# ---- block 1 ----
<file path="src/rtl/ifu_fetch_pkg.sv">
// ifu_fetch_pkg: shared definitions for the fetch stage.
//   DEF_RESET_PC  - default PC after reset
//   DEF_NOP_INSTR - default instruction word shown in D when d_valid=0
//   fetch_state_e - fetch control FSM encoding
//   FD_W          - width of the F/D {pc, instr} bundle
//   fd_bundle_t   - F/D pipeline register payload
package ifu_fetch_pkg;

  localparam logic [31:0] DEF_RESET_PC  = 32'h0000_3000;
  localparam logic [31:0] DEF_NOP_INSTR = 32'h0000_0000;
  localparam int          FD_W          = 64;

  typedef enum logic {
    FETCH = 1'b0,  // request outstanding, waiting for ack
    HOLD  = 1'b1   // word received while D stalled, parked in hold_buf
  } fetch_state_e;

  typedef struct packed {
    logic [31:0] pc;
    logic [31:0] instr;
  } fd_bundle_t;

endpackage

</file>
<file path="src/rtl/ifu_fetch_if.sv">
// ifu_fetch_if: instruction-memory read handshake.
//   req   - read request (fetch -> memory)
//   addr  - word-aligned read address (fetch -> memory)
//   ack   - read data valid this cycle, may be same cycle as req (memory -> fetch)
//   rdata - instruction word, valid with ack (memory -> fetch)
// master = fetch stage, slave = instruction memory.
interface ifu_fetch_if;
  logic        req;
  logic [31:0] addr;
  logic        ack;
  logic [31:0] rdata;

  modport master (output req, output addr, input ack, input rdata);
  modport slave  (input req, input addr, output ack, output rdata);
endinterface

</file>
<file path="src/rtl/ifu_fetch_fd_reg.sv">
// ifu_fetch_fd_reg: F/D pipeline register.
//   clk, reset - clock and asynchronous active-low reset
//   en         - advance: load d and mark D valid
//   d          - incoming {pc, instr}
//   q          - registered {d_pc, d_instr}
//   valid      - D holds a real instruction; sticky once set
module ifu_fetch_fd_reg
  import ifu_fetch_pkg::*;
#(
  parameter logic [31:0] NOP_INSTR = DEF_NOP_INSTR
) (
  input  logic       clk,
  input  logic       reset,
  input  logic       en,
  input  fd_bundle_t d,
  output fd_bundle_t q,
  output logic       valid
);

  logic [FD_W-1:0] fd_q;

  // NOTE: sequential state uses non-blocking assignments so every register
  // samples pre-edge values regardless of process evaluation order.
  always_ff @(posedge clk or negedge reset) begin
    if (!reset) begin
      fd_q  <= {32'h0, NOP_INSTR};
      valid <= 1'b0;
    end else if (en) begin
      fd_q  <= d;
      valid <= 1'b1;
    end
  end

  assign q = fd_q;

endmodule

</file>
<file path="src/rtl/ifu_fetch.sv">
// ifu_fetch: F stage of the 5-stage MIPS pipeline.
//   clk, reset - clock and asynchronous active-low reset
//   npc        - next PC from next-PC block, sampled only when F/D advances
//   stall_d    - hazard-unit stall of F/D (excludes fetch_busy)
//   imem       - instruction-memory handshake (master side)
//   f_pc       - current fetch PC, also drives imem.addr
//   d_pc, d_instr, d_valid - F/D register contents
//   fetch_busy - fetch outstanding and not acked this cycle
module ifu_fetch
  import ifu_fetch_pkg::*;
#(
  parameter logic [31:0] RESET_PC  = DEF_RESET_PC,
  parameter logic [31:0] NOP_INSTR = DEF_NOP_INSTR
) (
  input  logic                clk,
  input  logic                reset,
  input  logic [31:0]         npc,
  input  logic                stall_d,
  ifu_fetch_if.master         imem,
  output logic [31:0]         f_pc,
  output logic [31:0]         d_pc,
  output logic [31:0]         d_instr,
  output logic                d_valid,
  output logic                fetch_busy
);

  fetch_state_e state, state_nxt;
  logic [31:0]  hold_buf;
  logic [31:0]  npc_aligned;
  logic         deliver;   // a word for f_pc is available this cycle
  logic         advance;   // F/D loads and f_pc moves to npc
  logic         park;      // word arrives while D stalled
  fd_bundle_t   fd_d, fd_q;

  // Low two bits of npc are dropped so f_pc stays word aligned.
  assign npc_aligned = npc & ~32'h3;

  assign deliver = (state == HOLD) || imem.ack;
  assign advance = deliver && !stall_d;
  assign park    = (state == FETCH) && imem.ack && stall_d;

  // State register.
  always_ff @(posedge clk or negedge reset) begin
    if (!reset) state <= FETCH;
    else        state <= state_nxt;
  end

  // Next-state logic.
  // NOTE: every always_comb output gets a default first so no path can
  // leave it unassigned and infer a latch.
  always_comb begin
    state_nxt = state;
    unique case (state)
      FETCH: if (imem.ack && stall_d) state_nxt = HOLD;
      HOLD:  if (!stall_d)            state_nxt = FETCH;
    endcase
  end

  // Output logic: req is a function of state (and reset) only, so there is
  // no combinational path from stall_d.
  always_comb begin
    imem.req   = 1'b0;
    fetch_busy = 1'b0;
    if (state == FETCH) begin
      imem.req   = reset;
      fetch_busy = !imem.ack;
    end
  end

  assign imem.addr = f_pc;

  // PC register and hold buffer.
  // NOTE: hold_buf is reset along with the control state; it is only read
  // in HOLD, but a defined value keeps reset behaviour fully deterministic.
  always_ff @(posedge clk or negedge reset) begin
    if (!reset) begin
      f_pc     <= RESET_PC;
      hold_buf <= '0;
    end else begin
      if (advance) f_pc     <= npc_aligned;
      if (park)    hold_buf <= imem.rdata;
    end
  end

  assign fd_d.pc    = f_pc;
  assign fd_d.instr = (state == HOLD) ? hold_buf : imem.rdata;

  ifu_fetch_fd_reg #(
    .NOP_INSTR (NOP_INSTR)
  ) u_fd_reg (
    .clk   (clk),
    .reset (reset),
    .en    (advance),
    .d     (fd_d),
    .q     (fd_q),
    .valid (d_valid)
  );

  assign d_pc    = fd_q.pc;
  assign d_instr = fd_q.instr;

  // An ack without an outstanding request (including in HOLD) is a memory
  // protocol error; the design ignores it.
  ack_without_req : assert property (
    @(posedge clk) disable iff (!reset) !(imem.ack && !imem.req)
  );

endmodule

</file>
<file path="src/flat_wrapper.sv">
// flat-port wrapper written by rule: the top's interface ports become plain ports
module ifu_fetch_flat import ifu_fetch_pkg::*;
#(
  parameter logic [31:0] RESET_PC  = DEF_RESET_PC,
  parameter logic [31:0] NOP_INSTR = DEF_NOP_INSTR
)
  (clk, reset, npc, stall_d, f_pc, d_pc, d_instr, d_valid, fetch_busy, imem_req, imem_addr, imem_ack, imem_rdata);
  ifu_fetch_if imem_i ();
  input  logic clk;
  input  logic reset;
  input  logic [31:0] npc;
  input  logic stall_d;
  output logic [31:0] f_pc;
  output logic [31:0] d_pc;
  output logic [31:0] d_instr;
  output logic d_valid;
  output logic fetch_busy;
  output wire logic [$bits(imem_i.req)-1:0] imem_req;
  output wire logic [$bits(imem_i.addr)-1:0] imem_addr;
  input wire logic [$bits(imem_i.ack)-1:0] imem_ack;
  input wire logic [$bits(imem_i.rdata)-1:0] imem_rdata;
  assign imem_req = imem_i.req;
  assign imem_addr = imem_i.addr;
  assign imem_i.ack = imem_ack;
  assign imem_i.rdata = imem_rdata;
  ifu_fetch #(.RESET_PC(RESET_PC), .NOP_INSTR(NOP_INSTR)) u_core (.clk(clk), .reset(reset), .npc(npc), .stall_d(stall_d), .imem(imem_i), .f_pc(f_pc), .d_pc(d_pc), .d_instr(d_instr), .d_valid(d_valid), .fetch_busy(fetch_busy));
endmodule
</file>
<file path="config.mk">
export PLATFORM = sky130hd
export DESIGN_NAME = ifu_fetch_flat
export DESIGN_NICKNAME = d
export VERILOG_FILES = /design/src/rtl/ifu_fetch_pkg.sv /design/src/rtl/ifu_fetch_if.sv /design/src/rtl/ifu_fetch_fd_reg.sv /design/src/rtl/ifu_fetch.sv /design/src/flat_wrapper.sv
export SDC_FILE = /design/constraint.sdc
export NUM_CORES = 1
export LEC_CHECK = 0
export ABC_AREA = 0
export CAP_MARGIN = 20
export CORE_AREA = 2 2 120 122
export CTS_CLUSTER_SIZE = 14
export DETAILED_ROUTE_END_ITERATION = 10
export DIE_AREA = 0 0 122 124
export PLACE_DENSITY = 0.8
export SYNTH_ARGS = -nofsm -noshare
export SYNTH_HDL_FRONTEND = slang
export SYNTH_SLANG_ARGS = --single-unit
</file>
<file path="constraint.sdc">
create_clock -name clk -period 1.6 [get_ports clk]
set_input_delay 0.24 -clock clk [delete_from_list [all_inputs] [get_ports clk]]
set_output_delay 0.24 -clock clk [all_outputs]
set_load 0.01 [all_outputs]
</file>
Figure 1. Layout detail (block 1).
Scale bar: 5 um. Window x 51 to 71, y 77 to 97 um. Cells in grey, sequential cells in the stronger grey; small squares are vias.
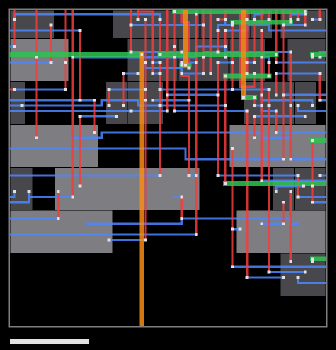
layer	colour
met3	green
met1	blue
met2	red
met4	orange
netlist names of flops here include	`u_core.u_fd_reg.q` (3), `u_core.hold_buf` (2)
sequential cells in the window	5
cells with their middle in the window	20
most frequent	o32ai_1 (6), dfrtp_1 (5), nor2_1 (4)

Figure 2. Logic cells by family (block 1).
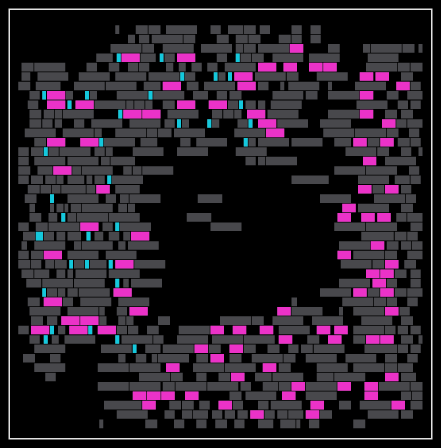
family	colour	cells	most used
multiplexers	magenta	92	mux2_1
NOR gates	cyan	34	nor2_1
most frequent logic cell in the layout: sky130_fd_sc_hd__dfrtp_1
multi-input gate share of total cell area: 22.9%
final non-filler cell total: 759

==> reports/writeup.txt <==
The flow ran to the end, and the final reports show no timing, DRC or antenna violations. With the H-tree depth at 4, the number of clock sinks is 126. The run reported a max-capacitance violation count of 0.

Gates resized during post-CTS repair numbered 82. Looking at the power breakdown, the clock network takes 36.5% of the total. Data arrives at the worst endpoint at 1890 ps.

The detailed router reported a total wirelength of 13700 um. The number of buffers inserted by hold repair at cts came out at 1. The share of layout cells above drive strength 1 works out to 16.6%.

Detailed placement ended at an HPWL of 8970 um. The number of I/O pins is 199, and the finished layout cell area is 8010 sq um. With the setup slack on the worst flop-to-flop path at 4 ps, the worst setup margin is 3.80 ps. Per the post-place timing report, worst setup slack is -286 ps. In this run, synthesis produced a sequential element count of 126. The global route stage reports its total congestion overflow as 0. The power report shows net switching accounting for 26.3% of the total. The final layout contains 634 nets.
## final cells by class
| class | count | area, sq um |
|---|---|---|
| clock buffers | 27 | 533 |
| clock inverters | 5 | 75.1 |
| fillers | 1089 | 5710 |
| inverters | 2 | 7.51 |
| multi-input cells | 203 | 1840 |
| flip-flops and latches | 126 | 3160 |
| well taps | 180 | 225 |
| repair buffers | 216 | 2180 |
## Yosys cell counts (all sizes together)
| library cell | n |
|---|---|
| clkbuf | 11 |
| o32ai | 32 |
| dfstp | 2 |
| nand2 | 1 |
| mux2 | 92 |
| o22ai | 29 |
| or2 | 2 |
| nand2b | 4 |
| nor2b | 1 |
| inv | 2 |
| a21oi | 3 |
| dfrtp | 124 |
| buf | 81 |
| conb | 1 |
| nor2 | 33 |
## registers in the layout, indices dropped and copies added (netlist names)
name                   flops
u_core.u_fd_reg.q         62
u_core.hold_buf           32
u_core.f_pc               30
u_core.state               1
u_core.u_fd_reg.valid      1
## metal layers
layer  share of wire [%]  vias to the layer above  GRT usage, %
met4                 2.4                        0          8.98
met3                 7.7                       34          4.95
met5                   0                        -             0
met1                  40                     1988          21.1
met2                  50                      211          29.9
li1                    -                     1729             -

# ---- block 2 ----
File: src/rtl/hog_frame_ctrl_if.sv
// Pixel stream handshake between source, frame controller and hog core.
// master drives valid/pixel, slave drives ready.
interface hog_frame_ctrl_if #(
  parameter int DATA_WIDTH = 8
);
  logic                  valid;
  logic [DATA_WIDTH-1:0] pixel;
  logic                  ready;

  modport master (
    output valid,
    output pixel,
    input  ready
  );

  modport slave (
    input  valid,
    input  pixel,
    output ready
  );
endinterface

File: src/rtl/hog_frame_ctrl.sv
// Frame sequencer in front of the hog core: admits one frame, counts windows.
// Define HOG_LATENCY_CNT_EN to measure first-window latency.
module hog_frame_ctrl #(
  parameter int DATA_WIDTH        = 8,
  parameter int IMAGE_WIDTH       = 128,
  parameter int IMAGE_HEIGHT      = 256,
  parameter int WINDOWS_PER_FRAME = 153,
  parameter int DRAIN_TIMEOUT     = 65535
) (
  input  logic                   clk,
  input  logic                   rst,
  input  logic                   start,
  input  logic                   abort,
  hog_frame_ctrl_if.slave        src,
  hog_frame_ctrl_if.master       hog,
  input  logic                   win_valid,
  input  logic                   win_ready_in,
  output logic                   win_ready_out,
  output logic                   busy,
  output logic                   frame_done,
  output logic                   frame_err,
  output logic [15:0]            win_count,
  output logic [31:0]            first_win_latency
);

  localparam int NPIX = IMAGE_WIDTH * IMAGE_HEIGHT;
  localparam int PW   = (NPIX > 1) ? $clog2(NPIX) : 1;
  localparam int TW   = $clog2(DRAIN_TIMEOUT + 1);

  localparam logic [PW-1:0] LAST_PIX = PW'(NPIX - 1);
  localparam logic [15:0]   WPF      = 16'(WINDOWS_PER_FRAME);
  localparam logic [TW-1:0] TMO      = TW'(DRAIN_TIMEOUT);

  typedef enum logic [1:0] {
    IDLE,
    STREAM,
    DRAIN,
    DONE
  } state_t;

  state_t state;
  state_t state_nxt;

  logic [PW-1:0] pix_cnt;
  logic [TW-1:0] tmo_cnt;
  logic [TW-1:0] tmo_inc;
  logic [15:0]   win_nxt;

  logic pix_fire;
  logic win_fire;
  logic win_cnt_en;
  logic last_pix;
  logic tmo_hit;
  logic run;

  assign win_ready_out = win_ready_in;

  assign run      = (state != IDLE) & ~abort;
  assign win_fire = win_valid & win_ready_in;
  assign pix_fire = (state == STREAM)
                  & src.valid & hog.ready;
  assign last_pix = pix_fire
                  & (pix_cnt == LAST_PIX);

  assign win_cnt_en = run & win_fire;
  assign win_nxt    = (win_cnt_en &&
                       win_count != 16'hFFFF)
                    ? win_count + 16'd1
                    : win_count;

  assign tmo_inc = tmo_cnt + 1'b1;
  assign tmo_hit = (state == DRAIN)
                 & ~win_fire
                 & (tmo_inc == TMO);

  always_ff @(posedge clk) begin
    if (!rst) begin
      state <= IDLE;
    end else begin
      state <= state_nxt;
    end
  end

  always_comb begin
    state_nxt = state;
    unique case (state)
      IDLE: begin
        if (start) state_nxt = STREAM;
      end
      STREAM: begin
        if (last_pix) begin
          state_nxt = (win_nxt == WPF)
                    ? DONE : DRAIN;
        end
      end
      DRAIN: begin
        if (win_nxt == WPF || tmo_hit)
          state_nxt = DONE;
      end
      DONE: begin
        state_nxt = IDLE;
      end
      default: begin
        state_nxt = IDLE;
      end
    endcase
    if (abort) state_nxt = IDLE;
  end

  // pixel path is pure wiring; only STREAM opens it
  always_comb begin
    src.ready  = 1'b0;
    hog.valid  = 1'b0;
    hog.pixel  = DATA_WIDTH'(src.pixel);
    busy       = 1'b0;
    frame_done = 1'b0;
    unique case (state)
      STREAM: begin
        src.ready = hog.ready;
        hog.valid = src.valid;
        busy      = 1'b1;
      end
      DRAIN: begin
        busy = 1'b1;
      end
      DONE: begin
        frame_done = 1'b1;
      end
      default: begin
      end
    endcase
  end

  always_ff @(posedge clk) begin
    if (!rst) begin
      pix_cnt   <= '0;
      tmo_cnt   <= '0;
      win_count <= '0;
      frame_err <= 1'b0;
    end else if (abort) begin
      pix_cnt   <= pix_cnt;
    end else if (state == IDLE) begin
      if (start) begin
        pix_cnt   <= '0;
        tmo_cnt   <= '0;
        win_count <= '0;
        frame_err <= 1'b0;
      end else if (win_fire) begin
        frame_err <= 1'b1;
      end
    end else begin
      if (pix_fire) pix_cnt <= pix_cnt + 1'b1;
      win_count <= win_nxt;
      if (win_cnt_en && win_count >= WPF)
        frame_err <= 1'b1;
      if (tmo_hit) frame_err <= 1'b1;
      if (state != DRAIN || win_fire)
        tmo_cnt <= '0;
      else
        tmo_cnt <= tmo_inc;
    end
  end

`ifdef HOG_LATENCY_CNT_EN
  logic        lat_run;
  logic        lat_seen;
  logic [31:0] lat_cnt;
  logic [31:0] lat_q;
  logic [31:0] lat_inc;

  assign lat_inc = (lat_cnt == 32'hFFFF_FFFF)
                 ? lat_cnt : lat_cnt + 32'd1;

  // run flag opens on first pixel, capture on first window
  always_ff @(posedge clk) begin
    if (!rst) begin
      lat_run  <= 1'b0;
      lat_seen <= 1'b0;
      lat_cnt  <= '0;
      lat_q    <= '0;
    end else if (!abort) begin
      if (state == IDLE) begin
        if (start) begin
          lat_run  <= 1'b0;
          lat_seen <= 1'b0;
          lat_cnt  <= '0;
          lat_q    <= '0;
        end
      end else begin
        if (lat_run) lat_cnt <= lat_inc;
        if (pix_fire && !lat_run && !lat_seen) begin
          lat_run <= 1'b1;
          lat_cnt <= '0;
        end
        if (win_cnt_en && !lat_seen) begin
          lat_seen <= 1'b1;
          lat_run  <= 1'b0;
          lat_q    <= lat_run ? lat_inc : '0;
        end
      end
    end
  end

  assign first_win_latency = lat_q;
`else
  assign first_win_latency = '0;
`endif

endmodule

File: src/flat_wrapper.sv
// flat-port wrapper written by rule: the top's interface ports become plain ports
module hog_frame_ctrl_flat 
#(
  parameter int DATA_WIDTH        = 8,
  parameter int IMAGE_WIDTH       = 128,
  parameter int IMAGE_HEIGHT      = 256,
  parameter int WINDOWS_PER_FRAME = 153,
  parameter int DRAIN_TIMEOUT     = 65535
)
  (clk, rst, start, abort, win_valid, win_ready_in, win_ready_out, busy, frame_done, frame_err, win_count, first_win_latency, src_valid, src_pixel, src_ready, hog_valid, hog_pixel, hog_ready);
  hog_frame_ctrl_if #(.DATA_WIDTH(DATA_WIDTH)) src_i ();
  hog_frame_ctrl_if #(.DATA_WIDTH(DATA_WIDTH)) hog_i ();
  input  logic clk;
  input  logic rst;
  input  logic start;
  input  logic abort;
  input  logic win_valid;
  input  logic win_ready_in;
  output logic win_ready_out;
  output logic busy;
  output logic frame_done;
  output logic frame_err;
  output logic [15:0] win_count;
  output logic [31:0] first_win_latency;
  input wire logic [$bits(src_i.valid)-1:0] src_valid;
  input wire logic [$bits(src_i.pixel)-1:0] src_pixel;
  output wire logic [$bits(src_i.ready)-1:0] src_ready;
  output wire logic [$bits(hog_i.valid)-1:0] hog_valid;
  output wire logic [$bits(hog_i.pixel)-1:0] hog_pixel;
  input wire logic [$bits(hog_i.ready)-1:0] hog_ready;
  assign src_i.valid = src_valid;
  assign src_i.pixel = src_pixel;
  assign src_ready = src_i.ready;
  assign hog_valid = hog_i.valid;
  assign hog_pixel = hog_i.pixel;
  assign hog_i.ready = hog_ready;
  hog_frame_ctrl #(.DATA_WIDTH(DATA_WIDTH), .IMAGE_WIDTH(IMAGE_WIDTH), .IMAGE_HEIGHT(IMAGE_HEIGHT), .WINDOWS_PER_FRAME(WINDOWS_PER_FRAME), .DRAIN_TIMEOUT(DRAIN_TIMEOUT)) u_core (.clk(clk), .rst(rst), .start(start), .abort(abort), .src(src_i), .hog(hog_i), .win_valid(win_valid), .win_ready_in(win_ready_in), .win_ready_out(win_ready_out), .busy(busy), .frame_done(frame_done), .frame_err(frame_err), .win_count(win_count), .first_win_latency(first_win_latency));
endmodule
File: config.mk
export PLATFORM = sky130hd
export DESIGN_NAME = hog_frame_ctrl_flat
export DESIGN_NICKNAME = d
export VERILOG_FILES = /design/src/rtl/hog_frame_ctrl_if.sv /design/src/rtl/hog_frame_ctrl.sv /design/src/flat_wrapper.sv
export SDC_FILE = /design/constraint.sdc
export NUM_CORES = 1
export LEC_CHECK = 0
export ABC_CLOCK_PERIOD_IN_PS = 2900
export CELL_PAD_IN_SITES_DETAIL_PLACEMENT = 1
export CELL_PAD_IN_SITES_GLOBAL_PLACEMENT = 2
export CORE_MARGIN = 2
export CORE_UTILIZATION = 29
export CTS_BUF_LIST = sky130_fd_sc_hd__clkbuf_16
export CTS_CLUSTER_SIZE = 20
export DETAILED_ROUTE_END_ITERATION = 6
export HOLD_SLACK_MARGIN = 0.1
export PLACE_DENSITY_LB_ADDON = 0.2
export SYNTH_ARGS = -nofsm -noshare
export SYNTH_HDL_FRONTEND = slang
export SYNTH_SLANG_ARGS = --single-unit
File: constraint.sdc
create_clock -name clk -period 2.9 [get_ports clk]
set_input_delay 0.29 -clock clk [delete_from_list [all_inputs] [get_ports clk]]
set_output_delay 0.29 -clock clk [all_outputs]
set_load 0.01 [all_outputs]
==> reports/writeup.txt <==
The routability congestion estimate came out at 0.761. During synthesis, Yosys emitted a total of 0 warnings. The power report lists cell-internal power as 1160 uW.

The critical path is of the register to register type. The routed length on met1 came out at 4570 um. Most common cell after layout, fill and taps aside: sky130_fd_sc_hd__dfxtp_1. In this run the worst path has a maximum fanout of 5. Per the final timing report, the hold violations number 0. The tools report the initial antenna violation count as 0. In the final design database the tool counted 491 nets. In this run the most critical hold path is launched from u_core.frame_err.

The die covers 12600 sq um. The share of total power consumed by net switching was 25.3%. Per the synthesis report, the adder-cell share of the synthesized area is 3.68%. In this build the clock could be raised as far as 0.367 GHz. The flow ran to the end, and the final reports show no timing, DRC or antenna violations. The combinational family with the most area after synthesis is simple AND/OR/NAND/NOR gates.

Buffers added to address setup during post-CTS repair amount to 0.
[synth_stat cells (all sizes together) (6+ instances only)]
library cell,n
clkbuf,11
nor4,7
and3,12
ha,10
and4,6
inv,8
dfxtp,50
buf,47
a21oi,34
xor2,10
nand2,35
nand3,16
nor2,48
o21ai,31
o31ai,6
nor2b,11
nand4,9
nor3,11
[worst max-delay path, cell delays in order, from the launching register on]
cell and delay (ps):
sky130_fd_sc_hd__dfxtp_1 410, sky130_fd_sc_hd__inv_1 80, sky130_fd_sc_hd__ha_1 210, sky130_fd_sc_hd__nand4bb_4 210, sky130_fd_sc_hd__or4_4 600, sky130_fd_sc_hd__a211oi_4 260, sky130_fd_sc_hd__mux2i_1 240, sky130_fd_sc_hd__nand4_2 160
sky130_fd_sc_hd__o31ai_4 280, sky130_fd_sc_hd__mux2i_1 200
[stage by stage]
stage               utilization, %  total power (uW)  std cells  setup slack, ps  area [sq um]
floorplan                        -               856        465              267          3510
global placement              32.9               867        601             85.8          3750
detailed placement            32.9               870        601             26.7          3750
CTS                           34.3              1570        609              106          3920
global route                  34.4              1620        609             20.1          3930
finish                        34.4              1550        609              176          3930
Figure 3. Pin placement (block 2).
Scale bar: 20 um. Pins as bars across the die edge, other pins in grey.
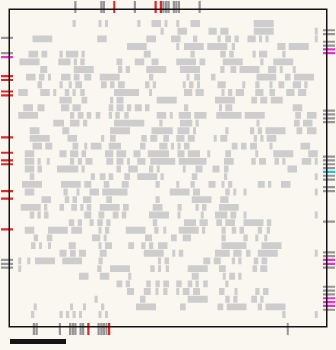
port	colour	pins	direction	edge
`win_count`	red	16	output	11 west, 3 north, 2 south
`src_pixel`	magenta	8	input	7 east, 1 west
`win_ready_out`	cyan	1	output	east
number of port buffers: 29
floorplan die width: 112 um


# ---- block 3 ----
Figure 4. Wiring by layer (block 3).
Scale bar: 10 um. Only two layers are drawn.
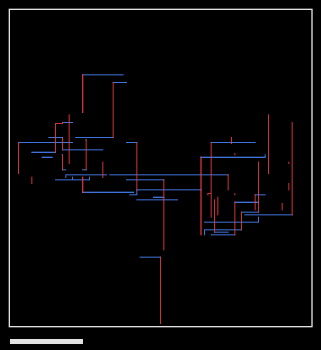
**src/rtl/full_adder_pkg.sv**
```systemverilog
// Shared arithmetic helpers for the full adder cell and its bit-serial wrapper.
package full_adder_pkg;

    function automatic logic fa_sum(input logic x, input logic y, input logic z);
        return x ^ y ^ z;
    endfunction

    function automatic logic fa_majority(input logic x, input logic y, input logic z);
        return (x & y) | (x & z) | (y & z);
    endfunction

endpackage

```
**src/rtl/full_adder_cell.sv**
```systemverilog
// Purely combinational one-bit full adder: (a, b, cin) -> (s, co).
module full_adder_cell
    import full_adder_pkg::*;
(
    input  logic a,
    input  logic b,
    input  logic cin,
    output logic s,
    output logic co
);

    assign s  = fa_sum(a, b, cin);
    assign co = fa_majority(a, b, cin);

endmodule

```
**src/rtl/full_adder.sv**
```systemverilog
// Full adder cell with a registered LSB-first serial carry chain on the side.
module full_adder (
    input  logic a,
    input  logic b,
    input  logic c_in,
    output logic sum,
    output logic c_out,
    input  logic clk,
    input  logic rst,
    input  logic ser_en,
    input  logic ser_first,
    output logic ser_sum,
    output logic ser_carry
);

    logic ser_sum_q, ser_sum_d;
    logic ser_carry_q, ser_carry_d;
    logic cin_eff;
    logic step_sum, step_carry;

    full_adder_cell u_comb_cell (
        .a   (a),
        .b   (b),
        .cin (c_in),
        .s   (sum),
        .co  (c_out)
    );

    // The first bit of a word seeds from c_in; later bits chain the stored carry.
    assign cin_eff = ser_first ? c_in : ser_carry_q;

    full_adder_cell u_serial_cell (
        .a   (a),
        .b   (b),
        .cin (cin_eff),
        .s   (step_sum),
        .co  (step_carry)
    );

    always_comb begin
        ser_sum_d   = ser_sum_q;
        ser_carry_d = ser_carry_q;
        if (ser_en) begin
            ser_sum_d   = step_sum;
            ser_carry_d = step_carry;
        end
    end

    always_ff @(posedge clk) begin
        if (rst) begin
            ser_sum_q   <= 1'b0;
            ser_carry_q <= 1'b0;
        end else begin
            ser_sum_q   <= ser_sum_d;
            ser_carry_q <= ser_carry_d;
        end
    end

    assign ser_sum   = ser_sum_q;
    assign ser_carry = ser_carry_q;

endmodule

```
**config.mk**
```make
export PLATFORM = sky130hd
export DESIGN_NAME = full_adder
export DESIGN_NICKNAME = d
export VERILOG_FILES = /design/src/rtl/full_adder_pkg.sv /design/src/rtl/full_adder_cell.sv /design/src/rtl/full_adder.sv
export SDC_FILE = /design/constraint.sdc
export NUM_CORES = 1
export LEC_CHECK = 0
export CORE_AREA = 2 2 39 41
export DETAILED_ROUTE_END_ITERATION = 8
export DIE_AREA = 0 0 41 43
export HOLD_SLACK_MARGIN = 0.02
export PLACE_DENSITY_LB_ADDON = 0.15
export SYNTH_ARGS = -nofsm -noshare
export SYNTH_HDL_FRONTEND = slang
export SYNTH_SLANG_ARGS = --single-unit
```
**constraint.sdc**
```tcl
create_clock -name clk -period 2.9 [get_ports clk]
set_input_delay 0.435 -clock clk [delete_from_list [all_inputs] [get_ports clk]]
set_output_delay 0.435 -clock clk [all_outputs]
set_load 0.02 [all_outputs]
```
==> reports/writeup.txt <==
The synthesized netlist was found by Yosys to have 9 cells. Looking at area per cell type in the netlist, the leader is sky130_fd_sc_hd__dfxtp_1. The run finished with clean final reports. Summed over all failing endpoints, the final setup total negative slack is 0 ps.

Among cell families on the critical path, the largest total delay comes from buffers and inverters. The launch instance of the worst register-to-register path is ser_carry. The multi-input combinational gate total was 7; the area share of and/or/nand/nor cells after synthesis was 6.12%. Total number of yosys warnings: 0. The cell sequence reported for the critical path is clkdlybuf4s50_1 -> fa_1 -> clkdlybuf4s50_1.

The timing report shows the most common cell along the critical path to be sky130_fd_sc_hd__clkdlybuf4s50_1. The script extracted a total leakage power of 0.000107 uW. The via density per instance works out to 3.21. The remaining routing DRC violations was 0; the top fanout value on the critical path was 2. Per the synth stats, the flop cell with the highest instance count is sky130_fd_sc_hd__dfxtp_1.

Looking at the max-slew report, the worst-margin pin has a slew of 219 ps. The tools report the count of buffers added by post-CTS timing repair for setup as 0. The end of the worst register-to-register path is ser_sum. The number of I/O pins came out at 11.
Notes on Figure 4 above:
layer	colour	wire length
met2	red	136 um
met1	blue	142 um
vias: 122
per-cell routed wire length: 8.76 um
routed wire length: 333 um
GRT Total Usage: 4.92%

sequential cells by signal, summed over array words and instances (netlist names):
| name | count |
|---|---|
| ser_sum | 1 |
| ser_carry | 1 |
power by group:
part           internal (uW)  switching, uW
clock                   45.5           13.9
combinational           22.6           16.5
sequential              30.2           1.51
total                   98.2           31.9
through the flow:
step,util (%),instance area [sq um],power (uW)
final,19.2,265,130
after detailed placement,17.5,243,72.1
after CTS,19.2,265,136
after global routing,19.2,265,142
after global placement,17.5,243,72.4
after floorplan,-,123,49.7
per-layer routing:
layer | part of all wire, % | up-vias | global-route usage [%]
met2 | 41 | 10 | 5.00
met1 | 42 | 54 | 5.79
met4 | 0 | 0 | 4.00
met3 | 17 | 0 | 4.71
met5 | 0 | - | 0
li1 | - | 58 | -
how the worst max path moves through the flow:
stage | from | end | slack, ps | cells after the start
2_1_floorplan | a | sum | 1390 | 1
3_3_place_gp | a | sum | 380 | 3
3_5_place_dp | a | sum | 380 | 3
4_1_cts | a | sum | 390 | 3
5_1_grt | a | sum | 350 | 3
6_report | a | sum | 400 | 3

# ---- block 4 ----
Figure 5. Clock routing (block 4).
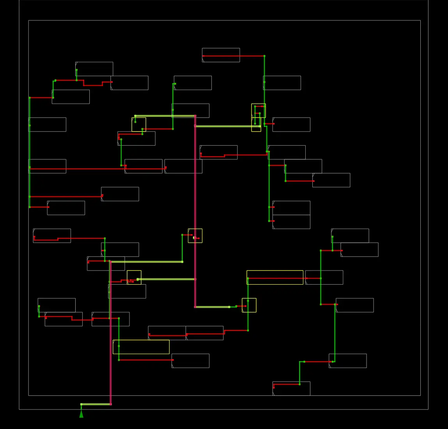
[src/rtl/spindle_index_gen.sv]
// Disk rotation emulator: produces the active-low /INDEX pulse once per revolution
// at 300/360 rpm, a spin-ready flag after a settling period, and a revolution counter.
module spindle_index_gen #(
  parameter int CLK_HZ      = 12000000,
  parameter int INDEX_W     = 24000,
  parameter int SPINUP_REVS = 3
) (
  input  logic       clk,
  input  logic       rst,
  input  logic       spin_en,
  input  logic       spin_ss,
  input  logic       disk_in,
  output logic       index_n,
  output logic       spin_ready,
  output logic [7:0] rev_cnt
);

  localparam int P300 = CLK_HZ / 5;
  localparam int P360 = CLK_HZ / 6;
  localparam int PH_W = $clog2(P300);
  localparam int RV_W = $clog2(SPINUP_REVS + 1);

  localparam logic [PH_W-1:0] P300_LAST = PH_W'(P300 - 1);
  localparam logic [PH_W-1:0] P360_LAST = PH_W'(P360 - 1);
  localparam logic [PH_W-1:0] IDX_W_C   = PH_W'(INDEX_W);
  localparam logic [RV_W-1:0] REVS_C    = RV_W'(SPINUP_REVS);

  typedef enum logic [1:0] {
    IDLE   = 2'd0,
    SPINUP = 2'd1,
    RUN    = 2'd2
  } state_t;

  state_t          state_r;
  logic [PH_W-1:0] phase_r;
  logic [RV_W-1:0] revs_r;
  logic            ss_r;

  logic            change_s;
  logic [PH_W-1:0] p_last_s;
  logic            wrap_s;

  // A speed change takes effect on the very edge it is seen, so the wrap test uses the new period.
  always_comb begin
    change_s = (spin_ss != ss_r);
    p_last_s = spin_ss ? P360_LAST : P300_LAST;
    wrap_s   = (phase_r >= p_last_s);
  end

  // Rotation state machine with registered index, ready and revolution count.
  always_ff @(posedge clk) begin
    if (rst) begin
      state_r    <= IDLE;
      phase_r    <= '0;
      revs_r     <= '0;
      ss_r       <= 1'b0;
      index_n    <= 1'b1;
      spin_ready <= 1'b0;
      rev_cnt    <= 8'd0;
    end else begin
      case (state_r)
        IDLE: begin
          phase_r    <= '0;
          index_n    <= 1'b1;
          spin_ready <= 1'b0;
          if (spin_en) begin
            state_r <= SPINUP;
            revs_r  <= '0;
            ss_r    <= spin_ss;
          end else begin
            state_r <= IDLE;
          end
        end
        SPINUP, RUN: begin
          if (!spin_en) begin
            // Stopping wins over wrap and speed change; rev_cnt is kept.
            state_r    <= IDLE;
            phase_r    <= '0;
            revs_r     <= '0;
            spin_ready <= 1'b0;
            index_n    <= 1'b1;
          end else begin
            index_n <= ~(disk_in && (phase_r < IDX_W_C));
            if (wrap_s) begin
              phase_r <= '0;
              rev_cnt <= rev_cnt + 8'd1;
            end else begin
              phase_r <= phase_r + PH_W'(1);
            end
            if (change_s) begin
              ss_r       <= spin_ss;
              revs_r     <= '0;
              state_r    <= SPINUP;
              spin_ready <= 1'b0;
            end else if (state_r == SPINUP && wrap_s) begin
              revs_r <= revs_r + RV_W'(1);
              if (revs_r + RV_W'(1) == REVS_C) begin
                state_r    <= RUN;
                spin_ready <= 1'b1;
              end else begin
                state_r <= SPINUP;
              end
            end else begin
              state_r <= state_r;
            end
          end
        end
        default: begin
          state_r    <= IDLE;
          phase_r    <= '0;
          revs_r     <= '0;
          index_n    <= 1'b1;
          spin_ready <= 1'b0;
        end
      endcase
    end
  end

endmodule

[config.mk]
export PLATFORM = sky130hd
export DESIGN_NAME = spindle_index_gen
export DESIGN_NICKNAME = d
export VERILOG_FILES = /design/src/rtl/spindle_index_gen.sv
export SDC_FILE = /design/constraint.sdc
export NUM_CORES = 1
export LEC_CHECK = 0
export ABC_CLOCK_PERIOD_IN_PS = 4600
export CAP_MARGIN = 10
export CORE_MARGIN = 1.5
export CORE_UTILIZATION = 35
export CTS_BUF_LIST = sky130_fd_sc_hd__clkbuf_4
export DETAILED_ROUTE_END_ITERATION = 10
export PLACE_DENSITY = 0.63
export SETUP_SLACK_MARGIN = 0.3
export SLEW_MARGIN = 40
export SYNTH_ARGS = -nofsm -noshare
export SYNTH_HDL_FRONTEND = slang
export SYNTH_SLANG_ARGS = --single-unit
[constraint.sdc]
create_clock -name clk -period 4.6 [get_ports clk]
set_input_delay 0.92 -clock clk [delete_from_list [all_inputs] [get_ports clk]]
set_output_delay 0.92 -clock clk [all_outputs]
set_load 0.01 [all_outputs]
==> reports/writeup.txt <==
The timing report gives the biggest stage delay along the critical path as 670 ps. The run gives 15 for the number of I/O pins. The share of total power dissipated in the clock network is 44.7%. Element type at the critical path end: a register.

The max-capacitance violation count is 0. Across all setup checks in the final design, the least slack found is 1280 ps. The top layer used by detailed routing was met4. With the switching power at 133 uW, the placed instance count is 317.

Summed over all instances, the cell type with the most area after synthesis is sky130_fd_sc_hd__dfxtp_1. After synthesis, the netlist uses 45 different library cells. The dominant kind of cell was logic gates.

The signal on the critical path passes through clkdlybuf4s50_1 -> inv_1 -> ha_1 -> nand3_1 -> a21oi_2 -> o311ai_0 -> buf_4 -> nor4_1 -> mux2_2. The number of global-route vias before repair is 1455. The flow reports that sequential cells draw 50.9% of the design power. The run finished with clean final reports.

TritonCTS reports the number of clock sinks as 37. The die extent in x came out at 80.2 um. The number of instances on the worst hold path is 1. The combinational family with the most area after synthesis is simple AND/OR/NAND/NOR gates.
## Picture notes: Figure 5
setup clock skew after layout: 10.7 ps
insertion delay to the later sink of the worst-skew pair: 350 ps
Clock buffer cells: 5

==> synth_stat cells, types with 3 or more instances <==
cell type                  count
sky130_fd_sc_hd__a21oi_1       7
sky130_fd_sc_hd__and3_1        4
sky130_fd_sc_hd__clkbuf_1      5
sky130_fd_sc_hd__dfxtp_1      37
sky130_fd_sc_hd__ha_1         15
sky130_fd_sc_hd__inv_1        11
sky130_fd_sc_hd__mux2_2        6
sky130_fd_sc_hd__mux2i_1       3
sky130_fd_sc_hd__nand2_1      11
sky130_fd_sc_hd__nand3_1      14
sky130_fd_sc_hd__nand4_1       5
sky130_fd_sc_hd__nor2_1       38
sky130_fd_sc_hd__nor2b_1       6
sky130_fd_sc_hd__nor3_1        5
sky130_fd_sc_hd__nor4_1        7
sky130_fd_sc_hd__o21ai_0       6
sky130_fd_sc_hd__o31ai_1       3
sky130_fd_sc_hd__xnor2_1      18
sky130_fd_sc_hd__xor2_1        3
==> through the flow <==
step	hold WS, ps	total power [uW]	area (sq um)	utilization (%)
after floorplan	441	349	2080	-
after global placement	459	358	2290	40.7
after detailed placement	472	359	2290	40.7
after CTS	496	644	2400	42.5
after global routing	519	662	2410	42.6
final	497	636	2410	42.6

# ---- block 5 ----
**src/rtl/izh_neuron_scheduler.sv**
```systemverilog
// Time-multiplexed Izhikevich neuron scheduler with spike event FIFO.
// Optional total spike counter enabled by define IZH_SCHED_SPIKE_CNT_EN.
module izh_neuron_scheduler #(
  parameter int N_NEURONS  = 8,
  parameter int IDX_W      = $clog2(N_NEURONS),
  parameter int DP_LAT     = 1,
  parameter int FIFO_DEPTH = 4
) (
  input  logic             clk,
  input  logic             rst_n,
  input  logic             ena,
  input  logic             tick,
  output logic             busy,
  output logic             sweep_done,
  input  logic             cfg_we,
  input  logic [1:0]       cfg_sel,
  input  logic [IDX_W-1:0] cfg_addr,
  input  logic [7:0]       cfg_data,
  output logic [17:0]      dp_v,
  output logic [17:0]      dp_u,
  output logic [3:0]       dp_type,
  output logic [7:0]       dp_current,
  output logic             dp_valid,
  input  logic [17:0]      dp_v_next,
  input  logic [17:0]      dp_u_next,
  input  logic             dp_spike,
  output logic             evt_valid,
  output logic [IDX_W-1:0] evt_idx,
  input  logic             evt_ready,
  output logic             evt_overflow,
  output logic             tick_overrun,
  input  logic [IDX_W-1:0] mon_idx,
  output logic [7:0]       mon_v,
  output logic [15:0]      spike_cnt
);

  localparam int CW = (DP_LAT > 0) ? $clog2(DP_LAT + 1) : 1;
  localparam int FW = $clog2(FIFO_DEPTH);
  localparam logic [17:0] V_RST = 18'h34CCD;
  localparam logic [17:0] U_RST = 18'h3CCCD;

  typedef enum logic [1:0] {IDLE, EVAL, DONE} state_t;

  state_t           state;
  logic [IDX_W-1:0] idx;
  logic [CW-1:0]    cnt;
  logic             pending;

  logic [17:0] v_mem [N_NEURONS];
  logic [17:0] u_mem [N_NEURONS];
  logic [3:0]  t_mem [N_NEURONS];
  logic [7:0]  c_mem [N_NEURONS];

  logic [IDX_W-1:0] fifo [FIFO_DEPTH];
  logic [FW:0]      wp, rp;

  logic             clr, cfg_ok, mon_ok;
  logic             last, last_n, wb, push, pop, full;
  logic             ld_first, ld_next, ld, start;
  logic [IDX_W-1:0] ld_idx;

  assign clr    = cfg_we && (cfg_sel == 2'd2);
  assign cfg_ok = 32'(cfg_addr) < N_NEURONS;
  assign mon_ok = 32'(mon_idx) < N_NEURONS;
  assign last   = cnt == CW'(DP_LAT);
  assign last_n = idx == IDX_W'(N_NEURONS - 1);
  assign wb     = ena && (state == EVAL) && last;
  assign push   = wb && dp_spike;

  assign evt_valid = wp != rp;
  assign full      = (wp[FW] != rp[FW]) && (wp[FW-1:0] == rp[FW-1:0]);
  assign pop       = evt_ready && evt_valid;
  assign evt_idx   = fifo[rp[FW-1:0]];

  assign start    = (state == DONE) ? (pending || tick) : tick;
  assign ld_first = ena && (state != EVAL) && start;
  assign ld_next  = wb && !last_n;
  assign ld       = ld_first || ld_next;
  assign ld_idx   = ld_first ? '0 : idx + 1'b1;

  assign mon_v = mon_ok ? v_mem[mon_idx][17:10] : 8'h00;

  always_ff @(posedge clk or negedge rst_n) begin
    if (!rst_n) begin
      state        <= IDLE;
      idx          <= '0;
      cnt          <= '0;
      pending      <= 1'b0;
      busy         <= 1'b0;
      sweep_done   <= 1'b0;
      tick_overrun <= 1'b0;
    end else begin
      sweep_done <= 1'b0;
      if (clr) tick_overrun <= 1'b0;
      if (ena) begin
        unique case (state)
          IDLE: if (tick) begin
            state <= EVAL;
            busy  <= 1'b1;
            idx   <= '0;
            cnt   <= '0;
          end
          EVAL: begin
            if (tick) begin
              if (pending) tick_overrun <= 1'b1;
              else pending <= 1'b1;
            end
            if (last) begin
              cnt <= '0;
              if (last_n) begin
                state      <= DONE;
                sweep_done <= 1'b1;
              end else begin
                idx <= ld_idx;
              end
            end else begin
              cnt <= cnt + 1'b1;
            end
          end
          DONE: if (start) begin
            // queued tick restarts the sweep without visiting IDLE
            state   <= EVAL;
            pending <= 1'b0;
            idx     <= '0;
            cnt     <= '0;
            if (pending && tick) tick_overrun <= 1'b1;
          end else begin
            state <= IDLE;
            busy  <= 1'b0;
          end
          default: state <= IDLE;
        endcase
      end
    end
  end

  always_ff @(posedge clk or negedge rst_n) begin
    if (!rst_n) begin
      dp_v       <= '0;
      dp_u       <= '0;
      dp_type    <= '0;
      dp_current <= '0;
      dp_valid   <= 1'b0;
    end else begin
      dp_valid <= ld;
      if (ld) begin
        dp_v       <= v_mem[ld_idx];
        dp_u       <= u_mem[ld_idx];
        dp_type    <= t_mem[ld_idx];
        dp_current <= c_mem[ld_idx];
      end
    end
  end

  always_ff @(posedge clk or negedge rst_n) begin
    if (!rst_n) begin
      for (int i = 0; i < N_NEURONS; i++) begin
        v_mem[i] <= V_RST;
        u_mem[i] <= U_RST;
        t_mem[i] <= '0;
        c_mem[i] <= '0;
      end
    end else begin
      if (wb) begin
        v_mem[idx] <= dp_v_next;
        u_mem[idx] <= dp_u_next;
      end
      if (cfg_we && cfg_ok && (cfg_sel == 2'd0)) t_mem[cfg_addr] <= cfg_data[3:0];
      if (cfg_we && cfg_ok && (cfg_sel == 2'd1)) c_mem[cfg_addr] <= cfg_data;
    end
  end

  always_ff @(posedge clk or negedge rst_n) begin
    if (!rst_n) begin
      wp           <= '0;
      rp           <= '0;
      evt_overflow <= 1'b0;
      for (int i = 0; i < FIFO_DEPTH; i++) fifo[i] <= '0;
    end else begin
      if (clr) evt_overflow <= 1'b0;
      if (push && (!full || pop)) begin
        fifo[wp[FW-1:0]] <= idx;
        wp               <= wp + 1'b1;
      end else if (push) begin
        evt_overflow <= 1'b1;
      end
      if (pop) rp <= rp + 1'b1;
    end
  end

`ifdef IZH_SCHED_SPIKE_CNT_EN
  logic [15:0] scnt;
  always_ff @(posedge clk or negedge rst_n) begin
    if (!rst_n) scnt <= '0;
    else if (clr || push) scnt <= (clr ? 16'h0 : scnt) + 16'(push);
  end
  assign spike_cnt = scnt;
`else
  assign spike_cnt = 16'h0;
`endif

endmodule

```
**config.mk**
```make
export PLATFORM = sky130hd
export DESIGN_NAME = izh_neuron_scheduler
export DESIGN_NICKNAME = d
export VERILOG_FILES = /design/src/rtl/izh_neuron_scheduler.sv
export SDC_FILE = /design/constraint.sdc
export NUM_CORES = 1
export LEC_CHECK = 0
export ABC_AREA = 0
export CAP_MARGIN = 10
export CORE_MARGIN = 2
export CORE_UTILIZATION = 30
export DETAILED_ROUTE_END_ITERATION = 10
export PLACE_DENSITY = 0.46
export SLEW_MARGIN = 10
export SYNTH_ARGS = -nofsm -noshare
export SYNTH_HDL_FRONTEND = slang
export SYNTH_SLANG_ARGS = --single-unit
```
**constraint.sdc**
```tcl
create_clock -name clk -period 3.3 [get_ports clk]
set_input_delay 0.99 -clock clk [delete_from_list [all_inputs] [get_ports clk]]
set_output_delay 0.99 -clock clk [all_outputs]
set_load 0.02 [all_outputs]
```
Figure 6. Clock routing (block 5).
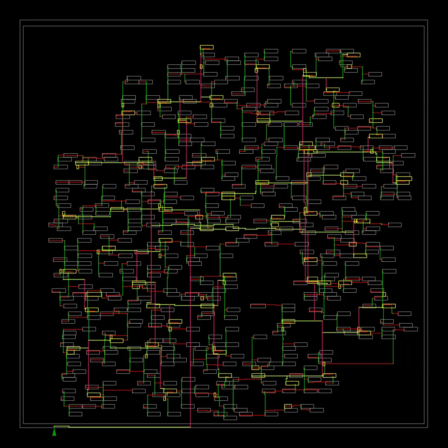
setup clock skew after layout: 25.6 ps
total CTS buffers: 56

==> reports/writeup.txt <==
The register fraction of the total cell area came out at 41.4%. The count of buffers added by post-CTS timing repair for setup was 0. Element type at the critical path end: a primary output.

The logs give 103 for the total number of placement rows and 26600 sq um for the area after detailed placement. Once the floorplan was initialized, standard cells occupied 30.4% of the core. Per the skew report, the later register of the worst-skew pair sees a clock latency of 630 ps. The top cell types in the final layout, fill and taps aside, are 433 x sky130_fd_sc_hd__mux2_2, 292 x sky130_fd_sc_hd__dfrtp_1, 168 x sky130_fd_sc_hd__dfstp_2. The power report attributes to the sequential group a share of 36.7%. Category of the critical setup timing path: primary input to primary output.

The routability congestion estimate was 0.771; the share of the synthesized area in the top cell type was 30.6%. Routing resource usage on met1 recorded by global route was 24.4%. Of the total power, the clock network draws 25.0%.

The final critical path takes up 97.0% of the cycle. Per the cell usage report, the commonest logic cell in the layout is sky130_fd_sc_hd__mux2_2. The synthesized netlist was found by Yosys to have 1959 cells. Once iteration 0 of detailed routing completed, the report listed 888 DRC markers.

For the final tally of hold violations, the log shows 0. The tools report the capturing element of the worst setup path as mon_v[2]. In this run, synthesis inferred 0 flip-flops with an integrated enable.

Data arrives at the worst endpoint at 2210 ps. The endpoint identified for the worst register-to-register timing path is dp_u[17]. The run finished with clean final reports. For the worst flop-to-flop path, the logic depth is 6. Looking at the cell usage after synthesis, the top flip-flop cell is sky130_fd_sc_hd__dfrtp_1. According to the finish report, the design has a final net count of 2121. The fraction of area in clock buffers and inverters was 6.50%. Detailed placement ended at an HPWL of 42900 um. The die covers 82500 sq um.
Figure 7. Wire density map (block 5).
29 x 29 tiles, from white (low) to dark blue (high), scaled to the fullest tile. Values are wire area over tile area, all layers added.
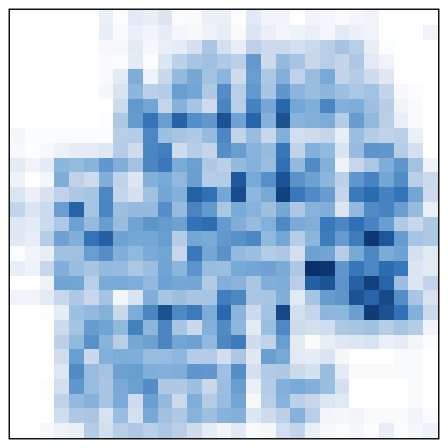
mean over tiles	0.14
emptiest ninth of the die	north-west
fullest tile	0.44
tiles over half the peak	23%
nearly empty tiles	15%
routed wire length: 73200 um
vias: 16600
GRT Total Usage: 17.7%
per-cell routed wire length: 23.2 um

cell families (layout without fill, tap and decap cells):
family / count (synthesis) / count (layout) / share of synthesized area (%)
and+or+nand+nor: 313 / 313 / 7.28
other: 1 / 16 / 0.0156
DFF: 462 / 462 / 48.9
AOI/OAI and AO/OA: 456 / 456 / 13.4
buffers and inverters: 187 / 311 / 4.44
muxes: 522 / 522 / 25.1
adders and majority gates: 11 / 11 / 0.572
xor gates and xnor gates: 7 / 7 / 0.255
critical path, delay by kind of cell:
| family | cells | cell delay [ps] |
|---|---|---|
| multiplexers | 2 | 780 |
| buffers and inverters | 3 | 430 |
metrics by stage:
step	total power [uW]	TNS (ps)	utilization [%]	setup WS [ps]	instances
2_1_floorplan	15300	0	-	20.7	1974
3_3_place_gp	18600	-5450	33.7	-700	3042
3_5_place_dp	18800	-5590	33.7	-727	3042
4_1_cts	25200	0	36.0	14.2	3148
5_1_grt	26400	0	36.0	43.4	3148
6_report	24900	0	36.0	97.5	3148
power groups by stage:
stage               sequential (uW)  clock (uW)  combinational, uW
floorplan                      9020           0               6310
global placement               9150           0               9490
detailed placement             9210           0               9630
CTS                            9130        6420               9660
global route                   9360        6660              10400
finish                         9130        6220               9550

# ---- block 6 ----
## config.mk

```make
export PLATFORM = sky130hd
export DESIGN_NAME = plm_bank_arbiter_flat
export DESIGN_NICKNAME = d
export VERILOG_FILES = /design/src/rtl/plm_bank_arbiter_if.sv /design/src/rtl/plm_bank_arbiter.sv /design/src/flat_wrapper.sv
export SDC_FILE = /design/constraint.sdc
export NUM_CORES = 1
export LEC_CHECK = 0
export CAP_MARGIN = 5
export CORE_MARGIN = 3
export CORE_UTILIZATION = 39
export DETAILED_ROUTE_END_ITERATION = 6
export PLACE_DENSITY = 0.86
export SYNTH_ARGS = -nofsm -noshare
export SYNTH_HDL_FRONTEND = slang
export SYNTH_SLANG_ARGS = --single-unit
```

## constraint.sdc

```tcl
create_clock -name clk -period 1.4 [get_ports clk]
set_input_delay 0.14 -clock clk [delete_from_list [all_inputs] [get_ports clk]]
set_output_delay 0.14 -clock clk [all_outputs]
set_load 0.05 [all_outputs]
```

## src/rtl/plm_bank_arbiter_if.sv

```systemverilog
// Consumer/PLM bus bundle for plm_bank_arbiter; slave = arbiter side, master = consumers and PLM.
// No timing of its own: carries valid/ready requests, registered port commands and read responses.
interface plm_bank_arbiter_if #(
   parameter int ADDR_WIDTH  = 4,
   parameter int VALUE_WIDTH = 8,
   parameter int NCONSUMERS  = 2,
   parameter int NBANKS      = 1,
   parameter int NPORTS      = 2
);
   localparam int BANK_BITS       = $clog2(NBANKS);
   localparam int BANK_ADDR_WIDTH = ADDR_WIDTH - BANK_BITS;
   localparam int PLM_INPUT_WIDTH = BANK_ADDR_WIDTH + VALUE_WIDTH + 1;
   localparam int NKERNELS        = NBANKS * NPORTS;

   logic                       req_valid [NCONSUMERS];
   logic                       req_we    [NCONSUMERS];
   logic [ADDR_WIDTH-1:0]      req_addr  [NCONSUMERS];
   logic [VALUE_WIDTH-1:0]     req_value [NCONSUMERS];
   logic                       req_ready [NCONSUMERS];
   logic                       plm_valid [NKERNELS];
   logic [PLM_INPUT_WIDTH-1:0] plm_out   [NKERNELS];
   logic [VALUE_WIDTH-1:0]     plm_rdata [NKERNELS];
   logic                       rsp_valid [NCONSUMERS];
   logic [VALUE_WIDTH-1:0]     rsp_data  [NCONSUMERS];

   modport master (
      output req_valid, req_we, req_addr, req_value, plm_rdata,
      input  req_ready, plm_valid, plm_out, rsp_valid, rsp_data
   );

   modport slave (
      input  req_valid, req_we, req_addr, req_value, plm_rdata,
      output req_ready, plm_valid, plm_out, rsp_valid, rsp_data
   );
endinterface

```

## src/rtl/plm_bank_arbiter.sv

```systemverilog
// Round-robin arbiter of NCONSUMERS requesters onto NBANKS x NPORTS PLM ports; command one cycle after accept,
// read response two cycles after accept. Excess requesters on a bank see req_ready low until their turn.
module plm_bank_arbiter #(
   parameter int ADDR_WIDTH  = 4,
   parameter int VALUE_WIDTH = 8,
   parameter int NCONSUMERS  = 2,
   parameter int NBANKS      = 1,
   parameter int NPORTS      = 2
) (
   input  logic            clk,
   input  logic            reset,
   plm_bank_arbiter_if.slave bus
);
   localparam int BANK_BITS       = $clog2(NBANKS);
   localparam int BANK_ADDR_WIDTH = ADDR_WIDTH - BANK_BITS;
   localparam int PLM_INPUT_WIDTH = BANK_ADDR_WIDTH + VALUE_WIDTH + 1;
   localparam int NKERNELS        = NBANKS * NPORTS;
   localparam int CW              = (NCONSUMERS > 1) ? $clog2(NCONSUMERS) : 1;

   typedef struct packed {
      logic          pend;
      logic [CW-1:0] cons;
   } tag_t;

   logic [CW-1:0]              ptr_q     [NBANKS];
   logic [CW-1:0]              ptr_d     [NBANKS];
   logic                       plm_vld_q [NKERNELS];
   logic                       plm_vld_d [NKERNELS];
   logic [PLM_INPUT_WIDTH-1:0] plm_out_q [NKERNELS];
   logic [PLM_INPUT_WIDTH-1:0] plm_out_d [NKERNELS];
   tag_t                       tag1_q    [NKERNELS];
   tag_t                       tag1_d    [NKERNELS];
   tag_t                       tag2_q    [NKERNELS];
   tag_t                       tag2_d    [NKERNELS];
   logic                       grant     [NCONSUMERS];

   always_comb begin : arbitrate
      int cnt;
      int idx;
      int k;
      cnt = 0;
      idx = 0;
      k   = 0;
      for (int c = 0; c < NCONSUMERS; c++) grant[c] = 1'b0;
      for (int kk = 0; kk < NKERNELS; kk++) begin
         plm_vld_d[kk] = 1'b0;
         plm_out_d[kk] = plm_out_q[kk];
         tag1_d[kk]    = '0;
         tag2_d[kk]    = tag1_q[kk];
      end
      for (int b = 0; b < NBANKS; b++) begin
         ptr_d[b] = ptr_q[b];
         cnt      = 0;
         // Scan from the bank pointer; ports are handed out in scan order.
         for (int i = 0; i < NCONSUMERS; i++) begin
            idx = int'(ptr_q[b]) + i;
            if (idx >= NCONSUMERS) idx = idx - NCONSUMERS;
            if (!reset && bus.req_valid[idx] && cnt < NPORTS &&
                int'(bus.req_addr[idx] & ADDR_WIDTH'(NBANKS - 1)) == b) begin
               k             = b * NPORTS + cnt;
               grant[idx]    = 1'b1;
               plm_vld_d[k]  = 1'b1;
               plm_out_d[k]  = {bus.req_we[idx],
                                BANK_ADDR_WIDTH'(bus.req_addr[idx] >> BANK_BITS),
                                bus.req_value[idx]};
               tag1_d[k].pend = !bus.req_we[idx];
               tag1_d[k].cons = CW'(idx);
               ptr_d[b]      = (idx == NCONSUMERS - 1) ? '0 : CW'(idx + 1);
               cnt           = cnt + 1;
            end
         end
      end
   end

   always_ff @(posedge clk) begin
      if (reset) begin
         for (int b = 0; b < NBANKS; b++) ptr_q[b] <= '0;
         for (int k = 0; k < NKERNELS; k++) begin
            plm_vld_q[k] <= 1'b0;
            plm_out_q[k] <= '0;
            tag1_q[k]    <= '0;
            tag2_q[k]    <= '0;
         end
      end else begin
         ptr_q     <= ptr_d;
         plm_vld_q <= plm_vld_d;
         plm_out_q <= plm_out_d;
         tag1_q    <= tag1_d;
         tag2_q    <= tag2_d;
      end
   end

   // Responses are combinational from the PLM read data, steered by the aligned tag.
   always_comb begin
      for (int c = 0; c < NCONSUMERS; c++) begin
         bus.rsp_valid[c] = 1'b0;
         bus.rsp_data[c]  = '0;
      end
      for (int k = 0; k < NKERNELS; k++) begin
         if (tag2_q[k].pend) begin
            bus.rsp_valid[tag2_q[k].cons] = 1'b1;
            bus.rsp_data[tag2_q[k].cons]  = bus.plm_rdata[k];
         end
      end
   end

   always_comb begin
      for (int c = 0; c < NCONSUMERS; c++) bus.req_ready[c] = grant[c];
      for (int k = 0; k < NKERNELS; k++) begin
         bus.plm_valid[k] = plm_vld_q[k];
         bus.plm_out[k]   = plm_out_q[k];
      end
   end
endmodule

```

## src/flat_wrapper.sv

```systemverilog
// flat-port wrapper written by rule: the top's interface ports become plain ports
module plm_bank_arbiter_flat 
#(
   parameter int ADDR_WIDTH  = 4,
   parameter int VALUE_WIDTH = 8,
   parameter int NCONSUMERS  = 2,
   parameter int NBANKS      = 1,
   parameter int NPORTS      = 2
)
  (clk, reset, bus_req_valid, bus_req_we, bus_req_addr, bus_req_value, bus_plm_rdata, bus_req_ready, bus_plm_valid, bus_plm_out, bus_rsp_valid, bus_rsp_data);
  plm_bank_arbiter_if #(.ADDR_WIDTH(ADDR_WIDTH), .VALUE_WIDTH(VALUE_WIDTH), .NCONSUMERS(NCONSUMERS), .NBANKS(NBANKS), .NPORTS(NPORTS)) bus_i ();
  input  logic clk;
  input  logic reset;
  input wire logic [$bits(bus_i.req_valid)-1:0] bus_req_valid;
  input wire logic [$bits(bus_i.req_we)-1:0] bus_req_we;
  input wire logic [$bits(bus_i.req_addr)-1:0] bus_req_addr;
  input wire logic [$bits(bus_i.req_value)-1:0] bus_req_value;
  input wire logic [$bits(bus_i.plm_rdata)-1:0] bus_plm_rdata;
  output wire logic [$bits(bus_i.req_ready)-1:0] bus_req_ready;
  output wire logic [$bits(bus_i.plm_valid)-1:0] bus_plm_valid;
  output wire logic [$bits(bus_i.plm_out)-1:0] bus_plm_out;
  output wire logic [$bits(bus_i.rsp_valid)-1:0] bus_rsp_valid;
  output wire logic [$bits(bus_i.rsp_data)-1:0] bus_rsp_data;
  assign bus_i.req_valid = {>>{bus_req_valid}};
  assign bus_i.req_we = {>>{bus_req_we}};
  assign bus_i.req_addr = {>>{bus_req_addr}};
  assign bus_i.req_value = {>>{bus_req_value}};
  assign bus_i.plm_rdata = {>>{bus_plm_rdata}};
  assign bus_req_ready = {>>{bus_i.req_ready}};
  assign bus_plm_valid = {>>{bus_i.plm_valid}};
  assign bus_plm_out = {>>{bus_i.plm_out}};
  assign bus_rsp_valid = {>>{bus_i.rsp_valid}};
  assign bus_rsp_data = {>>{bus_i.rsp_data}};
  plm_bank_arbiter #(.ADDR_WIDTH(ADDR_WIDTH), .VALUE_WIDTH(VALUE_WIDTH), .NCONSUMERS(NCONSUMERS), .NBANKS(NBANKS), .NPORTS(NPORTS)) u_core (.clk(clk), .reset(reset), .bus(bus_i));
endmodule
```

Figure 8. Pin placement (block 6).
Scale bar: 20 um. Pins as bars across the die edge, other pins in grey.
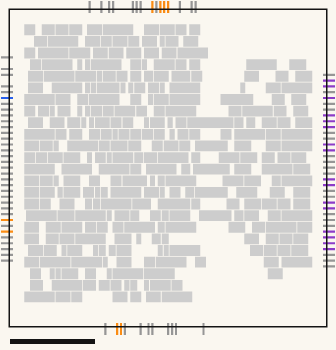
port	colour	pins	direction	edge
`bus_req_addr`	orange	8	input	4 north, 2 west, 2 south
`bus_rsp_data`	purple	16	output	east
`reset`	blue	1	input	west
Vert. Die Dim: 74.0 um
number of port buffers: 93
floorplan die width: 74.0 um

Figure 9. Logic cells by family (block 6).
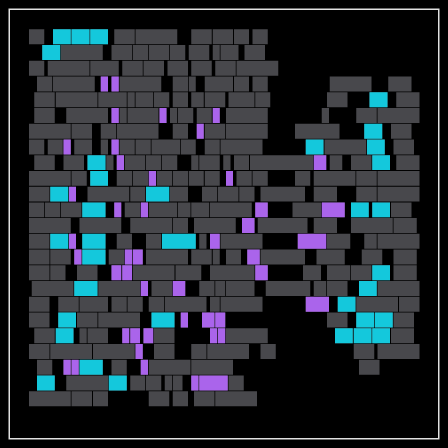
family	colour	cells	most used
NOR gates	purple	45	nor2_1
AND-OR and OR-AND gates	cyan	35	a22o_1
final non-filler cell total: 358
multi-input gate share of total cell area: 32.0%
most frequent logic cell in the layout: sky130_fd_sc_hd__buf_4

Figure 10. Wire density map (block 6).
15 x 15 tiles, from white (low) to dark blue (high), scaled to the fullest tile. Values are wire area over tile area, all layers added.
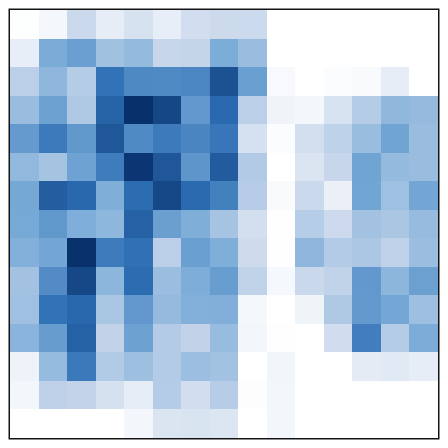
fullest tile	0.51
mean over tiles	0.17
nearly empty tiles	18%
densest ninth of the die	west
tiles over half the peak	28%
GRT Total Usage: 21.0%
routed wire length: 5690 um
vias: 1918

==> reports/writeup.txt <==
The flow ran to the end, but the final reports show violations. The checks that failed: setup timing. TritonCTS built the clock tree. For this run, the top clock speed supported by timing is 0.676 GHz. The worst setup margin was -78.4 ps.

For this run, asynchronously set or reset flops after synthesis account for 0%. The logs give 861 uW for the reported combinational group power and -247 ps for the worst slack at placement. The max-capacitance violation count was 0; the worst-case clock buffer depth was 2. The run gives 0 for the initial antenna violation count.

The tools report the finished layout cell area as 3240 sq um. Per the post-synthesis stats, the area per cell is 9.34 sq um. The share of total power dissipated in combinational logic is 28.9%. The number of cells reported by Yosys stat comes to 193. The run gives 16 for the number of failing setup endpoints in the final timing report.
final timing paths:
path / from / to / slack (ps) / cells after the start
min: bus_req_valid[1] / u_core.tag1_q[0] / 420 / 5
min reg2reg: u_core.tag1_q[3] / u_core.tag2_q[3] / 440 / 1
max reg2reg: u_core.ptr_q / u_core.bus.plm_out[21] / 60 / 4
max: u_core.tag2_q[2] / bus_rsp_data[11] / -80 / 5
synth_stat cells, types with 2 or more instances:
master / instances
sky130_fd_sc_hd__dfxtp_1: 37
sky130_fd_sc_hd__nor2_1: 31
sky130_fd_sc_hd__a22o_1: 15
sky130_fd_sc_hd__mux2i_1: 13
sky130_fd_sc_hd__a31o_2: 12
sky130_fd_sc_hd__inv_1: 9
sky130_fd_sc_hd__nor2b_1: 7
sky130_fd_sc_hd__nor3_1: 7
sky130_fd_sc_hd__a2111oi_0: 6
sky130_fd_sc_hd__a211oi_1: 6
sky130_fd_sc_hd__and2b_1: 6
sky130_fd_sc_hd__buf_2: 6
sky130_fd_sc_hd__nand2_1: 6
sky130_fd_sc_hd__o221a_2: 6
sky130_fd_sc_hd__clkbuf_1: 5
sky130_fd_sc_hd__nand2b_1: 3
sky130_fd_sc_hd__buf_4: 2
sky130_fd_sc_hd__o21ai_0: 2

# ---- block 7 ----
$ cat src/rtl/wave_cmd_pkg.sv
// Shared constants and enums for the waveform command parser.
package wave_cmd_pkg;

  localparam logic [3:0] SYNC_NIBBLE = 4'hA;

  typedef enum logic [3:0] {
    OP_NOP      = 4'd0,
    OP_SET_WAVE = 4'd1,
    OP_SET_FREQ = 4'd2,
    OP_SET_AMP  = 4'd3,
    OP_ENABLE   = 4'd4,
    OP_DISABLE  = 4'd5
  } opcode_e;

  typedef enum logic [1:0] {
    WAVE_SINE   = 2'd0,
    WAVE_SQUARE = 2'd1,
    WAVE_TRI    = 2'd2,
    WAVE_SAW    = 2'd3
  } wave_e;

  typedef enum logic [1:0] {
    ERR_NONE    = 2'd0,
    ERR_SYNC    = 2'd1,
    ERR_PAYLOAD = 2'd2,
    ERR_TIMEOUT = 2'd3
  } err_code_e;

  typedef enum logic [1:0] {
    ST_IDLE = 2'd0,
    ST_PAY1 = 2'd1,
    ST_PAY2 = 2'd2
  } state_e;

  // An opcode byte is accepted only with the sync nibble and a defined operation.
  function automatic logic opcode_ok(input logic [7:0] b);
    return (b[7:4] == SYNC_NIBBLE) && (b[3:0] <= 4'd5);
  endfunction

endpackage

$ cat src/rtl/wave_cmd_timeout.sv
// Inter-byte watchdog: counts while run is high, restarts on clear.
module wave_cmd_timeout #(
  parameter int TIMEOUT_CYCLES = 15000
) (
  input  logic clk,
  input  logic rst_n,
  input  logic run,
  input  logic clear,
  output logic expired
);
  localparam int CW = (TIMEOUT_CYCLES > 1) ? $clog2(TIMEOUT_CYCLES) : 1;
  localparam logic [CW-1:0] LAST = CW'(TIMEOUT_CYCLES - 1);

  logic [CW-1:0] cnt;

  always_ff @(posedge clk or negedge rst_n) begin
    if (!rst_n)                cnt <= '0;
    else if (clear || !run)    cnt <= '0;
    else if (cnt != LAST)      cnt <= cnt + 1'b1;
  end

  // An arriving byte in the expiry cycle takes precedence over the timeout.
  assign expired = run && !clear && (cnt == LAST);

endmodule

$ cat src/rtl/wave_cmd_parser.sv
// Parses SPI command frames (opcode + 0..2 payload bytes) into waveform settings.
module wave_cmd_parser
  import wave_cmd_pkg::*;
#(
  parameter int TIMEOUT_CYCLES = 15000
) (
  input  logic        clk,
  input  logic        rst_n,
  input  logic [7:0]  command,
  input  logic        command_signal,
  output logic [1:0]  wave_sel,
  output logic [15:0] freq_word,
  output logic [7:0]  amplitude,
  output logic        out_en,
  output logic        update,
  output logic        err,
  output logic [1:0]  err_code
);
  state_e     state;
  opcode_e    op_pend;
  logic [7:0] shadow;
  logic       expired;

  wave_cmd_timeout #(.TIMEOUT_CYCLES(TIMEOUT_CYCLES)) u_timeout (
    .clk     (clk),
    .rst_n   (rst_n),
    .run     (state != ST_IDLE),
    .clear   (command_signal),
    .expired (expired)
  );

  always_ff @(posedge clk or negedge rst_n) begin
    if (!rst_n) begin
      state     <= ST_IDLE;
      op_pend   <= OP_NOP;
      shadow    <= '0;
      wave_sel  <= '0;
      freq_word <= '0;
      amplitude <= '0;
      out_en    <= 1'b0;
      update    <= 1'b0;
      err       <= 1'b0;
      err_code  <= '0;
    end else begin
      update <= 1'b0;
      err    <= 1'b0;
      case (state)
        ST_IDLE: begin
          if (command_signal) begin
            if (!opcode_ok(command)) begin
              err      <= 1'b1;
              err_code <= ERR_SYNC;
            end else begin
              case (opcode_e'(command[3:0]))
                OP_SET_WAVE, OP_SET_FREQ, OP_SET_AMP: begin
                  op_pend <= opcode_e'(command[3:0]);
                  state   <= ST_PAY1;
                end
                OP_ENABLE: begin
                  out_en <= 1'b1;
                  update <= 1'b1;
                end
                OP_DISABLE: begin
                  out_en <= 1'b0;
                  update <= 1'b1;
                end
                default: ;
              endcase
            end
          end
        end
        ST_PAY1: begin
          if (command_signal) begin
            state <= ST_IDLE;
            case (op_pend)
              OP_SET_WAVE: begin
                if (|command[7:2]) begin
                  err      <= 1'b1;
                  err_code <= ERR_PAYLOAD;
                end else begin
                  wave_sel <= command[1:0];
                  update   <= 1'b1;
                end
              end
              OP_SET_AMP: begin
                amplitude <= command;
                update    <= 1'b1;
              end
              OP_SET_FREQ: begin
                // MSB waits in the shadow so freq_word never shows half a word.
                shadow <= command;
                state  <= ST_PAY2;
              end
              default: ;
            endcase
          end else if (expired) begin
            err      <= 1'b1;
            err_code <= ERR_TIMEOUT;
            shadow   <= '0;
            state    <= ST_IDLE;
          end
        end
        ST_PAY2: begin
          if (command_signal) begin
            freq_word <= {shadow, command};
            update    <= 1'b1;
            shadow    <= '0;
            state     <= ST_IDLE;
          end else if (expired) begin
            err      <= 1'b1;
            err_code <= ERR_TIMEOUT;
            shadow   <= '0;
            state    <= ST_IDLE;
          end
        end
        default: state <= ST_IDLE;
      endcase
    end
  end

endmodule

$ cat config.mk
export PLATFORM = sky130hd
export DESIGN_NAME = wave_cmd_parser
export DESIGN_NICKNAME = d
export VERILOG_FILES = /design/src/rtl/wave_cmd_pkg.sv /design/src/rtl/wave_cmd_timeout.sv /design/src/rtl/wave_cmd_parser.sv
export SDC_FILE = /design/constraint.sdc
export NUM_CORES = 1
export LEC_CHECK = 0
export CAP_MARGIN = 30
export CORE_MARGIN = 3
export CORE_UTILIZATION = 25
export CTS_CLUSTER_DIAMETER = 200
export DETAILED_ROUTE_END_ITERATION = 8
export PLACE_DENSITY = 0.54
export SLEW_MARGIN = 20
export SYNTH_ARGS = -nofsm -noshare
export SYNTH_HDL_FRONTEND = slang
export SYNTH_SLANG_ARGS = --single-unit
$ cat constraint.sdc
create_clock -name clk -period 2.4 [get_ports clk]
set_clock_uncertainty 0.1 [all_clocks]
set_input_delay 0.6 -clock clk [delete_from_list [all_inputs] [get_ports clk]]
set_output_delay 0.6 -clock clk [all_outputs]
set_load 0.05 [all_outputs]
==> reports/writeup.txt <==
In this run the standard cell core region covers 10400 sq um. Warnings reported by Yosys during synthesis add up to 0. After synthesis, the largest family of logic cells by area is simple AND/OR/NAND/NOR gates.

The largest registers in the layout are freq_word: 16 flops, u_timeout.cnt: 14 flops. For the summed standard-cell area reported by yosys, the log shows 2710 sq um. The startpoint identified for the worst register-to-register timing path is state[0]. With the maximum cell stage delay along the critical path at 820 ps, the final-layout non-clock buffer area share is 17.4%. In the final layout, the fill cell count is 1023.

For the tightest slew margin relative to the limit, the log shows 64.7%. The most common logic cells in the final layout are 59 x sky130_fd_sc_hd__dfrtp_1, 40 x sky130_fd_sc_hd__clkdlybuf4s50_1, 27 x sky130_fd_sc_hd__buf_4. The tally of buffers added on design ports is 41.

The run gives 0.00163 uW as the cell leakage power. On the critical path the data arrives at 1530 ps. The logs give 9 for the count of clock buffers in the final design and 59 for the number of clock sinks.

The max-slew violation count is 0, and the setup slack on the worst flop-to-flop path is 270 ps. Looking at the clock tree report, the H-tree level count equals 3. With the height of the die at 110 um, the clock buffer count from CTS is 9. The fraction of area in clock buffers and inverters came out at 6.01%. The synthesized-area fraction occupied by xor and xnor cells was 2.59%. The flow ran to the end, and the final reports show no timing, DRC or antenna violations.
routing by layer:
| layer | vias to the layer above | wire [um] | track usage (%) |
|---|---|---|---|
| met5 | - | 0 | 0 |
| met4 | 0 | 91 | 3.96 |
| met3 | 6 | 192 | 3.15 |
| met2 | 22 | 2760 | 15.4 |
| met1 | 1002 | 3190 | 15.6 |
| li1 | 994 | - | - |
per-stage QoR:
step	TNS [ps]	cells	cell area (sq um)	hold WS, ps	worst slack, ps
floorplan	0	226	2710	204	321
global placement	-1030	426	3500	379	-156
detailed placement	-925	426	3500	385	-154
CTS	0	442	3730	162	133
global route	0	442	3730	162	97.6
finish	0	442	3730	158	166
worst reg2reg max path: cells and delay by family (launching register included):
family,cells,cell delay (ps)
adder cells (fa/ha/maj),1,240
flip-flops,1,420
AND-OR/OR-AND,3,950
buffers and inverters,1,110
AND/OR/NAND/NOR,1,210
power by group through the flow:
stage               Clock [uW]  Sequential, uW  Combinational, uW
global route              1080            1270               1030
finish                    1010            1240                953
detailed placement           0            1260                960
global placement             0            1260                957
floorplan                    0            1460                397
CTS                       1040            1240                964
Figure 11. Layout detail (block 7).
Scale bar: 5 um. Window x 45 to 65, y 67 to 87 um. Cells in grey, sequential cells in the stronger grey; small squares are vias.
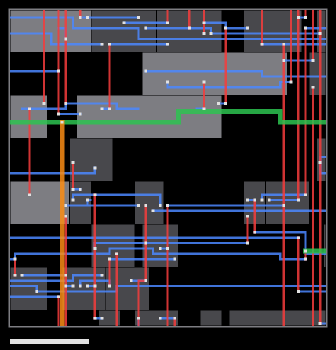
layer	colour
met3	green
met4	orange
met1	blue
met2	red
cells with their middle in the window	16
most frequent	buf_4 (4), dfrtp_1 (3), mux2_2 (2)
netlist names of flops here include	`freq_word` (2), `shadow` (1)
sequential cells in the window	3

Figure 12. Logic cells by family (block 7).
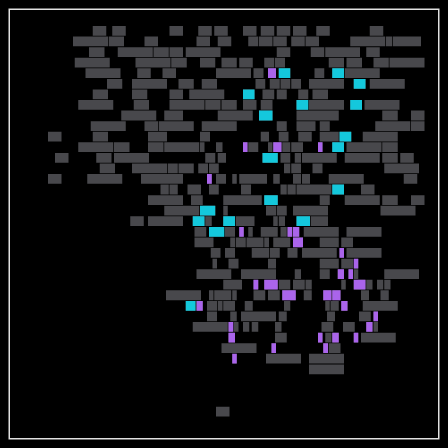
family	colour	cells	most used
NOR gates	purple	31	nor2_1
AND-OR and OR-AND gates	cyan	18	a22o_1
multi-input gate share of total cell area: 31.6%
most frequent logic cell in the layout: sky130_fd_sc_hd__dfrtp_1
final non-filler cell total: 442


# ---- block 8 ----
`config.mk`:
```
export PLATFORM = sky130hd
export DESIGN_NAME = aes_shift_rows_pipe
export DESIGN_NICKNAME = d
export VERILOG_FILES = /design/src/rtl/aes_pkg.sv /design/src/rtl/aes_skid_buf.sv /design/src/rtl/aes_shift_rows_pipe.sv
export SDC_FILE = /design/constraint.sdc
export NUM_CORES = 1
export LEC_CHECK = 0
export ABC_CLOCK_PERIOD_IN_PS = 11550
export CORE_UTILIZATION = 51
export DETAILED_ROUTE_END_ITERATION = 12
export PLACE_DENSITY = 0.93
export RECOVER_POWER = 100
export SYNTH_ARGS = -nofsm -noshare
export SYNTH_HDL_FRONTEND = slang
export SYNTH_HIERARCHICAL = 1
export SYNTH_SLANG_ARGS = --single-unit
```
`constraint.sdc`:
```
create_clock -name clk -period 11.55 [get_ports clk]
set_input_delay 1.7325 -clock clk [delete_from_list [all_inputs] [get_ports clk]]
set_output_delay 1.7325 -clock clk [all_outputs]
set_load 0.02 [all_outputs]
```
`src/rtl/aes_pkg.sv`:
```
// rtl/aes_pkg.sv - shared types, skid states and the Rijndael ShiftRows permutation
package aes_pkg;

  typedef logic [7:0] byte_t;

  localparam int MAX_NB = 8;
  localparam int MAX_DW = 32 * MAX_NB;

  // Encoding is {mvalid, svalid}; {0,1} is unreachable.
  typedef enum logic [1:0] {
    SKID_EMPTY = 2'b00,
    SKID_ONE   = 2'b10,
    SKID_FULL  = 2'b11
  } skid_state_e;

  function automatic int shift_offset(input int nb, input int row);
    case (row)
      0:       return 0;
      1:       return 1;
      2:       return (nb == 8) ? 3 : 2;
      default: return (nb == 8) ? 4 : 3;
    endcase
  endfunction

  // State is right-aligned in the 256-bit word; byte 0 sits at bit nb*32-1.
  function automatic logic [MAX_DW-1:0] shift_rows_fn(input logic [MAX_DW-1:0] state,
                                                      input int nb, input logic inv);
    logic [MAX_DW-1:0] res;
    byte_t             b;
    int                src;
    int                top;
    res = '0;
    top = nb * 32 - 1;
    for (int c = 0; c < MAX_NB; c++) begin
      for (int r = 0; r < 4; r++) begin
        if (c < nb) begin
          if (inv) src = (c - shift_offset(nb, r) + nb) % nb;
          else     src = (c + shift_offset(nb, r)) % nb;
          b = state[top - 8 * (4 * src + r) -: 8];
          res[top - 8 * (4 * c + r) -: 8] = b;
        end
      end
    end
    return res;
  endfunction

endpackage

```
`src/rtl/aes_skid_buf.sv`:
```
// rtl/aes_skid_buf.sv - 2-entry valid/ready register slice; ready depends only on local state
module aes_skid_buf
  import aes_pkg::*;
#(
  parameter int W = 8
) (
  input  logic         clk,
  input  logic         rst,
  input  logic         flush,
  input  logic         s_tvalid,
  output logic         s_tready,
  input  logic [W-1:0] s_tdata,
  output logic         m_tvalid,
  input  logic         m_tready,
  output logic [W-1:0] m_tdata,
  output logic [1:0]   occupancy
);

  skid_state_e  state_q, state_d;
  logic [W-1:0] skid_q;
  logic         accept, drain;
  logic         ld_main_in, ld_main_skid, ld_skid;

  assign m_tvalid  = state_q[1];
  assign s_tready  = ~state_q[0];
  assign occupancy = {1'b0, state_q[1]} + {1'b0, state_q[0]};
  assign accept    = s_tvalid & ~state_q[0];
  assign drain     = state_q[1] & m_tready;

  always_ff @(posedge clk or posedge rst) begin
    if (rst) state_q <= SKID_EMPTY;
    else     state_q <= state_d;
  end

  always_comb begin
    state_d = state_q;
    if (flush) begin
      state_d = SKID_EMPTY;
    end else begin
      case (state_q)
        SKID_EMPTY: if (accept) state_d = SKID_ONE;
        SKID_ONE: begin
          if (accept && !drain)      state_d = SKID_FULL;
          else if (!accept && drain) state_d = SKID_EMPTY;
        end
        SKID_FULL:  if (drain) state_d = SKID_ONE;
        default:    state_d = SKID_EMPTY;
      endcase
    end
  end

  always_comb begin
    ld_main_in   = 1'b0;
    ld_main_skid = 1'b0;
    ld_skid      = 1'b0;
    if (!flush) begin
      case (state_q)
        SKID_EMPTY: ld_main_in = accept;
        SKID_ONE: begin
          ld_main_in = accept & drain;
          ld_skid    = accept & ~drain;
        end
        SKID_FULL:  ld_main_skid = drain;
        default: ;
      endcase
    end
  end

  // Flush only clears the valid state; payload registers keep stale data.
  always_ff @(posedge clk or posedge rst) begin
    if (rst) begin
      m_tdata <= '0;
      skid_q  <= '0;
    end else begin
      if (ld_main_in)        m_tdata <= s_tdata;
      else if (ld_main_skid) m_tdata <= skid_q;
      if (ld_skid)           skid_q  <= s_tdata;
    end
  end

endmodule

```
`src/rtl/aes_shift_rows_pipe.sv`:
```
// rtl/aes_shift_rows_pipe.sv - ShiftRows/InvShiftRows round stage, NB = 4/6/8, tag sideband
module aes_shift_rows_pipe
  import aes_pkg::*;
#(
  parameter  int NB    = 4,
  parameter  int TAG_W = 4,
  localparam int DW    = 32 * NB
) (
  input  logic             clk,
  input  logic             rst,
  input  logic             flush,
  input  logic             in_valid,
  output logic             in_ready,
  input  logic [DW-1:0]    in_data,
  input  logic             in_inv,
  input  logic [TAG_W-1:0] in_tag,
  output logic             out_valid,
  input  logic             out_ready,
  output logic [DW-1:0]    out_data,
  output logic [TAG_W-1:0] out_tag,
  output logic [1:0]       occupancy
);

  if (!(NB == 4 || NB == 6 || NB == 8)) begin : g_bad_nb
    $error("aes_shift_rows_pipe: NB must be 4, 6 or 8");
  end
  if (TAG_W < 1) begin : g_bad_tag
    $error("aes_shift_rows_pipe: TAG_W must be at least 1");
  end

  logic [MAX_DW-1:0]   state_ext;
  logic [MAX_DW-1:0]   shifted_ext;
  logic [DW+TAG_W-1:0] slot_in;
  logic [DW+TAG_W-1:0] slot_out;

  // Permute before the register slice so both slots hold finished results.
  assign state_ext   = MAX_DW'(in_data);
  assign shifted_ext = shift_rows_fn(state_ext, NB, in_inv);
  assign slot_in     = {shifted_ext[DW-1:0], in_tag};

  if (DW < MAX_DW) begin : g_pad
    logic unused_hi;
    assign unused_hi = ^shifted_ext[MAX_DW-1:DW];
  end

  aes_skid_buf #(
    .W(DW + TAG_W)
  ) u_skid (
    .clk      (clk),
    .rst      (rst),
    .flush    (flush),
    .s_tvalid (in_valid),
    .s_tready (in_ready),
    .s_tdata  (slot_in),
    .m_tvalid (out_valid),
    .m_tready (out_ready),
    .m_tdata  (slot_out),
    .occupancy(occupancy)
  );

  assign out_data = slot_out[DW+TAG_W-1:TAG_W];
  assign out_tag  = slot_out[TAG_W-1:0];

endmodule
```
==> reports/writeup.txt <==
Startpoint of the lowest-slack hold path: u_skid/skid_q[129]. Of all cell types, the one taking the most synthesized area is sky130_fd_sc_hd__dfrtp_1. The floorplan report gives the top-level pin count as 274.

Cell internal power was estimated by the tool at 2720 uW. The number of nets in the finished design came out at 1208. After global routing the overflow that remains totals 0. The run finished, with violations left.

The tightest slew margin relative to the limit is -276%, and the number of buffers inserted by hold repair at cts is 0. The final timing report lists a max-slew violation count of 304. The checks that failed: capacitance limit, slew limit. The run gives 157 um for the die extent in x. With the cell leakage power at 0.00706 uW, the number of enable flip-flop cells is 0. Of the available clock period, the critical path in the final layout requires 63.0%. The routability congestion estimate was 0.801; the aggregate routed wire length was 30100 um. Per the run summary, max-cap violations total 4.
worst register-to-register path: stages (launching register included):
cell	delay [ps]
sky130_fd_sc_hd__dfrtp_1	480
sky130_fd_sc_hd__inv_1	110
sky130_fd_sc_hd__ha_1	240
sky130_fd_sc_hd__a31oi_1	400
sky130_fd_sc_hd__o21a_1	1950
sky130_fd_sc_hd__clkbuf_1	2560
sky130_fd_sc_hd__a221o_1	490
sequential cells by signal, indices dropped and copies added, names as in the netlist:
| register | count |
|---|---|
| u_skid/skid_q | 132 |
| u_skid/state_q | 2 |
| u_skid/m_tdata | 132 |
final cells by class:
cell class	instances	area, sq um	share of cell area [%]
Tap cell	319	399	2.55
Sequential cell	266	6660	42.5
Clock buffer	35	768	4.90
Clock inverter	18	245	1.56
Multi-Input combinational cell	484	4790	30.6
Inverter	3	12.5	0.0798
Timing Repair Buffer	282	2790	17.8
routing by layer:
| metal | part of all wire (%) | global-route usage, % | vias to the layer above |
|---|---|---|---|
| li1 | - | - | 3556 |
| met1 | 40 | 31.3 | 4228 |
| met2 | 49 | 41.5 | 311 |
| met3 | 7.1 | 6.04 | 71 |
| met4 | 3.7 | 9.85 | 0 |
| met5 | 0 | 0 | - |
Figure 13. Layout detail (block 8).
Scale bar: 5 um. Window x 68 to 88, y 100 to 120 um. Cells in grey, sequential cells in the stronger grey; small squares are vias.
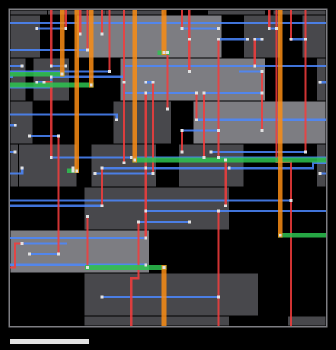
layer	colour
met4	orange
met1	blue
met2	red
met3	green
netlist names of flops here include	`u_skid/m_tdata` (2), `u_skid/skid_q` (2)
most frequent	dfrtp_1 (4), dlygate4sd3_1 (3)
cells with their middle in the window	13
sequential cells in the window	4

Figure 14. Logic cells by family (block 8).
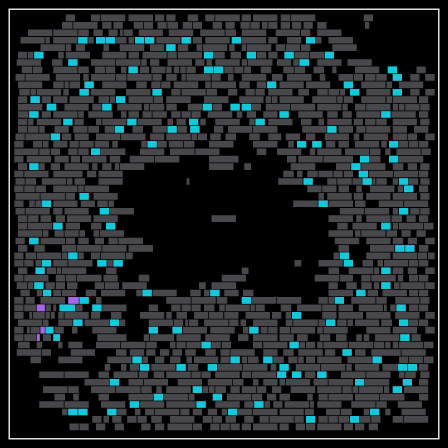
family	colour	cells	where
NOR gates	purple	4	south-west
AND-OR and OR-AND gates	cyan	136	widely spread
multi-input gate share of total cell area: 30.6%
most frequent logic cell in the layout: sky130_fd_sc_hd__dfrtp_1
final non-filler cell total: 1407


# ---- block 9 ----
**src/rtl/riscv_mem_pkg.sv**
```systemverilog
// Shared types for the unified instruction/data memory port:
// arbiter state encoding, requester ownership and byte-enable width helper.
package riscv_mem_pkg;

    typedef enum logic [1:0] {
        IDLE = 2'd0,
        REQ  = 2'd1,
        RESP = 2'd2,
        DONE = 2'd3
    } arb_state_t;

    localparam logic OWN_IF = 1'b0;
    localparam logic OWN_D  = 1'b1;

    function automatic int be_width(input int size);
        return size / 8;
    endfunction

endpackage

```
**src/rtl/mem_port_arbiter_if.sv**
```systemverilog
// Command/response bus between the arbiter (master) and the unified memory (slave).
interface mem_port_arbiter_if #(
    parameter int SIZE = 32,
    parameter int BE_W = riscv_mem_pkg::be_width(SIZE)
);
    logic            mem_req;
    logic            mem_we;
    logic [SIZE-1:0] mem_addr;
    logic [SIZE-1:0] mem_wdata;
    logic [BE_W-1:0] mem_be;
    logic            mem_ready;
    logic            mem_rvalid;
    logic [SIZE-1:0] mem_rdata;

    modport master (
        output mem_req, mem_we, mem_addr, mem_wdata, mem_be,
        input  mem_ready, mem_rvalid, mem_rdata
    );

    modport slave (
        input  mem_req, mem_we, mem_addr, mem_wdata, mem_be,
        output mem_ready, mem_rvalid, mem_rdata
    );
endinterface

```
**src/rtl/mem_port_arbiter.sv**
```systemverilog
// Arbitrates the single memory port between fetch and load/store, one transaction
// at a time; data has fixed priority and flushed fetch responses are discarded.
module mem_port_arbiter
    import riscv_mem_pkg::*;
#(
    parameter int SIZE = 32,
    parameter int BE_W = be_width(SIZE)
) (
    input  logic              clk,
    input  logic              rst_n,

    input  logic              if_req,
    input  logic [SIZE-1:0]   if_addr,
    output logic [SIZE-1:0]   if_rdata,
    output logic              if_valid,

    input  logic              d_req,
    input  logic              d_we,
    input  logic [SIZE-1:0]   d_addr,
    input  logic [SIZE-1:0]   d_wdata,
    input  logic [BE_W-1:0]   d_be,
    output logic [SIZE-1:0]   d_rdata,
    output logic              d_valid,

    input  logic              flush_if,

    mem_port_arbiter_if.master mem,

    output logic              stallf,
    output logic              stallM
);

    arb_state_t state_reg;
    logic       owner_reg;
    logic       drop_reg;

    // A flush arriving together with the response must still kill it.
    logic kill_fetch;
    assign kill_fetch = drop_reg | flush_if;

    always_ff @(posedge clk or negedge rst_n) begin
        if (!rst_n) begin
            state_reg     <= IDLE;
            owner_reg     <= OWN_IF;
            drop_reg      <= 1'b0;
            mem.mem_req   <= 1'b0;
            mem.mem_we    <= 1'b0;
            mem.mem_addr  <= '0;
            mem.mem_wdata <= '0;
            mem.mem_be    <= '0;
            if_rdata      <= '0;
            d_rdata       <= '0;
            if_valid      <= 1'b0;
            d_valid       <= 1'b0;
        end else begin
            if_valid <= 1'b0;
            d_valid  <= 1'b0;
            case (state_reg)
                IDLE: begin
                    if (d_req) begin
                        mem.mem_we    <= d_we;
                        mem.mem_addr  <= d_addr;
                        mem.mem_wdata <= d_wdata;
                        mem.mem_be    <= d_be;
                        mem.mem_req   <= 1'b1;
                        owner_reg     <= OWN_D;
                        state_reg     <= REQ;
                    end else if (if_req) begin
                        mem.mem_we    <= 1'b0;
                        mem.mem_addr  <= if_addr;
                        mem.mem_wdata <= '0;
                        mem.mem_be    <= '1;
                        mem.mem_req   <= 1'b1;
                        owner_reg     <= OWN_IF;
                        state_reg     <= REQ;
                    end
                end
                REQ: begin
                    if (owner_reg == OWN_IF && flush_if)
                        drop_reg <= 1'b1;
                    // A response in the acceptance cycle is not legal and is ignored.
                    if (mem.mem_ready) begin
                        mem.mem_req <= 1'b0;
                        state_reg   <= RESP;
                    end
                end
                RESP: begin
                    if (owner_reg == OWN_IF && flush_if)
                        drop_reg <= 1'b1;
                    if (mem.mem_rvalid) begin
                        if (owner_reg == OWN_D) begin
                            d_rdata <= mem.mem_rdata;
                            d_valid <= 1'b1;
                        end else if (!kill_fetch) begin
                            if_rdata <= mem.mem_rdata;
                            if_valid <= 1'b1;
                        end
                        state_reg <= DONE;
                    end
                end
                DONE: begin
                    // Requests are not sampled here, so a still-held req is not re-issued.
                    drop_reg  <= 1'b0;
                    state_reg <= IDLE;
                end
                default: state_reg <= IDLE;
            endcase
        end
    end

    assign stallf = if_req & ~if_valid;
    assign stallM = d_req & ~d_valid;

endmodule

```
**src/flat_wrapper.sv**
```systemverilog
// flat-port wrapper written by rule: the top's interface ports become plain ports
module mem_port_arbiter_flat import riscv_mem_pkg::*;
#(
    parameter int SIZE = 32,
    parameter int BE_W = be_width(SIZE)
)
  (clk, rst_n, if_req, if_addr, if_rdata, if_valid, d_req, d_we, d_addr, d_wdata, d_be, d_rdata, d_valid, flush_if, stallf, stallM, mem_mem_req, mem_mem_we, mem_mem_addr, mem_mem_wdata, mem_mem_be, mem_mem_ready, mem_mem_rvalid, mem_mem_rdata);
  mem_port_arbiter_if #(.SIZE(SIZE), .BE_W(BE_W)) mem_i ();
  input  logic clk;
  input  logic rst_n;
  input  logic if_req;
  input  logic [SIZE-1:0] if_addr;
  output logic [SIZE-1:0] if_rdata;
  output logic if_valid;
  input  logic d_req;
  input  logic d_we;
  input  logic [SIZE-1:0] d_addr;
  input  logic [SIZE-1:0] d_wdata;
  input  logic [BE_W-1:0] d_be;
  output logic [SIZE-1:0] d_rdata;
  output logic d_valid;
  input  logic flush_if;
  output logic stallf;
  output logic stallM;
  output wire logic [$bits(mem_i.mem_req)-1:0] mem_mem_req;
  output wire logic [$bits(mem_i.mem_we)-1:0] mem_mem_we;
  output wire logic [$bits(mem_i.mem_addr)-1:0] mem_mem_addr;
  output wire logic [$bits(mem_i.mem_wdata)-1:0] mem_mem_wdata;
  output wire logic [$bits(mem_i.mem_be)-1:0] mem_mem_be;
  input wire logic [$bits(mem_i.mem_ready)-1:0] mem_mem_ready;
  input wire logic [$bits(mem_i.mem_rvalid)-1:0] mem_mem_rvalid;
  input wire logic [$bits(mem_i.mem_rdata)-1:0] mem_mem_rdata;
  assign mem_mem_req = mem_i.mem_req;
  assign mem_mem_we = mem_i.mem_we;
  assign mem_mem_addr = mem_i.mem_addr;
  assign mem_mem_wdata = mem_i.mem_wdata;
  assign mem_mem_be = mem_i.mem_be;
  assign mem_i.mem_ready = mem_mem_ready;
  assign mem_i.mem_rvalid = mem_mem_rvalid;
  assign mem_i.mem_rdata = mem_mem_rdata;
  mem_port_arbiter #(.SIZE(SIZE), .BE_W(BE_W)) u_core (.clk(clk), .rst_n(rst_n), .if_req(if_req), .if_addr(if_addr), .if_rdata(if_rdata), .if_valid(if_valid), .d_req(d_req), .d_we(d_we), .d_addr(d_addr), .d_wdata(d_wdata), .d_be(d_be), .d_rdata(d_rdata), .d_valid(d_valid), .flush_if(flush_if), .mem(mem_i), .stallf(stallf), .stallM(stallM));
endmodule
```
**config.mk**
```make
export PLATFORM = sky130hd
export DESIGN_NAME = mem_port_arbiter_flat
export DESIGN_NICKNAME = d
export VERILOG_FILES = /design/src/rtl/riscv_mem_pkg.sv /design/src/rtl/mem_port_arbiter_if.sv /design/src/rtl/mem_port_arbiter.sv /design/src/flat_wrapper.sv
export SDC_FILE = /design/constraint.sdc
export NUM_CORES = 1
export LEC_CHECK = 0
export ABC_CLOCK_PERIOD_IN_PS = 1880
export CAP_MARGIN = 10
export CORE_MARGIN = 3
export CORE_UTILIZATION = 40
export CTS_BUF_LIST = sky130_fd_sc_hd__clkbuf_4 sky130_fd_sc_hd__clkbuf_8 sky130_fd_sc_hd__clkbuf_16
export DETAILED_ROUTE_END_ITERATION = 8
export HOLD_SLACK_MARGIN = 0.06
export PLACE_DENSITY = 0.79
export SKIP_LAST_GASP = 1
export SYNTH_ARGS = -nofsm -noshare
export SYNTH_HDL_FRONTEND = slang
export SYNTH_SLANG_ARGS = --single-unit
```
**constraint.sdc**
```tcl
create_clock -name clk -period 1.88 [get_ports clk]
set_input_delay 0.376 -clock clk [delete_from_list [all_inputs] [get_ports clk]]
set_output_delay 0.376 -clock clk [all_outputs]
set_load 0.05 [all_outputs]
```
Figure 15. Pin placement (block 9).
Scale bar: 50 um. Pins as bars across the die edge, other pins in grey.
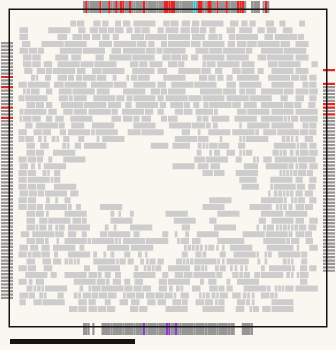
port	colour	pins	direction	edge
`mem_mem_rvalid`	cyan	1	input	north
`if_rdata`	red	32	output	23 north, 5 east, 4 west
`mem_mem_be`	purple	4	output	south
all pins by edge	78 north, 76 west, 67 south, 57 east
number of port buffers: 277
Vert. Die Dim: 126 um

Figure 16. Layout detail (block 9).
Scale bar: 5 um. Window x 53 to 73, y 79 to 99 um. Cells in grey, sequential cells in the stronger grey; small squares are vias.
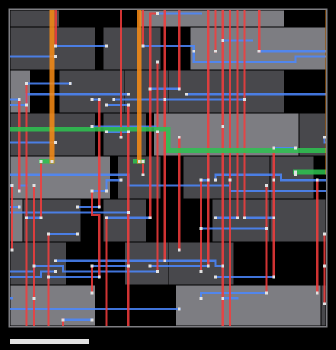
layer	colour
met3	green
met4	orange
met1	blue
met2	red
most frequent	buf_4 (6), dfrtp_1 (5), clkdlybuf4s50_1 (4)
netlist names of flops here include	`u_core.d_rdata` (3), `u_core.if_rdata` (2)
cells with their middle in the window	22
sequential cells in the window	5

==> reports/writeup.txt <==
The global routing report lists met3 layer usage as 6.91%. The highest supply drop recorded on VDD is 946 uV. The post-route netlist has 27.9% of its cells at a drive strength greater than 1. In the floorplan report the effective utilization is 41.3%. The floorplan report gives the top-level pin count as 278.

The antenna cell count came out at 0. The count of buffers added by post-CTS timing repair for setup is 0. The run gives 16.7 um for the average wire per cell in the routed design. The pin closest to its max-slew limit shows a slew of 518 ps. The synthesis-stage register bit count works out to 140. Ranked by total cell area, the synthesized netlist is headed by sky130_fd_sc_hd__dfrtp_1 60%, sky130_fd_sc_hd__mux2_4 7.8%, sky130_fd_sc_hd__nand2_1 6.9%. The flow ran to the end, and the final reports show no timing, DRC or antenna violations.

For the worst setup margin, the log shows 140 ps. TritonCTS built the clock tree. Each instance of the synthesized netlist takes up on average 12.2 sq um. The run gives 65.5% as the post-route core utilization.

For this block, the initial DRC count from the detailed router was 247. Number of nets still failing antenna checks after routing: 0. The largest single stage delay on the critical path is 550 ps. The run gives 50 ps for the CTS clock-pin slew for the worst setup and hold paths.

The run gives 474 for the post-synthesis cell count. Global routing used 19.8% of the available tracks.
## layout make-up
type	count	area, sq um
multi-input combinational	300	2140
sequential	140	3500
tap	180	225
inverter	5	18.8
clock inverter	12	145
clock buffer	20	454
fill	1079	4840
timing repair buffer	293	2710
## tightest hold or removal path: stages
cell and delay (ps):
sky130_fd_sc_hd__buf_4 190, sky130_fd_sc_hd__nand2_1 90, sky130_fd_sc_hd__nand2_1 40
## metal layers
metal,routed length [um],vias to the layer above,part of all wire [%]
met5,0,-,0
met2,8000,198,51
met4,511,0,3.2
li1,-,2172,-
met1,6130,2210,39
met3,1190,31,7.5
## power by group
part           internal (uW)  switching, uW
registers               4440            810
clock network           2140           1230
logic                   3150           6930
## stage by stage
stage | std cells | power [uW]
floorplan | 474 | 12100
global placement | 917 | 15500
detailed placement | 917 | 15800
CTS | 950 | 18900
global route | 950 | 19600
finish | 950 | 18700
## cell families after synthesis
family | synth area share [%]
simple gates | 11.4
flops | 60.4
mux | 20.3
compound gates | 3.77
buf+inv | 2.89
fa+ha+maj | 1.29
## timing repair
item                                    CTS  global route
endpoints found under the hold margin    24             0
hold buffers                              1             0
endpoints found under the setup margin   40             0
resized                                  40             0

# ---- block 10 ----
Figure 17. Logic cells by family (block 10).
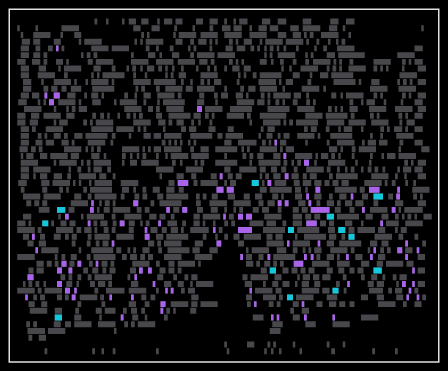
Figure 18. Layout detail (block 10).
Scale bar: 5 um. Window x 76 to 96, y 89 to 109 um. Cells in grey, sequential cells in the stronger grey; small squares are vias.
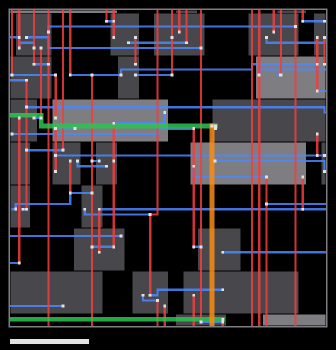
## src/rtl/ps_mailbox_reader_pkg.sv

```systemverilog
// ps_mailbox_reader_pkg: shared types and ack-word layout for the PS mailbox reader.
package ps_mailbox_reader_pkg;
  typedef struct packed {
    logic clk;
    logic reset;
  } ckrs_t;
  typedef enum logic [2:0] {IDLE, RD_HDR, CHK, RD_PAY, HOLD, ACK} mbox_state_t;
  typedef struct packed {
    logic [15:0] seq;
    logic [15:0] len;
  } mbox_hdr_t;
  localparam int ACK_ERR_BIT = 31;
  localparam int ACK_SEQ_LSB = 0;
  function automatic logic [31:0] ack_word(logic err, logic [15:0] seq);
    logic [31:0] w;
    w = '0;
    w[ACK_ERR_BIT] = err;
    w[ACK_SEQ_LSB +: 16] = seq;
    return w;
  endfunction
endpackage

```

## src/rtl/ps_mailbox_reader_if.sv

```systemverilog
// ps_mailbox_reader_if: BRAM port plus payload valid/ready stream of the mailbox reader.
interface ps_mailbox_reader_if;
  logic        mem_en_o;
  logic [3:0]  mem_we_o;
  logic [31:0] mem_addr_o;
  logic [31:0] mem_din_o;
  logic [31:0] mem_dout_i;
  logic [31:0] data_o;
  logic        valid_o;
  logic        last_o;
  logic        ready_i;
  modport master (
    output mem_en_o, mem_we_o, mem_addr_o, mem_din_o, data_o, valid_o, last_o,
    input  mem_dout_i, ready_i
  );
  modport slave (
    input  mem_en_o, mem_we_o, mem_addr_o, mem_din_o, data_o, valid_o, last_o,
    output mem_dout_i, ready_i
  );
endinterface

```

## src/rtl/ps_mailbox_reader_rd_pipe.sv

```systemverilog
// ps_mailbox_reader_rd_pipe: tracks one BRAM read through RD_LATENCY cycles and strobes when dout is valid.
module ps_mailbox_reader_rd_pipe #(
  parameter int RD_LATENCY = 2
) (
  input  logic clk,
  input  logic rst,
  input  logic en_i,
  output logic strobe_o,
  output logic pend_o
);
  logic [RD_LATENCY-1:0] sr_q;
  always_ff @(posedge clk) begin
    if (rst) sr_q <= '0;
    else sr_q <= (sr_q << 1) | RD_LATENCY'(en_i);
  end
  assign strobe_o = sr_q[RD_LATENCY-1];
  assign pend_o   = |sr_q;
endmodule

```

## src/rtl/ps_mailbox_reader.sv

```systemverilog
// ps_mailbox_reader: polls a PS mailbox header, streams new payloads over valid/ready and writes back an ack word.
module ps_mailbox_reader
  import ps_mailbox_reader_pkg::*;
#(
  parameter logic [31:0] BASE_ADDR     = 32'h0000_0000,
  parameter int          MAX_WORDS     = 64,
  parameter int          RD_LATENCY    = 2,
  parameter int          POLL_INTERVAL = 1000
) (
  input  ckrs_t                       ClkRs_ix,
  input  logic                        enable_i,
  ps_mailbox_reader_if.master         mb,
  output logic                        busy_o,
  output logic                        err_o,
  output logic [15:0]                 msg_count_o
);
  localparam logic [31:0] ACK_ADDR = BASE_ADDR + 32'(4 * (MAX_WORDS + 1));
  logic clk, rst;
  assign clk = ClkRs_ix.clk;
  assign rst = ClkRs_ix.reset;
  mbox_state_t st_q, st_d;
  mbox_hdr_t   hdr_q, hdr_d;
  logic [31:0] timer_q, timer_d, data_q, data_d;
  logic [15:0] last_seq_q, last_seq_d, k_q, k_d, cnt_q, cnt_d;
  logic        valid_q, valid_d, last_q, last_d, err_q, err_d, ack_err_q, ack_err_d;
  logic        rd_en, strobe, pend;
  ps_mailbox_reader_rd_pipe #(.RD_LATENCY(RD_LATENCY)) u_pipe (
    .clk(clk), .rst(rst), .en_i(rd_en), .strobe_o(strobe), .pend_o(pend)
  );
  always_ff @(posedge clk) begin
    if (rst) begin
      st_q       <= IDLE;
      hdr_q      <= '0;
      timer_q    <= '0;
      data_q     <= '0;
      last_seq_q <= '0;
      k_q        <= '0;
      cnt_q      <= '0;
      valid_q    <= 1'b0;
      last_q     <= 1'b0;
      err_q      <= 1'b0;
      ack_err_q  <= 1'b0;
    end else begin
      st_q       <= st_d;
      hdr_q      <= hdr_d;
      timer_q    <= timer_d;
      data_q     <= data_d;
      last_seq_q <= last_seq_d;
      k_q        <= k_d;
      cnt_q      <= cnt_d;
      valid_q    <= valid_d;
      last_q     <= last_d;
      err_q      <= err_d;
      ack_err_q  <= ack_err_d;
    end
  end
  always_comb begin
    st_d       = st_q;
    hdr_d      = hdr_q;
    timer_d    = timer_q;
    data_d     = data_q;
    last_seq_d = last_seq_q;
    k_d        = k_q;
    cnt_d      = cnt_q;
    valid_d    = valid_q;
    last_d     = last_q;
    err_d      = err_q;
    ack_err_d  = ack_err_q;
    rd_en      = 1'b0;
    case (st_q)
      IDLE: begin
        if (!enable_i) timer_d = '0;
        else if (timer_q == 32'(POLL_INTERVAL - 1)) begin
          timer_d = '0;
          rd_en   = 1'b1;
          st_d    = RD_HDR;
        end else timer_d = timer_q + 32'd1;
      end
      RD_HDR: begin
        if (strobe) begin
          hdr_d = mb.mem_dout_i;
          st_d  = CHK;
        end
      end
      CHK: begin
        if (hdr_q.seq == last_seq_q || hdr_q.len == 16'd0) st_d = IDLE;
        else if (32'(hdr_q.len) > MAX_WORDS) begin
          err_d     = 1'b1;
          ack_err_d = 1'b1;
          st_d      = ACK;
        end else begin
          ack_err_d = 1'b0;
          k_d       = '0;
          st_d      = RD_PAY;
        end
      end
      RD_PAY: begin
        rd_en = !pend;
        if (strobe) begin
          data_d  = mb.mem_dout_i;
          valid_d = 1'b1;
          last_d  = k_q == hdr_q.len - 16'd1;
          st_d    = HOLD;
        end
      end
      HOLD: begin
        if (mb.ready_i) begin
          valid_d = 1'b0;
          last_d  = 1'b0;
          k_d     = last_q ? k_q : k_q + 16'd1;
          st_d    = last_q ? ACK : RD_PAY;
        end
      end
      ACK: begin
        last_seq_d = hdr_q.seq;
        cnt_d      = cnt_q + 16'd1;
        st_d       = IDLE;
      end
      default: st_d = IDLE;
    endcase
  end
  assign mb.mem_en_o   = rd_en | (st_q == ACK);
  assign mb.mem_we_o   = st_q == ACK ? 4'hF : 4'h0;
  assign mb.mem_addr_o = st_q == ACK ? ACK_ADDR :
                         st_q == RD_PAY ? BASE_ADDR + ((32'(k_q) + 32'd1) << 2) : BASE_ADDR;
  assign mb.mem_din_o  = st_q == ACK ? ack_word(ack_err_q, hdr_q.seq) : '0;
  assign mb.data_o     = data_q;
  assign mb.valid_o    = valid_q;
  assign mb.last_o     = last_q;
  assign busy_o        = st_q != IDLE;
  assign err_o         = err_q;
  assign msg_count_o   = cnt_q;
endmodule

```

## src/flat_wrapper.sv

```systemverilog
// flat-port wrapper written by rule: the top's interface ports become plain ports
module ps_mailbox_reader_flat import ps_mailbox_reader_pkg::*;
#(
  parameter logic [31:0] BASE_ADDR     = 32'h0000_0000,
  parameter int          MAX_WORDS     = 64,
  parameter int          RD_LATENCY    = 2,
  parameter int          POLL_INTERVAL = 1000
)
  (ClkRs_ix, enable_i, busy_o, err_o, msg_count_o, mb_mem_en_o, mb_mem_we_o, mb_mem_addr_o, mb_mem_din_o, mb_data_o, mb_valid_o, mb_last_o, mb_mem_dout_i, mb_ready_i);
  ps_mailbox_reader_if mb_i ();
  input  ckrs_t ClkRs_ix;
  input  logic enable_i;
  output logic busy_o;
  output logic err_o;
  output logic [15:0] msg_count_o;
  output wire logic [$bits(mb_i.mem_en_o)-1:0] mb_mem_en_o;
  output wire logic [$bits(mb_i.mem_we_o)-1:0] mb_mem_we_o;
  output wire logic [$bits(mb_i.mem_addr_o)-1:0] mb_mem_addr_o;
  output wire logic [$bits(mb_i.mem_din_o)-1:0] mb_mem_din_o;
  output wire logic [$bits(mb_i.data_o)-1:0] mb_data_o;
  output wire logic [$bits(mb_i.valid_o)-1:0] mb_valid_o;
  output wire logic [$bits(mb_i.last_o)-1:0] mb_last_o;
  input wire logic [$bits(mb_i.mem_dout_i)-1:0] mb_mem_dout_i;
  input wire logic [$bits(mb_i.ready_i)-1:0] mb_ready_i;
  assign mb_mem_en_o = mb_i.mem_en_o;
  assign mb_mem_we_o = mb_i.mem_we_o;
  assign mb_mem_addr_o = mb_i.mem_addr_o;
  assign mb_mem_din_o = mb_i.mem_din_o;
  assign mb_data_o = mb_i.data_o;
  assign mb_valid_o = mb_i.valid_o;
  assign mb_last_o = mb_i.last_o;
  assign mb_i.mem_dout_i = mb_mem_dout_i;
  assign mb_i.ready_i = mb_ready_i;
  ps_mailbox_reader #(.BASE_ADDR(BASE_ADDR), .MAX_WORDS(MAX_WORDS), .RD_LATENCY(RD_LATENCY), .POLL_INTERVAL(POLL_INTERVAL)) u_core (.ClkRs_ix(ClkRs_ix), .enable_i(enable_i), .mb(mb_i), .busy_o(busy_o), .err_o(err_o), .msg_count_o(msg_count_o));
endmodule
```

## config.mk

```make
export PLATFORM = sky130hd
export DESIGN_NAME = ps_mailbox_reader_flat
export DESIGN_NICKNAME = d
export VERILOG_FILES = /design/src/rtl/ps_mailbox_reader_pkg.sv /design/src/rtl/ps_mailbox_reader_if.sv /design/src/rtl/ps_mailbox_reader_rd_pipe.sv /design/src/rtl/ps_mailbox_reader.sv /design/src/flat_wrapper.sv
export SDC_FILE = /design/constraint.sdc
export NUM_CORES = 1
export LEC_CHECK = 0
export CAP_MARGIN = 20
export CELL_PAD_IN_SITES_DETAIL_PLACEMENT = 1
export CELL_PAD_IN_SITES_GLOBAL_PLACEMENT = 1
export CORE_AREA = 2 2 171 140
export CTS_CLUSTER_SIZE = 30
export DETAILED_ROUTE_END_ITERATION = 6
export DIE_AREA = 0 0 173 142
export PLACE_DENSITY_LB_ADDON = 0.25
export SYNTH_ARGS = -nofsm -noshare
export SYNTH_HDL_FRONTEND = slang
export SYNTH_HIERARCHICAL = 1
export SYNTH_SLANG_ARGS = --single-unit
```

## constraint.sdc

```tcl
create_clock -name ClkRs_ix -period 2.6 [get_ports ClkRs_ix]
set_input_delay 0.39 -clock ClkRs_ix [delete_from_list [all_inputs] [get_ports ClkRs_ix]]
set_output_delay 0.39 -clock ClkRs_ix [all_outputs]
set_load 0.02 [all_outputs]
```

==> reports/writeup.txt <==
The tool flagged a number of max-cap violations equal to 0. The die is 142 um tall. Highest-utilization routing layer at the global route stage: met2. The main area contributors are sky130_fd_sc_hd__dfxtp_1 40%, sky130_fd_sc_hd__nand2_1 10%, sky130_fd_sc_hd__a21oi_1 8.2%. Setup repair after global routing could not meet its margin everywhere. The number of nets still failing antenna checks after routing is 0, and the largest vdd supply drop is 436 uV. Per the placement log, port buffering inserted 125 buffers. The clock period could shrink to 2580 ps. The core region area was 22900 sq um. With the count of buffering cells on the critical path with inverters included at 2, the post-synthesis async set-or-reset flop share is 0%. Per the final timing report, the hold violations number 0. The worst setup path is launched from a register. Power density over the cells: 729 nW/um^2. Net switching is 32.4% of the power.

The flow ran to the end, and the final reports show no timing, DRC or antenna violations. The tools report the count of buffers added by post-CTS timing repair for setup as 0. Looking at the gate-level netlist, the highest instance count belongs to sky130_fd_sc_hd__nand2_1. The via density per instance is 5.11.

The run gives 39.9% for the share of the synthesized area in the top cell type. The logs give 0 for the remaining global-route overflow and 420 ps for the later-pin clock latency in the skew report.
About Figure 17:
family	colour	cells	most used
NOR gates	purple	98	nor2_1
AND-OR and OR-AND gates	cyan	13	o21a_1
most frequent logic cell in the layout: sky130_fd_sc_hd__nand2_1
multi-input gate share of total cell area: 39.4%
final non-filler cell total: 1498

About Figure 18:
layer	colour
met2	red
met1	blue
met4	orange
met3	green
cells with their middle in the window	21
netlist names of flops here include	`u_core/last_seq_q` (2), `u_core/hdr_q` (1)
most frequent	nand2_1 (4), xnor2_1 (3), dfxtp_1 (3)
sequential cells in the window	3

[through the flow]
stage | TNS (ps) | setup slack [ps] | total power [uW]
3_3_place_gp | 0 | 112 | 2690
6_report | 0 | 20.1 | 7720
2_1_floorplan | 0 | 16.9 | 3240
5_1_grt | -825 | -75.6 | 8130
3_5_place_dp | 0 | 71.3 | 2700
4_1_cts | 0 | 17.9 | 7940
[cells in the final DEF (no fill, tap or decap), drive strengths merged, types with 27 or more instances in the layout]
cell	n
nand2	205
dfxtp	153
a21oi	125
clkdlybuf4s50	90
nor2	80
buf	66
clkbuf	43
inv	39
xnor2	36
conb	30
nand3	29
o21ai	27
[worst paths after layout]
kind	startpoint	endpoint	slack, ps	cells past startpoint
max	u_core/hdr_q[0]	u_core/k_q[2]	20	9
min	ClkRs_ix[0]	u_core/st_q[2]	90	3
max reg2reg	u_core/hdr_q[0]	u_core/k_q[2]	20	9
min reg2reg	u_core/mb.data_o[13]	u_core/mb.data_o[13]	450	2
[cell type report]
class | count | area share [%]
multi-input combinational | 753 | 39.4
sequential | 153 | 29.0
timing repair buffer | 189 | 16.2
clock buffer | 37 | 8.14
tap | 312 | 3.69
clock inverter | 26 | 2.58
inverter | 28 | 0.992

# ---- block 11 ----
<file path="src/rtl/mem_copy_engine_if.sv">
// Bus bundle for mem_copy_engine: control handshake plus the single-port word RAM port.
// The optional checksum result appears only when MEM_COPY_CHECKSUM_EN is defined.
interface mem_copy_engine_if #(
  parameter int LEN_W = 16
);
  logic             start;
  logic [31:0]      src_addr;
  logic [31:0]      dst_addr;
  logic [LEN_W-1:0] len;
  logic             busy;
  logic             done;
  logic             err;
  logic [31:0]      mem_addr;
  logic [31:0]      mem_w_data;
  logic             mem_wr_en;
  logic [31:0]      mem_r_data;
`ifdef MEM_COPY_CHECKSUM_EN
  logic [31:0]      checksum;
`endif

  // Engine side: takes requests and RAM read data, drives status and RAM requests.
  modport master (
    input  start, src_addr, dst_addr, len, mem_r_data,
`ifdef MEM_COPY_CHECKSUM_EN
    output checksum,
`endif
    output busy, done, err, mem_addr, mem_w_data, mem_wr_en
  );

  // Host/RAM side: issues requests, returns read data, observes status.
  modport slave (
    output start, src_addr, dst_addr, len, mem_r_data,
`ifdef MEM_COPY_CHECKSUM_EN
    input  checksum,
`endif
    input  busy, done, err, mem_addr, mem_w_data, mem_wr_en
  );
endinterface

</file>
<file path="src/rtl/mem_copy_engine.sv">
// mem_copy_engine: copies len 32-bit words from src_addr to dst_addr over a
// single-port word RAM, one read cycle and one write cycle per word.
// Optional feature macro: MEM_COPY_CHECKSUM_EN (adds a running sum of words read).
// All outputs are flops; their next values are derived from the next state so
// the observable timing equals a state-decoded Moore output.
module mem_copy_engine #(
  parameter int LEN_W = 16
) (
  input  logic               clk,
  input  logic               rst_n,
  input  logic               clk_en,
  mem_copy_engine_if.master  bus
);

  typedef enum logic [1:0] {
    ST_IDLE  = 2'd0,
    ST_READ  = 2'd1,
    ST_WRITE = 2'd2,
    ST_DONE  = 2'd3
  } state_e;

  state_e           state_q, state_d;
  logic [31:0]      src_ptr_q, src_ptr_d;
  logic [31:0]      dst_ptr_q, dst_ptr_d;
  logic [LEN_W-1:0] cnt_q, cnt_d;
  logic [31:0]      data_q, data_d;
  logic             err_q, err_d;
  logic             busy_q, busy_d;
  logic             done_q, done_d;
  logic [31:0]      mem_addr_q, mem_addr_d;
  logic [31:0]      mem_w_data_q, mem_w_data_d;
  logic             mem_wr_en_q, mem_wr_en_d;
`ifdef MEM_COPY_CHECKSUM_EN
  logic [31:0]      checksum_q, checksum_d;
`endif

  logic             misaligned_s;

  assign misaligned_s = (bus.src_addr[1:0] != 2'b00) || (bus.dst_addr[1:0] != 2'b00);

  // State and datapath registers; everything returns to the idle/zero state on reset.
  always_ff @(posedge clk or negedge rst_n) begin
    if (!rst_n) begin
      state_q      <= ST_IDLE;
      src_ptr_q    <= 32'h0000_0000;
      dst_ptr_q    <= 32'h0000_0000;
      cnt_q        <= {LEN_W{1'b0}};
      data_q       <= 32'h0000_0000;
      err_q        <= 1'b0;
      busy_q       <= 1'b0;
      done_q       <= 1'b0;
      mem_addr_q   <= 32'h0000_0000;
      mem_w_data_q <= 32'h0000_0000;
      mem_wr_en_q  <= 1'b0;
`ifdef MEM_COPY_CHECKSUM_EN
      checksum_q   <= 32'h0000_0000;
`endif
    end else begin
      state_q      <= state_d;
      src_ptr_q    <= src_ptr_d;
      dst_ptr_q    <= dst_ptr_d;
      cnt_q        <= cnt_d;
      data_q       <= data_d;
      err_q        <= err_d;
      busy_q       <= busy_d;
      done_q       <= done_d;
      mem_addr_q   <= mem_addr_d;
      mem_w_data_q <= mem_w_data_d;
      mem_wr_en_q  <= mem_wr_en_d;
`ifdef MEM_COPY_CHECKSUM_EN
      checksum_q   <= checksum_d;
`endif
    end
  end

  // Next-state and datapath updates; nothing moves unless clk_en is high.
  always_comb begin
    state_d   = state_q;
    src_ptr_d = src_ptr_q;
    dst_ptr_d = dst_ptr_q;
    cnt_d     = cnt_q;
    data_d    = data_q;
    err_d     = err_q;
`ifdef MEM_COPY_CHECKSUM_EN
    checksum_d = checksum_q;
`endif
    if (clk_en) begin
      case (state_q)
        ST_IDLE: begin
          if (bus.start) begin
            src_ptr_d = bus.src_addr;
            dst_ptr_d = bus.dst_addr;
            cnt_d     = bus.len;
            err_d     = misaligned_s;
`ifdef MEM_COPY_CHECKSUM_EN
            checksum_d = 32'h0000_0000;
`endif
            // Misaligned or empty requests finish without touching memory.
            if (misaligned_s || (bus.len == {LEN_W{1'b0}})) begin
              state_d = ST_DONE;
            end else begin
              state_d = ST_READ;
            end
          end else begin
            state_d = ST_IDLE;
          end
        end
        ST_READ: begin
          data_d    = bus.mem_r_data;
          src_ptr_d = src_ptr_q + 32'd4;
`ifdef MEM_COPY_CHECKSUM_EN
          checksum_d = checksum_q + bus.mem_r_data;
`endif
          state_d   = ST_WRITE;
        end
        ST_WRITE: begin
          dst_ptr_d = dst_ptr_q + 32'd4;
          cnt_d     = cnt_q - LEN_W'(1);
          if (cnt_q != LEN_W'(1)) begin
            state_d = ST_READ;
          end else begin
            state_d = ST_DONE;
          end
        end
        ST_DONE: begin
          state_d = ST_IDLE;
        end
        default: begin
          state_d = ST_IDLE;
        end
      endcase
    end else begin
      state_d = state_q;
    end
  end

  // Output values for the state being entered, so the flops present them in that state.
  always_comb begin
    busy_d       = (state_d != ST_IDLE);
    done_d       = (state_d == ST_DONE);
    mem_addr_d   = 32'h0000_0000;
    mem_w_data_d = 32'h0000_0000;
    mem_wr_en_d  = 1'b0;
    case (state_d)
      ST_READ: begin
        mem_addr_d = src_ptr_d;
      end
      ST_WRITE: begin
        mem_addr_d   = dst_ptr_d;
        mem_w_data_d = data_d;
        mem_wr_en_d  = 1'b1;
      end
      ST_IDLE, ST_DONE: begin
        mem_addr_d = 32'h0000_0000;
      end
      default: begin
        mem_addr_d = 32'h0000_0000;
      end
    endcase
  end

  assign bus.busy       = busy_q;
  assign bus.done       = done_q;
  assign bus.err        = err_q;
  assign bus.mem_addr   = mem_addr_q;
  assign bus.mem_w_data = mem_w_data_q;
  assign bus.mem_wr_en  = mem_wr_en_q;
`ifdef MEM_COPY_CHECKSUM_EN
  assign bus.checksum   = checksum_q;
`endif

endmodule
</file>
<file path="src/flat_wrapper.sv">
// flat-port wrapper written by rule: the top's interface ports become plain ports
module mem_copy_engine_flat 
#(
  parameter int LEN_W = 16
)
  (clk, rst_n, clk_en, bus_start, bus_src_addr, bus_dst_addr, bus_len, bus_mem_r_data, bus_busy, bus_done, bus_err, bus_mem_addr, bus_mem_w_data, bus_mem_wr_en);
  mem_copy_engine_if #(.LEN_W(LEN_W)) bus_i ();
  input  logic clk;
  input  logic rst_n;
  input  logic clk_en;
  input wire logic [$bits(bus_i.start)-1:0] bus_start;
  input wire logic [$bits(bus_i.src_addr)-1:0] bus_src_addr;
  input wire logic [$bits(bus_i.dst_addr)-1:0] bus_dst_addr;
  input wire logic [$bits(bus_i.len)-1:0] bus_len;
  input wire logic [$bits(bus_i.mem_r_data)-1:0] bus_mem_r_data;
  output wire logic [$bits(bus_i.busy)-1:0] bus_busy;
  output wire logic [$bits(bus_i.done)-1:0] bus_done;
  output wire logic [$bits(bus_i.err)-1:0] bus_err;
  output wire logic [$bits(bus_i.mem_addr)-1:0] bus_mem_addr;
  output wire logic [$bits(bus_i.mem_w_data)-1:0] bus_mem_w_data;
  output wire logic [$bits(bus_i.mem_wr_en)-1:0] bus_mem_wr_en;
  assign bus_i.start = bus_start;
  assign bus_i.src_addr = bus_src_addr;
  assign bus_i.dst_addr = bus_dst_addr;
  assign bus_i.len = bus_len;
  assign bus_i.mem_r_data = bus_mem_r_data;
  assign bus_busy = bus_i.busy;
  assign bus_done = bus_i.done;
  assign bus_err = bus_i.err;
  assign bus_mem_addr = bus_i.mem_addr;
  assign bus_mem_w_data = bus_i.mem_w_data;
  assign bus_mem_wr_en = bus_i.mem_wr_en;
  mem_copy_engine #(.LEN_W(LEN_W)) u_core (.clk(clk), .rst_n(rst_n), .clk_en(clk_en), .bus(bus_i));
endmodule
</file>
<file path="config.mk">
export PLATFORM = sky130hd
export DESIGN_NAME = mem_copy_engine_flat
export DESIGN_NICKNAME = d
export VERILOG_FILES = /design/src/rtl/mem_copy_engine_if.sv /design/src/rtl/mem_copy_engine.sv /design/src/flat_wrapper.sv
export SDC_FILE = /design/constraint.sdc
export NUM_CORES = 1
export LEC_CHECK = 0
export CORE_ASPECT_RATIO = 1.1
export CORE_MARGIN = 3
export CORE_UTILIZATION = 52
export CTS_CLUSTER_SIZE = 20
export DETAILED_ROUTE_END_ITERATION = 8
export HOLD_SLACK_MARGIN = 0.03
export PLACE_DENSITY = 0.81
export SKIP_CTS_REPAIR_TIMING = 1
export SYNTH_ARGS = -nofsm -noshare
export SYNTH_HDL_FRONTEND = slang
export SYNTH_SLANG_ARGS = --single-unit
</file>
<file path="constraint.sdc">
create_clock -name clk -period 3.4 [get_ports clk]
set_clock_uncertainty 0.15 [all_clocks]
set_input_delay 0.68 -clock clk [delete_from_list [all_inputs] [get_ports clk]]
set_output_delay 0.68 -clock clk [all_outputs]
set_load 0.02 [all_outputs]
</file>
Figure 19. Logic cells by family (block 11).
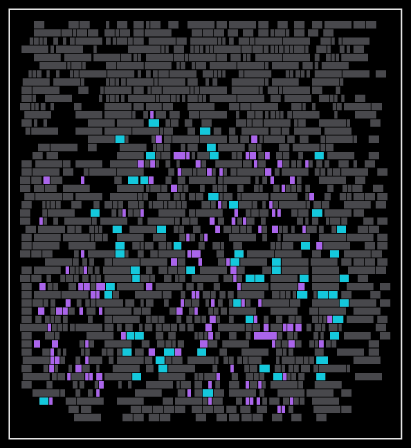
family	colour	cells	most used
NOR gates	purple	125	nor2_1
AND-OR and OR-AND gates	cyan	56	a22o_1
final non-filler cell total: 1360
multi-input gate share of total cell area: 34.3%

Figure 20. Wire density map (block 11).
26 x 28 tiles, from white (low) to dark blue (high), scaled to the fullest tile. Values are wire area over tile area, all layers added.
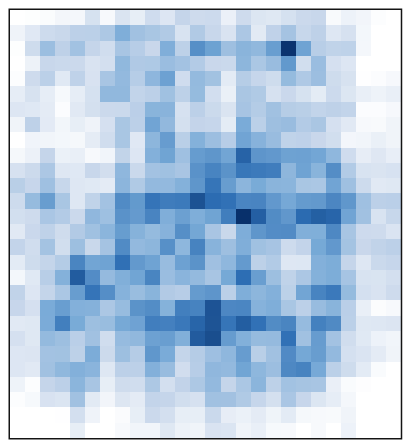
fullest tile	0.77
tiles over half the peak	19%
nearly empty tiles	6.7%
densest ninth of the die	centre
per-cell routed wire length: 19.9 um
GRT Total Usage: 29.4%
routed wire length: 27100 um

==> reports/writeup.txt <==
The run finished with clean final reports. Looking at the max-slew report, the worst-margin pin has a slew of 785 ps. The cell area that synthesis handed to floorplanning was 8780 sq um. The repair_antennas step left the layout with diodes totalling 0. Post-route minimum period: 2810 ps. The cell class contributing the biggest share of worst-path delay was buffers and inverters. The run gives 51.9% as the sequential cell area fraction in the yosys report. The number of maximum-capacitance violations recorded for the run is 0. Summing the areas of all compound-gate instances in the mapped netlist gives 20.1% of the synthesized area. The cell type with the highest occurrence count on the critical path is sky130_fd_sc_hd__o21ai_0. Leading cell type by number of instances after synthesis: sky130_fd_sc_hd__dfrtp_1. TritonCTS built the clock tree. The net count of the finished layout is 1263. The post-synth register bit count is 182. The tree is rooted in a sky130_fd_sc_hd__clkbuf_16.

The CTS clock-pin slew for the worst setup and hold paths came out at 70 ps. The tools report the total number of placement rows as 49. Post-synthesis cell count: 959.
## layout make-up
class                      instances  area share, %
inverter                          13          0.422
clock inverter                    14           1.42
sequential                       182           39.4
tap                              204           2.21
multi-input combinational        707           34.3
clock buffer                      18           3.71
timing repair buffer             222           18.6
## stage by stage
| step | power, uW | worst slack (ps) | area (sq um) | hold slack, ps | utilization, % |
|---|---|---|---|---|---|
| floorplan | 5420 | 834 | 8780 | 234 | - |
| CTS | 8800 | 626 | 11600 | 126 | 70.4 |
| global route | 9340 | 415 | 11600 | 154 | 70.4 |
| detailed placement | 6780 | 204 | 11000 | 306 | 66.8 |
| global placement | 6700 | 226 | 11000 | 300 | 66.8 |
| finish | 8830 | 590 | 11600 | 113 | 70.4 |
## routing by layer
layer / up-vias / wire (um) / GRT usage, %
met5: - / 0 / 0
met4: 0 / 768 / 10.6
met3: 60 / 2230 / 4.35
met2: 480 / 13200 / 47.1
met1: 3996 / 10900 / 41.1
li1: 3865 / - / -

# ---- block 12 ----
<file path="src/rtl/mem_seq.sv">
// -----------------------------------------------------------------------------
// mem_seq
// Memory sequencer sitting on the shared master port behind the 4-way arbiter.
// Accepts one req/rdy transaction at a time and drives a synchronous
// single-port RAM whose read latency is fixed at RD_LAT cycles. Out-of-range
// byte addresses are answered immediately with err_m and never touch the RAM.
// Good reads, good writes and errors are counted.
//
// Ports
//   clk, reset           clock (posedge) and synchronous active-high reset
//   addr_m, dout_m       byte address and write data from the arbiter
//   req_m, wr_m          request (held until rdy_m) and write/read select
//   din_m                read data back to the arbiter (0 on error)
//   rdy_m, err_m         one-cycle completion pulse and its error qualifier
//   ram_addr/en/we/wdata RAM command port; ram_rdata returns RD_LAT later
//   rd_cnt, wr_cnt       completed good reads / writes, wrapping
//   err_cnt              out-of-range transactions, saturating
// All outputs come straight from flops.
// -----------------------------------------------------------------------------
module mem_seq #(
    parameter int RAM_AW = 16,
    parameter int RD_LAT = 2
) (
    input  logic              clk,
    input  logic              reset,
    input  logic [63:0]       addr_m,
    input  logic [63:0]       dout_m,
    output logic [63:0]       din_m,
    input  logic              req_m,
    input  logic              wr_m,
    output logic              rdy_m,
    output logic              err_m,
    output logic [RAM_AW-1:0] ram_addr,
    output logic              ram_en,
    output logic              ram_we,
    output logic [63:0]       ram_wdata,
    input  logic [63:0]       ram_rdata,
    output logic [31:0]       rd_cnt,
    output logic [31:0]       wr_cnt,
    output logic [15:0]       err_cnt
);

    typedef enum logic [2:0] {
        IDLE    = 3'd0,
        ACCESS  = 3'd1,
        RD_WAIT = 3'd2,
        RESP    = 3'd3,
        GAP     = 3'd4
    } state_t;

    state_t            state_r;
    state_t            state_s;
    logic              wr_r;
    logic              wr_s;
    logic [2:0]        lat_cnt_r;
    logic [2:0]        lat_cnt_s;

    logic [63:0]       din_s;
    logic              rdy_s;
    logic              err_s;
    logic [RAM_AW-1:0] ram_addr_s;
    logic              ram_en_s;
    logic              ram_we_s;
    logic [63:0]       ram_wdata_s;
    logic [31:0]       rd_cnt_s;
    logic [31:0]       wr_cnt_s;
    logic [15:0]       err_cnt_s;

    // Any address bit above the RAM's byte space makes the access illegal;
    // the byte-lane bits [2:0] never matter.
    function automatic logic addr_in_range(input logic [63:0] a);
        return ((a >> (RAM_AW + 3)) == 64'd0);
    endfunction

    // Next-state and next-output computation for the whole sequencer.
    always_comb begin
        state_s     = state_r;
        wr_s        = wr_r;
        lat_cnt_s   = lat_cnt_r;
        din_s       = din_m;
        rdy_s       = 1'b0;
        err_s       = 1'b0;
        ram_addr_s  = ram_addr;
        ram_en_s    = 1'b0;
        ram_we_s    = ram_we;
        ram_wdata_s = ram_wdata;
        rd_cnt_s    = rd_cnt;
        wr_cnt_s    = wr_cnt;
        err_cnt_s   = err_cnt;

        case (state_r)
            IDLE: begin
                if (req_m) begin
                    wr_s = wr_m;
                    if (!addr_in_range(addr_m)) begin
                        // Answer at once, nothing reaches the RAM.
                        state_s = RESP;
                        rdy_s   = 1'b1;
                        err_s   = 1'b1;
                        din_s   = 64'd0;
                    end else begin
                        // RAM command is launched as the request is taken so
                        // that ram_en is high for exactly the ACCESS cycle.
                        state_s     = ACCESS;
                        ram_en_s    = 1'b1;
                        ram_addr_s  = addr_m[RAM_AW+2:3];
                        ram_we_s    = wr_m;
                        ram_wdata_s = dout_m;
                    end
                end else begin
                    state_s = IDLE;
                end
            end

            ACCESS: begin
                if (wr_r) begin
                    state_s = RESP;
                    rdy_s   = 1'b1;
                end else begin
                    // RD_LAT cycles of wait; the last one captures ram_rdata.
                    state_s   = RD_WAIT;
                    lat_cnt_s = 3'(RD_LAT - 1);
                end
            end

            RD_WAIT: begin
                if (lat_cnt_r == 3'd0) begin
                    state_s = RESP;
                    din_s   = ram_rdata;
                    rdy_s   = 1'b1;
                end else begin
                    lat_cnt_s = lat_cnt_r - 3'd1;
                end
            end

            RESP: begin
                state_s = GAP;
                // err_m is still high here for a rejected transaction.
                if (err_m) begin
                    if (err_cnt != 16'hFFFF) begin
                        err_cnt_s = err_cnt + 16'd1;
                    end else begin
                        err_cnt_s = err_cnt;
                    end
                end else if (wr_r) begin
                    wr_cnt_s = wr_cnt + 32'd1;
                end else begin
                    rd_cnt_s = rd_cnt + 32'd1;
                end
            end

            GAP: begin
                // Requests are deliberately not looked at in this cycle.
                state_s = IDLE;
            end

            default: begin
                state_s = IDLE;
            end
        endcase
    end

    // State and output registers with synchronous reset.
    always_ff @(posedge clk) begin
        if (reset) begin
            state_r   <= IDLE;
            wr_r      <= 1'b0;
            lat_cnt_r <= 3'd0;
            din_m     <= 64'd0;
            rdy_m     <= 1'b0;
            err_m     <= 1'b0;
            ram_addr  <= '0;
            ram_en    <= 1'b0;
            ram_we    <= 1'b0;
            ram_wdata <= 64'd0;
            rd_cnt    <= 32'd0;
            wr_cnt    <= 32'd0;
            err_cnt   <= 16'd0;
        end else begin
            state_r   <= state_s;
            wr_r      <= wr_s;
            lat_cnt_r <= lat_cnt_s;
            din_m     <= din_s;
            rdy_m     <= rdy_s;
            err_m     <= err_s;
            ram_addr  <= ram_addr_s;
            ram_en    <= ram_en_s;
            ram_we    <= ram_we_s;
            ram_wdata <= ram_wdata_s;
            rd_cnt    <= rd_cnt_s;
            wr_cnt    <= wr_cnt_s;
            err_cnt   <= err_cnt_s;
        end
    end

endmodule
</file>
<file path="config.mk">
export PLATFORM = sky130hd
export DESIGN_NAME = mem_seq
export DESIGN_NICKNAME = d
export VERILOG_FILES = /design/src/rtl/mem_seq.sv
export SDC_FILE = /design/constraint.sdc
export NUM_CORES = 1
export LEC_CHECK = 0
export CAP_MARGIN = 20
export CORE_MARGIN = 1.5
export CORE_UTILIZATION = 40
export DETAILED_ROUTE_END_ITERATION = 10
export PLACE_DENSITY_LB_ADDON = 0.15
export SYNTH_ARGS = -nofsm -noshare
export SYNTH_HDL_FRONTEND = slang
export SYNTH_SLANG_ARGS = --single-unit
</file>
<file path="constraint.sdc">
create_clock -name clk -period 6.4 [get_ports clk]
set_clock_uncertainty 0.15 [all_clocks]
set_input_delay 1.28 -clock clk [delete_from_list [all_inputs] [get_ports clk]]
set_output_delay 1.28 -clock clk [all_outputs]
set_load 0.02 [all_outputs]
</file>
Figure 21. Logic cells by family (block 12).
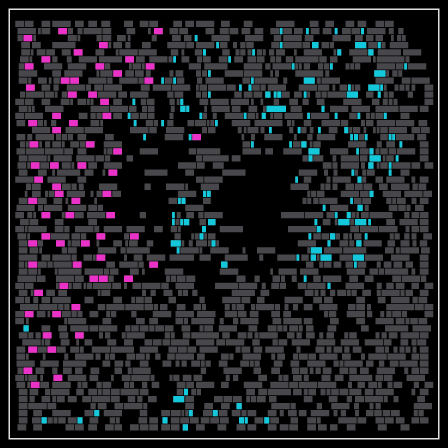
family	colour	cells	most used
NOR gates	cyan	134	nor2_1
multiplexers	magenta	65	mux2i_1
most frequent logic cell in the layout: sky130_fd_sc_hd__clkdlybuf4s50_1
multi-input gate share of total cell area: 33.7%
final non-filler cell total: 1870

Figure 22. Layout detail (block 12).
Scale bar: 5 um. Window x 72 to 92, y 105 to 125 um. Cells in grey, sequential cells in the stronger grey; small squares are vias.
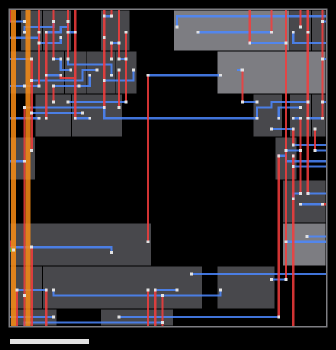
layer	colour
met3	green
met2	red
met4	orange
met1	blue
netlist names of flops here include	`wr_cnt` (2)
most frequent	nor2_1 (3)
sequential cells in the window	2
cells with their middle in the window	20

==> reports/writeup.txt <==
Subtracting the final worst setup slack from the clock period gives 3890 ps. The placement summary gives the final routability congestion estimate as 0.824. The area of combinational cells with multiple inputs came out at 5310 sq um.

The run finished with clean final reports. On met2, the global router reports a usage of 40.3%. The height of the die came out at 164 um. The floorplan report lists the tap cell count as 330. Each instance of the synthesized netlist takes up on average 9.05 sq um. In the global route stage, met1 resource usage came out at 29.0%. The worst setup path is captured at a register. The tally of buffers added on design ports works out to 420.

The pre-CTS setup check shows a worst slack of 2030 ps. The cell count in the Yosys report was 1153; the transition time of the tightest slew-check pin was 1030 ps. The tightest slew margin relative to the limit came out at 31.6%.

For reference, the final report shows the max-slew violation count at 0. Global routing usage on met3: 6.91%. The via density per instance is 5.11, and the register fraction of the total cell area is 29.9%.

The run gives 50.7% for the post-synthesis to final-layout area growth. The capturing element of the worst setup path is ram_wdata[52]. After routing, the total negative slack on setup checks comes to 0 ps. The first-pass GRT wire length is 50800 um.

Looking at the VDD voltage map, the peak drop is 246 uV. The floorplan-stage core utilization was 41.1%; the period utilization was 60.7%.
==> critical path, cell delays in order <==
cell,delay (ps)
sky130_fd_sc_hd__clkdlybuf4s50_1,420
sky130_fd_sc_hd__nor4_1,530
sky130_fd_sc_hd__nand4_1,290
sky130_fd_sc_hd__nor4_2,250
sky130_fd_sc_hd__and2_2,670
sky130_fd_sc_hd__buf_4,500
sky130_fd_sc_hd__o21ai_0,160
==> registers in the layout (all words and copies together) (netlist names), 3 cells and up <==
name	count
lat_cnt_r	3
wr_cnt	32
err_cnt	16
din_m	64
ram_wdata	64
ram_addr	16
state_r	3
rd_cnt	32
==> through the flow <==
step	hold slack, ps	area (sq um)	cells	total power (uW)	util [%]
finish	318	15700	1870	3840	61.9
global route	336	15700	1870	4000	61.9
CTS	319	15700	1870	3890	61.9
detailed placement	310	14700	1822	2190	58.0
global placement	302	14700	1822	2190	58.0
floorplan	293	10400	1153	1920	-
==> where the power goes <==
| group | internal (uW) | leakage [uW] | switching, uW |
|---|---|---|---|
| sequential | 1510 | 0.00190 | 37.0 |
| clock | 1070 | 0.000477 | 618 |
| combinational | 308 | 0.00299 | 300 |
| total | 2890 | 0.00536 | 955 |

# ---- block 13 ----
`config.mk`:
```
export PLATFORM = sky130hd
export DESIGN_NAME = coin_dispenser
export DESIGN_NICKNAME = d
export VERILOG_FILES = /design/src/rtl/coin_pkg.sv /design/src/rtl/coin_select.sv /design/src/rtl/coin_dispenser.sv
export SDC_FILE = /design/constraint.sdc
export NUM_CORES = 1
export LEC_CHECK = 0
export ABC_CLOCK_PERIOD_IN_PS = 4290
export CORE_MARGIN = 3
export CORE_UTILIZATION = 55
export CTS_BUF_LIST = sky130_fd_sc_hd__clkbuf_8
export CTS_CLUSTER_SIZE = 40
export DETAILED_ROUTE_END_ITERATION = 10
export PLACE_DENSITY = 0.88
export SLEW_MARGIN = 10
export SYNTH_ARGS = -nofsm -noshare
export SYNTH_HDL_FRONTEND = slang
export SYNTH_SLANG_ARGS = --single-unit
```
`constraint.sdc`:
```
create_clock -name clk -period 4.29 [get_ports clk]
set_clock_uncertainty 0.1 [all_clocks]
set_input_delay 0.6435 -clock clk [delete_from_list [all_inputs] [get_ports clk]]
set_output_delay 0.6435 -clock clk [all_outputs]
set_load 0.02 [all_outputs]
```
`src/rtl/coin_pkg.sv`:
```
// coin_pkg: shared definitions for the coin bus.
//   - 2-bit coin codes placed on the coin bus (shared with the vending controller)
//   - step values of each coin, in 5-unit steps
//   - dispenser FSM state encoding
package coin_pkg;

  localparam logic [1:0] COIN_NONE = 2'b00;
  localparam logic [1:0] COIN_5    = 2'b01;
  localparam logic [1:0] COIN_10   = 2'b10;
  localparam logic [1:0] COIN_20   = 2'b11;

  localparam logic [2:0] STEP_5  = 3'd1;
  localparam logic [2:0] STEP_10 = 3'd2;
  localparam logic [2:0] STEP_20 = 3'd4;

  typedef enum logic [1:0] {
    ST_IDLE   = 2'd0,
    ST_SELECT = 2'd1,
    ST_SEND   = 2'd2,
    ST_DONE   = 2'd3
  } disp_state_e;

endpackage

```
`src/rtl/coin_select.sv`:
```
// coin_select: combinational greedy coin picker.
//   rem_i   : remaining amount in 5-unit steps
//   code_o  : largest coin code whose value fits in rem_i (COIN_NONE if rem_i == 0)
//   step_o  : step value of code_o (0 if rem_i == 0)
//   zero_o  : rem_i == 0, nothing left to pay
module coin_select
  import coin_pkg::*;
#(
  parameter int AMT_W = 6
) (
  input  logic [AMT_W-1:0] rem_i,
  output logic [1:0]       code_o,
  output logic [2:0]       step_o,
  output logic             zero_o
);

  always_comb begin
    code_o = COIN_NONE;
    step_o = 3'd0;
    zero_o = 1'b0;
    if (rem_i >= AMT_W'(STEP_20)) begin
      code_o = COIN_20;
      step_o = STEP_20;
    end else if (rem_i >= AMT_W'(STEP_10)) begin
      code_o = COIN_10;
      step_o = STEP_10;
    end else if (rem_i >= AMT_W'(STEP_5)) begin
      code_o = COIN_5;
      step_o = STEP_5;
    end else begin
      zero_o = 1'b1;
    end
  end

endmodule

```
`src/rtl/coin_dispenser.sv`:
```
// coin_dispenser: emits a payout as a sequence of coins on the 2-bit coin bus,
// largest coin first, each held until the hopper acknowledges it.
//   clk, rst_n           : clock, asynchronous active-low reset
//   req_valid/req_amount : payout request (amount in 5-unit steps)
//   req_ready            : high only in IDLE
//   coin_out/coin_valid  : current coin code, valid until coin_ack
//   coin_ack             : hopper took the current coin (only honoured in SEND)
//   busy, done, err      : not-IDLE, completion pulse, timeout-abort pulse
//   coins_sent           : coins acknowledged in the current/last transaction
// Optional feature: define COIN_DISP_TIMEOUT_EN to abort a SEND that waits
// TIMEOUT_CYC cycles without coin_ack; otherwise err is tied low.
module coin_dispenser
  import coin_pkg::*;
#(
  parameter int AMT_W       = 6,
  parameter int TIMEOUT_CYC = 255
) (
  input  logic             clk,
  input  logic             rst_n,
  input  logic             req_valid,
  input  logic [AMT_W-1:0] req_amount,
  output logic             req_ready,
  output logic [1:0]       coin_out,
  output logic             coin_valid,
  input  logic             coin_ack,
  output logic             busy,
  output logic             done,
  output logic             err,
  output logic [AMT_W-1:0] coins_sent
);

  disp_state_e      state_q, state_d;
  logic [AMT_W-1:0] rem_q, rem_d;
  logic [1:0]       coin_q, coin_d;
  logic [AMT_W-1:0] cnt_q, cnt_d;

  logic [1:0]       sel_code;
  logic [2:0]       sel_step;
  logic             sel_zero;

  // rem_q is unchanged throughout SEND, so the picker's step output during
  // SEND is exactly the value of the coin currently on the bus.
  coin_select #(.AMT_W(AMT_W)) u_sel (
    .rem_i  (rem_q),
    .code_o (sel_code),
    .step_o (sel_step),
    .zero_o (sel_zero)
  );

`ifdef COIN_DISP_TIMEOUT_EN
  localparam int WAIT_W = ($clog2(TIMEOUT_CYC + 1) > 8) ? $clog2(TIMEOUT_CYC + 1) : 8;
  logic [WAIT_W-1:0] wait_q, wait_d;
  logic              err_q, err_d;
`endif

  always_comb begin
    state_d = state_q;
    rem_d   = rem_q;
    coin_d  = coin_q;
    cnt_d   = cnt_q;
`ifdef COIN_DISP_TIMEOUT_EN
    wait_d  = wait_q;
    err_d   = 1'b0;
`endif
    unique case (state_q)
      ST_IDLE: begin
        if (req_valid) begin
          rem_d   = req_amount;
          cnt_d   = '0;
          state_d = ST_SELECT;
        end
      end
      ST_SELECT: begin
        if (sel_zero) begin
          state_d = ST_DONE;
        end else begin
          coin_d  = sel_code;
          state_d = ST_SEND;
`ifdef COIN_DISP_TIMEOUT_EN
          wait_d  = '0;
`endif
        end
      end
      ST_SEND: begin
        if (coin_ack) begin
          rem_d   = rem_q - AMT_W'(sel_step);
          cnt_d   = cnt_q + 1'b1;
          coin_d  = COIN_NONE;
          state_d = ST_SELECT;
        end
`ifdef COIN_DISP_TIMEOUT_EN
        // Abort at the end of the TIMEOUT_CYC-th unacknowledged SEND cycle;
        // err is seen in the following cycle, already in IDLE.
        else if (wait_q == WAIT_W'(TIMEOUT_CYC - 1)) begin
          coin_d  = COIN_NONE;
          err_d   = 1'b1;
          state_d = ST_IDLE;
        end else begin
          wait_d  = wait_q + 1'b1;
        end
`endif
      end
      ST_DONE: state_d = ST_IDLE;
      default: state_d = ST_IDLE;
    endcase
  end

  always_ff @(posedge clk or negedge rst_n) begin
    if (!rst_n) begin
      state_q <= ST_IDLE;
      rem_q   <= '0;
      coin_q  <= COIN_NONE;
      cnt_q   <= '0;
    end else begin
      state_q <= state_d;
      rem_q   <= rem_d;
      coin_q  <= coin_d;
      cnt_q   <= cnt_d;
    end
  end

`ifdef COIN_DISP_TIMEOUT_EN
  always_ff @(posedge clk or negedge rst_n) begin
    if (!rst_n) begin
      wait_q <= '0;
      err_q  <= 1'b0;
    end else begin
      wait_q <= wait_d;
      err_q  <= err_d;
    end
  end
  assign err = err_q;
`else
  assign err = 1'b0;
`endif

  assign req_ready  = (state_q == ST_IDLE);
  assign busy       = (state_q != ST_IDLE);
  assign coin_valid = (state_q == ST_SEND);
  assign done       = (state_q == ST_DONE);
  assign coin_out   = coin_q;
  assign coins_sent = cnt_q;

endmodule

```
Figure 23. Logic cells by family (block 13).
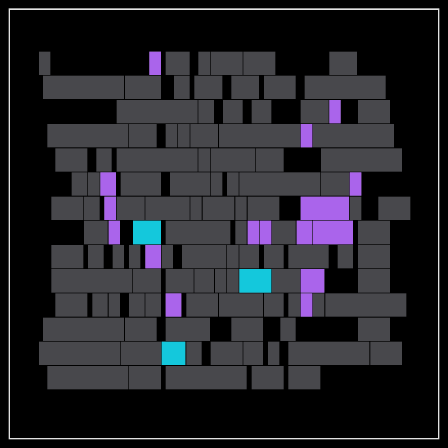
family	colour	cells
NOR gates	purple	16
AND-OR and OR-AND gates	cyan	3
multi-input gate share of total cell area: 41.8%
final non-filler cell total: 149
most frequent logic cell in the layout: sky130_fd_sc_hd__clkdlybuf4s50_1

==> reports/writeup.txt <==
The run finished with clean final reports. The synthesis run shows the most used standard cells to be 16 x sky130_fd_sc_hd__dfrtp_1, 14 x sky130_fd_sc_hd__nand2_1, 9 x sky130_fd_sc_hd__nor2_1. The post-synthesis cell count was 105.

Summed over all failing endpoints, the final setup total negative slack is 0 ps. The combinational family with the most area after synthesis is simple AND/OR/NAND/NOR gates. Per the post-synthesis stats, the area per cell is 9.31 sq um.

The number of clock sinks was 16. The most critical min-delay path falls under register to register. Setup repair after global routing left no endpoint under its margin. Looking at the reg2reg group, the worst path ends at rem_q[4]. The run gives 1 for the H-tree depth. The number of cells on the worst reg-to-reg path works out to 9. With the post-synthesis async set-or-reset flop share at 100%, the total via count in the routed design is 839.

Per the post-place timing report, worst setup slack is 1570 ps. Leading cell type by number of instances after synthesis: sky130_fd_sc_hd__dfrtp_1. The CTS report gives the tree buffer count as 3.

The number of instances on the worst hold path works out to 2. The routed length on met1 is 873 um, and the cell leakage power is 0.000531 uW. The run gives 2.43% for the mux share of post-synthesis cell area. The clock tree root driver cell is sky130_fd_sc_hd__clkbuf_8. The run gives 119 um for the total length of routed met3 wires. The required time at the worst endpoint is listed as 3550 ps. The final power report lists total power as 850 uW.

The remaining routing DRC violations was 0; the area after detailed placement was 1180 sq um. Floorplan-stage core utilization: 61.3%.
through the flow:
stage          hold WS [ps]  util (%)
3_5_place_dp            435      74.3
6_report                440      77.8
2_1_floorplan           248         -
4_1_cts                 447      77.8
3_3_place_gp            409      74.3
5_1_grt                 468      77.8
worst max path at each step:
stage,end,startpoint,slack [ps]
final,coin_valid,state_q[0],1450
after CTS,coin_valid,state_q[0],1440
after global placement,rem_q[4],rem_q[5],1650
after floorplan,rem_q[4],rem_q[5],1820
after global routing,coin_valid,state_q[0],1340
after detailed placement,rem_q[4],rem_q[5],1570
final cells by class:
cell class / count / area [sq um] / area share [%]
sequential: 16 / 400 / 32.3
timing repair buffer: 21 / 210 / 17.0
multi-input combinational: 77 / 518 / 41.8
inverter: 7 / 26.3 / 2.12
tap: 24 / 30.0 / 2.42
clock buffer: 4 / 55.1 / 4.44
where the power goes:
group	internal (uW)	total, uW	switching (uW)	leakage [uW]
Sequential	208	287	78.9	0.000198
Combinational	197	432	235	0.000304
Clock	81.3	131	49.4	0.0000288
Total	487	850	363	0.000531
flip-flops by register name, summed over array words and instances (netlist names):
signal      flops
coin_out        2
state_q         2
coins_sent      6
rem_q           6

# ---- block 14 ----
Figure 24. Pin placement (block 14).
Scale bar: 50 um. Pins as bars across the die edge, other pins in grey.
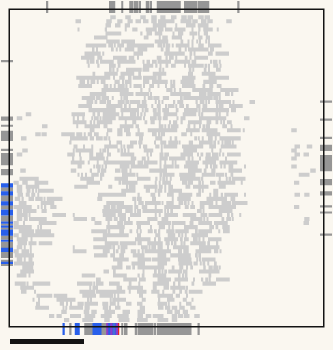
File: src/rtl/pc_gen_ras_if.sv
// Fetch PC generator bundle: branch/trap/predecode inputs toward the generator and
// PC/RAS/EPC outputs back to the fetch stage.
interface pc_gen_ras_if #(
   parameter int ADDR_W    = 32,
   parameter int RAS_DEPTH = 4
);
   localparam int CNT_W = $clog2(RAS_DEPTH) + 1;

   logic              pc_write_en;
   logic              redirect_valid;
   logic [ADDR_W-1:0] redirect_target;
   logic              trap_valid;
   logic [ADDR_W-1:0] trap_pc;
   logic              call;
   logic              ret;
   logic [ADDR_W-1:0] pc;
   logic [ADDR_W-1:0] pc_plus_inc;
   logic [ADDR_W-1:0] ras_top;
   logic [CNT_W-1:0]  ras_count;
   logic              ras_empty;
   logic [ADDR_W-1:0] epc;

   modport master (
      output pc_write_en, redirect_valid, redirect_target, trap_valid, trap_pc, call, ret,
      input  pc, pc_plus_inc, ras_top, ras_count, ras_empty, epc
   );

   modport slave (
      input  pc_write_en, redirect_valid, redirect_target, trap_valid, trap_pc, call, ret,
      output pc, pc_plus_inc, ras_top, ras_count, ras_empty, epc
   );
endinterface

File: src/rtl/pc_gen_ras.sv
// Fetch-stage next-PC generator: trap > redirect > stall > RAS return > sequential,
// with a circular return-address stack and EPC capture on trap.
module pc_gen_ras #(
   parameter int                ADDR_W    = 32,
   parameter logic [ADDR_W-1:0] RESET_VEC = '0,
   parameter logic [ADDR_W-1:0] TRAP_VEC  = 'h80,
   parameter int unsigned       INC       = 4,
   parameter int                RAS_DEPTH = 4
) (
   input logic         clk,
   input logic         reset,
   pc_gen_ras_if.slave bus
);
   localparam int PTR_W = $clog2(RAS_DEPTH);
   localparam int CNT_W = PTR_W + 1;

   logic [ADDR_W-1:0] pcReg;
   logic [ADDR_W-1:0] epcReg;
   logic [ADDR_W-1:0] pcNext;
   logic [ADDR_W-1:0] pcPlusInc;
   logic [ADDR_W-1:0] rasTop;
   logic [ADDR_W-1:0] rasMem [RAS_DEPTH];
   logic [PTR_W-1:0]  topPtr;
   logic [CNT_W-1:0]  rasCount;
   logic              rasEmpty;
   logic              doPush;
   logic              doPop;
   logic              doReplace;
   logic              doClear;
   logic              capEpc;

   assign pcPlusInc = pcReg + ADDR_W'(INC);
   assign rasEmpty  = (rasCount == '0);
   assign rasTop    = rasEmpty ? '0 : rasMem[topPtr];

   always_comb begin
      pcNext    = pcPlusInc;
      doPush    = 1'b0;
      doPop     = 1'b0;
      doReplace = 1'b0;
      doClear   = 1'b0;
      capEpc    = 1'b0;
      if (bus.trap_valid) begin
         pcNext  = TRAP_VEC;
         doClear = 1'b1;
         capEpc  = 1'b1;
      end else if (bus.redirect_valid) begin
         pcNext = bus.redirect_target;
      end else if (!bus.pc_write_en) begin
         pcNext = pcReg;
      end else if (bus.ret && !rasEmpty) begin
         // call+ret on a non-empty stack swaps the top entry in place
         pcNext    = rasTop;
         doReplace = bus.call;
         doPop     = !bus.call;
      end else if (bus.call) begin
         doPush = 1'b1;
      end
   end

   always_ff @(posedge clk or posedge reset) begin
      if (reset) begin
         pcReg    <= RESET_VEC;
         epcReg   <= '0;
         topPtr   <= '0;
         rasCount <= '0;
         for (int i = 0; i < RAS_DEPTH; i++) rasMem[i] <= '0;
      end else begin
         pcReg <= pcNext;
         if (capEpc) epcReg <= bus.trap_pc;
         if (doClear) begin
            rasCount <= '0;
         end else if (doPush) begin
            // full stack: pointer wraps onto the oldest entry, count saturates
            topPtr                      <= topPtr + PTR_W'(1);
            rasMem[topPtr + PTR_W'(1)]  <= pcPlusInc;
            if (rasCount != CNT_W'(RAS_DEPTH)) rasCount <= rasCount + CNT_W'(1);
         end else if (doPop) begin
            topPtr   <= topPtr - PTR_W'(1);
            rasCount <= rasCount - CNT_W'(1);
         end else if (doReplace) begin
            rasMem[topPtr] <= pcPlusInc;
         end
      end
   end

   assign bus.pc          = pcReg;
   assign bus.pc_plus_inc = pcPlusInc;
   assign bus.ras_top     = rasTop;
   assign bus.ras_count   = rasCount;
   assign bus.ras_empty   = rasEmpty;
   assign bus.epc         = epcReg;
endmodule

File: src/flat_wrapper.sv
// flat-port wrapper written by rule: the top's interface ports become plain ports
module pc_gen_ras_flat 
#(
   parameter int                ADDR_W    = 32,
   parameter logic [ADDR_W-1:0] RESET_VEC = '0,
   parameter logic [ADDR_W-1:0] TRAP_VEC  = 'h80,
   parameter int unsigned       INC       = 4,
   parameter int                RAS_DEPTH = 4
)
  (clk, reset, bus_pc_write_en, bus_redirect_valid, bus_redirect_target, bus_trap_valid, bus_trap_pc, bus_call, bus_ret, bus_pc, bus_pc_plus_inc, bus_ras_top, bus_ras_count, bus_ras_empty, bus_epc);
  pc_gen_ras_if #(.ADDR_W(ADDR_W), .RAS_DEPTH(RAS_DEPTH)) bus_i ();
  input logic clk;
  input logic reset;
  input wire logic [$bits(bus_i.pc_write_en)-1:0] bus_pc_write_en;
  input wire logic [$bits(bus_i.redirect_valid)-1:0] bus_redirect_valid;
  input wire logic [$bits(bus_i.redirect_target)-1:0] bus_redirect_target;
  input wire logic [$bits(bus_i.trap_valid)-1:0] bus_trap_valid;
  input wire logic [$bits(bus_i.trap_pc)-1:0] bus_trap_pc;
  input wire logic [$bits(bus_i.call)-1:0] bus_call;
  input wire logic [$bits(bus_i.ret)-1:0] bus_ret;
  output wire logic [$bits(bus_i.pc)-1:0] bus_pc;
  output wire logic [$bits(bus_i.pc_plus_inc)-1:0] bus_pc_plus_inc;
  output wire logic [$bits(bus_i.ras_top)-1:0] bus_ras_top;
  output wire logic [$bits(bus_i.ras_count)-1:0] bus_ras_count;
  output wire logic [$bits(bus_i.ras_empty)-1:0] bus_ras_empty;
  output wire logic [$bits(bus_i.epc)-1:0] bus_epc;
  assign bus_i.pc_write_en = bus_pc_write_en;
  assign bus_i.redirect_valid = bus_redirect_valid;
  assign bus_i.redirect_target = bus_redirect_target;
  assign bus_i.trap_valid = bus_trap_valid;
  assign bus_i.trap_pc = bus_trap_pc;
  assign bus_i.call = bus_call;
  assign bus_i.ret = bus_ret;
  assign bus_pc = bus_i.pc;
  assign bus_pc_plus_inc = bus_i.pc_plus_inc;
  assign bus_ras_top = bus_i.ras_top;
  assign bus_ras_count = bus_i.ras_count;
  assign bus_ras_empty = bus_i.ras_empty;
  assign bus_epc = bus_i.epc;
  pc_gen_ras #(.ADDR_W(ADDR_W), .RESET_VEC(RESET_VEC), .TRAP_VEC(TRAP_VEC), .INC(INC), .RAS_DEPTH(RAS_DEPTH)) u_core (.clk(clk), .reset(reset), .bus(bus_i));
endmodule
File: config.mk
export PLATFORM = sky130hd
export DESIGN_NAME = pc_gen_ras_flat
export DESIGN_NICKNAME = d
export VERILOG_FILES = /design/src/rtl/pc_gen_ras_if.sv /design/src/rtl/pc_gen_ras.sv /design/src/flat_wrapper.sv
export SDC_FILE = /design/constraint.sdc
export NUM_CORES = 1
export LEC_CHECK = 0
export ABC_AREA = 1
export CORE_AREA = 2 2 209 211
export DETAILED_ROUTE_END_ITERATION = 10
export DIE_AREA = 0 0 211 213
export SYNTH_ARGS = -nofsm -noshare
export SYNTH_HDL_FRONTEND = slang
export SYNTH_SLANG_ARGS = --single-unit
File: constraint.sdc
create_clock -name clk -period 15.2 [get_ports clk]
set_input_delay 2.28 -clock clk [delete_from_list [all_inputs] [get_ports clk]]
set_output_delay 2.28 -clock clk [all_outputs]
set_load 0.02 [all_outputs]
==> reports/writeup.txt <==
The tools report the later-pin clock latency in the skew report as 440 ps. The main flop type after synthesis was sky130_fd_sc_hd__dfrtp_1. The critical path depth in cells works out to 7. The tools report the sort of element at the start of the critical path as a register. According to the timing report, the data required time at the worst endpoint equals 12920 ps. TritonCTS built the clock tree.

The run finished with clean final reports. The run gives 10200 sq um as the summed standard-cell area reported by yosys. Grouping stages by cell kind, the critical path spends the most delay in buffers and inverters. The power report shows net switching accounting for 40.1% of the total.

The run gives 203 as the number of I/O pins. The most common logic cells in the final layout are 567 x sky130_fd_sc_hd__nand2_1, 202 x sky130_fd_sc_hd__clkdlybuf4s50_1, 196 x sky130_fd_sc_hd__dfrtp_1. Looking at the worst setup and hold paths, the clock pins of their registers show a slew of 70 ps. Cells with a size suffix above 1 make up 5.11% of the layout. The met1 routing resource usage after global routing was 18.8%; the post-synthesis cell count was 1370. The run gives 1370 for the cell count in the Yosys report. The most common cell after layout, fill and taps aside is sky130_fd_sc_hd__nand2_1. The mapped netlist covers 10200 sq um.

Setup slack on the worst reg-to-reg path comes out at 12060 ps. The logs give 53800 um for the first-pass GRT wire length and 0.905 for the routability congestion estimate. Once the clock tree was built, the setup fixing pass inserted 0 buffers. The top fanout value on the critical path is 33, and the count of buffering cells on the critical path with inverters included is 4. The number of enable flip-flop cells came out at 0. The highest-utilization routing layer at the global route stage is met2. On the final layout, the worst clock skew is 8.56 ps. Worst setup margin: 9550 ps.
## Picture notes: Figure 24
port	colour	pins	direction	edge
`bus_epc`	blue	32	output	18 west, 14 south
`bus_ras_count`	purple	3	output	south
`reset`	red	1	input	south
all pins by edge	72 south, 59 west, 50 north, 22 east
Vert. Die Dim: 213 um
number of port buffers: 202
floorplan die width: 211 um

[layout make-up]
cell class / count / area (sq um) / share of cell area, %
Clock buffer: 21 / 440 / 3.34
Antenna cell: 1 / 2.50 / 0.0190
Multi-Input combinational cell: 1014 / 4540 / 34.4
Tap cell: 546 / 683 / 5.17
Timing Repair Buffer: 215 / 2120 / 16.1
Clock inverter: 11 / 151 / 1.15
Sequential cell: 197 / 4930 / 37.3
Inverter: 87 / 335 / 2.54
[stage by stage]
step                      area [sq um]  hold slack, ps  total power, uW  utilization (%)
after floorplan                  10200             444             1240                -
after global placement           12600             454             1600             29.5
after detailed placement         12600             462             1610             29.5
after CTS                        13200             481             2080             30.9
after global routing             13200             497             2200             30.9
final                            13200             474             2070             30.9
[logic make-up (layout without fill, tap and decap cells)]
kind of cell / after synthesis / after routing / share of synthesized area, %
AOI/OAI and AO/OA: 217 / 217 / 12.2
xor gates and xnor gates: 12 / 12 / 1.03
adders and majority gates: 6 / 6 / 0.812
buffers and inverters: 159 / 334 / 6.88
DFF: 197 / 197 / 48.5
other: 0 / 1 / 0
and+or+nand+nor: 779 / 779 / 30.5


## Gallery

Wire density map.
shot_01.png
31 x 31 tiles, from white (low) to dark blue (high), scaled to the fullest tile. Values are wire area over tile area, all layers added.
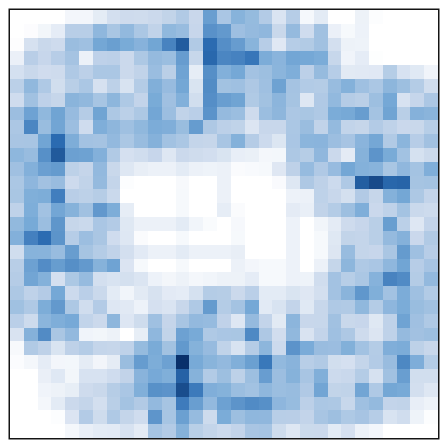
shot_02.png
22 x 22 tiles, from white (low) to dark blue (high), scaled to the fullest tile. Values are wire area over tile area, all layers added.
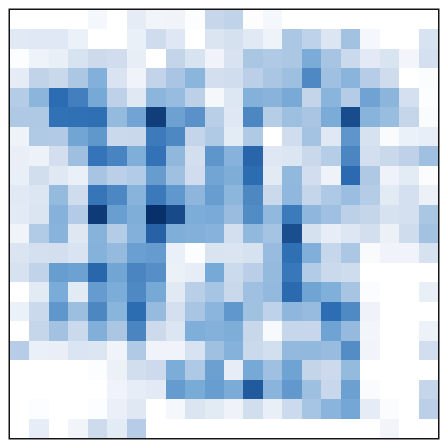
shot_03.png
24 x 25 tiles, from white (low) to dark blue (high), scaled to the fullest tile. Values are wire area over tile area, all layers added.
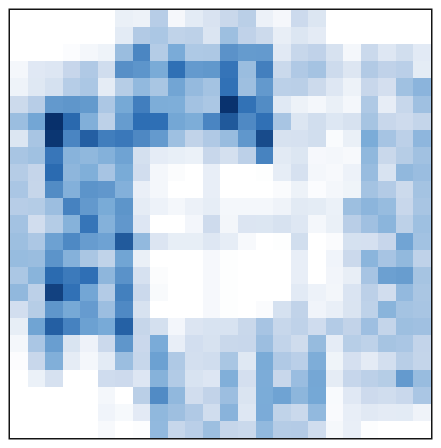
shot_04.png
8 x 9 tiles, from white (low) to dark blue (high), scaled to the fullest tile. Values are wire area over tile area, all layers added.
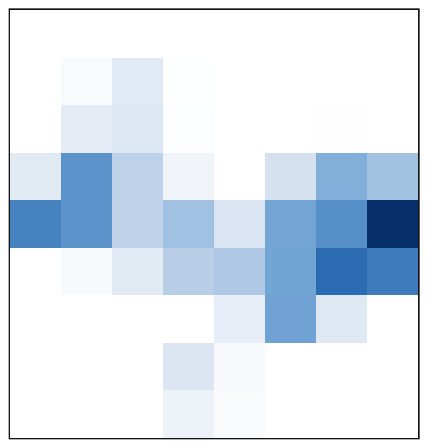
shot_05.png
22 x 22 tiles, from white (low) to dark blue (high), scaled to the fullest tile. Values are wire area over tile area, all layers added.
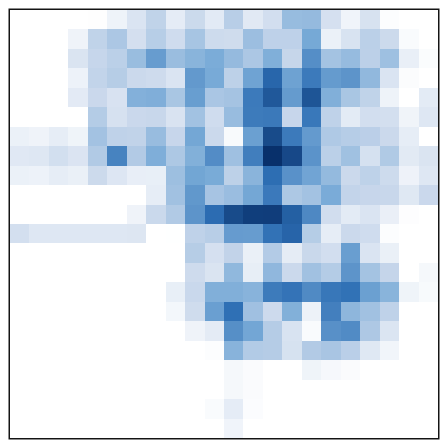
shot_06.png
33 x 33 tiles, from white (low) to dark blue (high), scaled to the fullest tile. Values are wire area over tile area, all layers added.
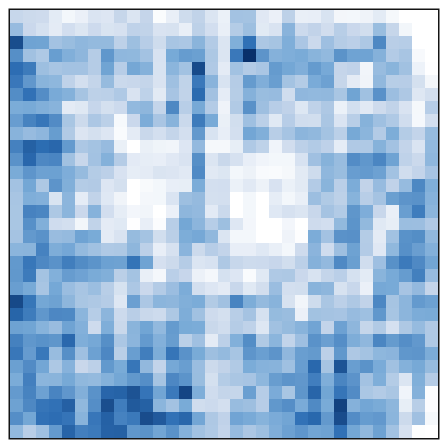
| from | picture |
|---|---|
| block 7 | shot_05.png |
| block 3 | shot_04.png |
| block 12 | shot_06.png |
| block 2 | shot_02.png |
| block 1 | shot_03.png |
| block 8 | shot_01.png |

Key to shot_02.png:
mean over tiles	0.11
tiles over half the peak	16%
fullest tile	0.41


## Gallery

Logic cells by family.
Plate I
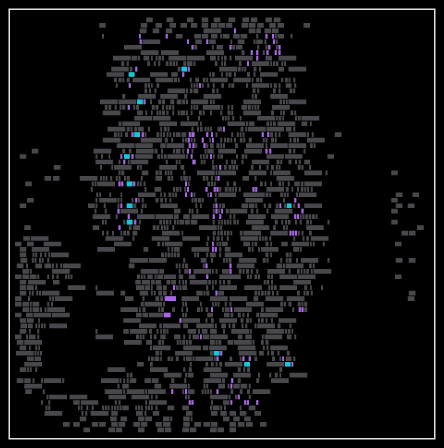
Plate II
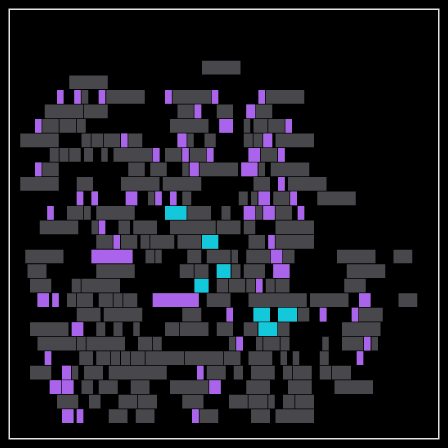
Plate III
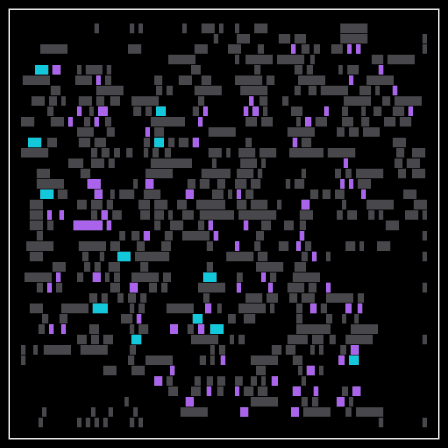
Plate IV
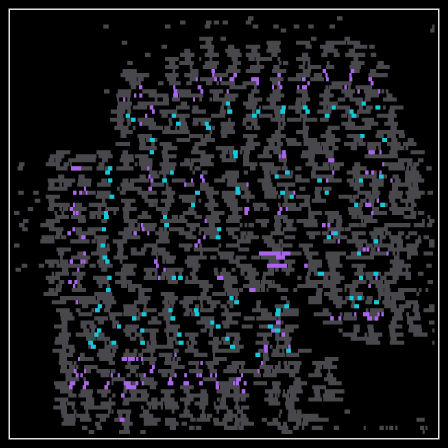
Plate V
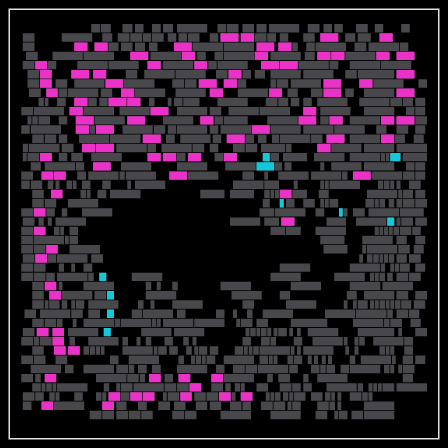
- most cells: Plate IV
- fewest cells: Plate II
Block 14 is Plate I.
Block 2 is Plate III.
Block 4 is Plate II.
Block 9 is Plate V.
Block 5 is Plate IV.

Key to Plate V:
family	colour	cells	most used
NOR gates	cyan	10	nor2b_1
multiplexers	magenta	98	mux2_2

Power is estimated from default activity; no workload was simulated.
